=== avalon_reg_master ===
Figure 1. Signal wires on met4 (avalon_reg_master).
Scale bar: 20 µm. Supply wires on this layer in grey.
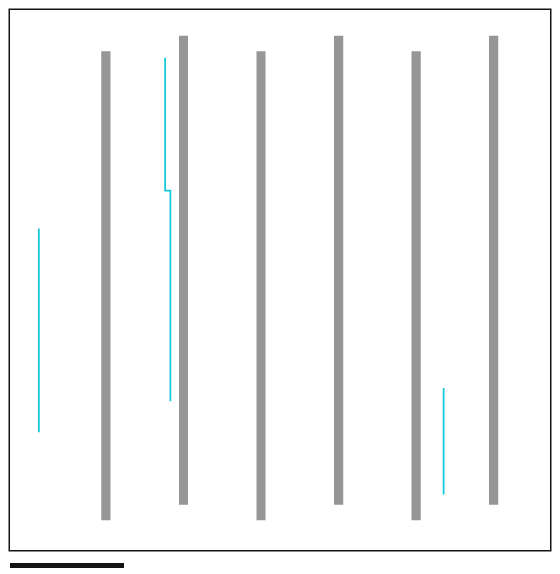

**src/rtl/avalon_reg_master.sv**
```systemverilog
// Avalon-MM register initiator: one valid/ready command becomes one Avalon read or write, one response.
// Optional waitrequest timeout is built when AVMM_MASTER_TIMEOUT_EN is defined.
module avalon_reg_master #(
    parameter int ADDR_W         = 3,
    parameter int READ_LATENCY   = 0,
    parameter int TIMEOUT_CYCLES = 1024
) (
    input  logic              clk,
    input  logic              reset_n,
    input  logic              cmd_valid,
    output logic              cmd_ready,
    input  logic              cmd_write,
    input  logic [ADDR_W-1:0] cmd_address,
    input  logic [31:0]       cmd_writedata,
    input  logic [3:0]        cmd_byteenable,
    output logic              rsp_valid,
    input  logic              rsp_ready,
    output logic [31:0]       rsp_readdata,
    output logic              rsp_is_write,
    output logic              rsp_error,
    output logic              avmm_write_o,
    output logic              avmm_read_o,
    output logic [ADDR_W-1:0] avmm_address_o,
    output logic [31:0]       avmm_writedata_o,
    output logic [3:0]        avmm_byteenable_o,
    input  logic              avmm_waitrequest_i,
    input  logic [31:0]       avmm_readdata_i
);

    typedef enum logic [1:0] {S_IDLE, S_REQ, S_RDLAT, S_RESP} state_t;

    generate
        if ((READ_LATENCY != 0 && READ_LATENCY != 1) || TIMEOUT_CYCLES < 1) begin : g_bad_param
            $error("avalon_reg_master: READ_LATENCY must be 0 or 1 and TIMEOUT_CYCLES >= 1");
        end
    endgenerate

    state_t            state_q, state_d;
    logic              cmd_ready_q, cmd_ready_d;
    logic              avm_write_q, avm_write_d;
    logic              avm_read_q, avm_read_d;
    logic [ADDR_W-1:0] avm_addr_q, avm_addr_d;
    logic [31:0]       avm_wdata_q, avm_wdata_d;
    logic [3:0]        avm_be_q, avm_be_d;
    logic              rsp_valid_q, rsp_valid_d;
    logic [31:0]       rsp_rdata_q, rsp_rdata_d;
    logic              rsp_is_write_q, rsp_is_write_d;

`ifdef AVMM_MASTER_TIMEOUT_EN
    localparam int CNT_W = $clog2(TIMEOUT_CYCLES + 1);
    logic [CNT_W-1:0]  tmo_cnt_q, tmo_cnt_d;
    logic              rsp_error_q, rsp_error_d;
    assign rsp_error = rsp_error_q;
`else
    assign rsp_error = 1'b0;
`endif

    always_comb begin
        state_d        = state_q;
        cmd_ready_d    = cmd_ready_q;
        avm_write_d    = avm_write_q;
        avm_read_d     = avm_read_q;
        avm_addr_d     = avm_addr_q;
        avm_wdata_d    = avm_wdata_q;
        avm_be_d       = avm_be_q;
        rsp_valid_d    = rsp_valid_q;
        rsp_rdata_d    = rsp_rdata_q;
        rsp_is_write_d = rsp_is_write_q;
`ifdef AVMM_MASTER_TIMEOUT_EN
        tmo_cnt_d      = tmo_cnt_q;
        rsp_error_d    = rsp_error_q;
`endif
        unique case (state_q)
            S_IDLE: begin
                if (cmd_valid) begin
                    state_d     = S_REQ;
                    cmd_ready_d = 1'b0;
                    avm_write_d = cmd_write;
                    avm_read_d  = ~cmd_write;
                    avm_addr_d  = cmd_address;
                    avm_wdata_d = cmd_writedata;
                    avm_be_d    = cmd_byteenable;
`ifdef AVMM_MASTER_TIMEOUT_EN
                    tmo_cnt_d   = '0;
`endif
                end
            end
            S_REQ: begin
                if (!avmm_waitrequest_i) begin
                    avm_write_d = 1'b0;
                    avm_read_d  = 1'b0;
                    avm_addr_d  = '0;
                    avm_wdata_d = '0;
                    avm_be_d    = '0;
                    if (avm_write_q) begin
                        state_d        = S_RESP;
                        rsp_valid_d    = 1'b1;
                        rsp_is_write_d = 1'b1;
                        rsp_rdata_d    = '0;
`ifdef AVMM_MASTER_TIMEOUT_EN
                        rsp_error_d    = 1'b0;
`endif
                    end else if (READ_LATENCY == 0) begin
                        state_d        = S_RESP;
                        rsp_valid_d    = 1'b1;
                        rsp_is_write_d = 1'b0;
                        rsp_rdata_d    = avmm_readdata_i;
`ifdef AVMM_MASTER_TIMEOUT_EN
                        rsp_error_d    = 1'b0;
`endif
                    end else begin
                        state_d = S_RDLAT;
                    end
                end
`ifdef AVMM_MASTER_TIMEOUT_EN
                // This stall cycle brings the count to TIMEOUT_CYCLES: abandon the transfer.
                else if (tmo_cnt_q == CNT_W'(TIMEOUT_CYCLES - 1)) begin
                    avm_write_d    = 1'b0;
                    avm_read_d     = 1'b0;
                    avm_addr_d     = '0;
                    avm_wdata_d    = '0;
                    avm_be_d       = '0;
                    state_d        = S_RESP;
                    rsp_valid_d    = 1'b1;
                    rsp_is_write_d = avm_write_q;
                    rsp_rdata_d    = '0;
                    rsp_error_d    = 1'b1;
                end else begin
                    tmo_cnt_d = tmo_cnt_q + CNT_W'(1);
                end
`endif
            end
            S_RDLAT: begin
                state_d        = S_RESP;
                rsp_valid_d    = 1'b1;
                rsp_is_write_d = 1'b0;
                rsp_rdata_d    = avmm_readdata_i;
`ifdef AVMM_MASTER_TIMEOUT_EN
                rsp_error_d    = 1'b0;
`endif
            end
            S_RESP: begin
                if (rsp_ready) begin
                    state_d     = S_IDLE;
                    rsp_valid_d = 1'b0;
                    cmd_ready_d = 1'b1;
                end
            end
            default: state_d = S_IDLE;
        endcase
    end

    always_ff @(posedge clk or negedge reset_n) begin
        if (!reset_n) begin
            state_q        <= S_IDLE;
            cmd_ready_q    <= 1'b1;
            avm_write_q    <= 1'b0;
            avm_read_q     <= 1'b0;
            avm_addr_q     <= '0;
            avm_wdata_q    <= '0;
            avm_be_q       <= '0;
            rsp_valid_q    <= 1'b0;
            rsp_rdata_q    <= '0;
            rsp_is_write_q <= 1'b0;
`ifdef AVMM_MASTER_TIMEOUT_EN
            tmo_cnt_q      <= '0;
            rsp_error_q    <= 1'b0;
`endif
        end else begin
            state_q        <= state_d;
            cmd_ready_q    <= cmd_ready_d;
            avm_write_q    <= avm_write_d;
            avm_read_q     <= avm_read_d;
            avm_addr_q     <= avm_addr_d;
            avm_wdata_q    <= avm_wdata_d;
            avm_be_q       <= avm_be_d;
            rsp_valid_q    <= rsp_valid_d;
            rsp_rdata_q    <= rsp_rdata_d;
            rsp_is_write_q <= rsp_is_write_d;
`ifdef AVMM_MASTER_TIMEOUT_EN
            tmo_cnt_q      <= tmo_cnt_d;
            rsp_error_q    <= rsp_error_d;
`endif
        end
    end

    assign cmd_ready         = cmd_ready_q;
    assign rsp_valid         = rsp_valid_q;
    assign rsp_readdata      = rsp_rdata_q;
    assign rsp_is_write      = rsp_is_write_q;
    assign avmm_write_o      = avm_write_q;
    assign avmm_read_o       = avm_read_q;
    assign avmm_address_o    = avm_addr_q;
    assign avmm_writedata_o  = avm_wdata_q;
    assign avmm_byteenable_o = avm_be_q;

endmodule

```
**config.mk**
```make
export PLATFORM = sky130hd
export DESIGN_NAME = avalon_reg_master
export DESIGN_NICKNAME = d
export VERILOG_FILES = /design/src/rtl/avalon_reg_master.sv
export SDC_FILE = /design/constraint.sdc
export NUM_CORES = 1
export LEC_CHECK = 0
export ABC_AREA = 0
export CORE_MARGIN = 3
export CORE_UTILIZATION = 46
export DETAILED_ROUTE_END_ITERATION = 16
export GPL_ROUTABILITY_DRIVEN = 0
export PLACE_DENSITY = 0.82
export SLEW_MARGIN = 10
export SYNTH_ARGS = -nofsm -noshare
export SYNTH_HDL_FRONTEND = slang
export SYNTH_SLANG_ARGS = --single-unit
```
**constraint.sdc**
```tcl
create_clock -name clk -period 3.3 [get_ports clk]
set_input_delay 0.33 -clock clk [delete_from_list [all_inputs] [get_ports clk]]
set_output_delay 0.33 -clock clk [all_outputs]
set_load 0.02 [all_outputs]
```
=== pls_bus_arbiter ===
==> src/rtl/pls_bus_pkg.sv <==
// Shared types and helpers for the PLS bus arbiter: command/response encodings,
// arbiter state and requester-ID sizing.
package pls_bus_pkg;

   localparam int unsigned CMD_W  = 3;
   localparam int unsigned RESP_W = 2;

   typedef enum logic [2:0] {
      CMD_IDLE = 3'd0,
      CMD_WR   = 3'd1,
      CMD_RD   = 3'd2
   } pls_cmd_t;

   typedef enum logic [1:0] {
      RESP_NULL = 2'd0,
      RESP_DVA  = 2'd1,
      RESP_FAIL = 2'd2,
      RESP_ERR  = 2'd3
   } pls_resp_t;

   typedef enum logic {
      ARB_FREE   = 1'b0,
      ARB_LOCKED = 1'b1
   } arb_state_t;

   // Requester-ID width; never below one bit.
   function automatic int unsigned id_width(input int unsigned n);
      return (n <= 2) ? 1 : $clog2(n);
   endfunction

endpackage

==> src/rtl/pls_arb_id_fifo.sv <==
// In-order FIFO of requester IDs for outstanding reads. Pointers carry one extra
// wrap bit so full and empty are distinguishable without a counter.
module pls_arb_id_fifo
   import pls_bus_pkg::*;
#(
   parameter int unsigned DEPTH = 4,
   parameter int unsigned WIDTH = 2
) (
   input  logic             clk,
   input  logic             reset_n,
   input  logic             push,
   input  logic             pop,
   input  logic [WIDTH-1:0] din,
   output logic             full,
   output logic             empty,
   output logic [WIDTH-1:0] head
);

   localparam int unsigned AW = (DEPTH <= 1) ? 1 : $clog2(DEPTH);
   localparam int unsigned PW = AW + 1;

   logic [PW-1:0]    rd_ptr;
   logic [PW-1:0]    wr_ptr;
   logic [WIDTH-1:0] mem [DEPTH];

   always_ff @(posedge clk) begin
      if (!reset_n) begin
         rd_ptr <= '0;
         wr_ptr <= '0;
      end else begin
         if (push && !full)
            wr_ptr <= wr_ptr + PW'(1);
         if (pop && !empty)
            rd_ptr <= rd_ptr + PW'(1);
      end
   end

   // Storage needs no reset; only entries between the pointers are ever read.
   always_ff @(posedge clk) begin
      if (reset_n && push && !full)
         mem[wr_ptr[AW-1:0]] <= din;
   end

   always_comb begin
      empty = (wr_ptr == rd_ptr);
      full  = (wr_ptr[AW] != rd_ptr[AW]) && (wr_ptr[AW-1:0] == rd_ptr[AW-1:0]);
      head  = mem[rd_ptr[AW-1:0]];
   end

endmodule

==> src/rtl/pls_bus_arbiter.sv <==
// Round-robin arbiter sharing one PLS master bus between NUM_REQ requesters.
// Command path is combinational; read responses are routed in issue order.
module pls_bus_arbiter
   import pls_bus_pkg::*;
#(
   parameter int unsigned NUM_REQ   = 4,
   parameter int unsigned ADDR_W    = 32,
   parameter int unsigned DATA_W    = 32,
   parameter int unsigned MAX_OUTST = 4
) (
   input  logic                      clk,
   input  logic                      reset_n,
   input  logic [NUM_REQ*CMD_W-1:0]  req_MCmd,
   input  logic [NUM_REQ*ADDR_W-1:0] req_MAddr,
   input  logic [NUM_REQ*DATA_W-1:0] req_MData,
   input  logic [NUM_REQ-1:0]        req_MRespAccept,
   output logic [NUM_REQ-1:0]        req_SCmdAccept,
   output logic [NUM_REQ*RESP_W-1:0] req_SResp,
   output logic [DATA_W-1:0]         req_SData,
   output logic [CMD_W-1:0]          bus_MCmd,
   output logic [ADDR_W-1:0]         bus_MAddr,
   output logic [DATA_W-1:0]         bus_MData,
   output logic                      bus_MRespAccept,
   input  logic                      bus_SCmdAccept,
   input  logic [RESP_W-1:0]         bus_SResp,
   input  logic [DATA_W-1:0]         bus_SData
);

   localparam int unsigned ID_W = id_width(NUM_REQ);

   arb_state_t        state;
   arb_state_t        state_nxt;
   logic [ID_W-1:0]   rr_ptr;
   logic [ID_W-1:0]   rr_ptr_nxt;
   logic [ID_W-1:0]   lock_id;
   logic [ID_W-1:0]   lock_id_nxt;

   logic [NUM_REQ-1:0] req_vec;
   logic [ID_W-1:0]    win_free;
   logic [ID_W-1:0]    cand;
   logic               found;
   int unsigned        idx;

   logic [ID_W-1:0]   win;
   logic              present;
   logic              accept;
   logic              push;
   logic              pop;
   logic              fifo_full;
   logic              fifo_empty;
   logic [ID_W-1:0]   head;
   logic              proto_err;

   always_comb begin
      req_vec = '0;
      for (int unsigned i = 0; i < NUM_REQ; i++)
         req_vec[i] = (req_MCmd[i*CMD_W +: CMD_W] != CMD_IDLE);
   end

   // First requesting slot at or after rr_ptr, cyclically.
   always_comb begin
      win_free = '0;
      cand     = '0;
      found    = 1'b0;
      idx      = 0;
      for (int unsigned k = 0; k < NUM_REQ; k++) begin
         idx  = (32'(rr_ptr) + k) % NUM_REQ;
         cand = ID_W'(idx);
         if (!found && req_vec[cand]) begin
            found    = 1'b1;
            win_free = cand;
         end
      end
   end

   always_ff @(posedge clk) begin
      if (!reset_n) begin
         state   <= ARB_FREE;
         rr_ptr  <= '0;
         lock_id <= '0;
      end else begin
         state   <= state_nxt;
         rr_ptr  <= rr_ptr_nxt;
         lock_id <= lock_id_nxt;
      end
   end

   // Command phase: grant mux, lock on unaccepted command, advance on accept.
   always_comb begin
      state_nxt      = state;
      rr_ptr_nxt     = rr_ptr;
      lock_id_nxt    = lock_id;
      bus_MCmd       = '0;
      bus_MAddr      = '0;
      bus_MData      = '0;
      req_SCmdAccept = '0;

      win     = (state == ARB_LOCKED) ? lock_id : win_free;
      // A full ID FIFO stalls every command, writes included, to keep ordering trivial.
      present = req_vec[win] && !fifo_full;
      accept  = present && bus_SCmdAccept;
      push    = accept && (req_MCmd[32'(win)*CMD_W +: CMD_W] == CMD_RD);

      if (present) begin
         bus_MCmd            = req_MCmd[32'(win)*CMD_W +: CMD_W];
         bus_MAddr           = req_MAddr[32'(win)*ADDR_W +: ADDR_W];
         bus_MData           = req_MData[32'(win)*DATA_W +: DATA_W];
         req_SCmdAccept[win] = bus_SCmdAccept;
      end

      case (state)
         ARB_FREE: begin
            if (present && !bus_SCmdAccept) begin
               state_nxt   = ARB_LOCKED;
               lock_id_nxt = win;
            end
         end
         ARB_LOCKED: begin
            if (!present && !fifo_full)
               state_nxt = ARB_FREE;
         end
         default: state_nxt = ARB_FREE;
      endcase

      if (accept) begin
         state_nxt  = ARB_FREE;
         rr_ptr_nxt = ID_W'((32'(win) + 32'd1) % NUM_REQ);
      end
   end

   // Response phase: only the FIFO head sees the bus response.
   always_comb begin
      req_SResp       = '0;
      bus_MRespAccept = 1'b0;
      req_SData       = bus_SData;
      if (!fifo_empty) begin
         req_SResp[32'(head)*RESP_W +: RESP_W] = bus_SResp;
         bus_MRespAccept                       = req_MRespAccept[head];
      end
      pop = bus_MRespAccept && (bus_SResp != RESP_NULL);
   end

   pls_arb_id_fifo #(
      .DEPTH (MAX_OUTST),
      .WIDTH (ID_W)
   ) u_id_fifo (
      .clk     (clk),
      .reset_n (reset_n),
      .push    (push),
      .pop     (pop),
      .din     (win),
      .full    (fifo_full),
      .empty   (fifo_empty),
      .head    (head)
   );

   // A response with nothing outstanding is dropped; the flag latches until reset.
   always_ff @(posedge clk) begin
      if (!reset_n) begin
         proto_err <= 1'b0;
      end else begin
         if (fifo_empty && (bus_SResp != RESP_NULL))
            proto_err <= 1'b1;
         assert (!proto_err);
      end
   end

endmodule

==> config.mk <==
export PLATFORM = sky130hd
export DESIGN_NAME = pls_bus_arbiter
export DESIGN_NICKNAME = d
export VERILOG_FILES = /design/src/rtl/pls_bus_pkg.sv /design/src/rtl/pls_arb_id_fifo.sv /design/src/rtl/pls_bus_arbiter.sv
export SDC_FILE = /design/constraint.sdc
export NUM_CORES = 1
export LEC_CHECK = 0
export CORE_AREA = 2 2 164 166
export DETAILED_ROUTE_END_ITERATION = 7
export DIE_AREA = 0 0 166 168
export GPL_ROUTABILITY_DRIVEN = 0
export PLACE_DENSITY = 0.48
export RECOVER_POWER = 100
export SYNTH_ARGS = -nofsm -noshare
export SYNTH_HDL_FRONTEND = slang
export SYNTH_SLANG_ARGS = --single-unit
==> constraint.sdc <==
create_clock -name clk -period 6.15 [get_ports clk]
set_input_delay 1.23 -clock clk [delete_from_list [all_inputs] [get_ports clk]]
set_output_delay 1.23 -clock clk [all_outputs]
set_load 0.005 [all_outputs]
=== ifu_fetch_ctrl ===
===== src/rtl/ifu_pkg.sv =====
// -----------------------------------------------------------------------------
// ifu_pkg
//   Constants and types shared by the instruction-fetch unit.
//
//   RESET_PC     first fetch address after reset
//   FETCH_BYTES  byte distance between consecutive sequential fetches
//   fetch_state_e
//     ST_RUN     fetch requests may issue
//     ST_ERR     a bus error was seen; issue is blocked until a redirect
// -----------------------------------------------------------------------------
package ifu_pkg;

  localparam logic [63:0] RESET_PC    = 64'h0000_0000_8000_0000;
  localparam int unsigned FETCH_BYTES = 4;

  typedef enum logic [0:0] {
    ST_RUN = 1'b0,
    ST_ERR = 1'b1
  } fetch_state_e;

endpackage : ifu_pkg


===== src/rtl/ifu_fetch_ctrl.sv =====
// -----------------------------------------------------------------------------
// ifu_fetch_ctrl
//   Instruction-fetch sequencer feeding the write side of the IFU instruction
//   FIFO. Sequential fetch requests go out on the memory port; in-order
//   responses are pushed into the FIFO. A request is only started when the
//   FIFO is guaranteed to have room for its response, counting both words
//   already in the FIFO and responses still in flight. A redirect flushes the
//   FIFO, restarts fetch at the new PC and drops every response that belongs
//   to the old stream.
//
// Ports
//   clk, rst_n      clock, asynchronous active-low reset
//   redirect_valid  flush the FIFO and restart fetching at redirect_pc
//   redirect_pc     new fetch address
//   fifo_pop        consumer read handshake (FIFO read & !empty)
//   fifo_wready     FIFO write enable (combinational from the response)
//   fifo_wdata      FIFO write data (zero when not writing)
//   fifo_flush      FIFO flush (combinational from redirect_valid)
//   req_valid       fetch request valid; held with req_addr until req_ready
//   req_ready       memory accepts the request
//   req_addr        fetch address
//   rsp_valid       response valid; in order, always accepted
//   rsp_data        response data
//   rsp_err         response carries a bus error
//   fetch_err       one-cycle pulse for an error response that is not dropped
// -----------------------------------------------------------------------------
module ifu_fetch_ctrl #(
  parameter int unsigned          DATA_LEN    = 32,
  parameter int unsigned          ADDR_LEN    = 64,
  parameter int unsigned          DEPTH_W     = 6,
  parameter int unsigned          MAX_OUTST   = 4,
  parameter logic [ADDR_LEN-1:0]  RESET_PC    = ADDR_LEN'(ifu_pkg::RESET_PC),
  parameter int unsigned          FETCH_BYTES = ifu_pkg::FETCH_BYTES
) (
  input  logic                clk,
  input  logic                rst_n,
  input  logic                redirect_valid,
  input  logic [ADDR_LEN-1:0] redirect_pc,
  input  logic                fifo_pop,
  output logic                fifo_wready,
  output logic [DATA_LEN-1:0] fifo_wdata,
  output logic                fifo_flush,
  output logic                req_valid,
  input  logic                req_ready,
  output logic [ADDR_LEN-1:0] req_addr,
  input  logic                rsp_valid,
  input  logic [DATA_LEN-1:0] rsp_data,
  input  logic                rsp_err,
  output logic                fetch_err
);

  import ifu_pkg::*;

  // Counters are one bit wider than the FIFO address so that a full FIFO
  // (2**DEPTH_W words) is representable. The credit rule keeps
  // occ + outst + pending <= 2**DEPTH_W, so their sum never wraps.
  localparam int unsigned         CNT_W      = DEPTH_W + 1;
  localparam logic [CNT_W-1:0]    FIFO_WORDS = CNT_W'(2 ** DEPTH_W);
  localparam logic [CNT_W-1:0]    OUTST_LIM  = CNT_W'(MAX_OUTST);
  localparam logic [ADDR_LEN-1:0] PC_STEP    = ADDR_LEN'(FETCH_BYTES);

  // ---------------------------------------------------------------------------
  // State
  //   pc_q       address of the next request to be presented
  //   req_*_q    the request currently presented on the memory port
  //   occ_q      mirror of the FIFO word count
  //   outst_q    requests accepted by memory but not yet answered
  //   discard_q  upcoming responses that belong to a dead stream
  // ---------------------------------------------------------------------------
  fetch_state_e        state_q,   state_d;
  logic [ADDR_LEN-1:0] pc_q;
  logic                req_valid_q;
  logic [ADDR_LEN-1:0] req_addr_q;
  logic [CNT_W-1:0]    occ_q,     occ_d;
  logic [CNT_W-1:0]    outst_q,   outst_d;
  logic [CNT_W-1:0]    discard_q, discard_d;

  logic accept;     // request handshake completes this cycle
  logic pend_hold;  // presented request stalls and must stay on the port
  logic rsp_drop;   // this cycle's response belongs to a dead stream
  logic rsp_live;   // this cycle's response is consumed by the current stream
  logic push;       // response data written into the FIFO
  logic err_hit;    // live error response
  logic issue;      // present a fresh request next cycle

  // ---------------------------------------------------------------------------
  // Next-state logic
  // ---------------------------------------------------------------------------
  always_comb begin
    // NOTE: every signal assigned in this block gets a default first, so no
    // path leaves one unassigned and no latch is inferred.
    state_d   = state_q;
    occ_d     = occ_q;
    outst_d   = outst_q;
    discard_d = discard_q;
    accept    = req_valid_q & req_ready;
    pend_hold = req_valid_q & ~req_ready;
    rsp_drop  = discard_q != '0;
    rsp_live  = 1'b0;
    push      = 1'b0;
    err_hit   = 1'b0;
    issue     = 1'b0;

    // Redirect wins over everything: a same-cycle response is treated as part
    // of the old stream and neither pushed nor reported.
    rsp_live = rst_n & rsp_valid & ~rsp_drop & ~redirect_valid;
    push     = rsp_live & ~rsp_err;
    err_hit  = rsp_live &  rsp_err;

    outst_d = outst_q + CNT_W'(accept) - CNT_W'(rsp_valid);

    if (redirect_valid) begin
      occ_d = '0;
    end else begin
      occ_d = occ_q + CNT_W'(push) - CNT_W'(fifo_pop);
    end

    // Both a redirect and an error kill the current stream. Everything still
    // in flight after this cycle, including a stalled request that memory
    // will accept later, must have its response dropped.
    if (redirect_valid || err_hit) begin
      discard_d = outst_d + CNT_W'(pend_hold);
    end else if (rsp_valid && rsp_drop) begin
      discard_d = discard_q - 1'b1;
    end

    if (redirect_valid) begin
      state_d = ST_RUN;
    end else if (err_hit) begin
      state_d = ST_ERR;
    end

    // Credit is checked against next-cycle counts, so the request presented
    // next cycle already has a guaranteed FIFO slot for its response.
    issue = (state_d == ST_RUN) && !redirect_valid &&
            (outst_d < OUTST_LIM) && ((occ_d + outst_d) < FIFO_WORDS);
  end

  // ---------------------------------------------------------------------------
  // Registers
  // ---------------------------------------------------------------------------
  // NOTE: state is updated with non-blocking assignments only, so every
  // register samples the values from before the clock edge regardless of
  // statement order.
  always_ff @(posedge clk or negedge rst_n) begin
    if (!rst_n) begin
      state_q     <= ST_RUN;
      pc_q        <= RESET_PC;
      req_valid_q <= 1'b0;
      req_addr_q  <= '0;
      occ_q       <= '0;
      outst_q     <= '0;
      discard_q   <= '0;
    end else begin
      state_q   <= state_d;
      occ_q     <= occ_d;
      outst_q   <= outst_d;
      discard_q <= discard_d;

      // A stalled request keeps both valid and address, even across a
      // redirect or an error; its response is dropped via discard_q.
      req_valid_q <= pend_hold | issue;
      if (!pend_hold && issue) begin
        req_addr_q <= pc_q;
      end

      // pc_q advances as a request is presented (wrapping at 2**ADDR_LEN).
      // A redirect suppresses issue this cycle, so the two never collide.
      if (redirect_valid) begin
        pc_q <= redirect_pc;
      end else if (!pend_hold && issue) begin
        pc_q <= pc_q + PC_STEP;
      end
    end
  end

  // ---------------------------------------------------------------------------
  // Outputs
  // ---------------------------------------------------------------------------
  // The combinational outputs are gated by rst_n so every output reads zero
  // while reset is asserted, whatever the memory side is still driving.
  assign req_valid   = req_valid_q;
  assign req_addr    = req_addr_q;
  assign fifo_wready = push;
  assign fifo_wdata  = push ? rsp_data : '0;
  assign fifo_flush  = rst_n & redirect_valid;
  assign fetch_err   = err_hit;

endmodule : ifu_fetch_ctrl


===== config.mk =====
export PLATFORM = sky130hd
export DESIGN_NAME = ifu_fetch_ctrl
export DESIGN_NICKNAME = d
export VERILOG_FILES = /design/src/rtl/ifu_pkg.sv /design/src/rtl/ifu_fetch_ctrl.sv
export SDC_FILE = /design/constraint.sdc
export NUM_CORES = 1
export LEC_CHECK = 0
export CORE_UTILIZATION = 28
export DETAILED_ROUTE_END_ITERATION = 8
export SLEW_MARGIN = 20
export SYNTH_ARGS = -nofsm -noshare
export SYNTH_HDL_FRONTEND = slang
export SYNTH_SLANG_ARGS = --single-unit

===== constraint.sdc =====
create_clock -name clk -period 5.7 [get_ports clk]
set_clock_uncertainty 0.05 [all_clocks]
set_input_delay 0.855 -clock clk [delete_from_list [all_inputs] [get_ports clk]]
set_output_delay 0.855 -clock clk [all_outputs]
set_load 0.01 [all_outputs]

=== spi_controller ===
## config.mk

```make
export PLATFORM = sky130hd
export DESIGN_NAME = spi_controller
export DESIGN_NICKNAME = d
export VERILOG_FILES = /design/src/rtl/spi_controller.sv
export SDC_FILE = /design/constraint.sdc
export NUM_CORES = 1
export LEC_CHECK = 0
export ABC_CLOCK_PERIOD_IN_PS = 3900
export CORE_ASPECT_RATIO = 1.75
export CORE_MARGIN = 3
export CORE_UTILIZATION = 45
export CTS_CLUSTER_SIZE = 16
export DETAILED_ROUTE_END_ITERATION = 16
export GPL_TIMING_DRIVEN = 0
export PLACE_DENSITY = 0.67
export SYNTH_ARGS = -nofsm -noshare
export SYNTH_HDL_FRONTEND = slang
export SYNTH_SLANG_ARGS = --single-unit
```

## constraint.sdc

```tcl
create_clock -name clk -period 3.9 [get_ports clk]
set_clock_uncertainty 0.15 [all_clocks]
set_input_delay 0.585 -clock clk [delete_from_list [all_inputs] [get_ports clk]]
set_output_delay 0.585 -clock clk [all_outputs]
set_load 0.01 [all_outputs]
```

## src/rtl/spi_controller.sv

```systemverilog
// -----------------------------------------------------------------------------
// spi_controller
//   Single-transfer SPI master (mode 0) for a 16-bit register-access frame
//   {rw, addr[6:0], data[7:0]}, sent MSB first. Each SCLK half-period is
//   CLK_DIV clk cycles. Read frames return the last 8 CIPO bits on rd_data.
//
// Ports
//   clk        system clock
//   rst_n      asynchronous active-low reset
//   req_valid  request present            req_ready  idle, accepting a request
//   req_rw     1 = write, 0 = read        req_addr   7-bit register address
//   req_data   write data (ignored for reads)
//   nCS        chip select, active low    SCLK       serial clock, idle low
//   COPI       serial data out            CIPO       serial data in (pre-synced)
//   rd_data    last read result           done       one-cycle completion pulse
//   busy       high whenever not idle
// -----------------------------------------------------------------------------
module spi_controller #(
  parameter int CLK_DIV = 8
) (
  input  logic       clk,
  input  logic       rst_n,
  input  logic       req_valid,
  output logic       req_ready,
  input  logic       req_rw,
  input  logic [6:0] req_addr,
  input  logic [7:0] req_data,
  output logic       nCS,
  output logic       SCLK,
  output logic       COPI,
  input  logic       CIPO,
  output logic [7:0] rd_data,
  output logic       done,
  output logic       busy
);

  generate
    if (CLK_DIV < 4 || CLK_DIV > 255) begin : g_bad_clk_div
      $error("spi_controller: CLK_DIV must lie in 4..255");
    end
  endgenerate

  localparam logic [7:0] DIV_LAST = 8'(CLK_DIV - 1);

  typedef enum logic [2:0] {
    S_IDLE,
    S_SETUP,
    S_HIGH,
    S_LOW,
    S_HOLD,
    S_GAP
  } state_t;

  state_t      r_state, w_state_next;
  logic [7:0]  r_div, w_div_next;
  logic [3:0]  r_bit, w_bit_next;
  logic [15:0] r_frame, w_frame_next;
  logic [7:0]  r_rx, w_rx_next;
  logic [7:0]  r_rd_data, w_rd_next;
  logic        r_done, w_done_next;
  logic        r_ncs, r_sclk, r_copi;
  logic        w_ncs_next, w_sclk_next, w_copi_next;
  logic        w_frame_active;
  logic        w_div_end;

  assign w_div_end = (r_div == DIV_LAST);

  always_ff @(posedge clk or negedge rst_n) begin
    if (!rst_n) begin
      r_state   <= S_IDLE;
      r_div     <= '0;
      r_bit     <= '0;
      r_frame   <= '0;
      r_rx      <= '0;
      r_rd_data <= '0;
      r_done    <= 1'b0;
      r_ncs     <= 1'b1;
      r_sclk    <= 1'b0;
      r_copi    <= 1'b0;
    end else begin
      r_state   <= w_state_next;
      r_div     <= w_div_next;
      r_bit     <= w_bit_next;
      r_frame   <= w_frame_next;
      r_rx      <= w_rx_next;
      r_rd_data <= w_rd_next;
      r_done    <= w_done_next;
      r_ncs     <= w_ncs_next;
      r_sclk    <= w_sclk_next;
      r_copi    <= w_copi_next;
    end
  end

  always_comb begin
    w_state_next = r_state;
    w_div_next   = r_div + 8'd1;
    w_bit_next   = r_bit;
    w_frame_next = r_frame;
    w_rx_next    = r_rx;
    w_rd_next    = r_rd_data;
    w_done_next  = 1'b0;

    unique case (r_state)
      S_IDLE: begin
        w_div_next = '0;
        if (req_valid) begin
          // Frame is captured here and never touched again, so input
          // changes during the transfer cannot leak into it.
          w_state_next = S_SETUP;
          w_frame_next = {req_rw, req_addr, req_data};
          w_bit_next   = '0;
        end
      end
      S_SETUP: begin
        if (w_div_end) begin
          w_state_next = S_HIGH;
          w_div_next   = '0;
        end
      end
      S_HIGH: begin
        if (w_div_end) begin
          w_div_next = '0;
          // Sample as late as possible in the high phase.
          w_rx_next  = {r_rx[6:0], CIPO};
          if (r_bit == 4'd15) begin
            w_state_next = S_HOLD;
          end else begin
            w_state_next = S_LOW;
            w_bit_next   = r_bit + 4'd1;
          end
        end
      end
      S_LOW: begin
        if (w_div_end) begin
          w_state_next = S_HIGH;
          w_div_next   = '0;
        end
      end
      S_HOLD: begin
        if (w_div_end) begin
          w_state_next = S_GAP;
          w_div_next   = '0;
        end
      end
      S_GAP: begin
        if (w_div_end) begin
          w_state_next = S_IDLE;
          w_div_next   = '0;
          w_done_next  = 1'b1;
          if (!r_frame[15]) begin
            w_rd_next = r_rx;
          end
        end
      end
      default: begin
        w_state_next = S_IDLE;
        w_div_next   = '0;
      end
    endcase

    // Pin values are registered from the next state so they switch on the
    // same edge as the state and are glitch-free. The bit index advances on
    // the edge that ends HIGH, so COPI moves together with SCLK falling.
    w_frame_active = (w_state_next == S_SETUP) || (w_state_next == S_HIGH) ||
                     (w_state_next == S_LOW)   || (w_state_next == S_HOLD);
    w_ncs_next     = !w_frame_active;
    w_sclk_next    = (w_state_next == S_HIGH);
    w_copi_next    = w_frame_active && w_frame_next[~w_bit_next];
  end

  assign req_ready = (r_state == S_IDLE);
  assign busy      = (r_state != S_IDLE);
  assign nCS       = r_ncs;
  assign SCLK      = r_sclk;
  assign COPI      = r_copi;
  assign rd_data   = r_rd_data;
  assign done      = r_done;

endmodule

```


## Gallery

M1 wires.
(a)
Scale bar: 20 µm. Supply wires on this layer in grey.
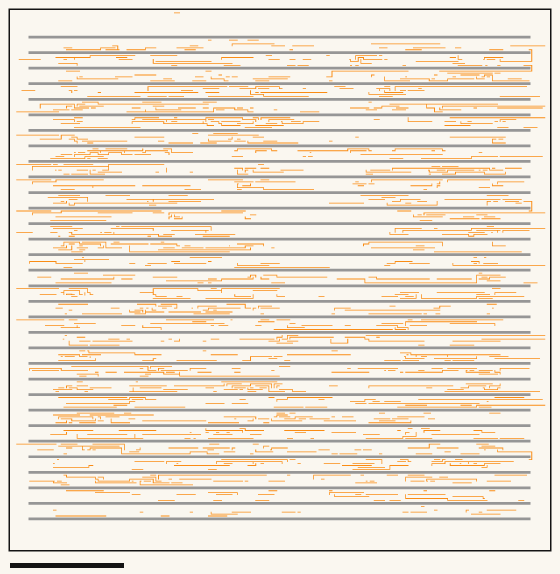
(b)
Scale bar: 50 µm. Supply wires on this layer in grey.
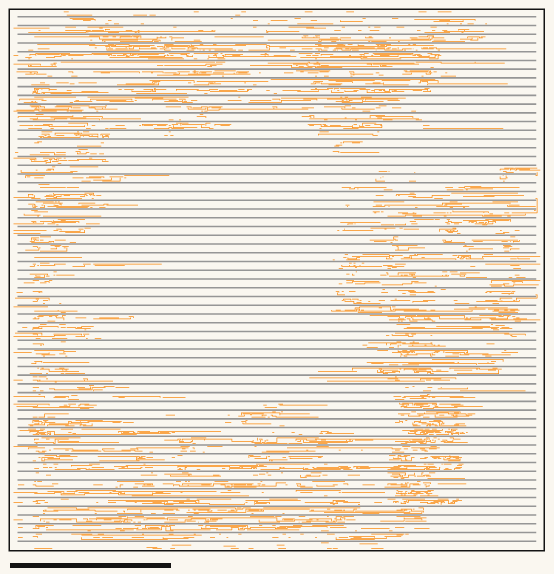
(c)
Scale bar: 20 µm. Supply wires on this layer in grey.
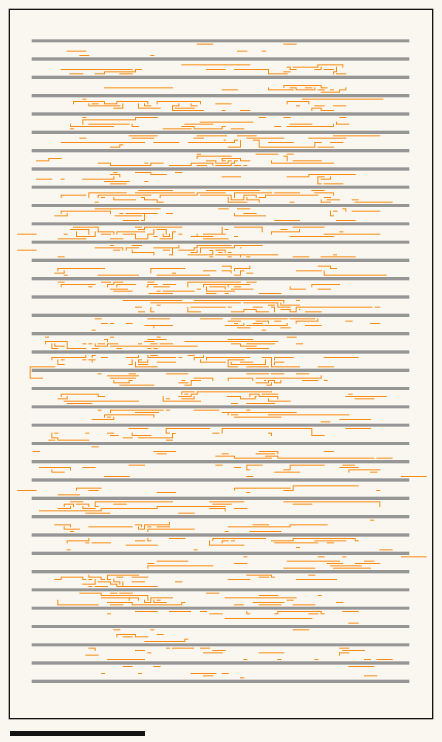
(d)
Scale bar: 50 µm. Supply wires on this layer in grey.
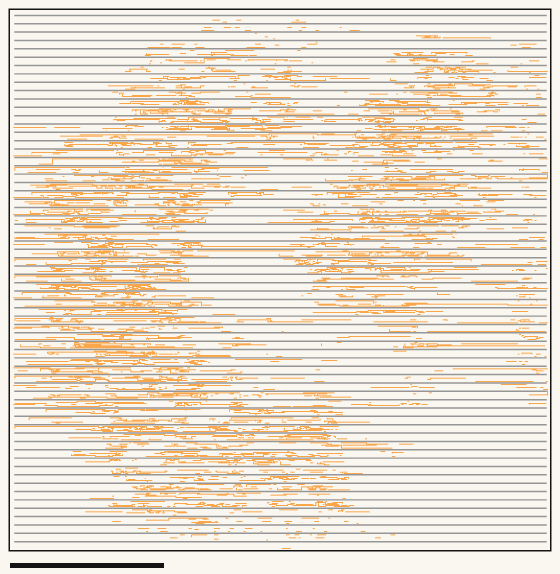
- (b) = pls_bus_arbiter
- (d) = ifu_fetch_ctrl
- (c) = spi_controller
- (a) = avalon_reg_master
The one with the smallest die is (c).

Figure 2. Met3 routing (avalon_reg_master).
Cells faint in the background.
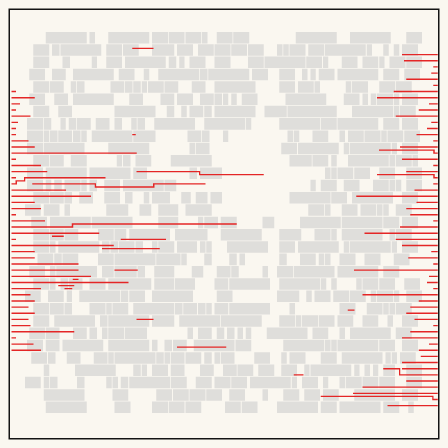
wire length on this layer: 887 µm
longest straight run: 36.1 µm
share of all routed wire: 9.7%
nets with wire on the layer: 107
main direction: horizontal

About Figure 1:
longest straight run: 36.7 µm
share of all routed wire: 1.3%

==> results.txt, avalon_reg_master <==
Here are the numbers from the latest Yosys + OpenROAD run.

The total number of cells along the worst setup path is 6. For this run, asynchronously set or reset flops after synthesis account for 100%. The number of cells on the worst reg-to-reg path is 6. The met2 demand-to-capacity share in global routing came out at between 30% and 40%. In the post-synthesis netlist, the cell with the most instances is sky130_fd_sc_hd__dfrtp_1.

The die span in x came out at approximately 95 µm. The setup total negative slack came out at 0 ps. The placed wire-length estimate after detailed placement is 6.52 mm. The combinational-cell power consumption came out at between 2000 and 3000 µW.

The sequential power reported by the tool is approximately 1700 µW. Warnings reported by Yosys during synthesis add up to 0. The post-layout total power came out at around 5300 µW.

The average instance area after synthesis came out at approximately 10 µm². The wire length on met3 came out at slightly below 900 µm. The clock skew after layout came out at roughly 5.5 ps.

The overall overflow remaining after global route is 0. The number of maximum-capacitance constraint violations is 0. The detailed router put a total of around 4 mm of wire on met1. Global routing used 21.1% of the available tracks. The highest cell delay on the worst timing path is 620 ps. The library cells used most frequently in the layout, excluding fill and tap cells, are sky130_fd_sc_hd__clkdlybuf4s50_1 (151), sky130_fd_sc_hd__dfrtp_1 (77), sky130_fd_sc_hd__inv_1 (75). The highest attainable clock frequency came out at ~410 MHz. The vertical extent of the die came out at between 90 and 100 µm. The routed length per instance is around 15 µm. The capture point of the critical path is avmm_address_o[0]. The simple-gate share of the synthesized area came out at between 10% and 20%.

The global-route wire length before repair is 14.7 mm. The run finished with clean final reports. The synthesis run shows the most used standard cells to be sky130_fd_sc_hd__dfrtp_1 (77), sky130_fd_sc_hd__inv_1 (75), sky130_fd_sc_hd__o21ai_1 (42).

The tally of OpenROAD warnings is 31. The internal power of the cells totals 3150 µW. Summing all placed instances gives a cell area of between 5000 and 6000 µm². Dividing the final minimum period by the clock period gives 73.1%. Setup repair after global routing left no endpoint under its margin. The highest-delay cell along the critical path is sky130_fd_sc_hd__ha_1.

In the Yosys report the total cell count is 351. The report lists the cells along the critical path as inv_1, ha_1, nor2_1, a211oi_4, buf_4, o21ai_1. The smallest hold slack is ~130 ps. The capture point of the worst register-to-register path is recorded as avmm_address_o[0].

The maximum fanout encountered on the critical timing path is 21. Routed signal wires occupy layers up through met4. The number of sinks handled by clock tree synthesis came out at just under 80. The wire length reported by the detailed router is between 9 and 10 mm. The portion of total power attributed to the clock network came out at between 10% and 20%.
[avalon_reg_master: area by class of cell]
class,instances,area [µm²]
multi-input cells,171,1240
well taps,99,124
clock inverters,5,50.0
repair buffers,159,1570
flip-flops and latches,78,1950
clock buffers,10,138
inverters,75,282
fillers,552,2050
[avalon_reg_master: registers in the layout (all words and copies together) (netlist names)]
| signal | flops |
|---|---|
| rsp_valid | 1 |
| cmd_ready | 1 |
| avmm_write_o | 1 |
| rsp_is_write | 1 |
| avmm_read_o | 1 |
| state_q | 2 |
| avmm_writedata_o | 32 |
| avmm_address_o | 3 |
| rsp_readdata | 32 |
| avmm_byteenable_o | 4 |
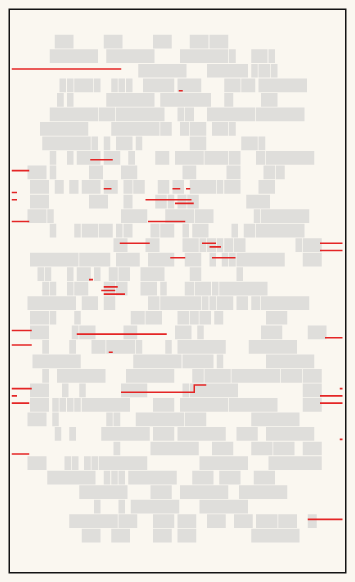
Figure 3: spi_controller, met3 routing.
Cells faint in the background.
longest straight run: 20.2 µm
nets with wire on the layer: 32

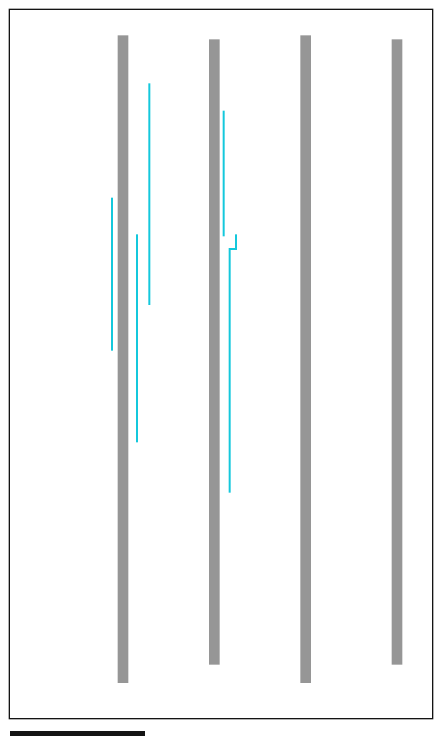
Figure 4: spi_controller, signal wires on met4.
Scale bar: 20 µm. Supply wires on this layer in grey.
longest straight run: 36.0 µm
wire length on this layer: 143 µm

==> results.txt, spi_controller <==
Here are the numbers from the latest Yosys + OpenROAD run.

Ranked by flip-flop count, first place goes to r_frame. The first-pass iteration count of the detailed router is 4. The signal on the critical path passes through clkbuf_1, buf_1, nor2_1, inv_1, clkdlybuf4s50_1. On the critical path, the stage with the largest delay is an instance of sky130_fd_sc_hd__clkdlybuf4s50_1.

The die outline area came out at ~6600 µm². The worst slack after detailed placement is 1030 ps. The number of enable flip-flop cells is 0. The first global-routing pass estimated 9.45 mm of wire.

The clock insertion delay at the later pin of the skew report came out at around 300 ps. The H-tree level count is 2. Routability-driven placement finished with a final weighted congestion of between 0.8 and 0.9. The run finished with clean final reports. After detailed placement, the design holds a cell count of 349. The number of register bits inferred by synthesis came out at 51. The smallest hold slack came out at roughly 160 ps. Clock buffers in the final layout number 6. The total of hold buffers inserted after clock tree synthesis came out at 0. Summing all placed instances gives a cell area of 2980 µm². The maximum fanout encountered on the critical timing path came out at 10. The placeable core region came out at 5340 µm².

Broken down by cell family, the worst path's largest delay share belongs to buffers and inverters. The number of global-route vias before repair came out at about 2000. The critical path start-end classification is register to output pin.

The post-cts gate resize count came out at 0. The wire length reported by the detailed router is 5.43 mm. The endpoint required time on the critical path came out at about 3200 ps. Per the placement log, port buffering inserted 33 buffers. The timing report gives the worst reg2reg path a setup slack of 1090 ps. The number of buffer and inverter stages on the critical path came out at 4.

The number of placement rows is 35.
## spi_controller: routing by layer
layer	global-route usage (%)	vias up	wire, µm
met5	0	-	0
met4	8.37	0	143
met3	1.92	12	153
met2	34.5	48	3060
met1	18.8	945	2070
li1	-	939	-
## spi_controller: power groups by stage
stage | Sequential (µW) | Clock, µW | Combinational [µW]
floorplan | 555 | 0 | 14.1
global placement | 557 | 0 | 47.5
detailed placement | 558 | 0 | 51.4
CTS | 547 | 314 | 51.5
global route | 548 | 333 | 56.6
finish | 547 | 306 | 50.3
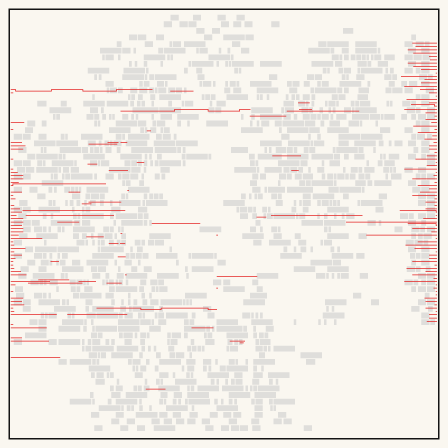
Figure 5: ifu_fetch_ctrl, met3 routing.
Cells faint in the background.
main direction: horizontal
wire length on this layer: 1360 µm
longest straight run: 41.9 µm

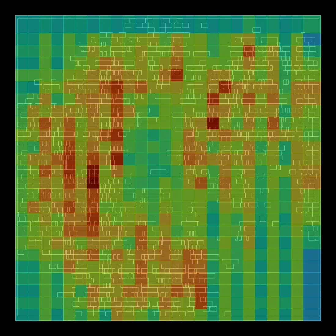
Figure 6: ifu_fetch_ctrl, congestion heat map.
All-Layer GR Usage: 16.2%
final standard cell utilization of the core: 38.8%
global-route track usage on met2: 27.3%

==> results.txt, ifu_fetch_ctrl <==
Here are the numbers from the latest Yosys + OpenROAD run.

The total of hold buffers inserted after clock tree synthesis came out at 0. The number of cells in the yosys synthesis report is 938. The number of instances in the synthesized netlist came out at between 900 and 1000.

The global-route wire length before repair came out at ~39 mm. The clock-pin slew on the worst setup and hold paths came out at approximately 70 ps. The synthesized netlist net count is 1067.

The topmost layer with routed signal wires is met4. STA reports the tightest min-delay check as being of type register to register. The number of register bits inferred by synthesis came out at about 150.

The area of the mapped netlist is roughly 8500 µm². The power group with the highest consumption is combinational cells. The adder-cell area share of the yosys netlist is between 4 and 5%.

The worst register-to-register path begins at discard_q[2]. The number of diodes came out at 0. The synthesis warning total is 0.

The power of the clock network is approximately 1200 µW. The layout has ~220 buffers outside the clock class. The fraction of the mapped netlist area in compound gates is between 10% and 20%. In the log, the iteration count for the first detailed-route pass is 6. The xor and xnor area share after synthesis came out at just over 2%.

The flow ran to the end, and the final reports show no timing, DRC or antenna violations. The fill cell instance count of the final layout is approximately 3000. The number of primary I/O pins came out at roughly 200. The multiplexer share of the synthesized area came out at between 7 and 8%. The top cell types in the final layout, fill and taps aside, are sky130_fd_sc_hd__clkdlybuf4s50_1 (200), sky130_fd_sc_hd__nand2_1 (164), sky130_fd_sc_hd__dfrtp_1 (150). Ranked by instance count, the synthesized netlist is headed by sky130_fd_sc_hd__nand2_1 (164), sky130_fd_sc_hd__dfrtp_1 (150), sky130_fd_sc_hd__o21ai_0 (73).

The buffer cell driving the clock tree root is sky130_fd_sc_hd__clkbuf_16. The total number of tap cells is a little under 400. The sequential cell count of the final layout came out at 151. The power per unit of standard cell area came out at 416 nW/µm². The average instance area after synthesis is between 9 and 10 µm².

The sequential fraction of total cell area came out at 32.7%.
[ifu_fetch_ctrl: worst min-delay path by stage]
| stage | cells after the start | end | startpoint | slack, ps |
|---|---|---|---|---|
| floorplan | 2 | req_addr[0] | pc_q[0] | 390 |
| finish | 2 | req_addr[40] | req_addr[40] | 410 |
| CTS | 2 | req_addr[62] | req_addr[62] | 420 |
| global route | 2 | req_addr[39] | req_addr[39] | 450 |
| detailed placement | 2 | req_addr[62] | req_addr[62] | 400 |
| global placement | 2 | req_addr[0] | pc_q[0] | 400 |
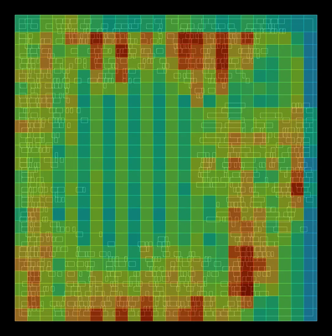
Figure 7: pls_bus_arbiter, congestion heat map.
GR met3 Demand/Resource: 3.86%
WL per Instance: 16.9 µm

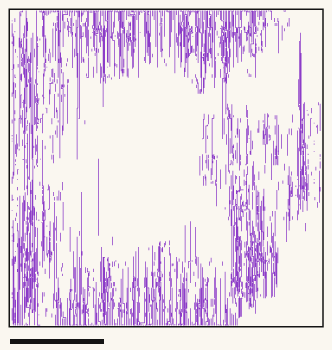
Figure 8: pls_bus_arbiter, the metal 2 layer.
Scale bar: 50 µm.
share of all routed wire: 51%
wire length on this layer: 11800 µm
longest straight run: 72.6 µm
nets with wire on the layer: 1028

==> results.txt, pls_bus_arbiter <==
Here are the numbers from the latest Yosys + OpenROAD run.

The async set-or-reset flop fraction in the synthesized netlist is 0%. The met2 wirelength from detailed routing came out at roughly 12 mm. The die outline area is between 20000 and 30000 µm².

The xor and xnor area share after synthesis is approximately 1.3%. The overall overflow remaining after global route came out at 0. The signal arrival time at the worst endpoint came out at roughly 4800 ps. The highest-delay cell along the critical path is sky130_fd_sc_hd__dlygate4sd3_1. The flip-flop cell with the highest count after synthesis is sky130_fd_sc_hd__dfxtp_1. The most common cell in the synthesized netlist is sky130_fd_sc_hd__nand2_1. The placement report lists the number of port buffers as 356. The number of placement rows is 60. The post-layout net count is 1343. The synthesized netlist was found by Yosys to have approximately 740 cells. The run finished with clean final reports. The switching share of total power came out at between 40% and 50%. By count the netlist is led by sky130_fd_sc_hd__nand2_1 (274), sky130_fd_sc_hd__nand3_1 (133), sky130_fd_sc_hd__and3_1 (70).

Signal nets in the final route climb as high as met4. The setup slack of the critical path after layout came out at between 150 and 200 ps. The cell type that accounts for the most area after synthesis is sky130_fd_sc_hd__nand2_1. The initial antenna violation count came out at 0.

The path class of the tightest hold or removal check is register to register. Setup repair after global routing left no endpoint under its margin. The power report attributes to the sequential group a share of around 8.6%. The area of the mapped netlist came out at 4160 µm². Summed over all nets, wire length on met3 after detailed routing comes to 1.74 mm. In the power breakdown, the internal column shows about 1100 µW.
## pls_bus_arbiter: cell type report
type                            instances  area (µm²)  share of cell area (%)
Multi-Input combinational cell        612        3170                    39.8
Timing Repair Buffer                  367        3730                    46.8
Inverter                               17        66.3                   0.832
Clock inverter                          1        5.00                  0.0628
Tap cell                              341         427                    5.35
Sequential cell                        21         500                    6.28
Clock buffer                            3        75.1                   0.942

=== alu_issue ===
<file path="config.mk">
export PLATFORM = sky130hd
export DESIGN_NAME = alu_issue
export DESIGN_NICKNAME = d
export VERILOG_FILES = /design/src/rtl/alu_issue.sv
export SDC_FILE = /design/constraint.sdc
export NUM_CORES = 1
export LEC_CHECK = 0
export ABC_AREA = 1
export ABC_CLOCK_PERIOD_IN_PS = 7500
export CORE_MARGIN = 4
export CORE_UTILIZATION = 53
export CTS_BUF_LIST = sky130_fd_sc_hd__clkbuf_16
export DETAILED_ROUTE_END_ITERATION = 8
export PLACE_DENSITY = 0.81
export RECOVER_POWER = 25
export SLEW_MARGIN = 30
export SYNTH_ARGS = -nofsm -noshare
export SYNTH_HDL_FRONTEND = slang
export SYNTH_SLANG_ARGS = --single-unit
</file>
<file path="constraint.sdc">
create_clock -name CLK -period 7.5 [get_ports CLK]
set_input_delay 0.75 -clock CLK [delete_from_list [all_inputs] [get_ports CLK]]
set_output_delay 0.75 -clock CLK [all_outputs]
set_load 0.03 [all_outputs]
</file>
<file path="src/rtl/alu_issue.sv">
// ---------------------------------------------------------------------------
// alu_issue
//   Requester side of a combinational ALU. A request is accepted over a
//   valid/ready handshake and held in a one-entry issue register. That
//   register drives the ALU for exactly one cycle. At the end of that cycle
//   the ALU result and its n/z/v flags are pushed, with the request tag,
//   into an in-order response FIFO.
//
//   Operand A can be replaced by the most recent result (forwarding). A
//   saturating counter records how many ADD/SUB results retired with
//   overflow.
//
// Ports
//   CLK, RST          clock, async active-high reset
//   req_*             request handshake: op, a, b, fwd_a, tag
//   aluop/port_a/b    operands driven to the ALU (held while idle)
//   port_o, n, z, v   ALU result and flags
//   rsp_*             response FIFO head (zeros while empty); pops on
//                     rsp_valid && rsp_ready
//   ovf_count         saturating count of retired ADD/SUB with v=1
// ---------------------------------------------------------------------------
module alu_issue #(
  parameter int WORD_W = 32,
  parameter int TAG_W  = 4,
  parameter int DEPTH  = 2,
  parameter int CNT_W  = 8
) (
  input  logic              CLK,
  input  logic              RST,
  input  logic              req_valid,
  output logic              req_ready,
  input  logic [3:0]        req_op,
  input  logic [WORD_W-1:0] req_a,
  input  logic [WORD_W-1:0] req_b,
  input  logic              req_fwd_a,
  input  logic [TAG_W-1:0]  req_tag,
  output logic [3:0]        aluop,
  output logic [WORD_W-1:0] port_a,
  output logic [WORD_W-1:0] port_b,
  input  logic [WORD_W-1:0] port_o,
  input  logic              n,
  input  logic              z,
  input  logic              v,
  output logic              rsp_valid,
  input  logic              rsp_ready,
  output logic [WORD_W-1:0] rsp_data,
  output logic              rsp_n,
  output logic              rsp_z,
  output logic              rsp_v,
  output logic [TAG_W-1:0]  rsp_tag,
  output logic [CNT_W-1:0]  ovf_count
);

  localparam int AW = $clog2(DEPTH);
  localparam int PW = AW + 1;

  localparam logic [3:0] ALU_ADD = 4'd2;
  localparam logic [3:0] ALU_SUB = 4'd3;

  typedef struct packed {
    logic [3:0]        op;
    logic [WORD_W-1:0] a;
    logic [WORD_W-1:0] b;
    logic [TAG_W-1:0]  tag;
  } req_t;

  typedef struct packed {
    logic [WORD_W-1:0] data;
    logic              n;
    logic              z;
    logic              v;
    logic [TAG_W-1:0]  tag;
  } rsp_t;

  // -------------------------------------------------------------------------
  // State
  // -------------------------------------------------------------------------
  logic              iss_vld;
  req_t              iss_q;
  logic [WORD_W-1:0] last_result;
  rsp_t              mem [DEPTH];
  logic [PW-1:0]     wr_ptr;
  logic [PW-1:0]     rd_ptr;

  // -------------------------------------------------------------------------
  // Flow control
  // -------------------------------------------------------------------------
  logic [PW-1:0] fifo_cnt;
  logic [PW:0]   occ;
  logic          req_fire;
  logic          rsp_fire;
  logic          retire;

  assign fifo_cnt = wr_ptr - rd_ptr;

  // The issue entry counts against FIFO space. Because of this, the entry
  // always finds a free slot one cycle later and the stage never stalls.
  // Only registered state is used here, so rsp_ready cannot reach req_ready.
  assign occ       = {1'b0, fifo_cnt} + (PW+1)'(iss_vld);
  assign req_ready = occ < (PW+1)'(DEPTH);
  assign req_fire  = req_valid & req_ready;
  assign rsp_valid = fifo_cnt != '0;
  assign rsp_fire  = rsp_valid & rsp_ready;
  assign retire    = iss_vld;

  // -------------------------------------------------------------------------
  // Issue stage
  // -------------------------------------------------------------------------
  logic [WORD_W-1:0] fwd_val;
  logic [WORD_W-1:0] op_a;

  // When an entry is retiring this cycle, its result is only visible on
  // port_o. Otherwise the newest result is the one held in last_result.
  assign fwd_val = iss_vld ? port_o : last_result;
  assign op_a    = req_fwd_a ? fwd_val : req_a;

  always_ff @(posedge CLK or posedge RST) begin
    if (RST) begin
      iss_vld <= 1'b0;
      iss_q   <= '0;
    end else begin
      iss_vld <= req_fire;
      // Fields load only on a handshake. As a result the ALU operands hold
      // their last values while the stage is empty.
      if (req_fire) begin
        iss_q.op  <= req_op;
        iss_q.a   <= op_a;
        iss_q.b   <= req_b;
        iss_q.tag <= req_tag;
      end
    end
  end

  assign aluop  = iss_q.op;
  assign port_a = iss_q.a;
  assign port_b = iss_q.b;

  // -------------------------------------------------------------------------
  // Retire: last result and overflow counter
  // -------------------------------------------------------------------------
  logic ovf_hit;

  assign ovf_hit = retire & v & ((iss_q.op == ALU_ADD) | (iss_q.op == ALU_SUB));

  always_ff @(posedge CLK or posedge RST) begin
    if (RST) begin
      last_result <= '0;
      ovf_count   <= '0;
    end else begin
      if (retire) last_result <= port_o;
      if (ovf_hit && (ovf_count != '1)) ovf_count <= ovf_count + CNT_W'(1);
    end
  end

  // -------------------------------------------------------------------------
  // Response FIFO
  // -------------------------------------------------------------------------
  // Storage needs no reset. The pointers define which entries are valid, and
  // the outputs are forced to zero while the FIFO is empty.
  always_ff @(posedge CLK) begin
    if (retire) begin
      mem[wr_ptr[AW-1:0]].data <= port_o;
      mem[wr_ptr[AW-1:0]].n    <= n;
      mem[wr_ptr[AW-1:0]].z    <= z;
      mem[wr_ptr[AW-1:0]].v    <= v;
      mem[wr_ptr[AW-1:0]].tag  <= iss_q.tag;
    end
  end

  always_ff @(posedge CLK or posedge RST) begin
    if (RST) begin
      wr_ptr <= '0;
      rd_ptr <= '0;
    end else begin
      if (retire)   wr_ptr <= wr_ptr + PW'(1);
      if (rsp_fire) rd_ptr <= rd_ptr + PW'(1);
    end
  end

  rsp_t head;

  always_comb begin
    head = '0;
    if (rsp_valid) head = mem[rd_ptr[AW-1:0]];
  end

  assign rsp_data = head.data;
  assign rsp_n    = head.n;
  assign rsp_z    = head.z;
  assign rsp_v    = head.v;
  assign rsp_tag  = head.tag;

endmodule

</file>
=== control_ajuste ===
`src/rtl/control_ajuste.sv`:
```
// control_ajuste: time/alarm setting sequencer for the alarm clock.
//
// Sits between the raw front-panel buttons and the hour/minute counters of the
// clock and the alarm. Each button is synchronized (2 FF) and debounced; the
// rising edge of a debounced level is a press. A mode FSM (NORMAL -> set clock
// -> set alarm -> NORMAL) routes hour/minute presses to one-cycle increment
// pulses for either the clock or the alarm counters. An inactivity timeout
// returns a setting mode to NORMAL.
//
// Optional feature, macro AUTO_REPETICION_EN:
//   defined   - holding hour/minute auto-repeats: first repeat HOLD_CYCLES after
//               the press pulse, then one every REPEAT_CYCLES.
//   undefined - hold counters are removed; one pulse per press.
//
// Ports:
//   clk            system clock
//   reset          synchronous, active-high reset
//   boton_modo     raw mode button (asynchronous, active-high)
//   boton_hora     raw hour button (asynchronous, active-high)
//   boton_minuto   raw minute button (asynchronous, active-high)
//   hora_reloj     1-cycle pulse: increment clock hour
//   minuto_reloj   1-cycle pulse: increment clock minute
//   hora_alarma    1-cycle pulse: increment alarm hour
//   minuto_alarma  1-cycle pulse: increment alarm minute
//   seleccion      1 while setting the alarm
//   ajustando      1 in either setting mode
//   pausa_segundos 1 while setting the clock (freezes/clears seconds)
//
// All outputs are registered.

module control_ajuste #(
  parameter int unsigned DEBOUNCE_CYCLES = 500000,
  parameter int unsigned HOLD_CYCLES     = 25000000,
  parameter int unsigned REPEAT_CYCLES   = 10000000,
  parameter int unsigned TIMEOUT_CYCLES  = 500000000
) (
  input  logic clk,
  input  logic reset,
  input  logic boton_modo,
  input  logic boton_hora,
  input  logic boton_minuto,
  output logic hora_reloj,
  output logic minuto_reloj,
  output logic hora_alarma,
  output logic minuto_alarma,
  output logic seleccion,
  output logic ajustando,
  output logic pausa_segundos
);

  // Button indices
  localparam int unsigned BtnModo   = 0;
  localparam int unsigned BtnHora   = 1;
  localparam int unsigned BtnMinuto = 2;

  localparam int unsigned DW = $clog2(DEBOUNCE_CYCLES + 1);
  localparam int unsigned TW = $clog2(TIMEOUT_CYCLES + 1);

  localparam logic [DW-1:0] DbLim = DW'(DEBOUNCE_CYCLES);
  localparam logic [DW-1:0] DbInc = DW'(1);
  localparam logic [TW-1:0] ToLim = TW'(TIMEOUT_CYCLES - 1);
  localparam logic [TW-1:0] ToMax = TW'(TIMEOUT_CYCLES);
  localparam logic [TW-1:0] ToInc = TW'(1);

  typedef enum logic [1:0] {
    StNormal,
    StReloj,
    StAlarma
  } state_e;

  // ---------------------------------------------------------------------------
  // Input path: synchronizer + debouncer per button
  // ---------------------------------------------------------------------------
  logic [2:0]    raw;
  logic [2:0]    sync1_q, sync2_q;
  logic [2:0]    deb_q, deb_d;
  logic [2:0]    deb_prev_q;
  logic [DW-1:0] db_cnt_q [3];
  logic [DW-1:0] db_cnt_d [3];
  logic [2:0]    press;

  assign raw = {boton_minuto, boton_hora, boton_modo};

  // The level flips on the cycle after the counter has recorded DEBOUNCE_CYCLES
  // consecutive mismatches; any matching cycle restarts the count.
  always_comb begin
    for (int i = 0; i < 3; i++) begin
      deb_d[i]    = deb_q[i];
      db_cnt_d[i] = '0;
      if (sync2_q[i] != deb_q[i]) begin
        if (db_cnt_q[i] == DbLim) begin
          deb_d[i]    = ~deb_q[i];
          db_cnt_d[i] = '0;
        end else begin
          db_cnt_d[i] = db_cnt_q[i] + DbInc;
        end
      end
    end
  end

  always_ff @(posedge clk) begin
    if (reset) begin
      sync1_q    <= '0;
      sync2_q    <= '0;
      deb_q      <= '0;
      deb_prev_q <= '0;
      for (int i = 0; i < 3; i++) begin
        db_cnt_q[i] <= '0;
      end
    end else begin
      sync1_q    <= raw;
      sync2_q    <= sync1_q;
      deb_q      <= deb_d;
      deb_prev_q <= deb_q;
      for (int i = 0; i < 3; i++) begin
        db_cnt_q[i] <= db_cnt_d[i];
      end
    end
  end

  assign press = deb_q & ~deb_prev_q;

  // ---------------------------------------------------------------------------
  // Event qualification
  // ---------------------------------------------------------------------------
  state_e        state_q, state_d;
  logic [TW-1:0] to_cnt_q, to_cnt_d;
  logic [1:0]    rep;     // auto-repeat events: [0] hora, [1] minuto
  logic          setting;
  logic          modo_ev, hora_ev, min_ev, accepted, timeout;

  assign setting  = (state_q != StNormal);
  assign modo_ev  = press[BtnModo];
  assign hora_ev  = setting & (press[BtnHora] | rep[0]);
  assign min_ev   = setting & (press[BtnMinuto] | rep[1]);
  assign accepted = modo_ev | hora_ev | min_ev;
  // A press on the final cycle counts as activity and cancels the timeout.
  assign timeout  = setting & ~accepted & (to_cnt_q >= ToLim);

  // ---------------------------------------------------------------------------
  // Auto-repeat
  // ---------------------------------------------------------------------------
`ifdef AUTO_REPETICION_EN
  localparam int unsigned HoldMax = (HOLD_CYCLES > REPEAT_CYCLES) ? HOLD_CYCLES : REPEAT_CYCLES;
  localparam int unsigned HW      = $clog2(HoldMax + 1);

  localparam logic [HW-1:0] HoldLim = HW'(HOLD_CYCLES);
  localparam logic [HW-1:0] RepLim  = HW'(REPEAT_CYCLES);
  localparam logic [HW-1:0] HoldSat = HW'(HoldMax);
  localparam logic [HW-1:0] HoldOne = HW'(1);

  // hold_cnt_q counts cycles since the last pulse of that button (0 = idle);
  // rep_phase_q selects the initial hold delay or the repeat period.
  logic [HW-1:0] hold_cnt_q [2];
  logic [HW-1:0] hold_cnt_d [2];
  logic [1:0]    rep_phase_q, rep_phase_d;
  logic [1:0]    hold_lvl, hold_press;

  assign hold_lvl   = {deb_q[BtnMinuto], deb_q[BtnHora]};
  assign hold_press = {press[BtnMinuto], press[BtnHora]};

  always_comb begin
    for (int j = 0; j < 2; j++) begin
      rep[j] = (hold_cnt_q[j] != '0) & hold_lvl[j] &
               (hold_cnt_q[j] == (rep_phase_q[j] ? RepLim : HoldLim));
    end
  end

  always_comb begin
    for (int j = 0; j < 2; j++) begin
      hold_cnt_d[j]  = hold_cnt_q[j];
      rep_phase_d[j] = rep_phase_q[j];
      if ((state_d != state_q) || !hold_lvl[j]) begin
        hold_cnt_d[j]  = '0;
        rep_phase_d[j] = 1'b0;
      end else if (setting && hold_press[j]) begin
        hold_cnt_d[j]  = HoldOne;
        rep_phase_d[j] = 1'b0;
      end else if (rep[j]) begin
        hold_cnt_d[j]  = HoldOne;
        rep_phase_d[j] = 1'b1;
      end else if ((hold_cnt_q[j] != '0) && (hold_cnt_q[j] != HoldSat)) begin
        hold_cnt_d[j]  = hold_cnt_q[j] + HoldOne;
      end
    end
  end

  always_ff @(posedge clk) begin
    if (reset) begin
      rep_phase_q <= '0;
      for (int j = 0; j < 2; j++) begin
        hold_cnt_q[j] <= '0;
      end
    end else begin
      rep_phase_q <= rep_phase_d;
      for (int j = 0; j < 2; j++) begin
        hold_cnt_q[j] <= hold_cnt_d[j];
      end
    end
  end
`else
  assign rep = 2'b00;
`endif

  // ---------------------------------------------------------------------------
  // Mode FSM: state register
  // ---------------------------------------------------------------------------
  always_ff @(posedge clk) begin
    if (reset) begin
      state_q  <= StNormal;
      to_cnt_q <= '0;
    end else begin
      state_q  <= state_d;
      to_cnt_q <= to_cnt_d;
    end
  end

  // Mode FSM: next state and inactivity counter
  always_comb begin
    state_d = state_q;
    if (modo_ev) begin
      case (state_q)
        StNormal: state_d = StReloj;
        StReloj:  state_d = StAlarma;
        StAlarma: state_d = StNormal;
        default:  state_d = StNormal;
      endcase
    end else if (timeout) begin
      state_d = StNormal;
    end

    to_cnt_d = to_cnt_q;
    if (!setting || accepted || (state_d != state_q)) begin
      to_cnt_d = '0;
    end else if (to_cnt_q != ToMax) begin
      to_cnt_d = to_cnt_q + ToInc;
    end
  end

  // Mode FSM: outputs (next values; registered below)
  logic hora_reloj_d, minuto_reloj_d, hora_alarma_d, minuto_alarma_d;
  logic seleccion_d, ajustando_d, pausa_segundos_d;

  always_comb begin
    // A modo press wins over a coincident hour/minute event.
    hora_reloj_d     = (state_q == StReloj)  & hora_ev & ~modo_ev;
    minuto_reloj_d   = (state_q == StReloj)  & min_ev  & ~modo_ev;
    hora_alarma_d    = (state_q == StAlarma) & hora_ev & ~modo_ev;
    minuto_alarma_d  = (state_q == StAlarma) & min_ev  & ~modo_ev;
    seleccion_d      = (state_d == StAlarma);
    ajustando_d      = (state_d != StNormal);
    pausa_segundos_d = (state_d == StReloj);
  end

  always_ff @(posedge clk) begin
    if (reset) begin
      hora_reloj     <= 1'b0;
      minuto_reloj   <= 1'b0;
      hora_alarma    <= 1'b0;
      minuto_alarma  <= 1'b0;
      seleccion      <= 1'b0;
      ajustando      <= 1'b0;
      pausa_segundos <= 1'b0;
    end else begin
      hora_reloj     <= hora_reloj_d;
      minuto_reloj   <= minuto_reloj_d;
      hora_alarma    <= hora_alarma_d;
      minuto_alarma  <= minuto_alarma_d;
      seleccion      <= seleccion_d;
      ajustando      <= ajustando_d;
      pausa_segundos <= pausa_segundos_d;
    end
  end

endmodule
```
`config.mk`:
```
export PLATFORM = sky130hd
export DESIGN_NAME = control_ajuste
export DESIGN_NICKNAME = d
export VERILOG_FILES = /design/src/rtl/control_ajuste.sv
export SDC_FILE = /design/constraint.sdc
export NUM_CORES = 1
export LEC_CHECK = 0
export ABC_AREA = 1
export CELL_PAD_IN_SITES_DETAIL_PLACEMENT = 1
export CELL_PAD_IN_SITES_GLOBAL_PLACEMENT = 1
export CORE_MARGIN = 2
export CORE_UTILIZATION = 39
export DETAILED_ROUTE_END_ITERATION = 10
export GPL_TIMING_DRIVEN = 0
export PLACE_DENSITY_LB_ADDON = 0.1
export SLEW_MARGIN = 20
export SYNTH_ARGS = -nofsm -noshare
export SYNTH_HDL_FRONTEND = slang
export SYNTH_SLANG_ARGS = --single-unit
```
`constraint.sdc`:
```
create_clock -name clk -period 4.6 [get_ports clk]
set_input_delay 0.69 -clock clk [delete_from_list [all_inputs] [get_ports clk]]
set_output_delay 0.69 -clock clk [all_outputs]
set_load 0.05 [all_outputs]
```

==> gallery <==
The metal 2 layer.
panel A
Scale bar: 20 µm.
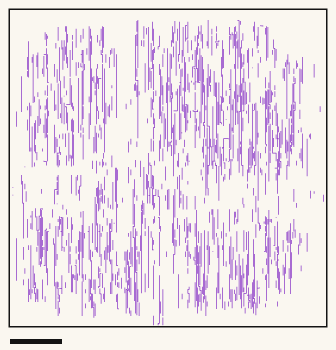
panel B
Scale bar: 50 µm.
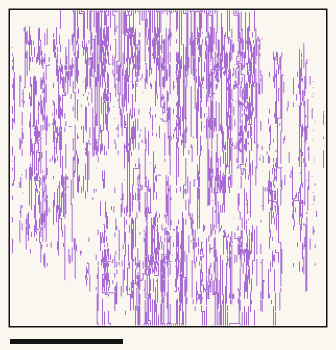
- largest die: panel B
panel B: alu_issue
panel A: control_ajuste

Key to panel A:
share of all routed wire: 46%
wire length on this layer: 6210 µm
nets with wire on the layer: 695
main direction: vertical

Figure 9. Congestion heat map (control_ajuste).
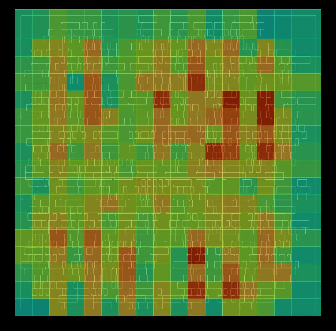
All-Layer GR Usage: 19.6%
WL per Instance: 13.6 µm
global-route track usage on met2: 32.5%

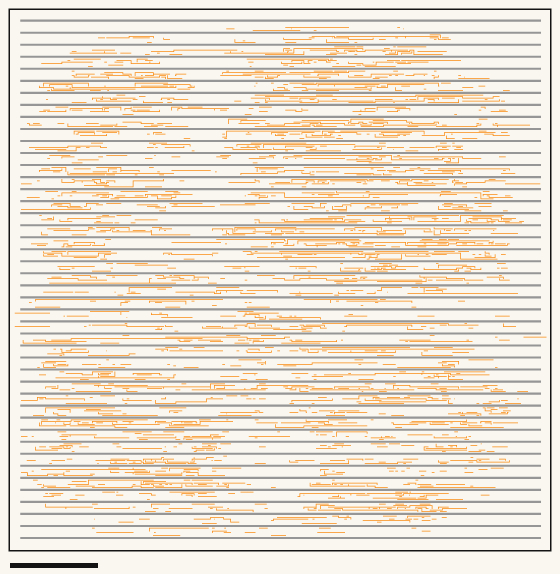
Figure 10: control_ajuste, M1 wires.
Scale bar: 20 µm. Supply wires on this layer in grey.
main direction: horizontal
wire length on this layer: 6690 µm
longest straight run: 42.3 µm
share of all routed wire: 50%
nets with wire on the layer: 772

==> results.txt, control_ajuste <==
Here are the numbers from the latest Yosys + OpenROAD run.

The flow ran to the end, and the final reports show no timing, DRC or antenna violations. The initial antenna violation count was 0. The adder-cell area share of the yosys netlist is ~1.8%.

The signal arrival time at the worst endpoint is 1480 ps. The register-to-register path setup slack came out at between 2000 and 3000 ps. The launch point of the worst min-delay path is recorded as sync1_q[0]. The wire length reported by the detailed router came out at roughly 13 mm. Setup repair after global routing left no endpoint under its margin. The die outline area came out at ~15000 µm². The die span in x is roughly 120 µm. Listed in order, past its start point the critical path passes clkdlybuf4s50_1. The fraction of cell area in non-clock buffers is 2.77%. The clock skew after layout is 9.27 ps. The highest attainable clock frequency came out at 461 MHz. OpenROAD reports that the post-layout worst path occupies 47.1% of the period. The total of buffers placed on input and output ports came out at 11. Cells with a size suffix above 1 make up approximately 11% of the layout. The setup total negative slack came out at 0 ps. The count of nets left with antenna violations after detail routing is 0. The post-layout net count came out at 809. The dominant cell by count in the synthesized netlist is sky130_fd_sc_hd__nand2_1.

The number of diodes is 0.
-- control_ajuste: metrics by stage --
stage / total power [µW] / instance area [µm²] / hold slack [ps]
after floorplan: 963 / 5440 / 388
after global placement: 971 / 5770 / 392
after detailed placement: 972 / 5770 / 396
after CTS: 1810 / 6100 / 409
after global routing: 1850 / 6100 / 428
final: 1780 / 6100 / 408
-- control_ajuste: report_power, final --
group | leakage, µW | internal [µW] | switching, µW | total, µW
Clock | 0.000161 | 472 | 363 | 835
Sequential | 0.000863 | 929 | 2.13 | 931
Combinational | 0.00110 | 6.87 | 11.7 | 18.6
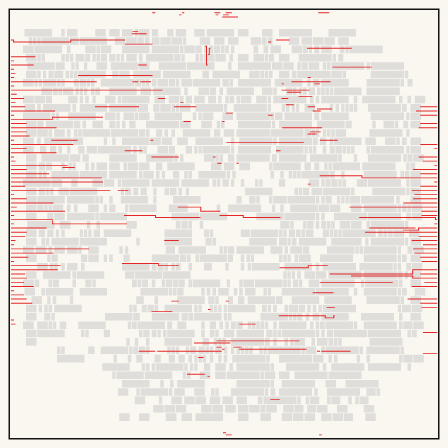
Figure 11: alu_issue, met3 routing.
Cells faint in the background.
longest straight run: 49.0 µm
nets with wire on the layer: 157
main direction: horizontal
share of all routed wire: 6.6%
wire length on this layer: 1540 µm

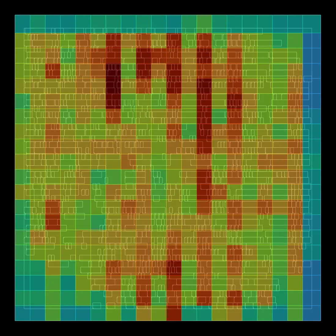
Figure 12: alu_issue, congestion heat map.
GR met3 Demand/Resource: 5.25%
met1 usage: 33.5%
All-Layer GR Usage: 24.3%
GR peak layer: met2
WL per Instance: 17.3 µm

==> results.txt, alu_issue <==
Here are the numbers from the latest Yosys + OpenROAD run.

The run finished, with violations left. The checks that failed: max-capacitance violations, max-slew violations. The worst setup path is launched from a register. The data required time reported for the critical path is 6750 ps. Measured along the x axis, the die boundary spans approximately 140 µm. The register with the most flip-flops in the layout has ~80 of them.

Summing the areas of all xor and xnor instances in the mapped netlist gives less than 1% of the synthesized area. Global routing finished with a remaining overflow of 0. Synthesis handed over a netlist of 998 instances. The DRC violations left came out at 0. Leaving out filler cells and counting taps, the final layout contains between 1000 and 1500. The leakage dissipation is 0.00531 µW. The pin slew with the least headroom to its limit came out at 2470 ps. The count of final max-slew check failures came out at roughly 56. Following the worst setup path forward leads to its endpoint at rsp_tag[1]. The initial standard-cell utilization of the core came out at approximately 55%. sky130_fd_sc_hd__nand2_1 is the most common cell in the netlist. The tally of OpenROAD warnings came out at 26. Per STA, the worst path accumulates the most delay in the family buffers and inverters. The number of maximum-capacitance constraint violations is 1. The highest cell delay on the worst timing path came out at approximately 640 ps.

The number of register bits inferred by synthesis came out at slightly below 200. The area of the mapped netlist is 9140 µm². In the post-route report, total wirelength is listed as 23.5 mm. The chip area line in the Yosys stat output reads between 9000 and 10000 µm². Sorting the Yosys area breakdown by cell type puts at the top sky130_fd_sc_hd__dfrtp_1. In this run the critical path is formed by inv_1, ha_1, inv_1, nand3_1, nand2_4, nand2_4, inv_2, a21oi_1, clkdlybuf4s50_1.

The setup total negative slack came out at 0 ps. Headroom to the max-slew limit came out at -65.6%. The library cell used most frequently in the layout, excluding fill and tap cells, is sky130_fd_sc_hd__nand2_1. For the completed layout, the total cell area is recorded as roughly 12000 µm². Sorting the synthesized cells by area gives the leading types as sky130_fd_sc_hd__dfrtp_1 (32%), sky130_fd_sc_hd__edfxtp_1 (26%), sky130_fd_sc_hd__nand2_1 (16%). The H-tree level count came out at 4.

The synthesis-to-finish area growth came out at 27.0%. The final standard cell utilization of the core came out at 69.2%.
alu_issue: cell type report:
cell class	count	area, µm²
Fill cell	1287	5160
Inverter	84	317
Antenna cell	2	5.00
Tap cell	220	275
Sequential cell	195	5270
Clock buffer	17	425
Timing Repair Buffer	236	2370
Multi-Input combinational cell	592	2720
Clock inverter	15	213
alu_issue: power breakdown:
part / switching (µW) / total (µW) / internal, µW
Combinational: 1860 / 2900 / 1030
Clock: 394 / 984 / 589
Sequential: 178 / 1690 / 1510
Total: 2430 / 5570 / 3140

=== addmul_arbiter ===
Figure 13. Clock network drawn from the DEF (addmul_arbiter).
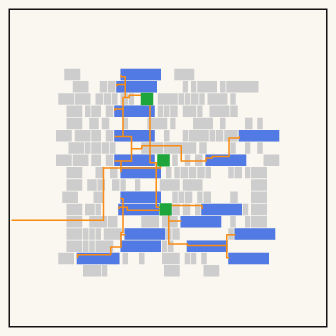

===== src/rtl/addmul_arbiter.sv =====
// Two-requester round-robin arbiter in front of a shared 3-bit add/multiply unit.
// Optional completed-operation counter (op_count) is built when ADDMUL_ARB_STATS_EN is defined.
module addmul_arbiter #(
  parameter int CNT_W = 8
) (
  input  logic       clk,
  input  logic       rst,
  input  logic       req0_valid,
  output logic       req0_ready,
  input  logic       req0_op,
  input  logic [2:0] req0_a,
  input  logic [2:0] req0_b,
  input  logic       req1_valid,
  output logic       req1_ready,
  input  logic       req1_op,
  input  logic [2:0] req1_a,
  input  logic [2:0] req1_b,
  output logic       res_valid,
  input  logic       res_ready,
  output logic [5:0] res_data,
  output logic       res_id
`ifdef ADDMUL_ARB_STATS_EN
  ,
  output logic [CNT_W-1:0] op_count
`endif
);

  typedef enum logic [1:0] {
    IDLE   = 2'd0,
    EXEC   = 2'd1,
    RESULT = 2'd2
  } state_t;

  state_t     state_reg, state_next;
  logic       last_grant_reg;
  logic       op_reg;
  logic [2:0] a_reg, b_reg;
  logic       id_reg;
  logic [5:0] res_data_reg;
  logic       res_id_reg;

  logic       grant_en;
  logic       grant_id;
  logic [1:0] ready_vec;
  logic [3:0] sum;
  logic [5:0] prod;
  logic [5:0] result_next;

  // Grant decision; ready is also gated by rst so nothing is offered during reset.
  always_comb begin
    state_next = state_reg;
    grant_en   = 1'b0;
    grant_id   = 1'b0;
    case (state_reg)
      IDLE: begin
        if (!rst && (req0_valid || req1_valid)) begin
          grant_en   = 1'b1;
          grant_id   = (req0_valid && req1_valid) ? ~last_grant_reg : req1_valid;
          state_next = EXEC;
        end
      end
      EXEC:    state_next = RESULT;
      RESULT:  if (res_ready) state_next = IDLE;
      default: state_next = IDLE;
    endcase
  end

  genvar gi;
  generate
    for (gi = 0; gi < 2; gi++) begin : g_ready
      assign ready_vec[gi] = grant_en && (grant_id == 1'(gi));
    end
  endgenerate

  assign req0_ready = ready_vec[0];
  assign req1_ready = ready_vec[1];

  assign sum         = {1'b0, a_reg} + {1'b0, b_reg};
  assign prod        = {3'b000, a_reg} * {3'b000, b_reg};
  assign result_next = op_reg ? {2'b00, sum} : prod;

  always_ff @(posedge clk or posedge rst) begin
    if (rst) begin
      state_reg      <= IDLE;
      last_grant_reg <= 1'b1;
      op_reg         <= 1'b0;
      a_reg          <= 3'd0;
      b_reg          <= 3'd0;
      id_reg         <= 1'b0;
      res_data_reg   <= 6'd0;
      res_id_reg     <= 1'b0;
    end else begin
      state_reg <= state_next;
      if (grant_en) begin
        op_reg         <= grant_id ? req1_op : req0_op;
        a_reg          <= grant_id ? req1_a  : req0_a;
        b_reg          <= grant_id ? req1_b  : req0_b;
        id_reg         <= grant_id;
        last_grant_reg <= grant_id;
      end
      // Result registers only change in EXEC, so they hold through RESULT and IDLE.
      if (state_reg == EXEC) begin
        res_data_reg <= result_next;
        res_id_reg   <= id_reg;
      end
    end
  end

  assign res_valid = (state_reg == RESULT);
  assign res_data  = res_data_reg;
  assign res_id    = res_id_reg;

`ifdef ADDMUL_ARB_STATS_EN
  logic [CNT_W-1:0] op_count_reg;

  always_ff @(posedge clk or posedge rst) begin
    if (rst) begin
      op_count_reg <= '0;
    end else if (state_reg == RESULT && res_ready) begin
      op_count_reg <= op_count_reg + 1'b1;
    end
  end

  assign op_count = op_count_reg;
`endif

endmodule


===== config.mk =====
export PLATFORM = sky130hd
export DESIGN_NAME = addmul_arbiter
export DESIGN_NICKNAME = d
export VERILOG_FILES = /design/src/rtl/addmul_arbiter.sv
export SDC_FILE = /design/constraint.sdc
export NUM_CORES = 1
export LEC_CHECK = 0
export ABC_AREA = 1
export CAP_MARGIN = 30
export CORE_MARGIN = 10
export CORE_UTILIZATION = 45
export CTS_CLUSTER_DIAMETER = 50
export DETAILED_ROUTE_END_ITERATION = 8
export GPL_ROUTABILITY_DRIVEN = 0
export GPL_TIMING_DRIVEN = 0
export PLACE_DENSITY = 0.75
export SETUP_SLACK_MARGIN = 0.02
export SLEW_MARGIN = 15
export SYNTH_ARGS = -nofsm -noshare
export SYNTH_HDL_FRONTEND = slang
export SYNTH_SLANG_ARGS = --single-unit

===== constraint.sdc =====
create_clock -name clk -period 6 [get_ports clk]
set_input_delay 0.6 -clock clk [delete_from_list [all_inputs] [get_ports clk]]
set_output_delay 0.6 -clock clk [all_outputs]
set_load 0.03 [all_outputs]

=== alu_rr_scheduler ===
<file path="config.mk">
export PLATFORM = sky130hd
export DESIGN_NAME = alu_rr_scheduler
export DESIGN_NICKNAME = d
export VERILOG_FILES = /design/src/rtl/alu_sched_pkg.sv /design/src/rtl/rr_arbiter.sv /design/src/rtl/alu_rr_scheduler.sv
export SDC_FILE = /design/constraint.sdc
export NUM_CORES = 1
export LEC_CHECK = 0
export CAP_MARGIN = 10
export CORE_MARGIN = 2
export CORE_UTILIZATION = 42
export DETAILED_ROUTE_END_ITERATION = 16
export GPL_ROUTABILITY_DRIVEN = 0
export PLACE_DENSITY = 0.85
export SLEW_MARGIN = 20
export SYNTH_ARGS = -nofsm -noshare
export SYNTH_HDL_FRONTEND = slang
export SYNTH_HIERARCHICAL = 1
export SYNTH_SLANG_ARGS = --single-unit
</file>
<file path="constraint.sdc">
create_clock -name clk_i -period 7.9 [get_ports clk_i]
set_input_delay 1.185 -clock clk_i [delete_from_list [all_inputs] [get_ports clk_i]]
set_output_delay 1.185 -clock clk_i [all_outputs]
set_load 0.005 [all_outputs]
</file>
<file path="src/rtl/alu_sched_pkg.sv">
// Shared types and defaults for the round-robin ALU scheduler.
package alu_sched_pkg;

    localparam int unsigned DATA_W_DEF = 8;
    localparam int unsigned OP_W_DEF   = 4;

    typedef enum logic [1:0] {
        IDLE,
        ISSUE,
        WAIT,
        RESP
    } sched_state_e;

    typedef struct packed {
        logic [DATA_W_DEF-1:0] a;
        logic [DATA_W_DEF-1:0] b;
        logic [OP_W_DEF-1:0]   opcode;
        logic                  m;
        logic                  cn;
        logic                  l;
        logic                  h;
    } alu_op_t;

endpackage

</file>
<file path="src/rtl/rr_arbiter.sv">
// Combinational round-robin pick: first set request strictly after last_grant, with wrap.
module rr_arbiter #(
    parameter int unsigned NUM_REQ = 4,
    parameter int unsigned ID_W    = $clog2(NUM_REQ)
) (
    input  logic [NUM_REQ-1:0] req_i,
    input  logic [ID_W-1:0]    last_grant_i,
    output logic [NUM_REQ-1:0] grant_o,
    output logic [ID_W-1:0]    grant_idx_o
);

    logic            found;
    logic [ID_W-1:0] idx;

    always_comb begin
        grant_o     = '0;
        grant_idx_o = '0;
        found       = 1'b0;
        idx         = '0;
        // Offsets 1..NUM_REQ visit every requester once, the previous winner last.
        for (int unsigned i = 1; i <= NUM_REQ; i++) begin
            idx = ID_W'((32'(last_grant_i) + i) % NUM_REQ);
            if (!found && req_i[idx]) begin
                found        = 1'b1;
                grant_o[idx] = 1'b1;
                grant_idx_o  = idx;
            end
        end
    end

endmodule

</file>
<file path="src/rtl/alu_rr_scheduler.sv">
// Shares one ALU between NUM_REQ requesters: round-robin grant, fixed-latency wait,
// then a tagged, backpressured response. One operation in flight at a time.
module alu_rr_scheduler import alu_sched_pkg::*; #(
    parameter int unsigned NUM_REQ = 4,
    parameter int unsigned DATA_W  = DATA_W_DEF,
    parameter int unsigned OP_W    = OP_W_DEF,
    parameter int unsigned ALU_LAT = 1,
    parameter int unsigned ID_W    = $clog2(NUM_REQ)
) (
    input  logic                      clk_i,
    input  logic                      rst_ni,
    input  logic [NUM_REQ-1:0]        req_valid_i,
    output logic [NUM_REQ-1:0]        req_ready_o,
    input  logic [NUM_REQ*DATA_W-1:0] req_a_i,
    input  logic [NUM_REQ*DATA_W-1:0] req_b_i,
    input  logic [NUM_REQ*OP_W-1:0]   req_opcode_i,
    input  logic [NUM_REQ*4-1:0]      req_ctrl_i,
    output logic [DATA_W-1:0]         alu_a_o,
    output logic [DATA_W-1:0]         alu_b_o,
    output logic [OP_W-1:0]           alu_opcode_o,
    output logic                      alu_m_o,
    output logic                      alu_cn_o,
    output logic                      alu_l_o,
    output logic                      alu_h_o,
    input  logic [DATA_W-1:0]         alu_r_i,
    output logic                      rsp_valid_o,
    input  logic                      rsp_ready_i,
    output logic [ID_W-1:0]           rsp_id_o,
    output logic [DATA_W-1:0]         rsp_data_o
);

    localparam int unsigned CNT_W = (ALU_LAT > 1) ? $clog2(ALU_LAT) : 1;

    sched_state_e        state_q, state_d;
    logic [CNT_W-1:0]    cnt_q, cnt_d;
    logic [ID_W-1:0]     last_grant_q;
    logic [NUM_REQ-1:0]  grant;
    logic [ID_W-1:0]     grant_idx;
    logic                load_op;
    logic                capture;

    logic [DATA_W-1:0]   alu_a_q, alu_b_q;
    logic [OP_W-1:0]     alu_opcode_q;
    logic [3:0]          alu_ctrl_q;
    logic [ID_W-1:0]     rsp_id_q;
    logic [DATA_W-1:0]   rsp_data_q;

    logic [DATA_W-1:0]   sel_a, sel_b;
    logic [OP_W-1:0]     sel_opcode;
    logic [3:0]          sel_ctrl;

    rr_arbiter #(
        .NUM_REQ (NUM_REQ),
        .ID_W    (ID_W)
    ) u_arb (
        .req_i        (req_valid_i),
        .last_grant_i (last_grant_q),
        .grant_o      (grant),
        .grant_idx_o  (grant_idx)
    );

    assign sel_a      = req_a_i[grant_idx*DATA_W +: DATA_W];
    assign sel_b      = req_b_i[grant_idx*DATA_W +: DATA_W];
    assign sel_opcode = req_opcode_i[grant_idx*OP_W +: OP_W];
    assign sel_ctrl   = req_ctrl_i[grant_idx*4 +: 4];

    always_comb begin
        state_d = state_q;
        cnt_d   = cnt_q;
        load_op = 1'b0;
        capture = 1'b0;
        unique case (state_q)
            IDLE: begin
                if (|req_valid_i) begin
                    load_op = 1'b1;
                    state_d = ISSUE;
                end
            end
            ISSUE: begin
                cnt_d   = CNT_W'(ALU_LAT - 1);
                state_d = WAIT;
            end
            WAIT: begin
                if (cnt_q == '0) begin
                    capture = 1'b1;
                    state_d = RESP;
                end else begin
                    cnt_d = cnt_q - CNT_W'(1);
                end
            end
            RESP: begin
                if (rsp_ready_i) begin
                    state_d = IDLE;
                end
            end
            default: state_d = IDLE;
        endcase
    end

    always_ff @(posedge clk_i or negedge rst_ni) begin
        if (!rst_ni) begin
            state_q <= IDLE;
            cnt_q   <= '0;
        end else begin
            state_q <= state_d;
            cnt_q   <= cnt_d;
        end
    end

    // ALU drive registers only change on a grant, so they hold between operations.
    always_ff @(posedge clk_i or negedge rst_ni) begin
        if (!rst_ni) begin
            last_grant_q <= ID_W'(NUM_REQ - 1);
            alu_a_q      <= '0;
            alu_b_q      <= '0;
            alu_opcode_q <= '0;
            alu_ctrl_q   <= '0;
            rsp_id_q     <= '0;
            rsp_data_q   <= '0;
        end else begin
            if (load_op) begin
                last_grant_q <= grant_idx;
                alu_a_q      <= sel_a;
                alu_b_q      <= sel_b;
                alu_opcode_q <= sel_opcode;
                alu_ctrl_q   <= sel_ctrl;
                rsp_id_q     <= grant_idx;
            end
            if (capture) begin
                rsp_data_q <= alu_r_i;
            end
        end
    end

    assign req_ready_o  = (state_q == IDLE) ? grant : '0;
    assign rsp_valid_o  = (state_q == RESP);
    assign rsp_id_o     = rsp_id_q;
    assign rsp_data_o   = rsp_data_q;
    assign alu_a_o      = alu_a_q;
    assign alu_b_o      = alu_b_q;
    assign alu_opcode_o = alu_opcode_q;
    assign alu_m_o      = alu_ctrl_q[3];
    assign alu_cn_o     = alu_ctrl_q[2];
    assign alu_l_o      = alu_ctrl_q[1];
    assign alu_h_o      = alu_ctrl_q[0];

endmodule

</file>
=== io_avalon_event_interface ===
==> src/rtl/io_avalon_event_interface.sv <==
// Debounced pad inputs queued as timestamped events in a FIFO, read over Avalon-MM.
// A level IRQ fires on FIFO occupancy or overflow.
module io_avalon_event_interface #(
  parameter int unsigned NUM_PADS        = 2,
  parameter int unsigned INPUTS_PER_PAD  = 12,
  parameter int unsigned DEBOUNCE_CYCLES = 50000,
  parameter int unsigned FIFO_DEPTH      = 16,
  parameter int unsigned TICK_CYCLES     = 50000,
  parameter int unsigned DATA_WIDTH      = 64
) (
  input  logic                                 clk,
  input  logic                                 rst_n,
  input  logic [NUM_PADS*INPUTS_PER_PAD-1:0]   pad_in,
  input  logic [1:0]                           address,
  input  logic                                 read,
  input  logic                                 write,
  input  logic [DATA_WIDTH-1:0]                writedata,
  output logic [DATA_WIDTH-1:0]                readdata,
  output logic                                 waitrequest,
  output logic                                 irq,
  output logic [7:0]                           leds
);

  localparam int unsigned NumLines = NUM_PADS * INPUTS_PER_PAD;
  localparam int unsigned CntW     = $clog2(DEBOUNCE_CYCLES);
  localparam int unsigned AddrW    = $clog2(FIFO_DEPTH);
  localparam int unsigned TickW    = (TICK_CYCLES > 1) ? $clog2(TICK_CYCLES) : 1;

  localparam logic [CntW-1:0]  DebMax  = CntW'(DEBOUNCE_CYCLES - 1);
  localparam logic [TickW-1:0] TickMax = TickW'(TICK_CYCLES - 1);
  localparam logic [AddrW:0]   FullCnt = (AddrW + 1)'(FIFO_DEPTH);

  typedef enum logic {StIdle, StResp} rd_state_e;

  // Input path
  logic [NumLines-1:0] sync1_q, sync2_q;
  logic [NumLines-1:0] deb_q, deb_d;
  logic [NumLines-1:0] pend_q, pend_d;
  logic [CntW-1:0]     cnt_q [NumLines];
  logic [CntW-1:0]     cnt_d [NumLines];

  // Arbiter
  logic [NumLines-1:0] grant;
  logic                push_req;
  logic [7:0]          ev_pad, ev_line;
  logic                ev_level;
  logic [63:0]         ev_word;

  // Timestamp
  logic [TickW-1:0] tick_q, tick_d;
  logic [15:0]      ts_q, ts_d;

  // FIFO
  logic [63:0]    mem_q [FIFO_DEPTH];
  logic [AddrW-1:0] wr_ptr_q, wr_ptr_d, rd_ptr_q, rd_ptr_d;
  logic [AddrW:0]   count_q, count_d;
  logic             full, empty, do_push, do_pop, ovf_set;
  logic             ovf_q, ovf_d;

  // Control and bus
  logic       irq_en_q, irq_en_d;
  logic [7:0] leds_q, leds_d;
  logic [7:0] thr_q, thr_d, thr_eff;
  logic       irq_q, irq_d;
  rd_state_e  rd_st_q, rd_st_d;
  logic       rd_accept, ctrl_wr;
  logic [63:0] readdata_q, readdata_d;
  logic [63:0] status_word, state_word, ctrl_word;
  logic        unused_wdata;

  assign unused_wdata = ^{writedata[63:32], writedata[30:24], writedata[7:1]};

  // Debounce: a line must differ from its accepted level for DEBOUNCE_CYCLES edges.
  always_comb begin
    deb_d  = deb_q;
    pend_d = pend_q & ~grant;
    for (int i = 0; i < NumLines; i++) begin
      cnt_d[i] = '0;
      if (sync2_q[i] != deb_q[i]) begin
        if (cnt_q[i] == DebMax) begin
          deb_d[i]  = sync2_q[i];
          pend_d[i] = 1'b1;
        end else begin
          cnt_d[i] = cnt_q[i] + 1'b1;
        end
      end
    end
  end

  // Lowest-index pending line wins; the event reports the level at push time.
  always_comb begin
    grant    = '0;
    push_req = 1'b0;
    ev_pad   = '0;
    ev_line  = '0;
    ev_level = 1'b0;
    for (int p = 0; p < NUM_PADS; p++) begin
      for (int l = 0; l < INPUTS_PER_PAD; l++) begin
        if (!push_req && pend_q[p*INPUTS_PER_PAD + l]) begin
          push_req                   = 1'b1;
          grant[p*INPUTS_PER_PAD + l] = 1'b1;
          ev_pad                     = 8'(p);
          ev_line                    = 8'(l);
          ev_level                   = deb_q[p*INPUTS_PER_PAD + l];
        end
      end
    end
  end

  assign ev_word = {1'b1, 15'b0, ts_q, 8'b0, ev_pad, ev_line, 7'b0, ev_level};

  always_comb begin
    tick_d = tick_q + 1'b1;
    ts_d   = ts_q;
    if (tick_q == TickMax) begin
      tick_d = '0;
      ts_d   = ts_q + 16'd1;
    end
  end

  assign rd_accept   = (rd_st_q == StIdle) && read && !write;
  assign waitrequest = rd_accept;
  assign ctrl_wr     = write && (address == 2'd3);

  assign full    = (count_q == FullCnt);
  assign empty   = (count_q == '0);
  assign do_pop  = rd_accept && (address == 2'd2) && !empty;
  // A full FIFO still accepts a push when a pop frees a slot in the same cycle.
  assign do_push = push_req && (!full || do_pop);
  assign ovf_set = push_req && full && !do_pop;

  always_comb begin
    wr_ptr_d = wr_ptr_q;
    rd_ptr_d = rd_ptr_q;
    count_d  = count_q;
    if (do_push) wr_ptr_d = wr_ptr_q + 1'b1;
    if (do_pop)  rd_ptr_d = rd_ptr_q + 1'b1;
    if (do_push && !do_pop)      count_d = count_q + 1'b1;
    else if (!do_push && do_pop) count_d = count_q - 1'b1;
  end

  always_comb begin
    irq_en_d = irq_en_q;
    leds_d   = leds_q;
    thr_d    = thr_q;
    ovf_d    = ovf_q;
    if (ctrl_wr) begin
      irq_en_d = writedata[0];
      leds_d   = writedata[15:8];
      thr_d    = writedata[23:16];
      if (writedata[31]) ovf_d = 1'b0;
    end
    if (ovf_set) ovf_d = 1'b1;
  end

  assign thr_eff = (thr_q == 8'd0) ? 8'd1 : thr_q;
  assign irq_d   = irq_en_q && (((9)'(count_q) >= {1'b0, thr_eff}) || ovf_q);

  always_comb begin
    status_word        = '0;
    status_word[8:0]   = 9'(count_q);
    status_word[16]    = ovf_q;
    status_word[17]    = irq_q;
    status_word[18]    = empty;
    state_word         = '0;
    state_word[NumLines-1:0] = deb_q;
    ctrl_word          = {40'b0, thr_q, leds_q, 7'b0, irq_en_q};
  end

  always_comb begin
    rd_st_d    = StIdle;
    readdata_d = readdata_q;
    if (rd_accept) begin
      rd_st_d = StResp;
      unique case (address)
        2'd0:    readdata_d = status_word;
        2'd1:    readdata_d = state_word;
        2'd2:    readdata_d = empty ? 64'd0 : mem_q[rd_ptr_q];
        default: readdata_d = ctrl_word;
      endcase
    end
  end

  always_ff @(posedge clk) begin
    if (do_push) mem_q[wr_ptr_q] <= ev_word;
  end

  always_ff @(posedge clk) begin
    if (!rst_n) begin
      sync1_q    <= '0;
      sync2_q    <= '0;
      deb_q      <= '0;
      pend_q     <= '0;
      for (int i = 0; i < NumLines; i++) cnt_q[i] <= '0;
      tick_q     <= '0;
      ts_q       <= '0;
      wr_ptr_q   <= '0;
      rd_ptr_q   <= '0;
      count_q    <= '0;
      ovf_q      <= 1'b0;
      irq_en_q   <= 1'b0;
      leds_q     <= '0;
      thr_q      <= '0;
      irq_q      <= 1'b0;
      rd_st_q    <= StIdle;
      readdata_q <= '0;
    end else begin
      sync1_q    <= pad_in;
      sync2_q    <= sync1_q;
      deb_q      <= deb_d;
      pend_q     <= pend_d;
      for (int i = 0; i < NumLines; i++) cnt_q[i] <= cnt_d[i];
      tick_q     <= tick_d;
      ts_q       <= ts_d;
      wr_ptr_q   <= wr_ptr_d;
      rd_ptr_q   <= rd_ptr_d;
      count_q    <= count_d;
      ovf_q      <= ovf_d;
      irq_en_q   <= irq_en_d;
      leds_q     <= leds_d;
      thr_q      <= thr_d;
      irq_q      <= irq_d;
      rd_st_q    <= rd_st_d;
      readdata_q <= readdata_d;
    end
  end

  assign readdata = readdata_q;
  assign irq      = irq_q;
  assign leds     = leds_q;

endmodule
==> config.mk <==
export PLATFORM = sky130hd
export DESIGN_NAME = io_avalon_event_interface
export DESIGN_NICKNAME = d
export VERILOG_FILES = /design/src/rtl/io_avalon_event_interface.sv
export SDC_FILE = /design/constraint.sdc
export NUM_CORES = 1
export LEC_CHECK = 0
export CORE_MARGIN = 5
export CORE_UTILIZATION = 60
export DETAILED_ROUTE_END_ITERATION = 10
export GPL_ROUTABILITY_DRIVEN = 0
export PLACE_DENSITY = 0.79
export SKIP_CTS_REPAIR_TIMING = 1
export SLEW_MARGIN = 20
export SYNTH_ARGS = -nofsm -noshare
export SYNTH_HDL_FRONTEND = slang
export SYNTH_SLANG_ARGS = --single-unit
==> constraint.sdc <==
create_clock -name clk -period 4.8 [get_ports clk]
set_input_delay 0.96 -clock clk [delete_from_list [all_inputs] [get_ports clk]]
set_output_delay 0.96 -clock clk [all_outputs]
set_load 0.05 [all_outputs]
Figure 14. The metal 2 layer (addmul_arbiter).
Scale bar: 20 µm.
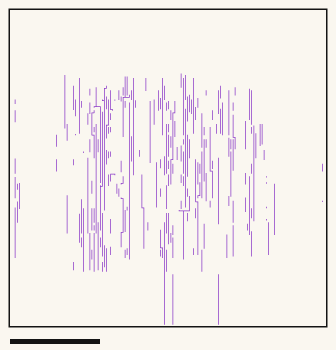
share of all routed wire: 46%
wire length on this layer: 1130 µm
longest straight run: 34.7 µm
nets with wire on the layer: 159
main direction: vertical

## Picture notes: Figure 13
[clock wires] orange | length: 224 µm
[flip-flops] blue | count: 18
[clock drivers] green | count: 3
routed clock nets: 4

==> results.txt, addmul_arbiter <==
Here are the numbers from the latest Yosys + OpenROAD run.

For this run, the detailed router reports a per-instance via density of ~5.1. The clock-cell share of area is between 2 and 2.5%. The maximum fanout encountered on the critical timing path came out at 10.

The switching share of total power is between 40% and 50%. The number of signal-net buffers in the layout came out at 29. The number of sinks handled by clock tree synthesis came out at 18.

The wire length reported by the detailed router came out at 2.45 mm. Leaving out fill and tap cells, the most frequent cells in the layout are sky130_fd_sc_hd__nand2_1 (33), sky130_fd_sc_hd__clkdlybuf4s50_1 (28), sky130_fd_sc_hd__inv_1 (17), sky130_fd_sc_hd__dfrtp_1 (17), sky130_fd_sc_hd__nand3_1 (16). For this run, combinational gates with multiple inputs come to about 100. The number of register bits inferred by synthesis came out at 18. The number of placement rows came out at 18.

The endpoint of the worst hold path is res_id. The detailed-route via count is ~1000. The relative contribution of sequential cells to total power came out at about 37%. The floorplan report gives the top-level pin count as 29. STA classifies the critical path startpoint as an input pin.

The endpoint required time on the critical path is approximately 5400 ps. The flip-flop and latch power is 219 µW. The flow ran to the end, and the final reports show no timing, DRC or antenna violations. The number of global-route vias before repair is between 1000 and 1500. The worst slew slack as a fraction of its limit is a little over half. For reference, the final report shows the max-slew violation count at 0. Counting every net in the synthesized netlist gives approximately 170.
-- addmul_arbiter: per-stage QoR --
step | utilization (%) | std cells | area, µm² | total power, µW | setup slack, ps
after floorplan | - | 135 | 1130 | 418 | 3990
after global placement | 59.4 | 193 | 1450 | 518 | 3010
after detailed placement | 59.4 | 193 | 1450 | 526 | 3000
after CTS | 60.9 | 197 | 1480 | 604 | 2990
after global routing | 60.9 | 197 | 1480 | 652 | 2900
final | 60.9 | 197 | 1480 | 596 | 2990
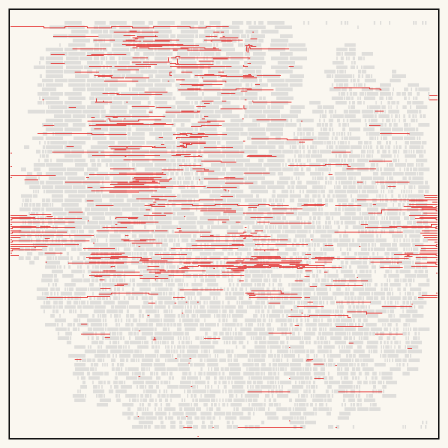
Figure 15: io_avalon_event_interface, met3 routing.
Cells faint in the background.
longest straight run: 87.6 µm
nets with wire on the layer: 295
share of all routed wire: 7.9%
main direction: horizontal
wire length on this layer: 6610 µm

==> results.txt, io_avalon_event_interface <==
Here are the numbers from the latest Yosys + OpenROAD run.

Clock latency on the worst-skew pair, taken at its later pin, is 660 ps. The total number of cells along the worst setup path is 12. The CTS log lists the clock sinks for this run as about 940. Measured against the total synthesized area, the mux share comes to 7.07%.

The endpoint required time on the critical path came out at 5390 ps. The signal arrival time at the worst endpoint is slightly above 4000 ps. The clock arrives with between 30 and 40 ps of skew.

Sequential cells burn between 50% and 60% of the power. The register-to-register path setup slack is ~1600 ps. The run finished with clean final reports. The placeable core region came out at 63100 µm². In this run, the synthesized area fraction spent on adder and majority cells is recorded as 1.36%. The sequential cell count of the final layout came out at between 900 and 1000. The share of the final layout cell area in multi-input gates came out at approximately 35%. The synthesis-to-finish area growth is 13.5%.

The worst pin sits at a relative slew slack of 29.0%. After layout, the clock buffer instance count stands at approximately 130. The switching power total came out at 3280 µW.

The detailed-route via count is ~25000. IR analysis of the VDD net gives a maximum drop of roughly 320 µV. The number of global-route vias before repair is about 25000. The average instance in the mapped netlist occupies roughly 11 µm². The smallest hold slack came out at around 430 ps. The worst setup path is launched from an input pin. In this run the clock root is driven by a sky130_fd_sc_hd__clkbuf_16.

The cell area after layout came out at ~43000 µm². The die outline area is slightly below 70000 µm². The total number of tap cells is between 800 and 900. The setup violation total in the final timing report came out at 0.

The final timing report derives a shortest allowable period of roughly 3500 ps. The worst hold path terminates at sync2_q[17]. Per the post-route antenna check, the number of violating nets is 0. STA classifies the critical path endpoint as a register.

Along the worst hold path, the cell count comes to 1. The area reported by Yosys stat is between 30000 and 40000 µm². The post-layout net count came out at between 3000 and 4000. The area share of the largest cell type after synthesis is about 31%. Summing all multi-input logic gate instances after layout gives 15000 µm². The maximum fanout encountered on the critical timing path is 4.
==> io_avalon_event_interface: sequential cells by signal, summed over array words and instances (netlist names), named ones only <==
register  count
mem_q       352
ts_q         16
irq           1
sync2_q      24
thr_q         8
ovf_q         1
tick_q       16
cnt_q       384
leds          8
deb_q        24
rd_st_q       1
wr_ptr_q      4
pend_q       24
sync1_q      24
rd_ptr_q      4
irq_en_q      1
readdata     41
count_q       5
==> io_avalon_event_interface: layer usage <==
metal  wire (µm)  vias up  global-route usage [%]
met4        2600        0                    7.94
met3        6610      170                    4.69
met5           0        -                       0
met1       35700    12300                    33.2
met2       38900      901                    39.1
li1            -    12100                       -
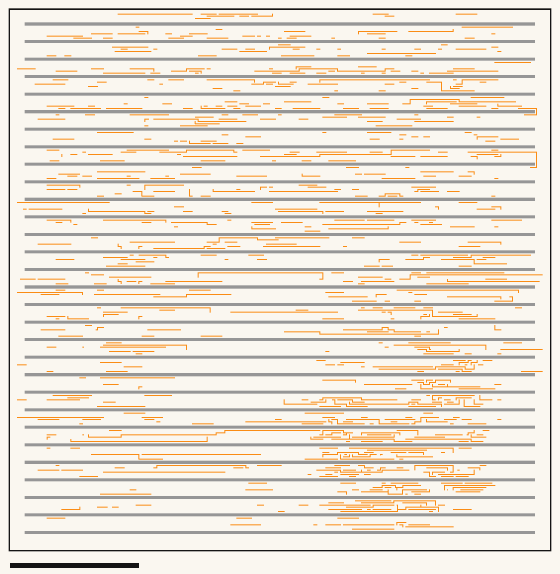
Figure 16: alu_rr_scheduler, M1 wires.
Scale bar: 20 µm. Supply wires on this layer in grey.
main direction: horizontal
wire length on this layer: 2530 µm
share of all routed wire: 37%

==> results.txt, alu_rr_scheduler <==
Here are the numbers from the latest Yosys + OpenROAD run.

The maximum fanout encountered on the critical timing path came out at 12. Leaving out fill and tap cells, the most frequent cells in the layout are sky130_fd_sc_hd__clkdlybuf4s50_1 (148), sky130_fd_sc_hd__mux2_2 (38), sky130_fd_sc_hd__dfrtp_1 (36). The timing report notes that buffer and inverter cells on the critical path total 2. The synthesized design contains 0 enable-type register cells. The number of instances in the synthesized netlist came out at 193. The adder-cell area share of the yosys netlist is under 10%. The final power report lists total power as roughly 1500 µW. In the power breakdown, the biggest contributor is combinational cells. Tracing the worst setup path back leads to its startpoint at req_valid_i[2]. The setup slack of the critical path after layout is roughly 3100 ps. The share of synthesized area occupied by flip-flops and latches came out at ~36%.

The multiplexer share of the synthesized area came out at 39.1%. The highest-delay cell along the critical path is sky130_fd_sc_hd__clkdlybuf4s50_1. After detailed routing, the wire length on met1 is ~2.5 mm. The first-pass iteration count of the detailed router is 4. The switching share of total power came out at between 30% and 40%.

The async set-or-reset flop fraction in the synthesized netlist came out at 100%. The most used flip-flop cell after synthesis is sky130_fd_sc_hd__dfrtp_1. The highest attainable clock frequency is approximately 210 MHz. The global-route wire length before repair is ~11 mm. The report puts the cell count of the worst reg-to-reg path at 9. The flow ran to the end, and the final reports show no timing, DRC or antenna violations. The number of cells in the yosys synthesis report is between 150 and 200.

The routed length per instance came out at about 17 µm. The leading area contributor after synthesis is sky130_fd_sc_hd__dfrtp_1. The placed wire-length estimate after detailed placement is roughly 5.5 mm. The initial DRC count is approximately 83. Grouping stages by cell kind, the critical path spends the most delay in buffers and inverters. For reference, the final report shows the max-slew violation count at 0. The post-route netlist has 24.9% of its cells at a drive strength greater than 1. The number of nets in the synthesized netlist is between 300 and 400. Setup repair after global routing left no endpoint under its margin. 150 I/O pins were placed. The setup total negative slack is 0 ps. Global routing consumed, on the met2 layer, between 30% and 40% of the routing resources. The post-cts gate resize count came out at 0. Warnings raised by the tools during the run amount to 37.

The number of maximum-capacitance constraint violations came out at 0. The average instance area after synthesis is 13.8 µm². The worst setup path is launched from an input pin. In the finished design, the share of the clock period the worst path needs comes to between 60% and 70%.
==> alu_rr_scheduler: cell type report <==
type | count | area [µm²]
Inverter | 5 | 18.8
Timing Repair Buffer | 152 | 1510
Multi-Input combinational cell | 134 | 1580
Fill cell | 462 | 1940
Clock inverter | 3 | 68.8
Sequential cell | 38 | 953
Tap cell | 77 | 96.3
Clock buffer | 5 | 68.8
==> alu_rr_scheduler: registers in the layout, indices dropped and copies added (netlist names) <==
signal	cells
alu_a_o	8
alu_b_o	8
alu_ctrl_q	4
alu_opcode_o	4
last_grant_q	2
rsp_data_o	8
rsp_id_o	2
state_q	2

=== iterative_shifter ===
Figure 17. Clock network drawn from the DEF (iterative_shifter).
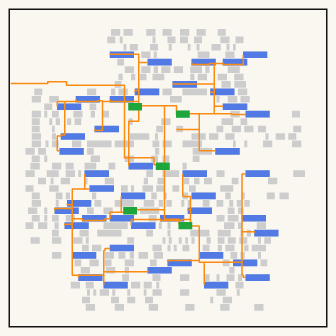

$ cat config.mk
export PLATFORM = sky130hd
export DESIGN_NAME = iterative_shifter
export DESIGN_NICKNAME = d
export VERILOG_FILES = /design/src/rtl/iterative_shifter.sv
export SDC_FILE = /design/constraint.sdc
export NUM_CORES = 1
export LEC_CHECK = 0
export CAP_MARGIN = 20
export CELL_PAD_IN_SITES_DETAIL_PLACEMENT = 1
export CELL_PAD_IN_SITES_GLOBAL_PLACEMENT = 2
export CORE_MARGIN = 5
export CORE_UTILIZATION = 22
export DETAILED_ROUTE_END_ITERATION = 12
export PLACE_DENSITY = 0.77
export SYNTH_ARGS = -nofsm -noshare
export SYNTH_HDL_FRONTEND = slang
export SYNTH_SLANG_ARGS = --single-unit
export TNS_END_PERCENT = 50
$ cat constraint.sdc
create_clock -name clock -period 1.7 [get_ports clock]
set_input_delay 0.34 -clock clock [delete_from_list [all_inputs] [get_ports clock]]
set_output_delay 0.34 -clock clock [all_outputs]
set_load 0.03 [all_outputs]
$ cat src/rtl/iterative_shifter.sv
// Iterative barrel-less shifter: one 1-bit shift/rotate step per clock until the count reaches zero.
// Define SHIFTER_CARRY_EN to add the carry_out port (last bit shifted or rotated out).
module iterative_shifter #(
    parameter int unsigned WIDTH   = 32,
    parameter int unsigned SHAMT_W = $clog2(WIDTH)
) (
    input  logic             clock,
    input  logic             clear,
    input  logic             start,
    input  logic [2:0]       op,
    input  logic [WIDTH-1:0] a,
    input  logic [WIDTH-1:0] b,
    output logic [WIDTH-1:0] result,
    output logic             busy,
    output logic             done
`ifdef SHIFTER_CARRY_EN
    ,
    output logic             carry_out
`endif
);

    localparam logic [2:0] OpShr  = 3'b000;
    localparam logic [2:0] OpShra = 3'b001;
    localparam logic [2:0] OpShl  = 3'b010;
    localparam logic [2:0] OpRor  = 3'b011;
    localparam logic [2:0] OpRol  = 3'b100;

    typedef enum logic [1:0] {
        StIdle,
        StShift,
        StDone
    } state_e;

    state_e             state_q, state_d;
    logic [WIDTH-1:0]   result_q, result_d;
    logic [SHAMT_W-1:0] count_q, count_d;
    logic [2:0]         op_q, op_d;
    logic               busy_q, busy_d;
    logic               done_q, done_d;
    logic [WIDTH-1:0]   step_val;
    logic               step_bit;
    logic               accept;

    // Only the low SHAMT_W bits of b matter; the rest is intentionally dropped.
    logic unused_b;
    assign unused_b = ^b[WIDTH-1:SHAMT_W];

`ifdef SHIFTER_CARRY_EN
    logic carry_q, carry_d;
`else
    logic unused_step_bit;
    assign unused_step_bit = step_bit;
`endif

    always_comb begin
        step_val = result_q;
        step_bit = 1'b0;
        case (op_q)
            OpShr: begin
                step_val = {1'b0, result_q[WIDTH-1:1]};
                step_bit = result_q[0];
            end
            OpShra: begin
                step_val = {result_q[WIDTH-1], result_q[WIDTH-1:1]};
                step_bit = result_q[0];
            end
            OpShl: begin
                step_val = {result_q[WIDTH-2:0], 1'b0};
                step_bit = result_q[WIDTH-1];
            end
            OpRor: begin
                step_val = {result_q[0], result_q[WIDTH-1:1]};
                step_bit = result_q[0];
            end
            OpRol: begin
                step_val = {result_q[WIDTH-2:0], result_q[WIDTH-1]};
                step_bit = result_q[WIDTH-1];
            end
            default: begin
                step_val = result_q;
                step_bit = 1'b0;
            end
        endcase
    end

    always_comb begin
        state_d  = state_q;
        result_d = result_q;
        count_d  = count_q;
        op_d     = op_q;
        busy_d   = busy_q;
        done_d   = 1'b0;
        accept   = 1'b0;
`ifdef SHIFTER_CARRY_EN
        carry_d  = carry_q;
`endif
        case (state_q)
            StIdle: begin
                accept = start;
            end
            StShift: begin
                if (count_q != '0) begin
                    result_d = step_val;
                    count_d  = count_q - SHAMT_W'(1);
`ifdef SHIFTER_CARRY_EN
                    carry_d  = step_bit;
`endif
                end else begin
                    state_d = StDone;
                    busy_d  = 1'b0;
                    done_d  = 1'b1;
                end
            end
            StDone: begin
                state_d = StIdle;
                accept  = start;
            end
            default: begin
                state_d = StIdle;
                busy_d  = 1'b0;
            end
        endcase

        // Pass ops (101-111) load a count of zero so result simply becomes a.
        if (accept) begin
            state_d  = StShift;
            result_d = a;
            count_d  = (op <= OpRol) ? b[SHAMT_W-1:0] : '0;
            op_d     = op;
            busy_d   = 1'b1;
`ifdef SHIFTER_CARRY_EN
            carry_d  = 1'b0;
`endif
        end
    end

    always_ff @(posedge clock or posedge clear) begin
        if (clear) begin
            state_q  <= StIdle;
            result_q <= '0;
            count_q  <= '0;
            op_q     <= '0;
            busy_q   <= 1'b0;
            done_q   <= 1'b0;
`ifdef SHIFTER_CARRY_EN
            carry_q  <= 1'b0;
`endif
        end else begin
            state_q  <= state_d;
            result_q <= result_d;
            count_q  <= count_d;
            op_q     <= op_d;
            busy_q   <= busy_d;
            done_q   <= done_d;
`ifdef SHIFTER_CARRY_EN
            carry_q  <= carry_d;
`endif
        end
    end

    assign result = result_q;
    assign busy   = busy_q;
    assign done   = done_q;
`ifdef SHIFTER_CARRY_EN
    assign carry_out = carry_q;
`endif

endmodule

=== tcp_hdr_trace_engine ===
==> src/rtl/tcp_trace_pkg.sv <==
// rtl/tcp_trace_pkg.sv - shared opcodes, states and trace word layout for the TCP header trace engine
package tcp_trace_pkg;

    localparam int IP_ADDR_WIDTH       = 32;
    localparam int TCP_HEADER_WIDTH    = 160;
    localparam int PAYLOAD_BUF_ENTRY_W = 32;
    localparam int TRACE_W_DEF         = 2*IP_ADDR_WIDTH + TCP_HEADER_WIDTH + PAYLOAD_BUF_ENTRY_W;

    typedef enum logic [3:0] {
        OP_NOP       = 4'd0,
        OP_SEND      = 4'd1,
        OP_RECV      = 4'd2,
        OP_LOAD_MASK = 4'd3,
        OP_WAIT      = 4'd4,
        OP_FINISH    = 4'd5
    } op_e;

    typedef enum logic [1:0] {
        ST_IDLE = 2'd0,
        ST_EXEC = 2'd1,
        ST_WAIT = 2'd2,
        ST_DONE = 2'd3
    } state_e;

    typedef struct packed {
        logic [IP_ADDR_WIDTH-1:0]       src_ip;
        logic [IP_ADDR_WIDTH-1:0]       dst_ip;
        logic [TCP_HEADER_WIDTH-1:0]    tcp_hdr;
        logic [PAYLOAD_BUF_ENTRY_W-1:0] payload_field;
    } trace_word_t;

endpackage

==> src/rtl/tcp_trace_cmp.sv <==
// rtl/tcp_trace_cmp.sv - masked response compare and per-receive timeout counter
module tcp_trace_cmp #(
    parameter int TRACE_W        = 256,
    parameter int TIMEOUT_CYCLES = 1024
) (
    input  logic               clk,
    input  logic               rst_n,
    input  logic               active_i,
    input  logic               rx_val_i,
    input  logic [TRACE_W-1:0] rx_data_i,
    input  logic [TRACE_W-1:0] exp_i,
    input  logic [TRACE_W-1:0] mask_i,
    output logic               rx_rdy_o,
    output logic               match_o,
    output logic               mismatch_o,
    output logic               timeout_o
);

    localparam int               CNT_W    = (TIMEOUT_CYCLES > 1) ? $clog2(TIMEOUT_CYCLES) : 1;
    localparam logic [CNT_W-1:0] CNT_LAST = CNT_W'(TIMEOUT_CYCLES - 1);

    logic [CNT_W-1:0] tmo_cnt_q, tmo_cnt_d;
    logic             at_limit;
    logic             equal;
    logic             accept;

    assign equal      = ((rx_data_i ^ exp_i) & mask_i) == '0;
    assign accept     = active_i && rx_val_i;
    assign at_limit   = (tmo_cnt_q == CNT_LAST);
    // A response arriving on the threshold cycle wins over the timeout.
    assign timeout_o  = active_i && !rx_val_i && at_limit;
    assign rx_rdy_o   = active_i && !timeout_o;
    assign match_o    = accept && equal;
    assign mismatch_o = accept && !equal;

    // Counter idles at zero outside RECV so every receive starts fresh.
    always_comb begin
        tmo_cnt_d = tmo_cnt_q + CNT_W'(1);
        if (!active_i || rx_val_i || at_limit) begin
            tmo_cnt_d = '0;
        end
    end

    always_ff @(posedge clk or negedge rst_n) begin
        if (!rst_n) begin
            tmo_cnt_q <= '0;
        end else begin
            tmo_cnt_q <= tmo_cnt_d;
        end
    end

endmodule

==> src/rtl/tcp_hdr_trace_engine.sv <==
// rtl/tcp_hdr_trace_engine.sv - ROM-driven replay of TCP header transactions with masked response checking
module tcp_hdr_trace_engine
    import tcp_trace_pkg::*;
#(
    parameter int TRACE_W        = TRACE_W_DEF,
    parameter int ROM_ADDR_W     = 8,
    parameter int TIMEOUT_CYCLES = 1024,
    parameter int ERR_CNT_W      = 8,
    parameter int STOP_ON_ERR    = 0
) (
    input  logic                  clk,
    input  logic                  rst,
    input  logic                  en_i,
    output logic                  tx_val_o,
    output logic [TRACE_W-1:0]    tx_data_o,
    input  logic                  tx_rdy_i,
    input  logic                  rx_val_i,
    input  logic [TRACE_W-1:0]    rx_data_i,
    output logic                  rx_rdy_o,
    output logic [ROM_ADDR_W-1:0] rom_addr_o,
    input  logic [TRACE_W+3:0]    rom_data_i,
    output logic                  done_o,
    output logic                  error_o,
    output logic [ERR_CNT_W-1:0]  err_cnt_o
);

    localparam logic [1:0] S_IDLE = ST_IDLE;
    localparam logic [1:0] S_EXEC = ST_EXEC;
    localparam logic [1:0] S_WAIT = ST_WAIT;
    localparam logic [1:0] S_DONE = ST_DONE;

    logic [1:0]            state_q, state_d;
    logic [ROM_ADDR_W-1:0] addr_q, addr_d;
    logic [TRACE_W-1:0]    mask_q, mask_d;
    logic [15:0]           wait_cnt_q, wait_cnt_d;
    logic                  error_q, error_d;
    logic [ERR_CNT_W-1:0]  err_cnt_q, err_cnt_d;

    logic [3:0]            op;
    logic [TRACE_W-1:0]    payload;
    logic                  exec;
    logic                  recv_active;
    logic                  cmp_match, cmp_mismatch, cmp_timeout;
    logic                  advance;
    logic                  err_evt;

    assign op          = rom_data_i[TRACE_W +: 4];
    assign payload     = rom_data_i[TRACE_W-1:0];
    assign exec        = (state_q == S_EXEC);
    assign recv_active = exec && (op == OP_RECV);

    tcp_trace_cmp #(
        .TRACE_W        (TRACE_W),
        .TIMEOUT_CYCLES (TIMEOUT_CYCLES)
    ) u_cmp (
        .clk        (clk),
        .rst_n      (rst),
        .active_i   (recv_active),
        .rx_val_i   (rx_val_i),
        .rx_data_i  (rx_data_i),
        .exp_i      (payload),
        .mask_i     (mask_q),
        .rx_rdy_o   (rx_rdy_o),
        .match_o    (cmp_match),
        .mismatch_o (cmp_mismatch),
        .timeout_o  (cmp_timeout)
    );

    always_comb begin
        state_d    = state_q;
        addr_d     = addr_q;
        mask_d     = mask_q;
        wait_cnt_d = wait_cnt_q;
        advance    = 1'b0;
        err_evt    = 1'b0;
        case (state_q)
            S_IDLE: begin
                if (en_i) begin
                    state_d = S_EXEC;
                end
            end
            S_EXEC: begin
                case (op)
                    OP_NOP:  advance = 1'b1;
                    OP_SEND: advance = tx_rdy_i;
                    OP_RECV: begin
                        advance = cmp_match || cmp_mismatch || cmp_timeout;
                        err_evt = cmp_mismatch || cmp_timeout;
                    end
                    OP_LOAD_MASK: begin
                        mask_d  = payload;
                        advance = 1'b1;
                    end
                    OP_WAIT: begin
                        if (payload[15:0] == 16'd0) begin
                            advance = 1'b1;
                        end else begin
                            wait_cnt_d = payload[15:0];
                            state_d    = S_WAIT;
                        end
                    end
                    OP_FINISH: state_d = S_DONE;
                    default: begin
                        err_evt = 1'b1;
                        state_d = S_DONE;
                    end
                endcase
            end
            S_WAIT: begin
                if (wait_cnt_q == 16'd1) begin
                    state_d = S_EXEC;
                    advance = 1'b1;
                end else begin
                    wait_cnt_d = wait_cnt_q - 16'd1;
                end
            end
            S_DONE: state_d = S_DONE;
            default: state_d = S_IDLE;
        endcase

        // Stop-on-error freezes the address on the failing instruction.
        if (err_evt && (STOP_ON_ERR != 0)) begin
            advance = 1'b0;
            state_d = S_DONE;
        end

        if (advance) begin
            if (&addr_q) begin
                err_evt = 1'b1;
                state_d = S_DONE;
            end else begin
                addr_d = addr_q + ROM_ADDR_W'(1);
            end
        end

        error_d   = error_q || err_evt;
        err_cnt_d = err_cnt_q;
        if (err_evt && !(&err_cnt_q)) begin
            err_cnt_d = err_cnt_q + ERR_CNT_W'(1);
        end
    end

    always_ff @(posedge clk or negedge rst) begin
        if (!rst) begin
            state_q    <= S_IDLE;
            addr_q     <= '0;
            mask_q     <= '1;
            wait_cnt_q <= '0;
            error_q    <= 1'b0;
            err_cnt_q  <= '0;
        end else begin
            state_q    <= state_d;
            addr_q     <= addr_d;
            mask_q     <= mask_d;
            wait_cnt_q <= wait_cnt_d;
            error_q    <= error_d;
            err_cnt_q  <= err_cnt_d;
        end
    end

    assign tx_val_o   = exec && (op == OP_SEND);
    assign tx_data_o  = tx_val_o ? payload : '0;
    assign rom_addr_o = addr_q;
    assign done_o     = (state_q == S_DONE);
    assign error_o    = error_q;
    assign err_cnt_o  = err_cnt_q;

endmodule

==> config.mk <==
export PLATFORM = sky130hd
export DESIGN_NAME = tcp_hdr_trace_engine
export DESIGN_NICKNAME = d
export VERILOG_FILES = /design/src/rtl/tcp_trace_pkg.sv /design/src/rtl/tcp_trace_cmp.sv /design/src/rtl/tcp_hdr_trace_engine.sv
export SDC_FILE = /design/constraint.sdc
export NUM_CORES = 1
export LEC_CHECK = 0
export CORE_AREA = 10 10 301 303
export DETAILED_ROUTE_END_ITERATION = 12
export DIE_AREA = 0 0 311 313
export PLACE_DENSITY = 0.54
export SLEW_MARGIN = 20
export SYNTH_ARGS = -nofsm -noshare
export SYNTH_HDL_FRONTEND = slang
export SYNTH_HIERARCHICAL = 1
export SYNTH_SLANG_ARGS = --single-unit
==> constraint.sdc <==
create_clock -name clk -period 7.5 [get_ports clk]
set_input_delay 1.125 -clock clk [delete_from_list [all_inputs] [get_ports clk]]
set_output_delay 1.125 -clock clk [all_outputs]
set_load 0.05 [all_outputs]
=== filter_pixel_feeder_flat ===
File: src/rtl/filter_pixel_feeder_pkg.sv
// rtl/filter_pixel_feeder_pkg.sv - shared types and helpers for the filter pixel feeder
package filter_pkg;

    localparam int COORD_W = 12;
    localparam int PIX_W   = 24;
    localparam int FETCH_W = 24;

    typedef enum logic [1:0] {
        IDLE   = 2'd0,
        ACTIVE = 2'd1,
        GAP    = 2'd2,
        DONE   = 2'd3
    } state_t;

    typedef struct packed {
        logic [7:0] r;
        logic [7:0] g;
        logic [7:0] b;
    } rgb_t;

    // Split a packed {R,G,B} word into its colour channels.
    function automatic rgb_t to_rgb(input logic [PIX_W-1:0] p);
        return rgb_t'(p);
    endfunction

endpackage

File: src/rtl/filter_pixel_feeder_if.sv
// rtl/filter_pixel_feeder_if.sv - upstream FIFO and filter-side pixel stream signals
interface filter_pixel_feeder_if;
    import filter_pkg::*;

    logic               SRC_VALID;
    logic [PIX_W-1:0]   SRC_DATA;
    logic               SRC_RDEN;
    logic               READY;
    logic               RDEN;
    logic [COORD_W-1:0] POSX;
    logic [COORD_W-1:0] POSY;
    logic [7:0]         IN_R;
    logic [7:0]         IN_G;
    logic [7:0]         IN_B;

    // Feeder side: pops the FIFO and presents pixels.
    modport master (
        input  SRC_VALID, SRC_DATA, RDEN,
        output SRC_RDEN, READY, POSX, POSY, IN_R, IN_G, IN_B
    );

    // FIFO/filter side.
    modport slave (
        output SRC_VALID, SRC_DATA, RDEN,
        input  SRC_RDEN, READY, POSX, POSY, IN_R, IN_G, IN_B
    );

endinterface

File: src/rtl/filter_pixel_feeder_raster.sv
// rtl/filter_pixel_feeder_raster.sv - column/line counter for the presented pixel
module raster_counter
    import filter_pkg::*;
#(
    parameter int H_PIXELS = 1920,
    parameter int V_LINES  = 1080
) (
    input  logic               CLK,
    input  logic               RST,
    input  logic               advance,
    output logic [COORD_W-1:0] posx,
    output logic [COORD_W-1:0] posy,
    output logic               eol,
    output logic               eof
);

    localparam logic [COORD_W-1:0] X_LAST = COORD_W'(H_PIXELS - 1);
    localparam logic [COORD_W-1:0] Y_LAST = COORD_W'(V_LINES - 1);

    assign eol = (posx == X_LAST);
    assign eof = eol && (posy == Y_LAST);

    // Step through the raster on each consumed pixel; wrap to origin after the frame.
    always_ff @(posedge CLK) begin
        if (RST) begin
            posx <= '0;
            posy <= '0;
        end else if (advance) begin
            if (eof) begin
                posx <= '0;
                posy <= '0;
            end else if (eol) begin
                posx <= '0;
                posy <= posy + 1'b1;
            end else begin
                posx <= posx + 1'b1;
            end
        end
    end

endmodule

File: src/rtl/filter_pixel_feeder.sv
// rtl/filter_pixel_feeder.sv - raster pixel source feeding the streaming 3x3 filters
module filter_pixel_feeder
    import filter_pkg::*;
#(
    parameter int H_PIXELS = 1920,
    parameter int V_LINES  = 1080,
    parameter int LINE_GAP = 4
) (
    input  logic                  CLK,
    input  logic                  RST,
    input  logic                  START,
    output logic                  BUSY,
    output logic                  FRAME_DONE,
    output logic                  ERR,
    filter_pixel_feeder_if.master pix
);

    localparam logic [FETCH_W-1:0] FRAME_TOTAL = FETCH_W'(H_PIXELS * V_LINES);
    localparam logic [7:0]         GAP_LAST    = 8'((LINE_GAP > 0) ? LINE_GAP - 1 : 0);

    state_t             state_q, state_d;
    logic               pix_valid_q, pix_valid_d;
    logic [PIX_W-1:0]   pix_data_q;
    logic [FETCH_W-1:0] fetched_q;
    logic [7:0]         gap_cnt_q, gap_cnt_d;
    logic               ready_q, ready_d;
    logic               err_q;
    logic               busy_state, consume, src_rden;
    logic               eol, eof;
    logic [COORD_W-1:0] posx, posy;
    rgb_t               pix_rgb;

    assign busy_state = (state_q == ACTIVE) || (state_q == GAP);
    // READY already implies ACTIVE, so a consume is just the handshake.
    assign consume    = ready_q && pix.RDEN;
    // Refill the one-entry register when it is empty or being drained this cycle,
    // but never pull more than one frame's worth out of the FIFO.
    assign src_rden   = !RST && busy_state && pix.SRC_VALID
                        && (!pix_valid_q || consume) && (fetched_q < FRAME_TOTAL);

    raster_counter #(
        .H_PIXELS (H_PIXELS),
        .V_LINES  (V_LINES)
    ) u_raster (
        .CLK     (CLK),
        .RST     (RST),
        .advance (consume),
        .posx    (posx),
        .posy    (posy),
        .eol     (eol),
        .eof     (eof)
    );

    // Frame sequencing and the next value of the registered READY.
    always_comb begin
        state_d   = state_q;
        gap_cnt_d = gap_cnt_q;
        case (state_q)
            IDLE: begin
                if (START) state_d = ACTIVE;
            end
            ACTIVE: begin
                if (consume && eof) begin
                    state_d = DONE;
                end else if (consume && eol && (LINE_GAP != 0)) begin
                    state_d   = GAP;
                    gap_cnt_d = '0;
                end
            end
            GAP: begin
                if (gap_cnt_q == GAP_LAST) state_d = ACTIVE;
                else                       gap_cnt_d = gap_cnt_q + 8'd1;
            end
            DONE: begin
                state_d = IDLE;
            end
            default: begin
                state_d = IDLE;
            end
        endcase
        pix_valid_d = src_rden ? 1'b1 : (consume ? 1'b0 : pix_valid_q);
        ready_d     = pix_valid_d && (state_d == ACTIVE);
    end

    // State, pixel register, fetch accounting and sticky error.
    always_ff @(posedge CLK) begin
        if (RST) begin
            state_q     <= IDLE;
            pix_valid_q <= 1'b0;
            pix_data_q  <= '0;
            fetched_q   <= '0;
            gap_cnt_q   <= '0;
            ready_q     <= 1'b0;
            err_q       <= 1'b0;
        end else begin
            state_q     <= state_d;
            pix_valid_q <= pix_valid_d;
            gap_cnt_q   <= gap_cnt_d;
            ready_q     <= ready_d;
            if (src_rden) pix_data_q <= pix.SRC_DATA;
            if (state_q == IDLE) fetched_q <= '0;
            else if (src_rden)   fetched_q <= fetched_q + 1'b1;
            if (pix.RDEN && !ready_q) err_q <= 1'b1;
        end
    end

    assign pix_rgb      = to_rgb(pix_data_q);
    assign pix.SRC_RDEN = src_rden;
    assign pix.READY    = ready_q;
    assign pix.POSX     = posx;
    assign pix.POSY     = posy;
    assign pix.IN_R     = pix_rgb.r;
    assign pix.IN_G     = pix_rgb.g;
    assign pix.IN_B     = pix_rgb.b;
    assign BUSY         = (state_q != IDLE);
    assign FRAME_DONE   = (state_q == DONE);
    assign ERR          = err_q;

endmodule

File: src/flat_wrapper.sv
// flat-port wrapper written by rule: the top's interface ports become plain ports
module filter_pixel_feeder_flat import filter_pkg::*;
#(
    parameter int H_PIXELS = 1920,
    parameter int V_LINES  = 1080,
    parameter int LINE_GAP = 4
)
  (CLK, RST, START, BUSY, FRAME_DONE, ERR, pix_SRC_VALID, pix_SRC_DATA, pix_RDEN, pix_SRC_RDEN, pix_READY, pix_POSX, pix_POSY, pix_IN_R, pix_IN_G, pix_IN_B);
  filter_pixel_feeder_if pix_i ();
  input  logic CLK;
  input  logic RST;
  input  logic START;
  output logic BUSY;
  output logic FRAME_DONE;
  output logic ERR;
  input wire logic [$bits(pix_i.SRC_VALID)-1:0] pix_SRC_VALID;
  input wire logic [$bits(pix_i.SRC_DATA)-1:0] pix_SRC_DATA;
  input wire logic [$bits(pix_i.RDEN)-1:0] pix_RDEN;
  output wire logic [$bits(pix_i.SRC_RDEN)-1:0] pix_SRC_RDEN;
  output wire logic [$bits(pix_i.READY)-1:0] pix_READY;
  output wire logic [$bits(pix_i.POSX)-1:0] pix_POSX;
  output wire logic [$bits(pix_i.POSY)-1:0] pix_POSY;
  output wire logic [$bits(pix_i.IN_R)-1:0] pix_IN_R;
  output wire logic [$bits(pix_i.IN_G)-1:0] pix_IN_G;
  output wire logic [$bits(pix_i.IN_B)-1:0] pix_IN_B;
  assign pix_i.SRC_VALID = pix_SRC_VALID;
  assign pix_i.SRC_DATA = pix_SRC_DATA;
  assign pix_i.RDEN = pix_RDEN;
  assign pix_SRC_RDEN = pix_i.SRC_RDEN;
  assign pix_READY = pix_i.READY;
  assign pix_POSX = pix_i.POSX;
  assign pix_POSY = pix_i.POSY;
  assign pix_IN_R = pix_i.IN_R;
  assign pix_IN_G = pix_i.IN_G;
  assign pix_IN_B = pix_i.IN_B;
  filter_pixel_feeder #(.H_PIXELS(H_PIXELS), .V_LINES(V_LINES), .LINE_GAP(LINE_GAP)) u_core (.CLK(CLK), .RST(RST), .START(START), .BUSY(BUSY), .FRAME_DONE(FRAME_DONE), .ERR(ERR), .pix(pix_i));
endmodule
File: config.mk
export PLATFORM = sky130hd
export DESIGN_NAME = filter_pixel_feeder_flat
export DESIGN_NICKNAME = d
export VERILOG_FILES = /design/src/rtl/filter_pixel_feeder_pkg.sv /design/src/rtl/filter_pixel_feeder_if.sv /design/src/rtl/filter_pixel_feeder_raster.sv /design/src/rtl/filter_pixel_feeder.sv /design/src/flat_wrapper.sv
export SDC_FILE = /design/constraint.sdc
export NUM_CORES = 1
export LEC_CHECK = 0
export CORE_AREA = 4 4 93 95
export DETAILED_ROUTE_END_ITERATION = 6
export DIE_AREA = 0 0 97 99
export PLACE_DENSITY = 0.88
export SYNTH_ARGS = -nofsm -noshare
export SYNTH_HDL_FRONTEND = slang
export SYNTH_HIERARCHICAL = 1
export SYNTH_SLANG_ARGS = --single-unit
File: constraint.sdc
create_clock -name CLK -period 3 [get_ports CLK]
set_input_delay 0.6 -clock CLK [delete_from_list [all_inputs] [get_ports CLK]]
set_output_delay 0.6 -clock CLK [all_outputs]
set_load 0.01 [all_outputs]
=== mem_port_arbiter ===
`src/rtl/mem_port_arbiter.sv`:
```
// Arbitrates one synchronous memory port between a clock-enabled core and a host requester.
// Define ARB_STATS_EN to add the stall_cycles / host_grants counters.

package mem_port_arbiter_pkg;
    typedef logic [1:0] mem_addr_t;  // access size encoding shared by core, host and memory
endpackage

module mem_port_arbiter
    import mem_port_arbiter_pkg::*;
#(
    parameter int WDATA     = 32,
    parameter int WPTR      = 32,
    parameter int MAX_BURST = 8,
    parameter int CORE_MIN  = 2
) (
    input  logic             clk,
    input  logic             rst_n,
    output logic             core_en,
    input  logic             core_mem_read,
    input  logic             core_mem_wren,
    input  logic [WPTR-1:0]  core_mem_addr,
    input  mem_addr_t        core_mem_size,
    input  logic [WDATA-1:0] core_memwrite_data,
    output logic [WDATA-1:0] core_memread_data,
    input  logic             host_req,
    input  logic             host_we,
    input  logic [WPTR-1:0]  host_addr,
    input  mem_addr_t        host_size,
    input  logic [WDATA-1:0] host_wdata,
    output logic             host_gnt,
    output logic             host_rvalid,
    output logic [WDATA-1:0] host_rdata,
    output logic             mem_read,
    output logic             mem_wren,
    output logic [WPTR-1:0]  mem_addr,
    output mem_addr_t        mem_size,
    output logic [WDATA-1:0] memwrite_data,
    input  logic [WDATA-1:0] memread_data
`ifdef ARB_STATS_EN
    ,
    output logic [31:0]      stall_cycles,
    output logic [31:0]      host_grants
`endif
);

    localparam int BW = $clog2(MAX_BURST + 1);
    localparam int CW = $clog2(CORE_MIN + 1);
    localparam logic [BW-1:0] BURST_LAST = BW'(MAX_BURST);
    localparam logic [CW-1:0] CORE_SAT   = CW'(CORE_MIN);

    typedef enum logic {ST_CORE, ST_HOST} state_t;

    state_t          state, state_nxt;
    logic [BW-1:0]   burst_cnt, burst_nxt;
    logic [CW-1:0]   core_cnt, core_cnt_nxt;
    logic            hold_valid;
    logic            capture;
    logic [WDATA-1:0] hold_reg;

    // NOTE: every signal driven here gets a default first so no path can infer a latch.
    always_comb begin
        state_nxt     = state;
        burst_nxt     = burst_cnt;
        core_cnt_nxt  = core_cnt;
        core_en       = 1'b1;
        host_gnt      = 1'b0;
        mem_read      = core_mem_read;
        mem_wren      = core_mem_wren;
        mem_addr      = core_mem_addr;
        mem_size      = core_mem_size;
        memwrite_data = core_memwrite_data;

        unique case (state)
            ST_CORE: begin
                // The count includes the current cycle, so CORE_MIN core cycles run before the host returns.
                if (core_cnt < CORE_SAT)
                    core_cnt_nxt = core_cnt + 1'b1;
                if (host_req && core_cnt_nxt >= CORE_SAT)
                    state_nxt = ST_HOST;
            end
            ST_HOST: begin
                core_en       = 1'b0;
                host_gnt      = host_req;
                mem_read      = host_req & ~host_we;
                mem_wren      = host_req & host_we;
                mem_addr      = host_addr;
                mem_size      = host_size;
                memwrite_data = host_wdata;
                if (host_req)
                    burst_nxt = burst_cnt + 1'b1;
                if (!host_req || burst_nxt == BURST_LAST) begin
                    state_nxt    = ST_CORE;
                    burst_nxt    = '0;
                    core_cnt_nxt = '0;
                end
            end
            default: state_nxt = ST_CORE;
        endcase
    end

    // Hold is empty on every HOST entry, so this marks the cycle carrying the core's last read response.
    assign capture = (state == ST_HOST) && !hold_valid;

    // NOTE: sequential state uses non-blocking assignments so all registers sample pre-edge values.
    always_ff @(posedge clk or negedge rst_n) begin
        if (!rst_n) begin
            state       <= ST_CORE;
            burst_cnt   <= '0;
            core_cnt    <= CORE_SAT;
            hold_valid  <= 1'b0;
            host_rvalid <= 1'b0;
        end else begin
            state       <= state_nxt;
            burst_cnt   <= burst_nxt;
            core_cnt    <= core_cnt_nxt;
            hold_valid  <= capture | (hold_valid & (state == ST_HOST));
            host_rvalid <= host_gnt & ~host_we;
        end
    end

    // NOTE: hold_reg is pure data qualified by hold_valid, so it carries no reset.
    always_ff @(posedge clk) begin
        if (capture)
            hold_reg <= memread_data;
    end

    assign core_memread_data = hold_valid ? hold_reg : memread_data;
    assign host_rdata        = memread_data;

`ifdef ARB_STATS_EN
    always_ff @(posedge clk or negedge rst_n) begin
        if (!rst_n) begin
            stall_cycles <= '0;
            host_grants  <= '0;
        end else begin
            if (!core_en)
                stall_cycles <= stall_cycles + 32'd1;
            if (host_gnt)
                host_grants <= host_grants + 32'd1;
        end
    end
`endif

endmodule

```
`config.mk`:
```
export PLATFORM = sky130hd
export DESIGN_NAME = mem_port_arbiter
export DESIGN_NICKNAME = d
export VERILOG_FILES = /design/src/rtl/mem_port_arbiter.sv
export SDC_FILE = /design/constraint.sdc
export NUM_CORES = 1
export LEC_CHECK = 0
export ABC_AREA = 1
export CAP_MARGIN = 20
export CORE_ASPECT_RATIO = 0.5
export CORE_MARGIN = 10
export CORE_UTILIZATION = 27
export DETAILED_ROUTE_END_ITERATION = 10
export GPL_TIMING_DRIVEN = 0
export HOLD_SLACK_MARGIN = 0.1
export PLACE_DENSITY = 0.78
export SYNTH_ARGS = -nofsm -noshare
export SYNTH_HDL_FRONTEND = slang
export SYNTH_SLANG_ARGS = --single-unit
```
`constraint.sdc`:
```
create_clock -name clk -period 2.3 [get_ports clk]
set_clock_uncertainty 0.1 [all_clocks]
set_input_delay 0.46 -clock clk [delete_from_list [all_inputs] [get_ports clk]]
set_output_delay 0.46 -clock clk [all_outputs]
set_load 0.02 [all_outputs]
```
Figure 18. M1 wires (tcp_hdr_trace_engine).
Scale bar: 100 µm. Supply wires on this layer in grey.
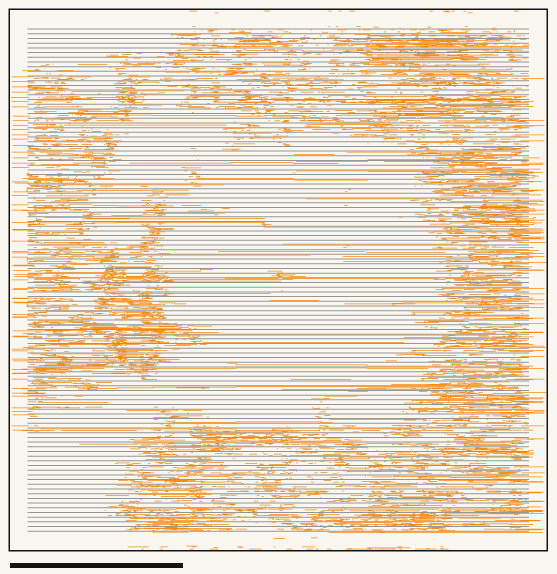
share of all routed wire: 39%
nets with wire on the layer: 2651
main direction: horizontal
wire length on this layer: 33.3 mm

==> results.txt, tcp_hdr_trace_engine <==
Here are the numbers from the latest Yosys + OpenROAD run.

The number of instances in the synthesized netlist is 1544. The run finished with clean final reports. The layout report lists the combined flip-flop and latch area as 7850 µm². In this run the critical path is formed by clkdlybuf4s50_1, nor3b_1, and3b_4, buf_12, and2_1, clkdlybuf4s50_1. The multiplexer share of the synthesized area is 16.6%. When the netlist entered floorplanning its net count stood at 2074. The fraction of cell area in non-clock buffers came out at between 20% and 30%. The met2 wirelength from detailed routing is 43.1 mm. Ranked by total cell area, the synthesized netlist is headed by sky130_fd_sc_hd__dfstp_2 (38%), sky130_fd_sc_hd__mux2_2 (17%), sky130_fd_sc_hd__xor2_1 (13%).

The number of cells in the yosys synthesis report is between 1500 and 2000. The flow measured a signed area growth from synthesis to layout of 61.0%. Per the detail_route report, vias per standard cell equal roughly 4.3. The biggest slice of the total power is consumed by registers. The peak supply drop is 123 µV. The met2 demand-to-capacity share in global routing is 29.7%. The fill cell instance count of the final layout is 8516. The post-cts gate resize count came out at 0.

Post-synth the commonest register cell is sky130_fd_sc_hd__dfstp_2. The overall overflow remaining after global route came out at 0. The sequential fraction of total cell area came out at 27.7%.

The number of register bits inferred by synthesis is roughly 300. The DRC violations left came out at 0. Counting the warning lines in the Yosys log gives 6.
[tcp_hdr_trace_engine: final timing paths]
path	start	end	slack (ps)	cells after the start
worst max register to register	mask_q[207]	err_cnt_o[1]	3100	12
worst max-delay path	rom_data_i[259]	tx_data_o[167]	1570	6
worst min register to register	error_o	error_o	490	1
max in group asynchronous	rst	err_cnt_o[1]	5520	2
min in group asynchronous	rst	mask_q[5]	960	1
worst min-delay path	error_o	error_o	490	1
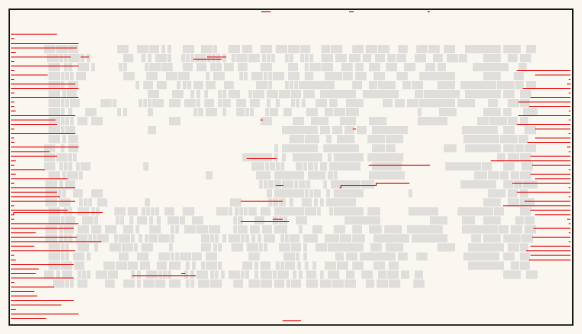
Figure 19: mem_port_arbiter, met3 routing.
Cells faint in the background.
main direction: horizontal
share of all routed wire: 8.9%

==> results.txt, mem_port_arbiter <==
Here are the numbers from the latest Yosys + OpenROAD run.

The flow ran to the end, and the final reports show no timing, DRC or antenna violations. The worst register-to-register path ends at hold_reg[2]. The number of buffer and inverter stages on the critical path came out at 3. For this run, the share of the core covered by cells in the final layout is a little under three fifths. The worst hold-check path type is input pin to asynchronous set/reset pin. The peak supply drop came out at 497 µV.

Combinational logic burns a little over two thirds of the power. The share of the final layout cell area in multi-input gates is 22.4%. The share of synthesized area occupied by flip-flops and latches is 39.4%. The pin slew with the least headroom to its limit is 867 ps. Looking at the worst setup and hold paths, the clock pins of their registers show a slew of 60 ps. The wire length reported by the detailed router came out at approximately 13 mm. The sequential fraction of total cell area came out at 18.9%. The worst slack after detailed placement is -323 ps. The highest cell delay on the worst timing path is approximately 600 ps. The flip-flop and latch power is around 1200 µW. The area reported by Yosys stat is between 3000 and 4000 µm².

The combinational-cell power consumption is 4330 µW. The global routing usage summed across all routing layers came out at between 10% and 20%. The portion of total power attributed to the clock network is around 11%.

Counting endpoints that fail hold in the final report gives 0. The register-to-register path setup slack is 390 ps. The capture point of the critical path is host_rdata[30]. The script logs the ratio of routed vias to standard cells as ~4.2. The number of buffers between clock root and the deepest sink is 2. Hold timing on the final database bottoms out at a slack of around 380 ps. Post-synth the commonest register cell is sky130_fd_sc_hd__edfxtp_1. Counting stages on the worst path, the most repeated cell is sky130_fd_sc_hd__clkdlybuf4s50_1. Dividing total power by cell area gives a power density of between 900 and 1000 nW/µm².

Per the detailed placement report, the placed cell area equals ~6200 µm². The clock-cell share of area is between 2 and 2.5%. The fraction of cell area in non-clock buffers is between 50% and 60%. The highest-delay cell along the critical path is sky130_fd_sc_hd__clkdlybuf4s50_1. The vertical extent of the die came out at 94.7 µm. For this design, the sink count on the clock tree is 41.

The setup path with the least slack is of type input pin to output pin. The number of maximum-capacitance constraint violations is 0. Entering global routing, the biggest net connects 33 pins. Tracing the worst setup path back leads to its startpoint at memread_data[30]. The number of multi-input combinational cells came out at around 270.

Sorting the synthesized cells by area gives the leading types as sky130_fd_sc_hd__edfxtp_1 (32%), sky130_fd_sc_hd__nand2_1 (26%), sky130_fd_sc_hd__mux2_4 (14%). The setup total negative slack is 0 ps. TritonRoute reported its final design rule violation total as 0. The signal arrival time at the worst endpoint is about 1700 ps.
[mem_port_arbiter: cell usage in the layout (no fill, tap or decap), drive strengths merged, types with 2 or more instances in the layout]
cell type and count:
clkdlybuf4s50 197, nand3 4, nand2 214, buf 50, edfxtp 32, ha 2
mux2 32, dlymetal6s2s 6, dlygate4sd2 99, inv 10, nor2 4, or2 2
o21ai 6, clkdlybuf4s15 2, clkbuf 10, dfrtp 8
[mem_port_arbiter: per-layer routing]
metal  GRT usage, %  routed length [µm]  up-vias
li1               -                   -     1763
met1           15.5                4860     1539
met2           28.4                7250      136
met3           5.31                1190        8
met4           3.57                 155        0
met5              0                   0        -
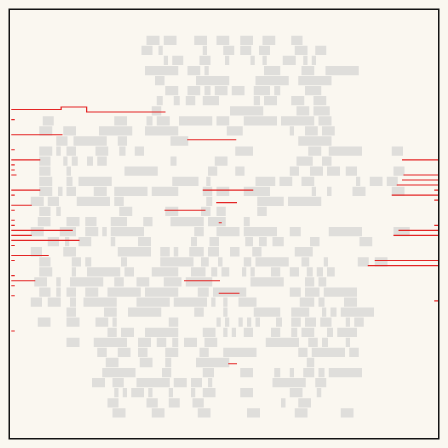
Figure 20: iterative_shifter, met3 routing.
Cells faint in the background.
longest straight run: 21.2 µm
main direction: horizontal

## Picture notes: Figure 17
[flip-flops] blue | count: 44
[clock drivers] green | count: 5
[clock wires] orange | length: 690 µm
routed clock nets: 6

==> results.txt, iterative_shifter <==
Here are the numbers from the latest Yosys + OpenROAD run.

The run finished, with violations left. The checks that failed: negative setup slack. The post-layout minimum cycle time came out at ~1800 ps. Hold repair after CTS inserted 0 buffers.

The worst VDD IR drop from the latest analysis is about 800 µV. The final standard cell utilization of the core is approximately a third. The setup violation total in the final timing report is 37. In this run the worst setup path terminates at count_q[3]. The placement report lists the number of port buffers as approximately 76. The placed instances occupy a cell area of approximately 3500 µm².

The startpoint of the lowest-slack register-to-register path is count_q[1]. The setup slack of the critical path after layout is -112 ps. The post-placement cell count came out at between 400 and 500.

In this run, the synthesized area fraction spent on xor and xnor cells is recorded as 1.07%. The worst slew slack as a fraction of its limit came out at between 70% and 80%. For this run, the post-layout net count is about 420. The total number of cells along the worst setup path came out at 8.
==> iterative_shifter: flip-flops by register name, indices dropped and copies added (netlist names) <==
register	flops
op_q	3
state_q	2
count_q	5
result	32
busy	1
done	1
==> iterative_shifter: routing by layer <==
metal / wire length, µm / part of all wire (%) / vias to the layer above
met2: 3860 / 47 / 48
met3: 314 / 3.9 / 8
met1: 3860 / 47 / 1121
li1: - / - / 1086
met5: 0 / 0 / -
met4: 111 / 1.4 / 0
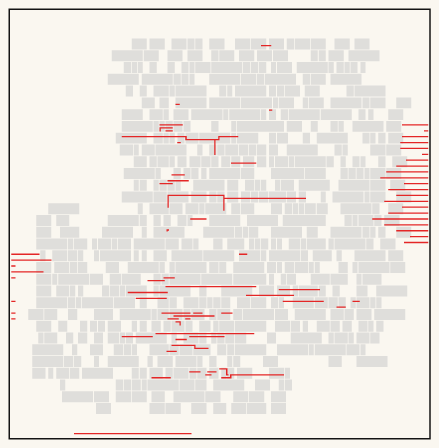
Figure 21: filter_pixel_feeder_flat, met3 routing.
Cells faint in the background.
share of all routed wire: 4.9%
longest straight run: 26.9 µm
main direction: horizontal
nets with wire on the layer: 64
wire length on this layer: 478 µm

==> results.txt, filter_pixel_feeder_flat <==
Here are the numbers from the latest Yosys + OpenROAD run.

The element type at the critical path end is an output pin. The met1 capacity usage during global routing came out at 24.0%. The number of diodes is 0. The share of synthesized area occupied by flip-flops and latches is between 40 and 50%. The cell family contributing the most delay on the critical path is buffers and inverters. The fill cell instance count of the final layout is ~600. Leaving out fill and tap cells, the most frequent cells in the layout are sky130_fd_sc_hd__dfxtp_1 (84), sky130_fd_sc_hd__clkdlybuf4s50_1 (79), sky130_fd_sc_hd__nand2_1 (57). Following the worst setup path forward leads to its endpoint at pix_SRC_RDEN.

The clock skew after layout is ~14 ps. The flow ran to the end, and the final reports show no timing, DRC or antenna violations. The routed length per instance came out at ~15 µm. The share of the core area taken by cells at floorplan is 50.3%. The setup slack of the critical path after layout is around 210 ps. The layout report gives the multi-input gate share of total cell area as between 40% and 50%.

The endpoint of the worst hold path is reported as u_core/pix_data_q[9]. The total number of cells along the worst setup path came out at 7. The area share of the largest cell type after synthesis is roughly 44%. The fraction of layout instances using a drive strength above 1 is between 7 and 8%.

The synthesis-to-finish area growth came out at 29.0%. The number of register bits inferred by synthesis is ~85. In the finished design the tool counted flip-flops and latches totalling 85. The layout report lists the multi-input gate area as roughly 2000 µm².

The adder-cell area share of the yosys netlist is around 2.6%.
[filter_pixel_feeder_flat: power breakdown]
group	internal [µW]	switching, µW	total (µW)
Sequential	1140	9.94	1150
Combinational	77.1	75.8	153
Clock	413	421	835
[filter_pixel_feeder_flat: worst register-to-register path, delay by kind of cell, from the launching register on]
family,cells,cell delay (ps)
DFF,1,480
AOI/OAI and AO/OA,1,140
adders and majority gates,1,300
and+or+nand+nor,6,1290
muxes,1,340

==> screenshots <==
The metal 2 layer.
Plate I
Scale bar: 50 µm.
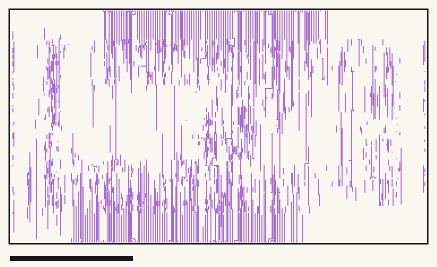
Plate II
Scale bar: 20 µm.
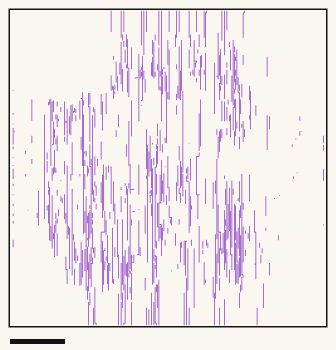
Plate III
Scale bar: 20 µm.
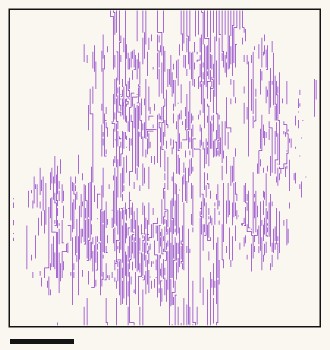
Plate IV
Scale bar: 100 µm.
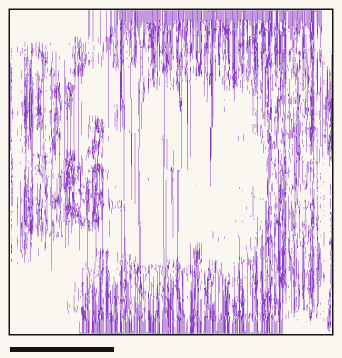
tcp_hdr_trace_engine: Plate IV
mem_port_arbiter: Plate I
iterative_shifter: Plate II
filter_pixel_feeder_flat: Plate III
The one with the largest die is Plate IV.

Key to Plate I:
share of all routed wire: 54%
wire length on this layer: 7250 µm
longest straight run: 45.9 µm


=== gray_pulse_gen_flat ===
Figure 22. M1 wires (gray_pulse_gen_flat).
Scale bar: 20 µm. Supply wires on this layer in grey.
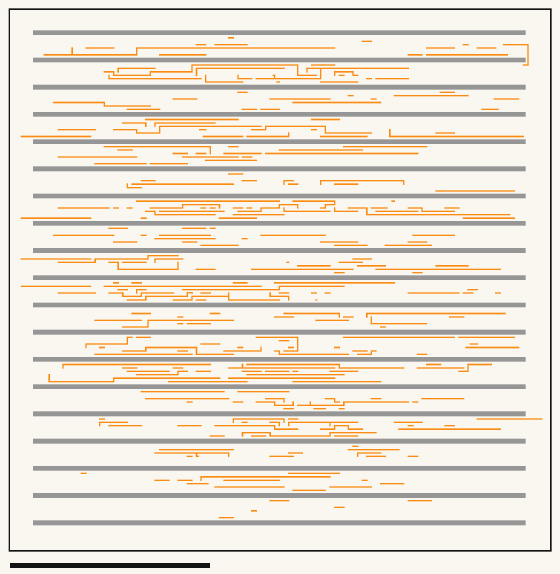

File: config.mk
export PLATFORM = sky130hd
export DESIGN_NAME = gray_pulse_gen_flat
export DESIGN_NICKNAME = d
export VERILOG_FILES = /design/src/rtl/gray_pulse_gen_if.sv /design/src/rtl/gray_pulse_gen.sv /design/src/flat_wrapper.sv
export SDC_FILE = /design/constraint.sdc
export NUM_CORES = 1
export LEC_CHECK = 0
export ABC_CLOCK_PERIOD_IN_PS = 1900
export CELL_PAD_IN_SITES_DETAIL_PLACEMENT = 1
export CELL_PAD_IN_SITES_GLOBAL_PLACEMENT = 1
export CORE_MARGIN = 2
export CORE_UTILIZATION = 34
export CTS_CLUSTER_DIAMETER = 60
export DETAILED_ROUTE_END_ITERATION = 6
export PLACE_DENSITY_LB_ADDON = 0.1
export SLEW_MARGIN = 20
export SYNTH_ARGS = -nofsm -noshare
export SYNTH_HDL_FRONTEND = slang
export SYNTH_SLANG_ARGS = --single-unit
File: constraint.sdc
create_clock -name clk -period 1.9 [get_ports clk]
set_input_delay 0.19 -clock clk [delete_from_list [all_inputs] [get_ports clk]]
set_output_delay 0.19 -clock clk [all_outputs]
set_load 0.02 [all_outputs]
File: src/rtl/gray_pulse_gen_if.sv
// Count/handshake bundle between a pulse-count source and gray_pulse_gen.
// The block itself takes the slave side; the source takes the master side.
interface gray_pulse_gen_if #(
   parameter int unsigned WIDTH = 8
);
   logic             in_valid;
   logic [WIDTH-1:0] in_gray;
   logic             in_ready;
   logic             pulse;
   logic             busy;
   logic             done;
   logic [WIDTH-1:0] remaining;

   modport master (
      output in_valid, in_gray,
      input  in_ready, pulse, busy, done, remaining
   );

   modport slave (
      input  in_valid, in_gray,
      output in_ready, pulse, busy, done, remaining
   );
endinterface

File: src/rtl/gray_pulse_gen.sv
// Accepts a Gray-coded count and emits that many single-cycle pulses,
// separated by GAP idle cycles, followed by a one-cycle done strobe.
module gray_pulse_gen #(
   parameter int unsigned WIDTH = 8,
   parameter int unsigned GAP   = 1
) (
   input  logic             clk,
   input  logic             reset,
   input  logic             enable,
   gray_pulse_gen_if.slave  bus
);

   localparam int unsigned GCW      = (GAP > 0) ? $clog2(GAP + 1) : 1;
   localparam bit          HAS_GAP  = (GAP != 0);
   localparam logic [GCW-1:0] GAP_LAST = GCW'((GAP > 0) ? (GAP - 1) : 0);

   typedef enum logic [1:0] {
      IDLE = 2'd0,
      EMIT = 2'd1,
      GAPW = 2'd2,
      DONE = 2'd3
   } state_t;

   state_t           state_q, state_d;
   logic [WIDTH-1:0] rem_q, rem_d;
   logic [GCW-1:0]   gap_q, gap_d;
   logic             live_q;
   logic             ready_c;
   logic             accept_c;
   logic [WIDTH-1:0] bin_c;

   function automatic logic [WIDTH-1:0] gray2bin(input logic [WIDTH-1:0] g);
      logic [WIDTH-1:0] b;
      b[WIDTH-1] = g[WIDTH-1];
      for (int i = int'(WIDTH) - 2; i >= 0; i--) begin
         b[i] = b[i+1] ^ g[i];
      end
      return b;
   endfunction

   assign bin_c    = gray2bin(bus.in_gray);
   // live_q keeps in_ready low until the first edge after reset release
   assign ready_c  = (state_q == IDLE) && enable && live_q;
   assign accept_c = bus.in_valid && ready_c;

   // State and counter registers
   always_ff @(posedge clk or negedge reset) begin
      if (!reset) begin
         state_q <= IDLE;
         rem_q   <= '0;
         gap_q   <= '0;
         live_q  <= 1'b0;
      end else begin
         state_q <= state_d;
         rem_q   <= rem_d;
         gap_q   <= gap_d;
         live_q  <= 1'b1;
      end
   end

   // Next-state and counter update; enable low freezes everything
   always_comb begin
      state_d = state_q;
      rem_d   = rem_q;
      gap_d   = gap_q;
      if (enable) begin
         case (state_q)
            IDLE: begin
               if (accept_c) begin
                  rem_d   = bin_c;
                  state_d = (bin_c != '0) ? EMIT : DONE;
               end
            end
            EMIT: begin
               rem_d = rem_q - WIDTH'(1);
               if (rem_q == WIDTH'(1)) begin
                  state_d = DONE;
               end else if (HAS_GAP) begin
                  gap_d   = '0;
                  state_d = GAPW;
               end else begin
                  state_d = EMIT;
               end
            end
            GAPW: begin
               if (gap_q == GAP_LAST) begin
                  gap_d   = '0;
                  state_d = EMIT;
               end else begin
                  gap_d = gap_q + GCW'(1);
               end
            end
            DONE: begin
               state_d = IDLE;
            end
            default: begin
               state_d = IDLE;
            end
         endcase
      end
   end

   assign bus.in_ready  = ready_c;
   assign bus.pulse     = (state_q == EMIT);
   assign bus.busy      = (state_q != IDLE);
   assign bus.done      = (state_q == DONE);
   assign bus.remaining = rem_q;

endmodule
File: src/flat_wrapper.sv
// flat-port wrapper written by rule: the top's interface ports become plain ports
module gray_pulse_gen_flat 
#(
   parameter int unsigned WIDTH = 8,
   parameter int unsigned GAP   = 1
)
  (clk, reset, enable, bus_in_valid, bus_in_gray, bus_in_ready, bus_pulse, bus_busy, bus_done, bus_remaining);
  gray_pulse_gen_if #(.WIDTH(WIDTH)) bus_i ();
  input  logic clk;
  input  logic reset;
  input  logic enable;
  input wire logic [$bits(bus_i.in_valid)-1:0] bus_in_valid;
  input wire logic [$bits(bus_i.in_gray)-1:0] bus_in_gray;
  output wire logic [$bits(bus_i.in_ready)-1:0] bus_in_ready;
  output wire logic [$bits(bus_i.pulse)-1:0] bus_pulse;
  output wire logic [$bits(bus_i.busy)-1:0] bus_busy;
  output wire logic [$bits(bus_i.done)-1:0] bus_done;
  output wire logic [$bits(bus_i.remaining)-1:0] bus_remaining;
  assign bus_i.in_valid = bus_in_valid;
  assign bus_i.in_gray = bus_in_gray;
  assign bus_in_ready = bus_i.in_ready;
  assign bus_pulse = bus_i.pulse;
  assign bus_busy = bus_i.busy;
  assign bus_done = bus_i.done;
  assign bus_remaining = bus_i.remaining;
  gray_pulse_gen #(.WIDTH(WIDTH), .GAP(GAP)) u_core (.clk(clk), .reset(reset), .enable(enable), .bus(bus_i));
endmodule
=== ins_fetch_unit ===
**src/rtl/ins_fetch_unit.sv**
```systemverilog
// Instruction fetch unit for the exp5 accumulator CPU: PC, IR, JMP/BAN redirection, STP halt.
// Optional retired-instruction counter enabled by defining FETCH_RETCNT_EN.
module ins_fetch_unit #(
  parameter int unsigned ADDR_W   = 9,
  parameter int unsigned OP_W     = 7,
  parameter int unsigned INS_W    = OP_W + ADDR_W,
  parameter int unsigned RESET_PC = 0
) (
  input  logic              clk,
  input  logic              rst,
  output logic              imem_en,
  output logic [ADDR_W-1:0] imem_addr,
  input  logic [INS_W-1:0]  imem_rdata,
  output logic [OP_W-1:0]   ins,
  output logic [ADDR_W-1:0] ins_addr,
  output logic              ins_valid,
  input  logic              ins_ready,
  input  logic              acc_neg,
  output logic [ADDR_W-1:0] pc,
  output logic              halted
`ifdef FETCH_RETCNT_EN
  ,
  output logic [31:0]       ret_cnt
`endif
);

  localparam logic [OP_W-1:0] OP_STP = OP_W'(7'b0000100);
  localparam logic [OP_W-1:0] OP_JMP = OP_W'(7'b0001000);
  localparam logic [OP_W-1:0] OP_BAN = OP_W'(7'b0001001);

  typedef enum logic [1:0] {
    S_FETCH,
    S_WAIT,
    S_ISSUE,
    S_HALT
  } state_t;

  state_t            state;
  logic [INS_W-1:0]  ir;
  logic              handshake;

  assign ins       = ir[INS_W-1:ADDR_W];
  assign ins_addr  = ir[ADDR_W-1:0];
  assign imem_addr = pc;
  assign ins_valid = (state == S_ISSUE);
  assign halted    = (state == S_HALT);
  assign handshake = ins_valid && ins_ready;
  // Reset parks the FSM in S_FETCH; masking with rst keeps the read idle while reset is held.
  assign imem_en   = (state == S_FETCH) && !rst;

  always_ff @(posedge clk) begin
    if (rst) begin
      state <= S_FETCH;
      pc    <= ADDR_W'(RESET_PC);
      ir    <= '0;
    end else begin
      unique case (state)
        S_FETCH: state <= S_WAIT;
        S_WAIT: begin
          ir    <= imem_rdata;
          state <= S_ISSUE;
        end
        S_ISSUE: begin
          if (handshake) begin
            state <= S_FETCH;
            if (ins == OP_JMP) begin
              pc <= ins_addr;
            end else if (ins == OP_BAN) begin
              pc <= acc_neg ? ins_addr : pc + 1'b1;
            end else if (ins == OP_STP) begin
              state <= S_HALT;
            end else begin
              pc <= pc + 1'b1;
            end
          end
        end
        S_HALT: state <= S_HALT;
        default: state <= S_FETCH;
      endcase
    end
  end

`ifdef FETCH_RETCNT_EN
  always_ff @(posedge clk) begin
    if (rst) begin
      ret_cnt <= '0;
    end else if (handshake) begin
      ret_cnt <= ret_cnt + 32'd1;
    end
  end
`endif

endmodule

```
**config.mk**
```make
export PLATFORM = sky130hd
export DESIGN_NAME = ins_fetch_unit
export DESIGN_NICKNAME = d
export VERILOG_FILES = /design/src/rtl/ins_fetch_unit.sv
export SDC_FILE = /design/constraint.sdc
export NUM_CORES = 1
export LEC_CHECK = 0
export ABC_AREA = 1
export CORE_UTILIZATION = 37
export DETAILED_ROUTE_END_ITERATION = 6
export GPL_ROUTABILITY_DRIVEN = 0
export PLACE_DENSITY = 0.67
export SETUP_SLACK_MARGIN = 0.3
export SLEW_MARGIN = 20
export SYNTH_ARGS = -nofsm -noshare
export SYNTH_HDL_FRONTEND = slang
export SYNTH_SLANG_ARGS = --single-unit
```
**constraint.sdc**
```tcl
create_clock -name clk -period 1.5 [get_ports clk]
set_input_delay 0.3 -clock clk [delete_from_list [all_inputs] [get_ports clk]]
set_output_delay 0.3 -clock clk [all_outputs]
set_load 0.005 [all_outputs]
```
=== ctrl_issue_sequencer ===
==> src/rtl/ctrl_issue_sequencer.sv <==
// rtl/ctrl_issue_sequencer.sv - feeds opcodes to the control decoder and issues registered control words
//
// Ports:
//   clock, reset            single clock, synchronous active-high reset
//   in_valid/in_ready/in_op opcode input handshake (in_ready is combinational from out_ready/flush)
//   flush                   drop the pending, not-yet-issued opcode
//   dec_op/dec_ctrl         registered opcode out to the external decoder, combinational result back
//   out_valid/out_ready     control word handshake to the datapath
//   out_ctrl                registered control word
//   busy                    multi-cycle operation in progress
//   issued_cnt              wrap-around count of issued control words

module ctrl_issue_sequencer #(
  parameter int OP_W      = 7,
  parameter int CTRL_W    = 26,
  parameter int MC_BIT    = 21,
  parameter int MC_CYCLES = 4,
  parameter int CNT_W     = 16
) (
  input  logic              clock,
  input  logic              reset,
  input  logic              in_valid,
  input  logic [OP_W-1:0]   in_op,
  output logic              in_ready,
  input  logic              flush,
  output logic [OP_W-1:0]   dec_op,
  input  logic [CTRL_W-1:0] dec_ctrl,
  output logic              out_valid,
  output logic [CTRL_W-1:0] out_ctrl,
  input  logic              out_ready,
  output logic              busy,
  output logic [CNT_W-1:0]  issued_cnt
);

  typedef enum logic [1:0] {
    S_IDLE   = 2'd0,
    S_DECODE = 2'd1,
    S_ISSUE  = 2'd2,
    S_BUSY   = 2'd3
  } state_t;

  // Busy lasts MC_CYCLES cycles: the counter is loaded with MC_CYCLES-1 and
  // the state leaves BUSY on the edge after it reads zero.
  localparam logic [3:0] MC_LOAD = 4'(MC_CYCLES - 1);

  state_t              state_q, state_d;
  logic [OP_W-1:0]     op_q, op_d;
  logic [CTRL_W-1:0]   ctrl_q, ctrl_d;
  logic [3:0]          mc_cnt_q, mc_cnt_d;
  logic [CNT_W-1:0]    cnt_q, cnt_d;

  always_ff @(posedge clock) begin
    if (reset) begin
      state_q  <= S_IDLE;
      op_q     <= '0;
      ctrl_q   <= '0;
      mc_cnt_q <= '0;
      cnt_q    <= '0;
    end else begin
      state_q  <= state_d;
      op_q     <= op_d;
      ctrl_q   <= ctrl_d;
      mc_cnt_q <= mc_cnt_d;
      cnt_q    <= cnt_d;
    end
  end

  always_comb begin
    state_d   = state_q;
    op_d      = op_q;
    ctrl_d    = ctrl_q;
    mc_cnt_d  = mc_cnt_q;
    cnt_d     = cnt_q;
    in_ready  = 1'b0;
    out_valid = 1'b0;
    busy      = 1'b0;

    case (state_q)
      S_IDLE: begin
        // A flush in IDLE blocks acceptance for that cycle.
        in_ready = ~flush;
        if (in_valid && !flush) begin
          op_d    = in_op;
          state_d = S_DECODE;
        end
      end

      S_DECODE: begin
        // The decoder has had a full cycle on op_q; capture its result.
        if (flush) begin
          state_d = S_IDLE;
        end else begin
          ctrl_d  = dec_ctrl;
          state_d = S_ISSUE;
        end
      end

      S_ISSUE: begin
        out_valid = 1'b1;
        if (flush) begin
          // Flush beats a same-cycle handshake: nothing is issued or counted.
          state_d = S_IDLE;
        end else if (out_ready) begin
          cnt_d = cnt_q + CNT_W'(1);
          if (ctrl_q[MC_BIT]) begin
            mc_cnt_d = MC_LOAD;
            state_d  = S_BUSY;
          end else begin
            // Back-to-back accept keeps one word per two cycles.
            in_ready = 1'b1;
            if (in_valid) begin
              op_d    = in_op;
              state_d = S_DECODE;
            end else begin
              state_d = S_IDLE;
            end
          end
        end
      end

      S_BUSY: begin
        busy = 1'b1;
        if (mc_cnt_q == 4'd0) begin
          state_d = S_IDLE;
        end else begin
          mc_cnt_d = mc_cnt_q - 4'd1;
        end
      end

      default: begin
        state_d = S_IDLE;
      end
    endcase
  end

  assign dec_op     = op_q;
  assign out_ctrl   = ctrl_q;
  assign issued_cnt = cnt_q;

endmodule

==> config.mk <==
export PLATFORM = sky130hd
export DESIGN_NAME = ctrl_issue_sequencer
export DESIGN_NICKNAME = d
export VERILOG_FILES = /design/src/rtl/ctrl_issue_sequencer.sv
export SDC_FILE = /design/constraint.sdc
export NUM_CORES = 1
export LEC_CHECK = 0
export ABC_AREA = 1
export ABC_CLOCK_PERIOD_IN_PS = 3100
export CELL_PAD_IN_SITES_DETAIL_PLACEMENT = 0
export CELL_PAD_IN_SITES_GLOBAL_PLACEMENT = 1
export CORE_MARGIN = 5
export CORE_UTILIZATION = 33
export DETAILED_ROUTE_END_ITERATION = 10
export GPL_TIMING_DRIVEN = 0
export PLACE_DENSITY = 0.82
export RECOVER_POWER = 25
export SYNTH_ARGS = -nofsm -noshare
export SYNTH_HDL_FRONTEND = slang
export SYNTH_SLANG_ARGS = --single-unit
==> constraint.sdc <==
create_clock -name clock -period 3.1 [get_ports clock]
set_input_delay 0.465 -clock clock [delete_from_list [all_inputs] [get_ports clock]]
set_output_delay 0.465 -clock clock [all_outputs]
set_load 0.01 [all_outputs]

==> notes/layouts.md <==
Pictures saved along the way, in no particular order.

Congestion heat map.
shot_01.png
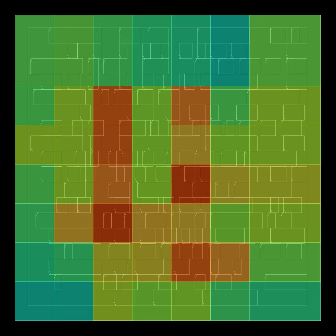
shot_02.png
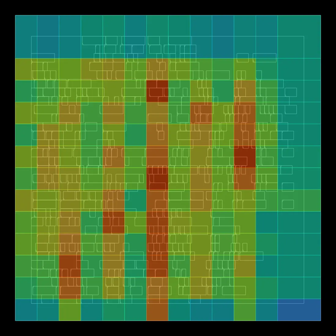
shot_03.png
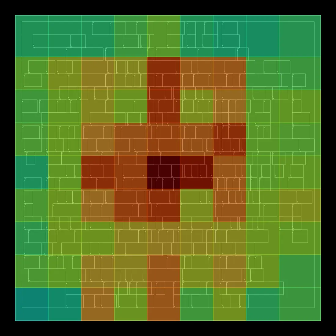
ctrl_issue_sequencer -> shot_02.png
ins_fetch_unit -> shot_03.png
gray_pulse_gen_flat -> shot_01.png
Of these, highest utilization: shot_03.png
Of these, lowest utilization: shot_02.png

Figure 23. The metal 2 layer (ctrl_issue_sequencer).
Scale bar: 20 µm.
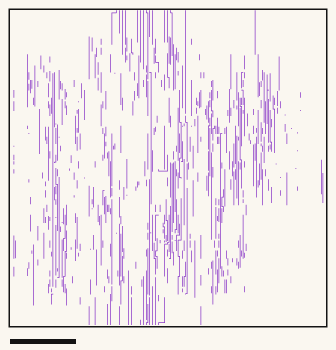
main direction: vertical
nets with wire on the layer: 383
share of all routed wire: 45%
wire length on this layer: 2960 µm

==> results.txt, ctrl_issue_sequencer <==
Here are the numbers from the latest Yosys + OpenROAD run.

The commonest cells after synthesis are sky130_fd_sc_hd__inv_1 (56), sky130_fd_sc_hd__dfxtp_1 (55), sky130_fd_sc_hd__a21oi_1 (44). The routed via count divided by cell count is about 4.5. By instance count after routing, the leading logic cell types are sky130_fd_sc_hd__clkdlybuf4s50_1 (83), sky130_fd_sc_hd__inv_1 (56), sky130_fd_sc_hd__dfxtp_1 (55). The pre-antenna-repair detailed-routing pass consisted of 5 iterations.

The number of buffers between clock root and the deepest sink is 2. Traced cell by cell, the critical path runs through dlygate4sd3_1, inv_2, nand2_1, a21oi_1, clkdlybuf4s50_1. Of all cell types, the one taking the most synthesized area is sky130_fd_sc_hd__dfxtp_1. The simple-gate share of the synthesized area is 21.0%. The total of hold buffers inserted after clock tree synthesis is 0.

Per STA, the worst path accumulates the most delay in the family buffers and inverters. For this sky-water flow run, the detailed-routed wirelength per cell is reported as between 10 and 15 µm. The flow ran to the end, and the final reports show no timing, DRC or antenna violations. The number of signal-net buffers in the layout is roughly 100.

The switching share of total power is 24.3%. The number of non-clock inverters in the layout is about 60. The flow reports power dissipated in the clock network as between 400 and 500 µW. The DRC violations left is 0. The clock insertion delay at the later pin of the skew report is between 300 and 400 ps. The clock-pin slew on the worst setup and hold paths is around 100 ps. After synthesis, the netlist uses 31 different library cells. The setup violation total in the final timing report is 0.

The count of final max-slew check failures is 0. The wire length reported by the detailed router is 6.56 mm. The data arrival time reported for the critical path is roughly 2000 ps. The fill cell instance count of the final layout is approximately 750. The final timing report gives a worst setup slack of 633 ps. The dominant cell by count in the synthesized netlist is sky130_fd_sc_hd__inv_1. The vertical extent of the die is 96.4 µm. The count of nets left with antenna violations after detail routing is 0.

The layout report lists the combined flip-flop and latch area as roughly 1100 µm². Dividing the final minimum period by the clock period gives between 70% and 80%. The initial antenna violation count came out at 0. The fraction of the mapped netlist area in compound gates came out at 20.0%. Per the final timing report, the hold violations number 0. For reference, full adder, half adder and majority cells occupy 1.02% of the area reported after synthesis. The worst slew slack as a fraction of its limit is between 60% and 70%. The placeable core region came out at between 7000 and 8000 µm². The start point of the critical path is flush.

The synthesis warning total is 0. The number of enable flip-flop cells came out at 0. Averaged over all synthesized cells, the footprint is roughly 7.4 µm². The number of diodes came out at 0. Yosys reported that registers with async set or reset make up 0%. On the worst path, the slowest cell contributes a delay of 620 ps.
## ctrl_issue_sequencer: metal layers
layer | routed length [µm] | part of all wire (%) | track usage [%] | vias up
met5 | 0 | 0 | 0 | -
met1 | 2740 | 42 | 17.6 | 1063
met4 | 85 | 1.3 | 4.32 | 0
met2 | 2960 | 45 | 23.1 | 70
li1 | - | - | - | 1256
met3 | 767 | 12 | 7.82 | 5
## ctrl_issue_sequencer: sequential cells by signal, summed over array words and instances (netlist names)
signal,count
dec_op,7
issued_cnt,16
mc_cnt_q,4
out_ctrl,26
state_q,2
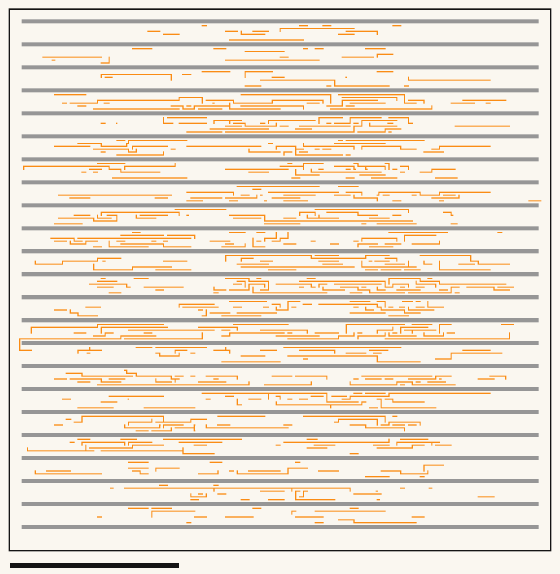
Figure 24: ins_fetch_unit, M1 wires.
Scale bar: 20 µm. Supply wires on this layer in grey.
nets with wire on the layer: 290
main direction: horizontal

==> results.txt, ins_fetch_unit <==
Here are the numbers from the latest Yosys + OpenROAD run.

The critical path maximum fanout is 4. In this run, placement finished with an instance count of 309. The power group with the highest consumption is registers. The share of the final layout cell area in multi-input gates is about a third. After layout, the setup clock skew is reported as ~7.0 ps. The highest-delay cell along the critical path is sky130_fd_sc_hd__dfxtp_4.

The detailed-route via count is around 1700. The flip-flop and latch power came out at 829 µW. The element type at the critical path end is a register.

The die span in x is approximately 64 µm. TritonCTS built the clock tree. The synthesis stats list as the most numerous cell sky130_fd_sc_hd__nand2_1. The wire length on met3 came out at between 200 and 250 µm. The number of global-route vias before repair came out at about 1600. The synthesis warning total came out at 0. The clock insertion delay at the later pin of the skew report came out at between 200 and 300 ps. The wire length reported by the detailed router came out at about 4.6 mm. The topmost layer with routed signal wires is met4.

The smallest hold slack is roughly 470 ps. The worst slack after detailed placement is -205 ps. The placed instance area came out at roughly 2000 µm². The synthesized netlist handed to floorplanning was reported with a cell count of about 210.

The initial DRC count is about 96. The flow ran to the end, and the final reports show no timing, DRC or antenna violations. The number of multi-input combinational cells is about 140. The period utilization is between 90% and 100%.

The count of nets left with antenna violations after detail routing came out at 0. The area share of the largest cell type after synthesis is 38.1%. The combined area of the multi-input logic cells came out at about 820 µm². The met2 wirelength from detailed routing came out at approximately 2.3 mm. The number of flip-flops in the largest register is 16.

Measured on the finished design, the core utilization comes to between 60% and 70%. The final hold violation count is 0. The synthesis report names the predominant flop master as sky130_fd_sc_hd__dfxtp_1. The critical path start-end classification is register to register. By instance count, the cell type seen most on the critical path is sky130_fd_sc_hd__nand2_2. For this design the total switching power over the nets is 629 µW. The synthesis-to-finish area growth came out at 78.8%. Registers represent a cell area share of 23.1%.
[ins_fetch_unit: path summary, 6_finish.rpt]
path | to | slack (ps) | depth (start not counted)
worst max-delay path | imem_addr[6] | 140 | 9
worst min-delay path | ir[5] | 470 | 2
worst max register to register | imem_addr[6] | 140 | 9
worst min register to register | ir[5] | 470 | 2
[ins_fetch_unit: cells by family after synthesis]
group,share of synthesized area [%]
buf+inv,16.3
xor+xnor,0.618
compound gates,14.5
flops,38.1
simple gates,29.6
fa+ha+maj,0.882
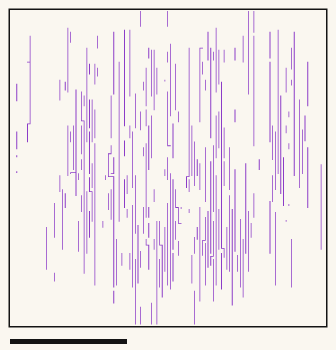
Figure 25: gray_pulse_gen_flat, the metal 2 layer.
Scale bar: 20 µm.
wire length on this layer: 1370 µm
share of all routed wire: 50%
longest straight run: 28.4 µm
nets with wire on the layer: 139
main direction: vertical

Notes on Figure 22 above:
longest straight run: 19.8 µm
main direction: horizontal

==> results.txt, gray_pulse_gen_flat <==
Here are the numbers from the latest Yosys + OpenROAD run.

On the critical path, the stage with the largest delay is an instance of sky130_fd_sc_hd__or3_1. The setup violation total in the final timing report is 3. The die outline area is 2910 µm².

The flow ran to the end, but the final reports show violations. Summed over all routing layers, the global router reports a total usage of about a fifth. The setup slack of the critical path after layout came out at -188 ps. The share of the final layout cell area in multi-input gates came out at between 40% and 50%.

The netlist uses 37 different library cells. The cell sitting at the root of the clock tree is a sky130_fd_sc_hd__clkbuf_4. The vertical extent of the die came out at 54.0 µm. The met1 capacity usage during global routing is roughly a quarter. The period utilization came out at 110%. The placed wire-length estimate after detailed placement came out at ~1.8 mm. Counting flops with a built-in enable in the synthesized netlist gives 0. Per the cell usage report, the commonest logic cell in the layout is sky130_fd_sc_hd__buf_4. According to the Yosys statistics, the synthesized design has a chip area of 848 µm². The die span in x came out at approximately 54 µm. The TritonCTS clock tree is done.

The number of signal-net buffers in the layout is between 40 and 50. The overall overflow remaining after global route came out at 0. The checks that failed: negative setup slack.
gray_pulse_gen_flat: final timing paths:
| path | from | end | slack [ps] | depth (start not counted) |
|---|---|---|---|---|
| max in group asynchronous | reset | u_core.state_q[1] | 1210 | 1 |
| max | bus_in_gray[7] | u_core.bus.remaining[0] | -190 | 12 |
| max reg2reg | u_core.bus.remaining[0] | u_core.bus.remaining[6] | 350 | 6 |
| min in group clk | bus_in_gray[7] | u_core.state_q[1] | 550 | 7 |
| min | reset | u_core.bus.remaining[5] | 280 | 1 |
| min reg2reg | u_core.bus.remaining[1] | u_core.bus.remaining[1] | 580 | 2 |

=== mem_port_arbiter_flat ===
Figure 26. Met3 routing (mem_port_arbiter_flat).
Cells faint in the background.
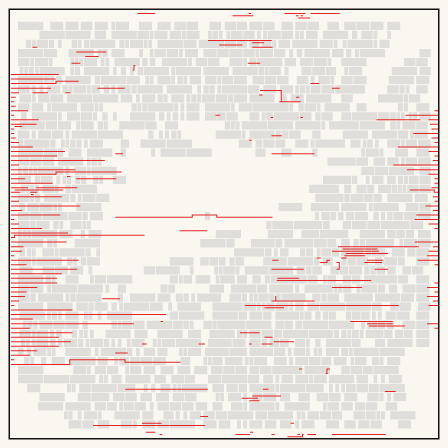

`src/rtl/mem_port_arbiter_if.sv`:
```
// Bundle of the IF/DM requester ports, the backing-memory port and the stall outputs.
// The slave modport is the arbiter's view; the master modport is the surrounding pipeline/memory.
interface mem_port_arbiter_if #(
    parameter int ADDR_W = 32,
    parameter int DATA_W = 32
);
    logic              if_req_i;
    logic [ADDR_W-1:0] if_addr_i;
    logic [DATA_W-1:0] if_data_o;
    logic              if_ack_o;

    logic              dm_req_i;
    logic              dm_we_i;
    logic [ADDR_W-1:0] dm_addr_i;
    logic [DATA_W-1:0] dm_wdata_i;
    logic [DATA_W-1:0] dm_rdata_o;
    logic              dm_ack_o;

    logic              stall_o;
    logic [15:0]       stall_cnt_o;

    logic              mem_req_o;
    logic              mem_we_o;
    logic [ADDR_W-1:0] mem_addr_o;
    logic [DATA_W-1:0] mem_wdata_o;
    logic [DATA_W-1:0] mem_rdata_i;
    logic              mem_ready_i;

    modport slave (
        input  if_req_i, if_addr_i,
        input  dm_req_i, dm_we_i, dm_addr_i, dm_wdata_i,
        input  mem_rdata_i, mem_ready_i,
        output if_data_o, if_ack_o, dm_rdata_o, dm_ack_o,
        output stall_o, stall_cnt_o,
        output mem_req_o, mem_we_o, mem_addr_o, mem_wdata_o
    );

    modport master (
        output if_req_i, if_addr_i,
        output dm_req_i, dm_we_i, dm_addr_i, dm_wdata_i,
        output mem_rdata_i, mem_ready_i,
        input  if_data_o, if_ack_o, dm_rdata_o, dm_ack_o,
        input  stall_o, stall_cnt_o,
        input  mem_req_o, mem_we_o, mem_addr_o, mem_wdata_o
    );
endinterface

```
`src/rtl/mem_port_arbiter.sv`:
```
// Arbitrates IF and DM requests onto one single-port memory: DM-first with a starvation
// limit for IF, registered one-cycle acks, and a pipeline stall while a request is pending.
module mem_port_arbiter #(
    parameter int ADDR_W     = 32,
    parameter int DATA_W     = 32,
    parameter int STARVE_MAX = 3
) (
    input logic               clk_i,
    input logic               rst_i,
    mem_port_arbiter_if.slave bus
);
    typedef enum logic [1:0] {IDLE, BUSY_IF, BUSY_DM, ACK} state_t;

    localparam logic [3:0] STARVE_LIM = 4'(STARVE_MAX);

    state_t            state_q, state_d;
    logic              grant_dm, grant_if, done_if, done_dm;
    logic              if_ack_q, dm_ack_q, mem_req_q, mem_we_q;
    logic [ADDR_W-1:0] mem_addr_q;
    logic [DATA_W-1:0] mem_wdata_q, if_data_q, dm_rdata_q;
    logic [15:0]       stall_cnt_q;
    logic [3:0]        starve_q;
    logic              stall;

    function automatic logic [15:0] sat_inc16(input logic [15:0] v);
        return (v == 16'hFFFF) ? v : v + 16'd1;
    endfunction

    function automatic logic [3:0] sat_inc_starve(input logic [3:0] v);
        return (v >= STARVE_LIM) ? STARVE_LIM : v + 4'd1;
    endfunction

    always_ff @(posedge clk_i) begin
        if (rst_i) state_q <= IDLE;
        else       state_q <= state_d;
    end

    always_comb begin
        state_d = state_q;
        case (state_q)
            IDLE: begin
                if (grant_dm)      state_d = BUSY_DM;
                else if (grant_if) state_d = BUSY_IF;
            end
            BUSY_IF, BUSY_DM: if (bus.mem_ready_i) state_d = ACK;
            ACK:              state_d = IDLE;
            default:          state_d = IDLE;
        endcase
    end

    // IF only beats a waiting DM once DM has taken STARVE_MAX grants in a row over it.
    always_comb begin
        grant_dm = 1'b0;
        grant_if = 1'b0;
        done_if  = 1'b0;
        done_dm  = 1'b0;
        case (state_q)
            IDLE: begin
                grant_dm = bus.dm_req_i && (!bus.if_req_i || (starve_q < STARVE_LIM));
                grant_if = !grant_dm && bus.if_req_i;
            end
            BUSY_IF: done_if = bus.mem_ready_i;
            BUSY_DM: done_dm = bus.mem_ready_i;
            default: ;
        endcase
    end

    always_ff @(posedge clk_i) begin
        if (rst_i) begin
            if_ack_q    <= 1'b0;
            dm_ack_q    <= 1'b0;
            mem_req_q   <= 1'b0;
            mem_we_q    <= 1'b0;
            mem_addr_q  <= '0;
            mem_wdata_q <= '0;
            if_data_q   <= '0;
            dm_rdata_q  <= '0;
            stall_cnt_q <= '0;
            starve_q    <= '0;
        end else begin
            if_ack_q <= done_if;
            dm_ack_q <= done_dm;

            if (grant_dm) begin
                mem_req_q   <= 1'b1;
                mem_we_q    <= bus.dm_we_i;
                mem_addr_q  <= bus.dm_addr_i;
                mem_wdata_q <= bus.dm_wdata_i;
            end else if (grant_if) begin
                mem_req_q  <= 1'b1;
                mem_we_q   <= 1'b0;
                mem_addr_q <= bus.if_addr_i;
            end else if (done_if || done_dm) begin
                mem_req_q <= 1'b0;
                mem_we_q  <= 1'b0;
            end

            if (done_if)              if_data_q  <= bus.mem_rdata_i;
            if (done_dm && !mem_we_q) dm_rdata_q <= bus.mem_rdata_i;

            if (grant_dm && bus.if_req_i) starve_q <= sat_inc_starve(starve_q);
            else if (grant_if)            starve_q <= '0;

            if (stall) stall_cnt_q <= sat_inc16(stall_cnt_q);
        end
    end

    assign stall = (bus.if_req_i & ~if_ack_q) | (bus.dm_req_i & ~dm_ack_q);

    assign bus.stall_o     = stall;
    assign bus.stall_cnt_o = stall_cnt_q;
    assign bus.if_ack_o    = if_ack_q;
    assign bus.dm_ack_o    = dm_ack_q;
    assign bus.if_data_o   = if_data_q;
    assign bus.dm_rdata_o  = dm_rdata_q;
    assign bus.mem_req_o   = mem_req_q;
    assign bus.mem_we_o    = mem_we_q;
    assign bus.mem_addr_o  = mem_addr_q;
    assign bus.mem_wdata_o = mem_wdata_q;
endmodule
```
`src/flat_wrapper.sv`:
```
// flat-port wrapper written by rule: the top's interface ports become plain ports
module mem_port_arbiter_flat 
#(
    parameter int ADDR_W     = 32,
    parameter int DATA_W     = 32,
    parameter int STARVE_MAX = 3
)
  (clk_i, rst_i, bus_if_req_i, bus_if_addr_i, bus_dm_req_i, bus_dm_we_i, bus_dm_addr_i, bus_dm_wdata_i, bus_mem_rdata_i, bus_mem_ready_i, bus_if_data_o, bus_if_ack_o, bus_dm_rdata_o, bus_dm_ack_o, bus_stall_o, bus_stall_cnt_o, bus_mem_req_o, bus_mem_we_o, bus_mem_addr_o, bus_mem_wdata_o);
  mem_port_arbiter_if #(.ADDR_W(ADDR_W), .DATA_W(DATA_W)) bus_i ();
  input logic clk_i;
  input logic rst_i;
  input wire logic [$bits(bus_i.if_req_i)-1:0] bus_if_req_i;
  input wire logic [$bits(bus_i.if_addr_i)-1:0] bus_if_addr_i;
  input wire logic [$bits(bus_i.dm_req_i)-1:0] bus_dm_req_i;
  input wire logic [$bits(bus_i.dm_we_i)-1:0] bus_dm_we_i;
  input wire logic [$bits(bus_i.dm_addr_i)-1:0] bus_dm_addr_i;
  input wire logic [$bits(bus_i.dm_wdata_i)-1:0] bus_dm_wdata_i;
  input wire logic [$bits(bus_i.mem_rdata_i)-1:0] bus_mem_rdata_i;
  input wire logic [$bits(bus_i.mem_ready_i)-1:0] bus_mem_ready_i;
  output wire logic [$bits(bus_i.if_data_o)-1:0] bus_if_data_o;
  output wire logic [$bits(bus_i.if_ack_o)-1:0] bus_if_ack_o;
  output wire logic [$bits(bus_i.dm_rdata_o)-1:0] bus_dm_rdata_o;
  output wire logic [$bits(bus_i.dm_ack_o)-1:0] bus_dm_ack_o;
  output wire logic [$bits(bus_i.stall_o)-1:0] bus_stall_o;
  output wire logic [$bits(bus_i.stall_cnt_o)-1:0] bus_stall_cnt_o;
  output wire logic [$bits(bus_i.mem_req_o)-1:0] bus_mem_req_o;
  output wire logic [$bits(bus_i.mem_we_o)-1:0] bus_mem_we_o;
  output wire logic [$bits(bus_i.mem_addr_o)-1:0] bus_mem_addr_o;
  output wire logic [$bits(bus_i.mem_wdata_o)-1:0] bus_mem_wdata_o;
  assign bus_i.if_req_i = bus_if_req_i;
  assign bus_i.if_addr_i = bus_if_addr_i;
  assign bus_i.dm_req_i = bus_dm_req_i;
  assign bus_i.dm_we_i = bus_dm_we_i;
  assign bus_i.dm_addr_i = bus_dm_addr_i;
  assign bus_i.dm_wdata_i = bus_dm_wdata_i;
  assign bus_i.mem_rdata_i = bus_mem_rdata_i;
  assign bus_i.mem_ready_i = bus_mem_ready_i;
  assign bus_if_data_o = bus_i.if_data_o;
  assign bus_if_ack_o = bus_i.if_ack_o;
  assign bus_dm_rdata_o = bus_i.dm_rdata_o;
  assign bus_dm_ack_o = bus_i.dm_ack_o;
  assign bus_stall_o = bus_i.stall_o;
  assign bus_stall_cnt_o = bus_i.stall_cnt_o;
  assign bus_mem_req_o = bus_i.mem_req_o;
  assign bus_mem_we_o = bus_i.mem_we_o;
  assign bus_mem_addr_o = bus_i.mem_addr_o;
  assign bus_mem_wdata_o = bus_i.mem_wdata_o;
  mem_port_arbiter #(.ADDR_W(ADDR_W), .DATA_W(DATA_W), .STARVE_MAX(STARVE_MAX)) u_core (.clk_i(clk_i), .rst_i(rst_i), .bus(bus_i));
endmodule
```
`config.mk`:
```
export PLATFORM = sky130hd
export DESIGN_NAME = mem_port_arbiter_flat
export DESIGN_NICKNAME = d
export VERILOG_FILES = /design/src/rtl/mem_port_arbiter_if.sv /design/src/rtl/mem_port_arbiter.sv /design/src/flat_wrapper.sv
export SDC_FILE = /design/constraint.sdc
export NUM_CORES = 1
export LEC_CHECK = 0
export CAP_MARGIN = 20
export CORE_MARGIN = 2
export CORE_UTILIZATION = 38
export CTS_BUF_LIST = sky130_fd_sc_hd__clkbuf_2
export DETAILED_ROUTE_END_ITERATION = 16
export HOLD_SLACK_MARGIN = 0.1
export PLACE_DENSITY = 0.85
export SYNTH_ARGS = -nofsm -noshare
export SYNTH_HDL_FRONTEND = slang
export SYNTH_SLANG_ARGS = --single-unit
export TNS_END_PERCENT = 5
```
`constraint.sdc`:
```
create_clock -name clk_i -period 1.8 [get_ports clk_i]
set_clock_uncertainty 0.2 [all_clocks]
set_input_delay 0.54 -clock clk_i [delete_from_list [all_inputs] [get_ports clk_i]]
set_output_delay 0.54 -clock clk_i [all_outputs]
set_load 0.02 [all_outputs]
```
=== sipo_frame_rx_flat ===
<file path="config.mk">
export PLATFORM = sky130hd
export DESIGN_NAME = sipo_frame_rx_flat
export DESIGN_NICKNAME = d
export VERILOG_FILES = /design/src/rtl/sipo_rx_pkg.sv /design/src/rtl/sipo_frame_rx_if.sv /design/src/rtl/sipo_rx_hold.sv /design/src/rtl/sipo_frame_rx.sv /design/src/flat_wrapper.sv
export SDC_FILE = /design/constraint.sdc
export NUM_CORES = 1
export LEC_CHECK = 0
export CAP_MARGIN = 20
export CORE_MARGIN = 10
export CORE_UTILIZATION = 40
export DETAILED_ROUTE_END_ITERATION = 8
export REMOVE_ABC_BUFFERS = 1
export SYNTH_ARGS = -nofsm -noshare
export SYNTH_HDL_FRONTEND = slang
export SYNTH_SLANG_ARGS = --single-unit
export TNS_END_PERCENT = 5
</file>
<file path="constraint.sdc">
create_clock -name sys_clk -period 4.2 [get_ports sys_clk]
set_input_delay 0.63 -clock sys_clk [delete_from_list [all_inputs] [get_ports sys_clk]]
set_output_delay 0.63 -clock sys_clk [all_outputs]
set_load 0.005 [all_outputs]
</file>
<file path="src/rtl/sipo_rx_pkg.sv">
// Shared types and constants for the framed serial receiver.
package sipo_rx_pkg;

    typedef enum logic [1:0] {
        IDLE   = 2'd0,
        DATA   = 2'd1,
        PARITY = 2'd2,
        STOP   = 2'd3
    } rx_state_e;

    // Level of a drained line; a start bit is the opposite level.
    localparam logic LINE_IDLE = 1'b0;

endpackage

</file>
<file path="src/rtl/sipo_frame_rx_if.sv">
// Serial-in / parallel-out bundle between the receiver and its environment.
interface sipo_frame_rx_if #(
    parameter int unsigned N = 8
);
    logic         bit_en;
    logic         sin;
    logic [N-1:0] dout;
    logic         dout_valid;
    logic         dout_ready;
    logic         parity_err;
    logic         frame_err;
    logic         overrun;
    logic         clr_err;
    logic         busy;

    modport slave (
        input  bit_en, sin, dout_ready, clr_err,
        output dout, dout_valid, parity_err, frame_err, overrun, busy
    );

    modport master (
        output bit_en, sin, dout_ready, clr_err,
        input  dout, dout_valid, parity_err, frame_err, overrun, busy
    );
endinterface

</file>
<file path="src/rtl/sipo_rx_hold.sv">
// One-entry valid/ready holding register with sticky overrun detection.
module sipo_rx_hold #(
    parameter int unsigned W = 9
) (
    input  logic         clk,
    input  logic         rst,
    input  logic         commit_c,
    input  logic [W-1:0] wdata,
    input  logic         ready,
    input  logic         clr_err,
    output logic [W-1:0] data_q,
    output logic         valid_q,
    output logic         overrun_q
);

    logic [W-1:0] data_d;
    logic         valid_d;
    logic         overrun_d;
    logic         pop_c;

    always_comb begin
        data_d    = data_q;
        valid_d   = valid_q;
        overrun_d = overrun_q;
        pop_c     = valid_q & ready;

        if (pop_c) begin
            valid_d = 1'b0;
        end
        if (clr_err) begin
            overrun_d = 1'b0;
        end
        // A commit may reuse the slot being drained this cycle; otherwise it is lost.
        if (commit_c) begin
            if (!valid_q || pop_c) begin
                data_d  = wdata;
                valid_d = 1'b1;
            end else begin
                overrun_d = 1'b1;
            end
        end
    end

    always_ff @(posedge clk or posedge rst) begin
        if (rst) begin
            data_q    <= '0;
            valid_q   <= 1'b0;
            overrun_q <= 1'b0;
        end else begin
            data_q    <= data_d;
            valid_q   <= valid_d;
            overrun_q <= overrun_d;
        end
    end

endmodule

</file>
<file path="src/rtl/sipo_frame_rx.sv">
// Framed serial receiver: start bit, N data bits MSB first, optional even parity, stop bit.
module sipo_frame_rx
    import sipo_rx_pkg::*;
#(
    parameter int unsigned N         = 8,
    parameter int unsigned PARITY_EN = 1
) (
    input  logic            sys_clk,
    input  logic            sys_rst,
    sipo_frame_rx_if.slave  rx
);

    localparam int unsigned CNT_W  = $clog2(N);
    localparam int unsigned HOLD_W = N + 1;

    rx_state_e          state_q, state_d;
    logic [CNT_W-1:0]   cnt_q, cnt_d;
    logic [N-1:0]       sreg_q, sreg_d;
    logic               perr_q, perr_d;
    logic               frame_err_q, frame_err_d;
    logic               busy_q, busy_d;
    logic               commit_c;
    logic [HOLD_W-1:0]  hold_data;
    logic               hold_valid;
    logic               hold_overrun;

    always_comb begin
        state_d     = state_q;
        cnt_d       = cnt_q;
        sreg_d      = sreg_q;
        perr_d      = perr_q;
        frame_err_d = 1'b0;
        commit_c    = 1'b0;

        if (rx.bit_en) begin
            case (state_q)
                IDLE: begin
                    if (rx.sin != LINE_IDLE) begin
                        state_d = DATA;
                        cnt_d   = '0;
                        perr_d  = 1'b0;
                    end
                end
                DATA: begin
                    sreg_d = {sreg_q[N-2:0], rx.sin};
                    cnt_d  = cnt_q + CNT_W'(1);
                    if (cnt_q == CNT_W'(N - 1)) begin
                        cnt_d   = '0;
                        state_d = (PARITY_EN != 0) ? PARITY : STOP;
                    end
                end
                PARITY: begin
                    perr_d  = (^sreg_q) ^ rx.sin;
                    state_d = STOP;
                end
                STOP: begin
                    // A high stop bit rejects the frame and is not taken as a new start.
                    if (rx.sin == LINE_IDLE) begin
                        commit_c = 1'b1;
                    end else begin
                        frame_err_d = 1'b1;
                    end
                    state_d = IDLE;
                end
                default: state_d = IDLE;
            endcase
        end

        busy_d = (state_d != IDLE);
    end

    always_ff @(posedge sys_clk or posedge sys_rst) begin
        if (sys_rst) begin
            state_q     <= IDLE;
            cnt_q       <= '0;
            sreg_q      <= '0;
            perr_q      <= 1'b0;
            frame_err_q <= 1'b0;
            busy_q      <= 1'b0;
        end else begin
            state_q     <= state_d;
            cnt_q       <= cnt_d;
            sreg_q      <= sreg_d;
            perr_q      <= perr_d;
            frame_err_q <= frame_err_d;
            busy_q      <= busy_d;
        end
    end

    sipo_rx_hold #(
        .W (HOLD_W)
    ) u_hold (
        .clk       (sys_clk),
        .rst       (sys_rst),
        .commit_c  (commit_c),
        .wdata     ({perr_q, sreg_q}),
        .ready     (rx.dout_ready),
        .clr_err   (rx.clr_err),
        .data_q    (hold_data),
        .valid_q   (hold_valid),
        .overrun_q (hold_overrun)
    );

    assign rx.dout       = hold_data[N-1:0];
    assign rx.parity_err = hold_data[N];
    assign rx.dout_valid = hold_valid;
    assign rx.overrun    = hold_overrun;
    assign rx.frame_err  = frame_err_q;
    assign rx.busy       = busy_q;

endmodule

</file>
<file path="src/flat_wrapper.sv">
// flat-port wrapper written by rule: the top's interface ports become plain ports
module sipo_frame_rx_flat import sipo_rx_pkg::*;
#(
    parameter int unsigned N         = 8,
    parameter int unsigned PARITY_EN = 1
)
  (sys_clk, sys_rst, rx_bit_en, rx_sin, rx_dout_ready, rx_clr_err, rx_dout, rx_dout_valid, rx_parity_err, rx_frame_err, rx_overrun, rx_busy);
  sipo_frame_rx_if #(.N(N)) rx_i ();
  input  logic sys_clk;
  input  logic sys_rst;
  input wire logic [$bits(rx_i.bit_en)-1:0] rx_bit_en;
  input wire logic [$bits(rx_i.sin)-1:0] rx_sin;
  input wire logic [$bits(rx_i.dout_ready)-1:0] rx_dout_ready;
  input wire logic [$bits(rx_i.clr_err)-1:0] rx_clr_err;
  output wire logic [$bits(rx_i.dout)-1:0] rx_dout;
  output wire logic [$bits(rx_i.dout_valid)-1:0] rx_dout_valid;
  output wire logic [$bits(rx_i.parity_err)-1:0] rx_parity_err;
  output wire logic [$bits(rx_i.frame_err)-1:0] rx_frame_err;
  output wire logic [$bits(rx_i.overrun)-1:0] rx_overrun;
  output wire logic [$bits(rx_i.busy)-1:0] rx_busy;
  assign rx_i.bit_en = rx_bit_en;
  assign rx_i.sin = rx_sin;
  assign rx_i.dout_ready = rx_dout_ready;
  assign rx_i.clr_err = rx_clr_err;
  assign rx_dout = rx_i.dout;
  assign rx_dout_valid = rx_i.dout_valid;
  assign rx_parity_err = rx_i.parity_err;
  assign rx_frame_err = rx_i.frame_err;
  assign rx_overrun = rx_i.overrun;
  assign rx_busy = rx_i.busy;
  sipo_frame_rx #(.N(N), .PARITY_EN(PARITY_EN)) u_core (.sys_clk(sys_clk), .sys_rst(sys_rst), .rx(rx_i));
endmodule
</file>
Figure 27. M1 wires (mem_port_arbiter_flat).
Scale bar: 50 µm. Supply wires on this layer in grey.
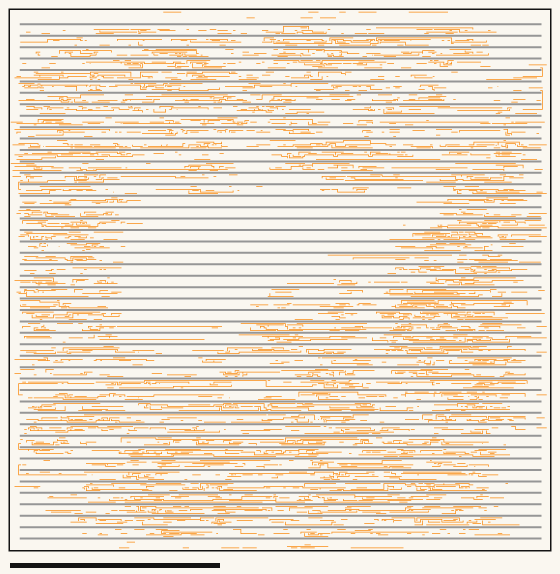
main direction: horizontal
nets with wire on the layer: 1104

Notes on Figure 26 above:
share of all routed wire: 6.6%
wire length on this layer: 1500 µm
longest straight run: 46.2 µm

==> results.txt, mem_port_arbiter_flat <==
Here are the numbers from the latest Yosys + OpenROAD run.

The first-pass iteration count of the detailed router came out at 5. The count of final max-slew check failures came out at 0. The cell family contributing the most delay on the critical path is flip-flops. The setup violation total in the final timing report came out at about 220. The synthesis-to-finish area growth is 84.2%. The placer congestion estimate came out at approximately 0.8. The flow ran to the end, but the final reports show violations. Counting flops and latches in the post-synthesis netlist gives 154. For this design, the slowest cell found on the critical path is sky130_fd_sc_hd__dfxtp_4.

Yosys mapped a number of flops with a built-in enable equal to 0. Per the detailed-route log, wirelength across all metal layers totals about 23 mm. The initial standard-cell utilization of the core came out at roughly two fifths. Once routing completed, OpenROAD measured the worst setup slack at -620 ps. The final reports fail on negative setup slack.

The area of the mapped netlist came out at roughly 5900 µm². The share of synthesized area occupied by flip-flops and latches is 52.3%. Note that the worst hold path type here is input pin to register. Including well taps, the total number of placed cells is 1193. The internal portion of the total power is approximately 7000 µW. The initial DRC count is 454. The largest family of logic cells by area is simple AND/OR/NAND/NOR gates. The largest share of the power goes to combinational cells.
[mem_port_arbiter_flat: final cells by class]
type,count,area [µm²]
clock inverters,12,124
multi-input cells,510,2850
fillers,1067,4350
well taps,188,235
flip-flops and latches,154,3300
clock buffers,20,100
repair buffers,391,4200
inverters,10,40.0
[mem_port_arbiter_flat: repair_timing]
item,CTS,global route
hold endpoints to repair,102,1
cloned,0,5
gates resized,1033,89
setup endpoints to repair,224,237
pin swaps,0,24
buffers inserted,8,4
hold buffers,42,1
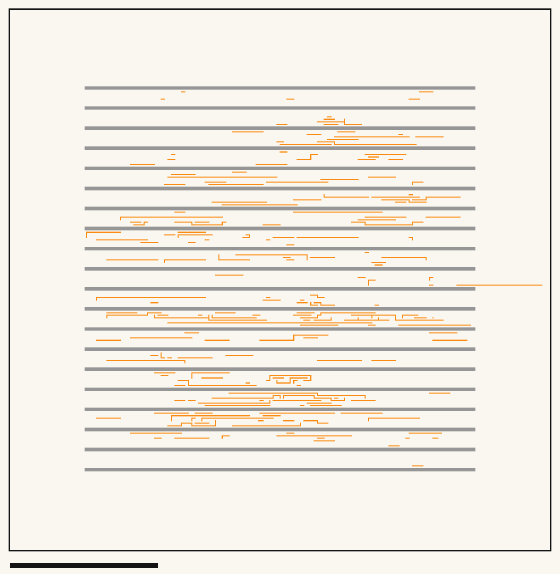
Figure 28: sipo_frame_rx_flat, M1 wires.
Scale bar: 20 µm. Supply wires on this layer in grey.
share of all routed wire: 44%
nets with wire on the layer: 92

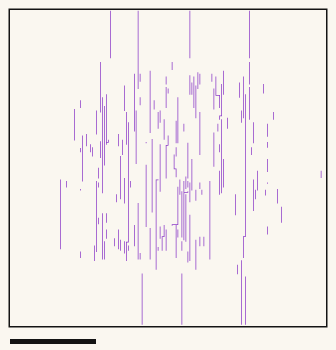
Figure 29: sipo_frame_rx_flat, the metal 2 layer.
Scale bar: 20 µm.
main direction: vertical
wire length on this layer: 901 µm

==> results.txt, sipo_frame_rx_flat <==
Here are the numbers from the latest Yosys + OpenROAD run.

According to the floorplan report, the die height is 73.1 µm. The number of maximum-capacitance violations recorded for the run is 0. The flow ran to the end, and the final reports show no timing, DRC or antenna violations. The die is around 73 µm wide. Post-CTS timing repair inserted 0 buffers for setup. The post-cts gate resize count came out at 0. The cell sequence reported for the critical path is clkdlybuf4s50_1, nand4b_1, nor2b_1, mux2_2.

The number of diodes came out at 0. The highest cell delay on the worst timing path came out at 690 ps. The endpoint required time on the critical path is between 4000 and 5000 ps.

The period utilization is between 50% and 60%. The global-route wire length before repair is ~3.2 mm. The final instance count without filler cells came out at ~130. The pin slew with the least headroom to its limit is roughly 900 ps. The most frequent logic cell in the layout is sky130_fd_sc_hd__dfrtp_1. Per the synthesis report, the AND-OR/OR-AND share of the synthesized area is between 6 and 7%.

Clock tree synthesis found a total of 27 sinks. The setup slack of the critical path after layout is 1900 ps.
-- sipo_frame_rx_flat: worst paths after layout --
check                             startpoint                      end  depth (start not counted)  slack (ps)
hold reg to reg              u_core.cnt_q[1]          u_core.cnt_q[1]                          1         520
min in group asynchronous            sys_rst    u_core.u_hold.valid_q                          2         610
hold / removal               u_core.cnt_q[1]          u_core.cnt_q[1]                          1         520
max in group asynchronous            sys_rst  u_core.u_hold.data_q[0]                          3        3150
setup / recovery                      rx_sin  u_core.u_hold.data_q[3]                          4        1900
setup reg to reg           u_core.state_q[1]  u_core.u_hold.data_q[3]                          3        2340

## Gallery

Congestion heat map.
picture 1
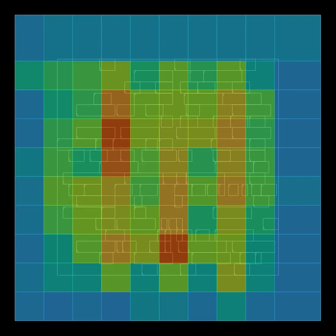
picture 2
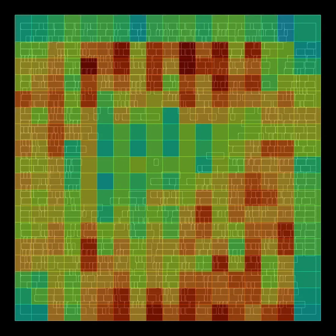
Of these, highest track usage: picture 2
mem_port_arbiter_flat is picture 2.
sipo_frame_rx_flat is picture 1.


=== writeback_unit_flat ===
Figure 30. The metal 2 layer (writeback_unit_flat).
Scale bar: 20 µm.
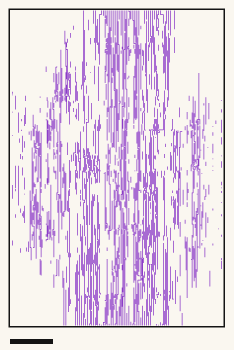

File: src/rtl/writeback_unit_if.sv
// Bundle of the writeback stage's pipeline and data-memory signals.
// Handshake: the upstream stage presents an instruction with valid_i and holds
// every instruction field stable until a cycle where valid_i and ready_o are both
// high; that cycle is the transfer. valid_i is ignored while ready_o is low.
// mem_req_o/mem_addr_o stay stable until mem_ack_i is sampled high.
interface writeback_unit_if #(
  parameter int ADDR_SIZE     = 5,
  parameter int WORD_SIZE     = 32,
  parameter int MEM_ADDR_SIZE = 32
);
  logic                     valid_i;
  logic                     ready_o;
  logic [WORD_SIZE-1:0]     alu_data_i;
  logic [ADDR_SIZE-1:0]     rd_addr_i;
  logic                     rd_we_i;
  logic                     is_load_i;
  logic [1:0]               ld_size_i;
  logic                     ld_unsigned_i;
  logic                     mem_req_o;
  logic [MEM_ADDR_SIZE-1:0] mem_addr_o;
  logic                     mem_ack_i;
  logic [WORD_SIZE-1:0]     mem_data_i;
  logic                     rf_we_o;
  logic [ADDR_SIZE-1:0]     rf_addr_o;
  logic [WORD_SIZE-1:0]     rf_data_o;
  logic                     err_o;

  // Writeback unit side.
  modport slave (
    input  valid_i, alu_data_i, rd_addr_i, rd_we_i, is_load_i, ld_size_i,
           ld_unsigned_i, mem_ack_i, mem_data_i,
    output ready_o, mem_req_o, mem_addr_o, rf_we_o, rf_addr_o, rf_data_o, err_o
  );

  // Environment side: upstream stage, data memory and register file.
  modport master (
    output valid_i, alu_data_i, rd_addr_i, rd_we_i, is_load_i, ld_size_i,
           ld_unsigned_i, mem_ack_i, mem_data_i,
    input  ready_o, mem_req_o, mem_addr_o, rf_we_o, rf_addr_o, rf_data_o, err_o
  );
endinterface

File: src/rtl/writeback_unit.sv
// Writeback stage: registers ALU results, runs loads against a variable-latency
// data memory (with alignment, lane selection, extension and a timeout), and
// stalls the upstream stage while a load is outstanding.
module writeback_unit #(
  parameter int ADDR_SIZE     = 5,
  parameter int WORD_SIZE     = 32,
  parameter int MEM_ADDR_SIZE = 32,
  parameter int BIG_ENDIAN    = 0,
  parameter int TIMEOUT       = 16
) (
  input  logic             clk_i,
  input  logic             rst_i,
  writeback_unit_if.slave  bus,
  output logic             o_dbg_state   // 1 while a load is outstanding
);

  localparam int NBYTES = WORD_SIZE / 8;
  localparam int LB     = $clog2(NBYTES);
  localparam int CW     = (TIMEOUT > 1) ? $clog2(TIMEOUT) : 1;
  localparam logic [CW-1:0] CNT_LAST = (TIMEOUT > 0) ? CW'(TIMEOUT - 1) : '0;

  localparam logic [1:0] SZ_BYTE = 2'b00;
  localparam logic [1:0] SZ_HALF = 2'b01;
  localparam logic [1:0] SZ_WORD = 2'b10;
  localparam logic [1:0] SZ_FULL = 2'b11;

  typedef enum logic {S_IDLE = 1'b0, S_WAIT = 1'b1} state_t;

  state_t                   r_state,    w_state_nxt;
  logic [CW-1:0]            r_cnt,      w_cnt_nxt;
  logic                     r_mem_req,  w_mem_req_nxt;
  logic [MEM_ADDR_SIZE-1:0] r_mem_addr, w_mem_addr_nxt;
  logic                     r_rf_we,    w_rf_we_nxt;
  logic [ADDR_SIZE-1:0]     r_rf_addr,  w_rf_addr_nxt;
  logic [WORD_SIZE-1:0]     r_rf_data,  w_rf_data_nxt;
  logic                     r_err,      w_err_nxt;
  logic [LB-1:0]            r_ld_off,   w_ld_off_nxt;
  logic [1:0]               r_ld_size,  w_ld_size_nxt;
  logic                     r_ld_uns,   w_ld_uns_nxt;
  logic [ADDR_SIZE-1:0]     r_ld_rd,    w_ld_rd_nxt;
  logic                     r_ld_we,    w_ld_we_nxt;

  logic                 w_ready;
  logic                 w_xfer;
  logic [LB-1:0]        w_in_off;
  logic                 w_misaligned;
  logic [LB:0]          w_sz;
  logic [7:0]           w_nbits;
  logic [LB:0]          w_lane;
  logic [WORD_SIZE-1:0] w_shifted;
  logic [WORD_SIZE-1:0] w_mask;
  logic [WORD_SIZE-1:0] w_top;
  logic                 w_sign;
  logic [WORD_SIZE-1:0] w_ld_data;

  assign w_ready  = (r_state == S_IDLE) & ~rst_i;
  assign w_xfer   = bus.valid_i & w_ready;
  assign w_in_off = bus.alu_data_i[LB-1:0];

  // Alignment check of the incoming load address against its access size.
  always_comb begin
    w_misaligned = 1'b0;
    case (bus.ld_size_i)
      SZ_HALF: w_misaligned = w_in_off[0];
      SZ_WORD: w_misaligned = |w_in_off[1:0];
      SZ_FULL: w_misaligned = |w_in_off;
      default: w_misaligned = 1'b0;
    endcase
  end

  // Load data extraction: pick the byte lanes, right-justify, then extend.
  // The mask/top-bit form keeps this width-agnostic for 32- and 64-bit words.
  always_comb begin
    w_sz    = (LB+1)'(1);
    w_nbits = 8'd8;
    case (r_ld_size)
      SZ_BYTE: begin w_sz = (LB+1)'(1);      w_nbits = 8'd8;               end
      SZ_HALF: begin w_sz = (LB+1)'(2);      w_nbits = 8'd16;              end
      SZ_WORD: begin w_sz = (LB+1)'(4);      w_nbits = 8'd32;              end
      default: begin w_sz = (LB+1)'(NBYTES); w_nbits = 8'(WORD_SIZE);      end
    endcase
    if (BIG_ENDIAN != 0) w_lane = (LB+1)'(NBYTES) - w_sz - {1'b0, r_ld_off};
    else                 w_lane = {1'b0, r_ld_off};
    w_shifted = bus.mem_data_i >> {w_lane, 3'b000};
    w_mask    = ~({WORD_SIZE{1'b1}} << w_nbits);
    w_top     = w_mask & ~(w_mask >> 1);
    w_sign    = ~r_ld_uns & (|(w_shifted & w_top));
    w_ld_data = (w_shifted & w_mask) | (w_sign ? ~w_mask : '0);
  end

  // Next-state and next-output logic; pulses default low, data holds.
  always_comb begin
    w_state_nxt    = r_state;
    w_cnt_nxt      = r_cnt;
    w_mem_req_nxt  = r_mem_req;
    w_mem_addr_nxt = r_mem_addr;
    w_rf_we_nxt    = 1'b0;
    w_rf_addr_nxt  = r_rf_addr;
    w_rf_data_nxt  = r_rf_data;
    w_err_nxt      = 1'b0;
    w_ld_off_nxt   = r_ld_off;
    w_ld_size_nxt  = r_ld_size;
    w_ld_uns_nxt   = r_ld_uns;
    w_ld_rd_nxt    = r_ld_rd;
    w_ld_we_nxt    = r_ld_we;
    case (r_state)
      S_IDLE: begin
        if (w_xfer && !bus.is_load_i) begin
          if (bus.rd_we_i && (bus.rd_addr_i != '0)) begin
            w_rf_we_nxt   = 1'b1;
            w_rf_addr_nxt = bus.rd_addr_i;
            w_rf_data_nxt = bus.alu_data_i;
          end
        end else if (w_xfer) begin
          w_ld_off_nxt  = w_in_off;
          w_ld_size_nxt = bus.ld_size_i;
          w_ld_uns_nxt  = bus.ld_unsigned_i;
          w_ld_rd_nxt   = bus.rd_addr_i;
          w_ld_we_nxt   = bus.rd_we_i;
          if (w_misaligned) begin
            w_err_nxt = 1'b1;
          end else begin
            w_mem_req_nxt  = 1'b1;
            w_mem_addr_nxt = bus.alu_data_i[MEM_ADDR_SIZE-1:0];
            w_cnt_nxt      = '0;
            w_state_nxt    = S_WAIT;
          end
        end
      end
      S_WAIT: begin
        if (bus.mem_ack_i) begin
          // An ack on the final timeout cycle still completes the load.
          if (r_ld_we && (r_ld_rd != '0)) begin
            w_rf_we_nxt   = 1'b1;
            w_rf_addr_nxt = r_ld_rd;
            w_rf_data_nxt = w_ld_data;
          end
          w_mem_req_nxt = 1'b0;
          w_state_nxt   = S_IDLE;
        end else if ((TIMEOUT != 0) && (r_cnt == CNT_LAST)) begin
          w_err_nxt     = 1'b1;
          w_mem_req_nxt = 1'b0;
          w_state_nxt   = S_IDLE;
        end else begin
          w_cnt_nxt = r_cnt + 1'b1;
        end
      end
      default: w_state_nxt = S_IDLE;
    endcase
  end

  // State and output registers; reset abandons any outstanding load.
  always_ff @(posedge clk_i) begin
    if (rst_i) begin
      r_state    <= S_IDLE;
      r_cnt      <= '0;
      r_mem_req  <= 1'b0;
      r_mem_addr <= '0;
      r_rf_we    <= 1'b0;
      r_rf_addr  <= '0;
      r_rf_data  <= '0;
      r_err      <= 1'b0;
      r_ld_off   <= '0;
      r_ld_size  <= '0;
      r_ld_uns   <= 1'b0;
      r_ld_rd    <= '0;
      r_ld_we    <= 1'b0;
    end else begin
      r_state    <= w_state_nxt;
      r_cnt      <= w_cnt_nxt;
      r_mem_req  <= w_mem_req_nxt;
      r_mem_addr <= w_mem_addr_nxt;
      r_rf_we    <= w_rf_we_nxt;
      r_rf_addr  <= w_rf_addr_nxt;
      r_rf_data  <= w_rf_data_nxt;
      r_err      <= w_err_nxt;
      r_ld_off   <= w_ld_off_nxt;
      r_ld_size  <= w_ld_size_nxt;
      r_ld_uns   <= w_ld_uns_nxt;
      r_ld_rd    <= w_ld_rd_nxt;
      r_ld_we    <= w_ld_we_nxt;
    end
  end

  assign bus.ready_o    = w_ready;
  assign bus.mem_req_o  = r_mem_req;
  assign bus.mem_addr_o = r_mem_addr;
  assign bus.rf_we_o    = r_rf_we;
  assign bus.rf_addr_o  = r_rf_addr;
  assign bus.rf_data_o  = r_rf_data;
  assign bus.err_o      = r_err;
  assign o_dbg_state    = (r_state == S_WAIT);

endmodule

File: src/flat_wrapper.sv
// flat-port wrapper written by rule: the top's interface ports become plain ports
module writeback_unit_flat 
#(
  parameter int ADDR_SIZE     = 5,
  parameter int WORD_SIZE     = 32,
  parameter int MEM_ADDR_SIZE = 32,
  parameter int BIG_ENDIAN    = 0,
  parameter int TIMEOUT       = 16
)
  (clk_i, rst_i, o_dbg_state, bus_valid_i, bus_alu_data_i, bus_rd_addr_i, bus_rd_we_i, bus_is_load_i, bus_ld_size_i, bus_ld_unsigned_i, bus_mem_ack_i, bus_mem_data_i, bus_ready_o, bus_mem_req_o, bus_mem_addr_o, bus_rf_we_o, bus_rf_addr_o, bus_rf_data_o, bus_err_o);
  writeback_unit_if #(.ADDR_SIZE(ADDR_SIZE), .WORD_SIZE(WORD_SIZE), .MEM_ADDR_SIZE(MEM_ADDR_SIZE)) bus_i ();
  input  logic clk_i;
  input  logic rst_i;
  output logic o_dbg_state;
  input wire logic [$bits(bus_i.valid_i)-1:0] bus_valid_i;
  input wire logic [$bits(bus_i.alu_data_i)-1:0] bus_alu_data_i;
  input wire logic [$bits(bus_i.rd_addr_i)-1:0] bus_rd_addr_i;
  input wire logic [$bits(bus_i.rd_we_i)-1:0] bus_rd_we_i;
  input wire logic [$bits(bus_i.is_load_i)-1:0] bus_is_load_i;
  input wire logic [$bits(bus_i.ld_size_i)-1:0] bus_ld_size_i;
  input wire logic [$bits(bus_i.ld_unsigned_i)-1:0] bus_ld_unsigned_i;
  input wire logic [$bits(bus_i.mem_ack_i)-1:0] bus_mem_ack_i;
  input wire logic [$bits(bus_i.mem_data_i)-1:0] bus_mem_data_i;
  output wire logic [$bits(bus_i.ready_o)-1:0] bus_ready_o;
  output wire logic [$bits(bus_i.mem_req_o)-1:0] bus_mem_req_o;
  output wire logic [$bits(bus_i.mem_addr_o)-1:0] bus_mem_addr_o;
  output wire logic [$bits(bus_i.rf_we_o)-1:0] bus_rf_we_o;
  output wire logic [$bits(bus_i.rf_addr_o)-1:0] bus_rf_addr_o;
  output wire logic [$bits(bus_i.rf_data_o)-1:0] bus_rf_data_o;
  output wire logic [$bits(bus_i.err_o)-1:0] bus_err_o;
  assign bus_i.valid_i = bus_valid_i;
  assign bus_i.alu_data_i = bus_alu_data_i;
  assign bus_i.rd_addr_i = bus_rd_addr_i;
  assign bus_i.rd_we_i = bus_rd_we_i;
  assign bus_i.is_load_i = bus_is_load_i;
  assign bus_i.ld_size_i = bus_ld_size_i;
  assign bus_i.ld_unsigned_i = bus_ld_unsigned_i;
  assign bus_i.mem_ack_i = bus_mem_ack_i;
  assign bus_i.mem_data_i = bus_mem_data_i;
  assign bus_ready_o = bus_i.ready_o;
  assign bus_mem_req_o = bus_i.mem_req_o;
  assign bus_mem_addr_o = bus_i.mem_addr_o;
  assign bus_rf_we_o = bus_i.rf_we_o;
  assign bus_rf_addr_o = bus_i.rf_addr_o;
  assign bus_rf_data_o = bus_i.rf_data_o;
  assign bus_err_o = bus_i.err_o;
  writeback_unit #(.ADDR_SIZE(ADDR_SIZE), .WORD_SIZE(WORD_SIZE), .MEM_ADDR_SIZE(MEM_ADDR_SIZE), .BIG_ENDIAN(BIG_ENDIAN), .TIMEOUT(TIMEOUT)) u_core (.clk_i(clk_i), .rst_i(rst_i), .bus(bus_i), .o_dbg_state(o_dbg_state));
endmodule
File: config.mk
export PLATFORM = sky130hd
export DESIGN_NAME = writeback_unit_flat
export DESIGN_NICKNAME = d
export VERILOG_FILES = /design/src/rtl/writeback_unit_if.sv /design/src/rtl/writeback_unit.sv /design/src/flat_wrapper.sv
export SDC_FILE = /design/constraint.sdc
export NUM_CORES = 1
export LEC_CHECK = 0
export CORE_ASPECT_RATIO = 1.5
export CORE_MARGIN = 2
export CORE_UTILIZATION = 30
export CTS_BUF_LIST = sky130_fd_sc_hd__clkbuf_4 sky130_fd_sc_hd__clkbuf_8
export DETAILED_ROUTE_END_ITERATION = 16
export SKIP_CTS_REPAIR_TIMING = 1
export SLEW_MARGIN = 20
export SYNTH_ARGS = -nofsm -noshare
export SYNTH_HDL_FRONTEND = slang
export SYNTH_SLANG_ARGS = --single-unit
export TNS_END_PERCENT = 20
File: constraint.sdc
create_clock -name clk_i -period 3.33 [get_ports clk_i]
set_clock_uncertainty 0.15 [all_clocks]
set_input_delay 0.666 -clock clk_i [delete_from_list [all_inputs] [get_ports clk_i]]
set_output_delay 0.666 -clock clk_i [all_outputs]
set_load 0.05 [all_outputs]
=== in_register_port ===
<file path="src/rtl/in_register_port.sv">
// Input register port: captures a nibble over an async four-phase strobe/ack handshake
// and presents it on the OR-merged internal bus on ReadIn. Build option: INREG_OVERWRITE_EN.
module in_register_port #(
    parameter int unsigned DATA_W = 4
) (
    input  logic              MainClock,
    input  logic              MainReset,
    input  logic [DATA_W-1:0] InData,
    input  logic              InStrobe,
    output logic              InAck,
    input  logic              ReadIn,
    output logic [DATA_W-1:0] IB,
    output logic              IBDrive,
    output logic              Full,
    output logic              Overrun
);

    typedef enum logic {
        IDLE = 1'b0,
        ACK  = 1'b1
    } state_t;

    state_t            state;
    logic              s1;
    logic              s2;
    logic [DATA_W-1:0] hold;
    logic              capture_ok;

    // Default build stalls the device while unread data is held.
`ifdef INREG_OVERWRITE_EN
    assign capture_ok = 1'b1;
`else
    assign capture_ok = ~Full;
`endif

    // Read path; reset forces the bus quiet even if a stale Full is still set.
    assign IBDrive = ReadIn & Full & ~MainReset;
    assign IB      = IBDrive ? hold : '0;

    // Synchronizer, holding register and handshake FSM.
    always_ff @(posedge MainClock) begin
        if (MainReset) begin
            s1    <= 1'b0;
            s2    <= 1'b0;
            hold  <= '0;
            Full  <= 1'b0;
            InAck <= 1'b0;
            state <= IDLE;
        end else begin
            s1 <= InStrobe;
            s2 <= s1;
            if (IBDrive) begin
                Full <= 1'b0;
            end
            // Capture comes after the read clear so a same-cycle capture keeps Full set.
            case (state)
                IDLE: begin
                    if (s2 && capture_ok) begin
                        hold  <= InData;
                        Full  <= 1'b1;
                        InAck <= 1'b1;
                        state <= ACK;
                    end
                end
                ACK: begin
                    if (!s2) begin
                        InAck <= 1'b0;
                        state <= IDLE;
                    end
                end
                default: begin
                    InAck <= 1'b0;
                    state <= IDLE;
                end
            endcase
        end
    end

`ifdef INREG_OVERWRITE_EN
    logic overrun_q;

    // Sticky: set when unread data is overwritten without a concurrent read.
    always_ff @(posedge MainClock) begin
        if (MainReset) begin
            overrun_q <= 1'b0;
        end else if (state == IDLE && s2 && Full && !ReadIn) begin
            overrun_q <= 1'b1;
        end
    end

    assign Overrun = overrun_q;
`else
    assign Overrun = 1'b0;
`endif

endmodule

</file>
<file path="config.mk">
export PLATFORM = sky130hd
export DESIGN_NAME = in_register_port
export DESIGN_NICKNAME = d
export VERILOG_FILES = /design/src/rtl/in_register_port.sv
export SDC_FILE = /design/constraint.sdc
export NUM_CORES = 1
export LEC_CHECK = 0
export CAP_MARGIN = 20
export CORE_MARGIN = 2
export CORE_UTILIZATION = 25
export CTS_CLUSTER_SIZE = 12
export DETAILED_ROUTE_END_ITERATION = 10
export SYNTH_ARGS = -nofsm -noshare
export SYNTH_HDL_FRONTEND = slang
export SYNTH_SLANG_ARGS = --single-unit
</file>
<file path="constraint.sdc">
create_clock -name MainClock -period 3.2 [get_ports MainClock]
set_input_delay 0.48 -clock MainClock [delete_from_list [all_inputs] [get_ports MainClock]]
set_output_delay 0.48 -clock MainClock [all_outputs]
set_load 0.01 [all_outputs]
</file>
=== lsu_flat ===
`config.mk`:
```
export PLATFORM = sky130hd
export DESIGN_NAME = lsu_flat
export DESIGN_NICKNAME = d
export VERILOG_FILES = /design/src/rtl/lsu_pkg.sv /design/src/rtl/lsu_if.sv /design/src/rtl/lsu_align.sv /design/src/rtl/lsu.sv /design/src/flat_wrapper.sv
export SDC_FILE = /design/constraint.sdc
export NUM_CORES = 1
export LEC_CHECK = 0
export CAP_MARGIN = 25
export CORE_ASPECT_RATIO = 2
export CORE_MARGIN = 8
export CORE_UTILIZATION = 40
export CTS_CLUSTER_DIAMETER = 80
export DETAILED_ROUTE_END_ITERATION = 6
export GPL_TIMING_DRIVEN = 0
export PLACE_DENSITY = 0.72
export RECOVER_POWER = 100
export SLEW_MARGIN = 25
export SYNTH_ARGS = -nofsm -noshare
export SYNTH_HDL_FRONTEND = slang
export SYNTH_SLANG_ARGS = --single-unit
```
`constraint.sdc`:
```
create_clock -name clk -period 7.85 [get_ports clk]
set_input_delay 1.57 -clock clk [delete_from_list [all_inputs] [get_ports clk]]
set_output_delay 1.57 -clock clk [all_outputs]
set_load 0.05 [all_outputs]
```
`src/rtl/lsu_pkg.sv`:
```
// Shared constants and types for the load/store unit: width codes, FSM states
// and the funct3 -> access width decode used by the top and the align datapath.
package lsu_pkg;

    localparam int DATA_W       = 32;
    localparam int ADDR_W_DFLT  = 32;

    localparam logic ENABLED  = 1'b1;
    localparam logic DISABLED = 1'b0;
    localparam logic [DATA_W-1:0] ZERO = '0;

    localparam logic [2:0] F3_B  = 3'b000;
    localparam logic [2:0] F3_H  = 3'b001;
    localparam logic [2:0] F3_W  = 3'b010;
    localparam logic [2:0] F3_BU = 3'b100;
    localparam logic [2:0] F3_HU = 3'b101;

    typedef enum logic [1:0] {
        ST_IDLE   = 2'd0,
        ST_ACCESS = 2'd1,
        ST_MERGE  = 2'd2
    } lsu_state_e;

    typedef enum logic [1:0] {
        WIDTH_B = 2'd0,
        WIDTH_H = 2'd1,
        WIDTH_W = 2'd2
    } width_e;

    // Any code outside the byte/halfword set falls back to a full word access.
    function automatic width_e decode_width(input logic [2:0] funct3);
        case (funct3)
            F3_B, F3_BU: return WIDTH_B;
            F3_H, F3_HU: return WIDTH_H;
            default:     return WIDTH_W;
        endcase
    endfunction

endpackage

```
`src/rtl/lsu_if.sv`:
```
// Request, data-RAM and write-back signals of the load/store unit.
// The lsu uses the slave modport; the surrounding core/testbench uses master.
interface lsu_if #(parameter int ADDR_W = 32);

    logic              in_valid;
    logic              in_ready;
    logic              in_load;
    logic              in_store;
    logic [2:0]        in_funct3;
    logic [ADDR_W-1:0] in_addr;
    logic [31:0]       in_wdata;
    logic [4:0]        in_rd;

    logic              ram_we;
    logic              ram_re;
    logic [ADDR_W-1:0] ram_waddr;
    logic [ADDR_W-1:0] ram_raddr;
    logic [31:0]       ram_wdata;
    logic [31:0]       ram_rdata;

    logic              out_valid;
    logic              out_wen;
    logic [4:0]        out_rd;
    logic [31:0]       out_data;
    logic              out_misalign;

    modport master (
        output in_valid, in_load, in_store, in_funct3, in_addr, in_wdata, in_rd,
        input  in_ready,
        input  ram_we, ram_re, ram_waddr, ram_raddr, ram_wdata,
        output ram_rdata,
        input  out_valid, out_wen, out_rd, out_data, out_misalign
    );

    modport slave (
        input  in_valid, in_load, in_store, in_funct3, in_addr, in_wdata, in_rd,
        output in_ready,
        output ram_we, ram_re, ram_waddr, ram_raddr, ram_wdata,
        input  ram_rdata,
        output out_valid, out_wen, out_rd, out_data, out_misalign
    );

endinterface

```
`src/rtl/lsu_align.sv`:
```
// Combinational datapath: big-endian load extract/extend, sub-word store merge
// into the old RAM word, and the alignment check.
module lsu_align
    import lsu_pkg::*;
(
    input  logic [2:0]  funct3,
    input  logic [1:0]  addr_lo,
    input  logic [31:0] ram_rdata,
    input  logic [31:0] old_word,
    input  logic [31:0] wdata,
    output logic [31:0] load_value,
    output logic [31:0] merged_word,
    output logic        misalign
);

    width_e      width;
    logic        sign_ext;
    logic [31:0] shifted;
    logic [3:0]  lane_mask;

    assign width    = decode_width(funct3);
    assign sign_ext = ~funct3[2];

    // The addressed byte is the MSB of the RAM word, so sub-word data sits at the top.
    always_comb begin
        case (width)
            WIDTH_B: load_value = {{24{sign_ext & ram_rdata[31]}}, ram_rdata[31:24]};
            WIDTH_H: load_value = {{16{sign_ext & ram_rdata[31]}}, ram_rdata[31:16]};
            default: load_value = ram_rdata;
        endcase
    end

    always_comb begin
        shifted   = wdata;
        lane_mask = 4'b1111;
        case (width)
            WIDTH_B: begin
                shifted   = {wdata[7:0], 24'h0};
                lane_mask = 4'b1000;
            end
            WIDTH_H: begin
                shifted   = {wdata[15:0], 16'h0};
                lane_mask = 4'b1100;
            end
            default: ;
        endcase
    end

    generate
        for (genvar gi = 0; gi < 4; gi++) begin : g_lane
            assign merged_word[gi*8 +: 8] = lane_mask[gi] ? shifted[gi*8 +: 8]
                                                          : old_word[gi*8 +: 8];
        end
    endgenerate

    always_comb begin
        case (width)
            WIDTH_H: misalign = addr_lo[0];
            WIDTH_W: misalign = |addr_lo;
            default: misalign = 1'b0;
        endcase
    end

endmodule

```
`src/rtl/lsu.sv`:
```
// Load/store unit top: request latch, IDLE/ACCESS/MERGE FSM, read-modify-write
// merge register and registered write-back outputs.
module lsu
    import lsu_pkg::*;
#(
    parameter int ADDR_W = ADDR_W_DFLT
)(
    input  logic  clk,
    input  logic  rst,
    lsu_if.slave  bus
);

    lsu_state_e        state_reg;
    logic              load_reg;
    logic              store_reg;
    logic [2:0]        funct3_reg;
    logic [ADDR_W-1:0] addr_reg;
    logic [31:0]       wdata_reg;
    logic [4:0]        rd_reg;
    logic [31:0]       merge_reg;

    logic              out_valid_reg;
    logic              out_wen_reg;
    logic [4:0]        out_rd_reg;
    logic [31:0]       out_data_reg;
    logic              out_misalign_reg;

    logic              is_load;
    logic              is_store;
    logic              sub_store;
    logic              misalign_raw;
    logic              suppress;
    logic [31:0]       load_value;
    logic [31:0]       merged_word;

    logic              ram_we_drv;
    logic              ram_re_drv;
    logic [ADDR_W-1:0] ram_waddr_drv;
    logic [ADDR_W-1:0] ram_raddr_drv;
    logic [31:0]       ram_wdata_drv;

    // A request with both flags set is a load.
    assign is_load   = load_reg;
    assign is_store  = store_reg & ~load_reg;
    assign sub_store = is_store & (decode_width(funct3_reg) != WIDTH_W);
    assign suppress  = misalign_raw & (is_load | is_store);

    lsu_align u_align (
        .funct3      (funct3_reg),
        .addr_lo     (addr_reg[1:0]),
        .ram_rdata   (bus.ram_rdata),
        .old_word    (merge_reg),
        .wdata       (wdata_reg),
        .load_value  (load_value),
        .merged_word (merged_word),
        .misalign    (misalign_raw)
    );

    // Enables decode straight from state so an asynchronous reset kills a pending write.
    always_comb begin
        ram_we_drv    = DISABLED;
        ram_re_drv    = DISABLED;
        ram_waddr_drv = '0;
        ram_raddr_drv = '0;
        ram_wdata_drv = ZERO;
        case (state_reg)
            ST_ACCESS: begin
                if (!suppress && (is_load || sub_store)) begin
                    ram_re_drv    = ENABLED;
                    ram_raddr_drv = addr_reg;
                end else if (!suppress && is_store) begin
                    ram_we_drv    = ENABLED;
                    ram_waddr_drv = addr_reg;
                    ram_wdata_drv = wdata_reg;
                end
            end
            ST_MERGE: begin
                ram_we_drv    = ENABLED;
                ram_waddr_drv = addr_reg;
                ram_wdata_drv = merged_word;
            end
            default: ;
        endcase
    end

    always_ff @(posedge clk or posedge rst) begin
        if (rst) begin
            state_reg        <= ST_IDLE;
            load_reg         <= 1'b0;
            store_reg        <= 1'b0;
            funct3_reg       <= '0;
            addr_reg         <= '0;
            wdata_reg        <= ZERO;
            rd_reg           <= '0;
            merge_reg        <= ZERO;
            out_valid_reg    <= 1'b0;
            out_wen_reg      <= 1'b0;
            out_rd_reg       <= '0;
            out_data_reg     <= ZERO;
            out_misalign_reg <= 1'b0;
        end else begin
            out_valid_reg    <= 1'b0;
            out_wen_reg      <= 1'b0;
            out_misalign_reg <= 1'b0;
            case (state_reg)
                ST_IDLE: begin
                    if (bus.in_valid) begin
                        load_reg   <= bus.in_load;
                        store_reg  <= bus.in_store;
                        funct3_reg <= bus.in_funct3;
                        addr_reg   <= bus.in_addr;
                        wdata_reg  <= bus.in_wdata;
                        rd_reg     <= bus.in_rd;
                        state_reg  <= ST_ACCESS;
                    end
                end
                ST_ACCESS: begin
                    if (sub_store && !suppress) begin
                        merge_reg <= bus.ram_rdata;
                        state_reg <= ST_MERGE;
                    end else begin
                        out_valid_reg    <= 1'b1;
                        out_wen_reg      <= is_load & ~suppress & (rd_reg != 5'd0);
                        out_misalign_reg <= suppress;
                        out_rd_reg       <= rd_reg;
                        if (is_load && !suppress) begin
                            out_data_reg <= load_value;
                        end
                        state_reg <= ST_IDLE;
                    end
                end
                ST_MERGE: begin
                    out_valid_reg <= 1'b1;
                    out_rd_reg    <= rd_reg;
                    state_reg     <= ST_IDLE;
                end
                default: state_reg <= ST_IDLE;
            endcase
        end
    end

    assign bus.in_ready     = (state_reg == ST_IDLE);
    assign bus.ram_we       = ram_we_drv;
    assign bus.ram_re       = ram_re_drv;
    assign bus.ram_waddr    = ram_waddr_drv;
    assign bus.ram_raddr    = ram_raddr_drv;
    assign bus.ram_wdata    = ram_wdata_drv;
    assign bus.out_valid    = out_valid_reg;
    assign bus.out_wen      = out_wen_reg;
    assign bus.out_rd       = out_rd_reg;
    assign bus.out_data     = out_data_reg;
    assign bus.out_misalign = out_misalign_reg;

endmodule
```
`src/flat_wrapper.sv`:
```
// flat-port wrapper written by rule: the top's interface ports become plain ports
module lsu_flat import lsu_pkg::*;
#(
    parameter int ADDR_W = ADDR_W_DFLT
)
  (clk, rst, bus_in_valid, bus_in_load, bus_in_store, bus_in_funct3, bus_in_addr, bus_in_wdata, bus_in_rd, bus_in_ready, bus_ram_we, bus_ram_re, bus_ram_waddr, bus_ram_raddr, bus_ram_wdata, bus_ram_rdata, bus_out_valid, bus_out_wen, bus_out_rd, bus_out_data, bus_out_misalign);
  lsu_if #(.ADDR_W(ADDR_W)) bus_i ();
  input  logic clk;
  input  logic rst;
  input wire logic [$bits(bus_i.in_valid)-1:0] bus_in_valid;
  input wire logic [$bits(bus_i.in_load)-1:0] bus_in_load;
  input wire logic [$bits(bus_i.in_store)-1:0] bus_in_store;
  input wire logic [$bits(bus_i.in_funct3)-1:0] bus_in_funct3;
  input wire logic [$bits(bus_i.in_addr)-1:0] bus_in_addr;
  input wire logic [$bits(bus_i.in_wdata)-1:0] bus_in_wdata;
  input wire logic [$bits(bus_i.in_rd)-1:0] bus_in_rd;
  output wire logic [$bits(bus_i.in_ready)-1:0] bus_in_ready;
  output wire logic [$bits(bus_i.ram_we)-1:0] bus_ram_we;
  output wire logic [$bits(bus_i.ram_re)-1:0] bus_ram_re;
  output wire logic [$bits(bus_i.ram_waddr)-1:0] bus_ram_waddr;
  output wire logic [$bits(bus_i.ram_raddr)-1:0] bus_ram_raddr;
  output wire logic [$bits(bus_i.ram_wdata)-1:0] bus_ram_wdata;
  input wire logic [$bits(bus_i.ram_rdata)-1:0] bus_ram_rdata;
  output wire logic [$bits(bus_i.out_valid)-1:0] bus_out_valid;
  output wire logic [$bits(bus_i.out_wen)-1:0] bus_out_wen;
  output wire logic [$bits(bus_i.out_rd)-1:0] bus_out_rd;
  output wire logic [$bits(bus_i.out_data)-1:0] bus_out_data;
  output wire logic [$bits(bus_i.out_misalign)-1:0] bus_out_misalign;
  assign bus_i.in_valid = bus_in_valid;
  assign bus_i.in_load = bus_in_load;
  assign bus_i.in_store = bus_in_store;
  assign bus_i.in_funct3 = bus_in_funct3;
  assign bus_i.in_addr = bus_in_addr;
  assign bus_i.in_wdata = bus_in_wdata;
  assign bus_i.in_rd = bus_in_rd;
  assign bus_in_ready = bus_i.in_ready;
  assign bus_ram_we = bus_i.ram_we;
  assign bus_ram_re = bus_i.ram_re;
  assign bus_ram_waddr = bus_i.ram_waddr;
  assign bus_ram_raddr = bus_i.ram_raddr;
  assign bus_ram_wdata = bus_i.ram_wdata;
  assign bus_i.ram_rdata = bus_ram_rdata;
  assign bus_out_valid = bus_i.out_valid;
  assign bus_out_wen = bus_i.out_wen;
  assign bus_out_rd = bus_i.out_rd;
  assign bus_out_data = bus_i.out_data;
  assign bus_out_misalign = bus_i.out_misalign;
  lsu #(.ADDR_W(ADDR_W)) u_core (.clk(clk), .rst(rst), .bus(bus_i));
endmodule
```

==> screenshots <==
Congestion heat map.
image #1
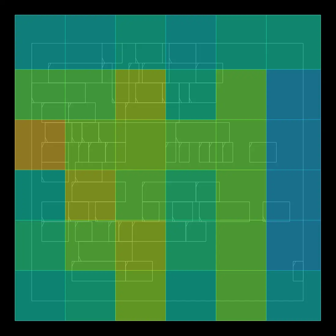
image #2
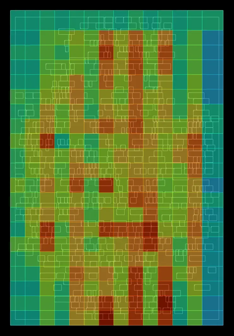
image #3
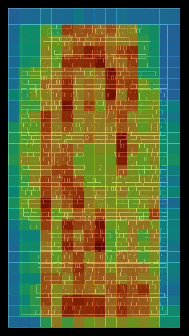
Of these, lowest track usage: image #1
Of these, highest utilization: image #3
image #1 -> in_register_port
image #3 -> lsu_flat
image #2 -> writeback_unit_flat

Figure 31. Met3 routing (in_register_port).
Cells faint in the background.
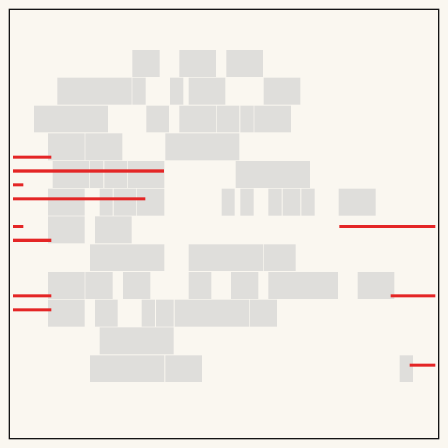
longest straight run: 14.5 µm
main direction: horizontal

==> results.txt, in_register_port <==
Here are the numbers from the latest Yosys + OpenROAD run.

Setup repair after global routing left no endpoint under its margin. The register with the most flip-flops in the layout has 4 of them. The combined area of the multi-input logic cells came out at around 160 µm². Looking at the post-CTS report, the setup buffer insertion count equals 0. The met2 demand-to-capacity share in global routing came out at 10.0%. The synthesized netlist net count came out at about 45.

The adder-cell area share of the yosys netlist came out at 0%. The sequential cell count of the final layout came out at 9. The flow reports power dissipated in the clock network as 83.5 µW. The number of buffers between clock root and the deepest sink came out at 2.

The combinational-cell power consumption came out at 23.8 µW. The global routing usage on met3 came out at between 2 and 3%. Multi-input combinational cells in the finished layout were counted as 25. Per the post-CTS timing run, clock transition at the registers of the reported paths is approximately 60 ps. The async set-or-reset flop fraction in the synthesized netlist came out at 0%. The signal on the critical path passes through clkdlybuf4s50_1, buf_4, nor2_1, and2_1, clkdlybuf4s50_1.

sky130_fd_sc_hd__dfxtp_1 takes more of the synthesized area than any other cell. The leakage dissipation came out at between 0.0002 and 0.00025 µW. The fraction of the mapped netlist area in compound gates is 2.78%. The initial DRC count came out at 1. The run finished with clean final reports. More flip-flops sit in one register than any other, and that register is hold.
[in_register_port: worst max-delay path by stage]
stage                     cells after the start  endpoint  slack [ps]       from
after global routing                          5     IB[2]         640  MainReset
after global placement                        5     IB[2]         770  MainReset
after detailed placement                      5     IB[0]         740  MainReset
after CTS                                     5     IB[2]         730  MainReset
final                                         5     IB[2]         750  MainReset
after floorplan                               3     IB[0]        1610  MainReset
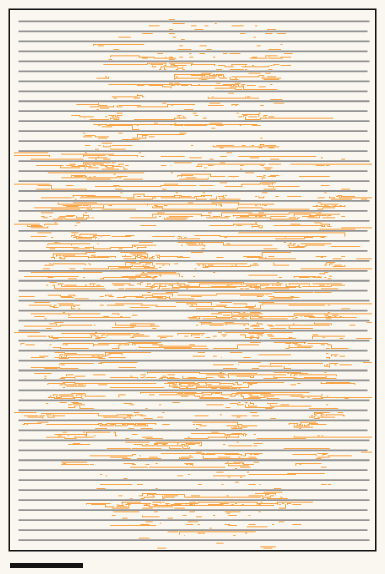
Figure 32: writeback_unit_flat, M1 wires.
Scale bar: 20 µm. Supply wires on this layer in grey.
wire length on this layer: 5380 µm
nets with wire on the layer: 622
longest straight run: 43.2 µm
main direction: horizontal

## Picture notes: Figure 30
main direction: vertical
nets with wire on the layer: 602

==> results.txt, writeback_unit_flat <==
Here are the numbers from the latest Yosys + OpenROAD run.

STA classifies the critical path endpoint as an output pin. The final layout report lists a non-clock buffer count of 163. The clock insertion delay at the later pin of the skew report is roughly 370 ps. The global routing stage identified its most utilized layer as met2. The flow ran to the end, and the final reports show no timing, DRC or antenna violations. The cell area after layout is about 6000 µm². The endpoint of the worst hold path is u_core.bus.mem_addr_o[23].

The flow reports that sequential cells draw 44.8% of the design power. The post-layout minimum cycle time came out at 2770 ps. Among cell families on the critical path, the largest total delay comes from buffers and inverters. The async set-or-reset flop fraction in the synthesized netlist came out at 0%. The share of synthesized area occupied by flip-flops and latches is between 40 and 50%.

The critical path starts at u_core.o_dbg_state. Global routing consumed, on the met2 layer, between 30% and 40% of the routing resources. The setup total negative slack came out at 0 ps. Per the breakdown, switching nets consume 26.5% of all power. Once detailed placement completed, the half-perimeter wirelength came to 10.5 mm. The total number of cells along the worst setup path is 1.

The initial standard-cell utilization of the core came out at between 30% and 40%. The power per unit of standard cell area is around 410 nW/µm². The total of buffers placed on input and output ports came out at 151. The biggest area contributor in the post-synthesis netlist is sky130_fd_sc_hd__dfxtp_1. The number of sinks handled by clock tree synthesis is slightly below 90. The hold-critical path depth came out at 2. The combinational-cell power consumption is 429 µW.

In this run, the synthesized area fraction spent on AND-OR/OR-AND gates is recorded as ~23%. The initial antenna violation count came to 0. The highest attainable clock frequency is roughly 360 MHz.

The final layout contains routed wiring with a total length of ~14 mm. The sequential cell count of the final layout is approximately 88. The number of buffers between clock root and the deepest sink is 2.
[writeback_unit_flat: registers in the layout, indices dropped and copies added (netlist names), 2 cells and up]
register	cells
u_core.bus.rf_data_o	32
u_core.r_ld_off	2
u_core.r_cnt	4
u_core.r_ld_rd	5
u_core.bus.mem_addr_o	32
u_core.bus.rf_addr_o	5
u_core.r_ld_size	2
[writeback_unit_flat: cells by family after synthesis]
group                    Yosys count
AND/OR/NAND/NOR                  186
buffers and inverters             40
multiplexers                      32
flip-flops                        88
adder cells (fa/ha/maj)            3
AND-OR/OR-AND                    132
XOR/XNOR                           2
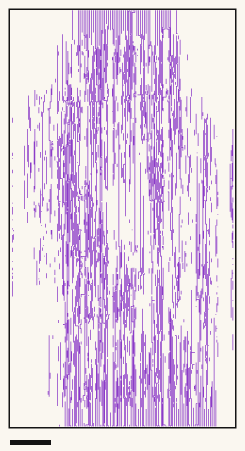
Figure 33: lsu_flat, the metal 2 layer.
Scale bar: 20 µm.
wire length on this layer: 13300 µm
longest straight run: 80.2 µm
main direction: vertical
share of all routed wire: 56%

==> results.txt, lsu_flat <==
Here are the numbers from the latest Yosys + OpenROAD run.

After detailed placement, the design holds a cell count of ~1100. The combinational share of power came out at roughly half. In the routed layout, each cell is associated on average with a via count of 5.18.

The number of enable flip-flop cells came out at 0. The analysis attributes to cell leakage a power of between 0.004 and 0.005 µW. The number of global-route vias before repair is ~6000.

The clock buffer count in the final layout came out at 18. The clock skew after layout is ~7.6 ps. Per the GRT log, the top usage layer is met2. The wire length on met3 is around 1.2 mm. The synthesized netlist net count came out at approximately 700. The fraction of the mapped netlist area in compound gates came out at around 7.5%. The register-to-register path setup slack is 5360 ps. Counting stages on the worst path, the most repeated cell is sky130_fd_sc_hd__clkbuf_1. The number of maximum-capacitance constraint violations came out at 1.

The topmost layer with routed signal wires is met4. The final reports fail on max-capacitance violations, max-slew violations. The overall overflow remaining after global route came out at 0. The biggest cell category by area in the final layout is registers.

The placeable core region came out at ~17000 µm². The DRC violations left is 0. For reference, the final report shows the max-slew violation count at ~67.

The post-layout total power came out at ~4500 µW. The run finished, with violations left. The sequential cell count of the final layout is 140. After detailed placement, the total cell area comes to about 9800 µm². The initial standard-cell utilization of the core came out at 40.7%. The simple-gate share of the synthesized area is between 10% and 20%. The placer congestion estimate came out at 0.819.

Per STA, the highest per-stage delay on the worst path measures slightly above 900 ps.
-- lsu_flat: how the worst max path moves through the flow --
| stage | from | end | cells after the start |
|---|---|---|---|
| global route | u_core.state_reg[0] | bus_ram_wdata[13] | 7 |
| floorplan | rst | u_core.addr_reg[0] | 1 |
| finish | u_core.state_reg[0] | bus_ram_wdata[14] | 7 |
| CTS | u_core.state_reg[0] | bus_ram_wdata[14] | 7 |
| detailed placement | u_core.state_reg[0] | bus_ram_wdata[14] | 7 |
| global placement | rst | u_core.bus.out_rd[3] | 2 |

=== debug_dump_ctrl ===
Figure 34. M1 wires (debug_dump_ctrl).
Scale bar: 20 µm. Supply wires on this layer in grey.
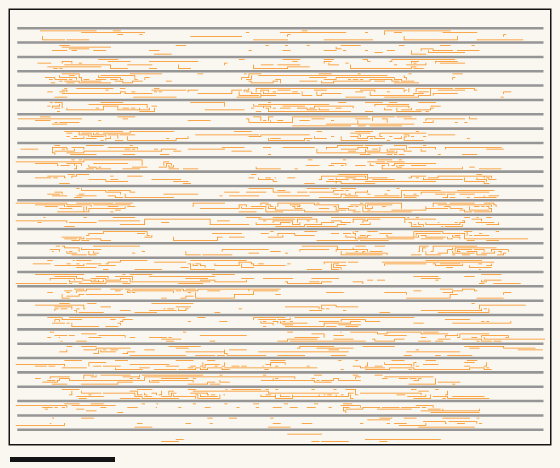

===== config.mk =====
export PLATFORM = sky130hd
export DESIGN_NAME = debug_dump_ctrl
export DESIGN_NICKNAME = d
export VERILOG_FILES = /design/src/rtl/debug_dump_ctrl.sv
export SDC_FILE = /design/constraint.sdc
export NUM_CORES = 1
export LEC_CHECK = 0
export ABC_AREA = 1
export ABC_CLOCK_PERIOD_IN_PS = 2600
export CAP_MARGIN = 20
export CORE_ASPECT_RATIO = 0.8
export CORE_UTILIZATION = 43
export CTS_CLUSTER_SIZE = 14
export DETAILED_ROUTE_END_ITERATION = 10
export PLACE_DENSITY = 0.81
export SLEW_MARGIN = 40
export SYNTH_ARGS = -nofsm -noshare
export SYNTH_HDL_FRONTEND = slang
export SYNTH_SLANG_ARGS = --single-unit

===== constraint.sdc =====
create_clock -name i_clock -period 2.6 [get_ports i_clock]
set_input_delay 0.52 -clock i_clock [delete_from_list [all_inputs] [get_ports i_clock]]
set_output_delay 0.52 -clock i_clock [all_outputs]
set_load 0.05 [all_outputs]

===== src/rtl/debug_dump_ctrl.sv =====
// debug_dump_ctrl: walks PC, the register file and the first N_MEM_WORDS data
// memory words, handing each one to the UART as a single 32-bit transfer.
// Optional build macro DUMP_CHECKSUM_EN appends one final word holding the
// modulo-2^NB_DATA sum of every word sent before it.
module debug_dump_ctrl #(
    parameter int unsigned NB_DATA        = 32,
    parameter int unsigned NB_REG_ADDRESS = 5,
    parameter int unsigned NB_MEM_ADDRESS = 7,
    parameter int unsigned N_MEM_WORDS    = 32
) (
    input  logic                      i_clock,
    input  logic                      i_reset,
    input  logic                      i_start,
    input  logic [NB_DATA-1:0]        i_read_pc,
    input  logic [NB_DATA-1:0]        i_debug_read_reg,
    input  logic [NB_DATA-1:0]        i_debug_read_mem,
    input  logic                      i_tx_done_32b_word,
    output logic [NB_REG_ADDRESS-1:0] o_debug_read_reg_address,
    output logic [NB_MEM_ADDRESS-1:0] o_debug_read_mem_address,
    output logic [NB_DATA-1:0]        o_data_to_send,
    output logic                      o_enable_uart_send_data,
    output logic                      o_busy,
    output logic                      o_done
);

    localparam int unsigned N_REGS   = 2 ** NB_REG_ADDRESS;
`ifdef DUMP_CHECKSUM_EN
    localparam int unsigned N_EXTRA  = 1;
`else
    localparam int unsigned N_EXTRA  = 0;
`endif
    localparam int unsigned N_ITEMS  = 1 + N_REGS + N_MEM_WORDS + N_EXTRA;
    localparam int unsigned NB_IDX   = $clog2(N_ITEMS);
    // Item index layout: 0 = PC, 1..N_REGS = registers, then memory words.
    localparam int unsigned REG_LAST = N_REGS;
    localparam int unsigned MEM_BASE = N_REGS + 1;
    localparam int unsigned MEM_LAST = N_REGS + N_MEM_WORDS;
    localparam int unsigned LAST_IDX = N_ITEMS - 1;

    typedef enum logic [2:0] {
        ST_IDLE,
        ST_SET_ADDR,
        ST_LATCH,
        ST_SEND,
        ST_WAIT_TX,
        ST_DONE
    } state_t;

    state_t                    state, state_next;
    logic [NB_IDX-1:0]         idx, idx_next;
    logic [NB_REG_ADDRESS-1:0] reg_addr, reg_addr_next;
    logic [NB_MEM_ADDRESS-1:0] mem_addr, mem_addr_next;
    logic [NB_DATA-1:0]        data, data_next;
    logic                      send, send_next;
    logic                      busy, busy_next;
    logic                      done, done_next;
    logic [NB_DATA-1:0]        sel_word;
`ifdef DUMP_CHECKSUM_EN
    logic [NB_DATA-1:0]        csum, csum_next;
    logic                      sel_is_data;
`endif

    // Source mux for the word belonging to the current item index.
    always_comb begin
        sel_word = i_read_pc;
`ifdef DUMP_CHECKSUM_EN
        sel_is_data = 1'b1;
`endif
        if (idx == '0) begin
            sel_word = i_read_pc;
        end else if (idx <= NB_IDX'(REG_LAST)) begin
            sel_word = i_debug_read_reg;
`ifdef DUMP_CHECKSUM_EN
        end else if (idx <= NB_IDX'(MEM_LAST)) begin
            sel_word = i_debug_read_mem;
        end else begin
            sel_word    = csum;
            sel_is_data = 1'b0;
        end
`else
        end else begin
            sel_word = i_debug_read_mem;
        end
`endif
    end

    // Next-state, item sequencing and registered-output next values.
    always_comb begin
        state_next    = state;
        idx_next      = idx;
        reg_addr_next = reg_addr;
        mem_addr_next = mem_addr;
        data_next     = data;
`ifdef DUMP_CHECKSUM_EN
        csum_next     = csum;
`endif
        case (state)
            ST_IDLE: begin
                if (i_start) begin
                    state_next = ST_SET_ADDR;
                    idx_next   = '0;
`ifdef DUMP_CHECKSUM_EN
                    csum_next  = '0;
`endif
                end
            end
            ST_SET_ADDR: state_next = ST_LATCH;
            ST_LATCH: begin
                data_next  = sel_word;
`ifdef DUMP_CHECKSUM_EN
                if (sel_is_data) begin
                    csum_next = csum + sel_word;
                end
`endif
                state_next = ST_SEND;
            end
            ST_SEND: state_next = ST_WAIT_TX;
            ST_WAIT_TX: begin
                if (i_tx_done_32b_word) begin
                    if (idx == NB_IDX'(LAST_IDX)) begin
                        state_next = ST_DONE;
                    end else begin
                        idx_next   = idx + NB_IDX'(1);
                        state_next = ST_SET_ADDR;
                    end
                end
            end
            ST_DONE: state_next = ST_IDLE;
            default: state_next = ST_IDLE;
        endcase

        // Pointers only move when a new item of their kind is addressed, so
        // each one parks on its final value once its phase is over.
        if (state_next == ST_IDLE) begin
            reg_addr_next = '0;
            mem_addr_next = '0;
        end else if (state_next == ST_SET_ADDR && state != ST_SET_ADDR) begin
            if (idx_next != '0 && idx_next <= NB_IDX'(REG_LAST)) begin
                reg_addr_next = NB_REG_ADDRESS'(idx_next - NB_IDX'(1));
            end else if (idx_next >= NB_IDX'(MEM_BASE) && idx_next <= NB_IDX'(MEM_LAST)) begin
                mem_addr_next = NB_MEM_ADDRESS'(idx_next - NB_IDX'(MEM_BASE));
            end
        end

        send_next = (state_next == ST_SEND);
        busy_next = (state_next != ST_IDLE);
        done_next = (state_next == ST_DONE);
    end

    // State and output registers.
    always_ff @(posedge i_clock or posedge i_reset) begin
        if (i_reset) begin
            state    <= ST_IDLE;
            idx      <= '0;
            reg_addr <= '0;
            mem_addr <= '0;
            data     <= '0;
            send     <= 1'b0;
            busy     <= 1'b0;
            done     <= 1'b0;
`ifdef DUMP_CHECKSUM_EN
            csum     <= '0;
`endif
        end else begin
            state    <= state_next;
            idx      <= idx_next;
            reg_addr <= reg_addr_next;
            mem_addr <= mem_addr_next;
            data     <= data_next;
            send     <= send_next;
            busy     <= busy_next;
            done     <= done_next;
`ifdef DUMP_CHECKSUM_EN
            csum     <= csum_next;
`endif
        end
    end

    assign o_debug_read_reg_address = reg_addr;
    assign o_debug_read_mem_address = mem_addr;
    assign o_data_to_send           = data;
    assign o_enable_uart_send_data  = send;
    assign o_busy                   = busy;
    assign o_done                   = done;

endmodule


=== cmsdk_mybusmatrix_slave_port_arbiter ===
## src/rtl/cmsdk_mybusmatrix_slave_port_arbiter.sv

```systemverilog
//==============================================================================
// Module   : cmsdk_mybusmatrix_slave_port_arbiter
// Purpose  : Round-robin owner arbiter for one shared bus-matrix slave port,
//            producing address-phase and data-phase mux selects.
// Revision : 1.0 - initial release
//==============================================================================
`default_nettype none

module cmsdk_mybusmatrix_slave_port_arbiter #(
   parameter int NUM_MASTERS = 3,
   parameter int ID_W        = 2
) (
   input  logic                     HCLK,
   input  logic                     HRESET,
   input  logic [NUM_MASTERS-1:0]   req,
   input  logic [2*NUM_MASTERS-1:0] htrans,
   input  logic [NUM_MASTERS-1:0]   hmastlock,
   input  logic                     HREADY,
   output logic [NUM_MASTERS-1:0]   addr_sel,
   output logic [ID_W-1:0]          addr_id,
   output logic                     no_port,
   output logic [NUM_MASTERS-1:0]   data_sel,
   output logic                     data_valid
);

   typedef enum logic [0:0] {
      S_NOPORT = 1'b0,
      S_OWNED  = 1'b1
   } state_t;

   state_t            r_state;
   logic [ID_W-1:0]   r_rr_ptr;

   logic [1:0]        w_own_htrans;
   logic              w_own_lock;
   logic              w_hold;
   logic              w_own_active;
   logic              w_found;
   logic [ID_W-1:0]   w_winner;

   // addr_id doubles as the current owner index while in S_OWNED
   always_comb begin
      w_own_htrans = 2'b00;
      w_own_lock   = 1'b0;
      for (int m = 0; m < NUM_MASTERS; m++) begin
         if (addr_id == ID_W'(m)) begin
            w_own_htrans = htrans[2*m +: 2];
            w_own_lock   = hmastlock[m];
         end
      end
   end

   assign w_hold       = (r_state == S_OWNED) &&
                         ((w_own_htrans == 2'b11) || (w_own_htrans == 2'b01) || w_own_lock);
   assign w_own_active = (r_state == S_OWNED) && w_own_htrans[1];

   // Rotation starts after rr_ptr, so the last winner is considered last
   always_comb begin : p_search
      int v_idx;
      w_found  = 1'b0;
      w_winner = '0;
      v_idx    = 0;
      for (int i = 1; i <= NUM_MASTERS; i++) begin
         v_idx = int'(r_rr_ptr) + i;
         if (v_idx >= NUM_MASTERS) begin
            v_idx = v_idx - NUM_MASTERS;
         end
         if (!w_found && req[v_idx[ID_W-1:0]]) begin
            w_found  = 1'b1;
            w_winner = v_idx[ID_W-1:0];
         end
      end
   end

   always_ff @(posedge HCLK) begin
      if (HRESET) begin
         r_state    <= S_NOPORT;
         r_rr_ptr   <= ID_W'(NUM_MASTERS-1);
         addr_sel   <= '0;
         addr_id    <= '0;
         no_port    <= 1'b1;
         data_sel   <= '0;
         data_valid <= 1'b0;
      end else if (HREADY) begin
         data_valid <= w_own_active;
         data_sel   <= w_own_active ? (NUM_MASTERS'(1) << addr_id) : '0;
         if (!w_hold) begin
            if (w_found) begin
               r_state  <= S_OWNED;
               r_rr_ptr <= w_winner;
               addr_sel <= NUM_MASTERS'(1) << w_winner;
               addr_id  <= w_winner;
               no_port  <= 1'b0;
            end else begin
               r_state  <= S_NOPORT;
               addr_sel <= '0;
               addr_id  <= '0;
               no_port  <= 1'b1;
            end
         end
      end
   end

endmodule

`default_nettype wire

```

## config.mk

```make
export PLATFORM = sky130hd
export DESIGN_NAME = cmsdk_mybusmatrix_slave_port_arbiter
export DESIGN_NICKNAME = d
export VERILOG_FILES = /design/src/rtl/cmsdk_mybusmatrix_slave_port_arbiter.sv
export SDC_FILE = /design/constraint.sdc
export NUM_CORES = 1
export LEC_CHECK = 0
export CORE_ASPECT_RATIO = 1.4
export CORE_MARGIN = 2
export CORE_UTILIZATION = 40
export DETAILED_ROUTE_END_ITERATION = 6
export MAX_ROUTING_LAYER = met4
export PLACE_DENSITY = 0.73
export SYNTH_ARGS = -nofsm -noshare
export SYNTH_HDL_FRONTEND = slang
export SYNTH_SLANG_ARGS = --single-unit
```

## constraint.sdc

```tcl
create_clock -name HCLK -period 1.9 [get_ports HCLK]
set_input_delay 0.38 -clock HCLK [delete_from_list [all_inputs] [get_ports HCLK]]
set_output_delay 0.38 -clock HCLK [all_outputs]
set_load 0.05 [all_outputs]
```

Figure 35. Congestion heat map (cmsdk_mybusmatrix_slave_port_arbiter).
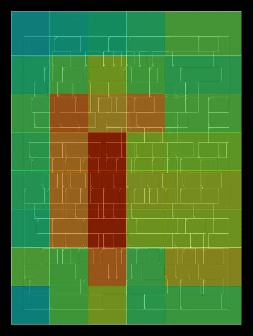
global-route track usage on met2: 37.7%
final standard cell utilization of the core: 70.5%
GR met3 Demand/Resource: 2.00%
All-Layer GR Usage: 20.3%

==> results.txt, cmsdk_mybusmatrix_slave_port_arbiter <==
Here are the numbers from the latest Yosys + OpenROAD run.

In this run the full chip footprint comes out at about 2300 µm². Hold analysis lists the worst path endpoint as no_port. The number of sinks handled by clock tree synthesis is 13. Per the STA report, the cell with the highest stage delay on the worst path is sky130_fd_sc_hd__or4_4. Post-route period utilization is reported as a little over nine tenths. The placeable core region came out at around 1800 µm². Per the final report, the share of cell area in clock cells is slightly above 2%. The cell depth of the worst flop-to-flop path is 7. The met1 capacity usage during global routing is 18.2%. The highest attainable clock frequency came out at roughly 540 MHz. The highest cell delay on the worst timing path is around 500 ps.

The number of signal-net buffers in the layout is roughly 42. The number of buffer and inverter stages on the critical path came out at 1. The biggest slice of the area belongs to logic gates. The portion of total power attributed to the clock network is 18.6%.

The multiplexer share of the synthesized area came out at under 10%. The run finished with clean final reports. After global routing, the most crowded layer is met2.

The initial standard-cell utilization of the core came out at 43.3%. The power per unit of standard cell area came out at between 600 and 700 nW/µm². The number of enable flip-flop cells came out at 0. Counting only logic cells after layout, the most numerous master is sky130_fd_sc_hd__clkdlybuf4s50_1. Signal routing reaches up to met4. The synthesis-to-finish area growth came out at 62.9%. The capture point of the critical path is addr_sel[0]. The number of register bits inferred by synthesis is 13. Per the CTS log, the root buffer master is sky130_fd_sc_hd__clkbuf_4. The count of nets left with antenna violations after detail routing is 0. The timing report attributes the biggest portion of critical-path delay to simple AND/OR/NAND/NOR gates. The fraction of the mapped netlist area in compound gates came out at between 20 and 25%. The average instance in the mapped netlist occupies 8.29 µm².
-- cmsdk_mybusmatrix_slave_port_arbiter: repair_timing --
action | in CTS | in global routing
cloned | 0 | 0
setup endpoints to repair | 4 | 4
buffers inserted | 0 | 2
pin swaps | 8 | 8
gates resized | 9 | 11
hold buffers | 0 | 0
-- cmsdk_mybusmatrix_slave_port_arbiter: per-stage QoR --
step           power, µW  worst slack [ps]  util [%]
3_5_place_dp         662              -258      64.3
5_1_grt              927             -54.1      70.5
2_1_floorplan        516              2.32         -
6_report             871              33.2      70.5
3_3_place_gp         655              -194      64.3
4_1_cts              841             -17.6      66.7
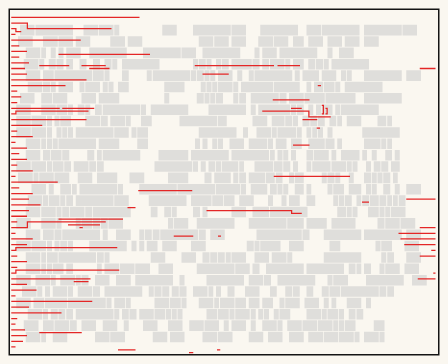
Figure 36: debug_dump_ctrl, met3 routing.
Cells faint in the background.
longest straight run: 30.4 µm
wire length on this layer: 669 µm
share of all routed wire: 6.9%

## Picture notes: Figure 34
wire length on this layer: 4150 µm
longest straight run: 28.5 µm
main direction: horizontal
share of all routed wire: 43%
nets with wire on the layer: 602

==> results.txt, debug_dump_ctrl <==
Here are the numbers from the latest Yosys + OpenROAD run.

The xor and xnor area share after synthesis came out at 0.252%. The final instance count without filler cells came out at 705. After clock tree synthesis, the repair step resized 0 gates. The OpenROAD report gives the critical path a required time of 2820 ps.

The tally of OpenROAD warnings came out at 29. The sequential cell count of the final layout came out at between 50 and 60. Per the CTS log, the root buffer master is sky130_fd_sc_hd__clkbuf_8. The post-layout total power is ~6200 µW. Looking at the reg2reg group, the worst path starts from idx[0]. The largest share of the power goes to combinational cells. The kind of launch point of the worst setup path is an input pin. The transition time recorded at the tightest slew-check pin is between 500 and 600 ps. Looking at the setup timing report, the critical path kind is input pin to register. The signal arrival time at the worst endpoint is 2550 ps. The run finished with clean final reports. The highest attainable clock frequency came out at around 430 MHz. The total of buffers placed on input and output ports is 146. The total number of cells along the worst setup path is 16. For reference, the final report shows the max-slew violation count at 0. The largest family of logic cells by area is simple AND/OR/NAND/NOR gates.
debug_dump_ctrl: kinds of logic after synthesis:
logic type / count (synthesis)
AND/OR/NAND/NOR: 194
AND-OR/OR-AND: 108
buffers and inverters: 80
flip-flops: 57
adder cells (fa/ha/maj): 5
XOR/XNOR: 1
debug_dump_ctrl: worst reg2reg max path, delay by kind of cell (launching register included):
family | cells | cell delay (ps)
AND/OR/NAND/NOR | 11 | 1160
adder cells (fa/ha/maj) | 2 | 470
flip-flops | 1 | 430
buffers and inverters | 3 | 150


==> screenshots <==
Congestion heat map.
shot_01.png
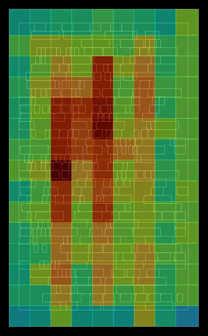
shot_02.png
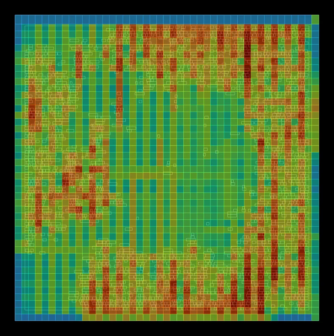
shot_03.png
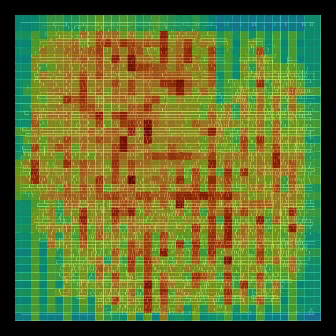
shot_04.png
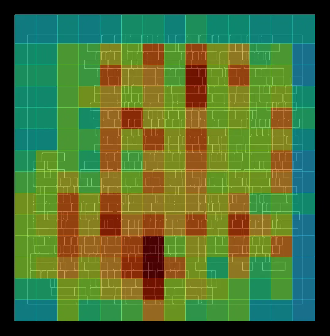
shot_05.png
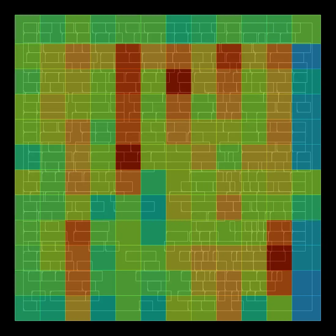
shot_06.png
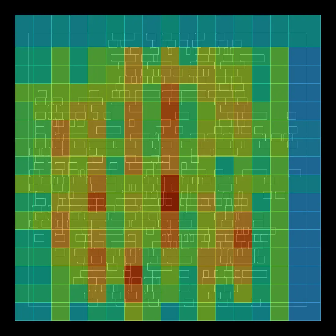
shot_04.png -> filter_pixel_feeder_flat
shot_06.png -> iterative_shifter
shot_03.png -> io_avalon_event_interface
shot_01.png -> spi_controller
shot_02.png -> tcp_hdr_trace_engine
shot_05.png -> alu_rr_scheduler


==> screenshots <==
Congestion heat map.
Plate I
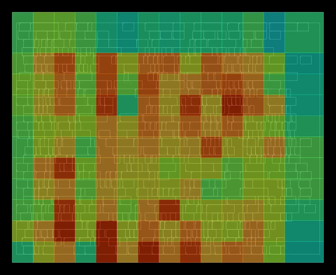
Plate II
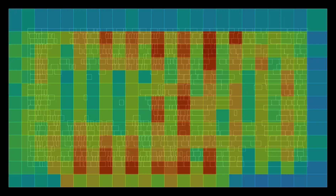
Plate III
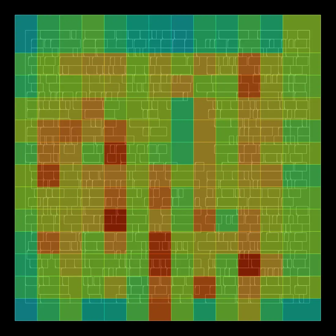
Plate III comes from avalon_reg_master.
Plate II comes from mem_port_arbiter.
Plate I comes from debug_dump_ctrl.

Power and IR drop assume default switching activity.
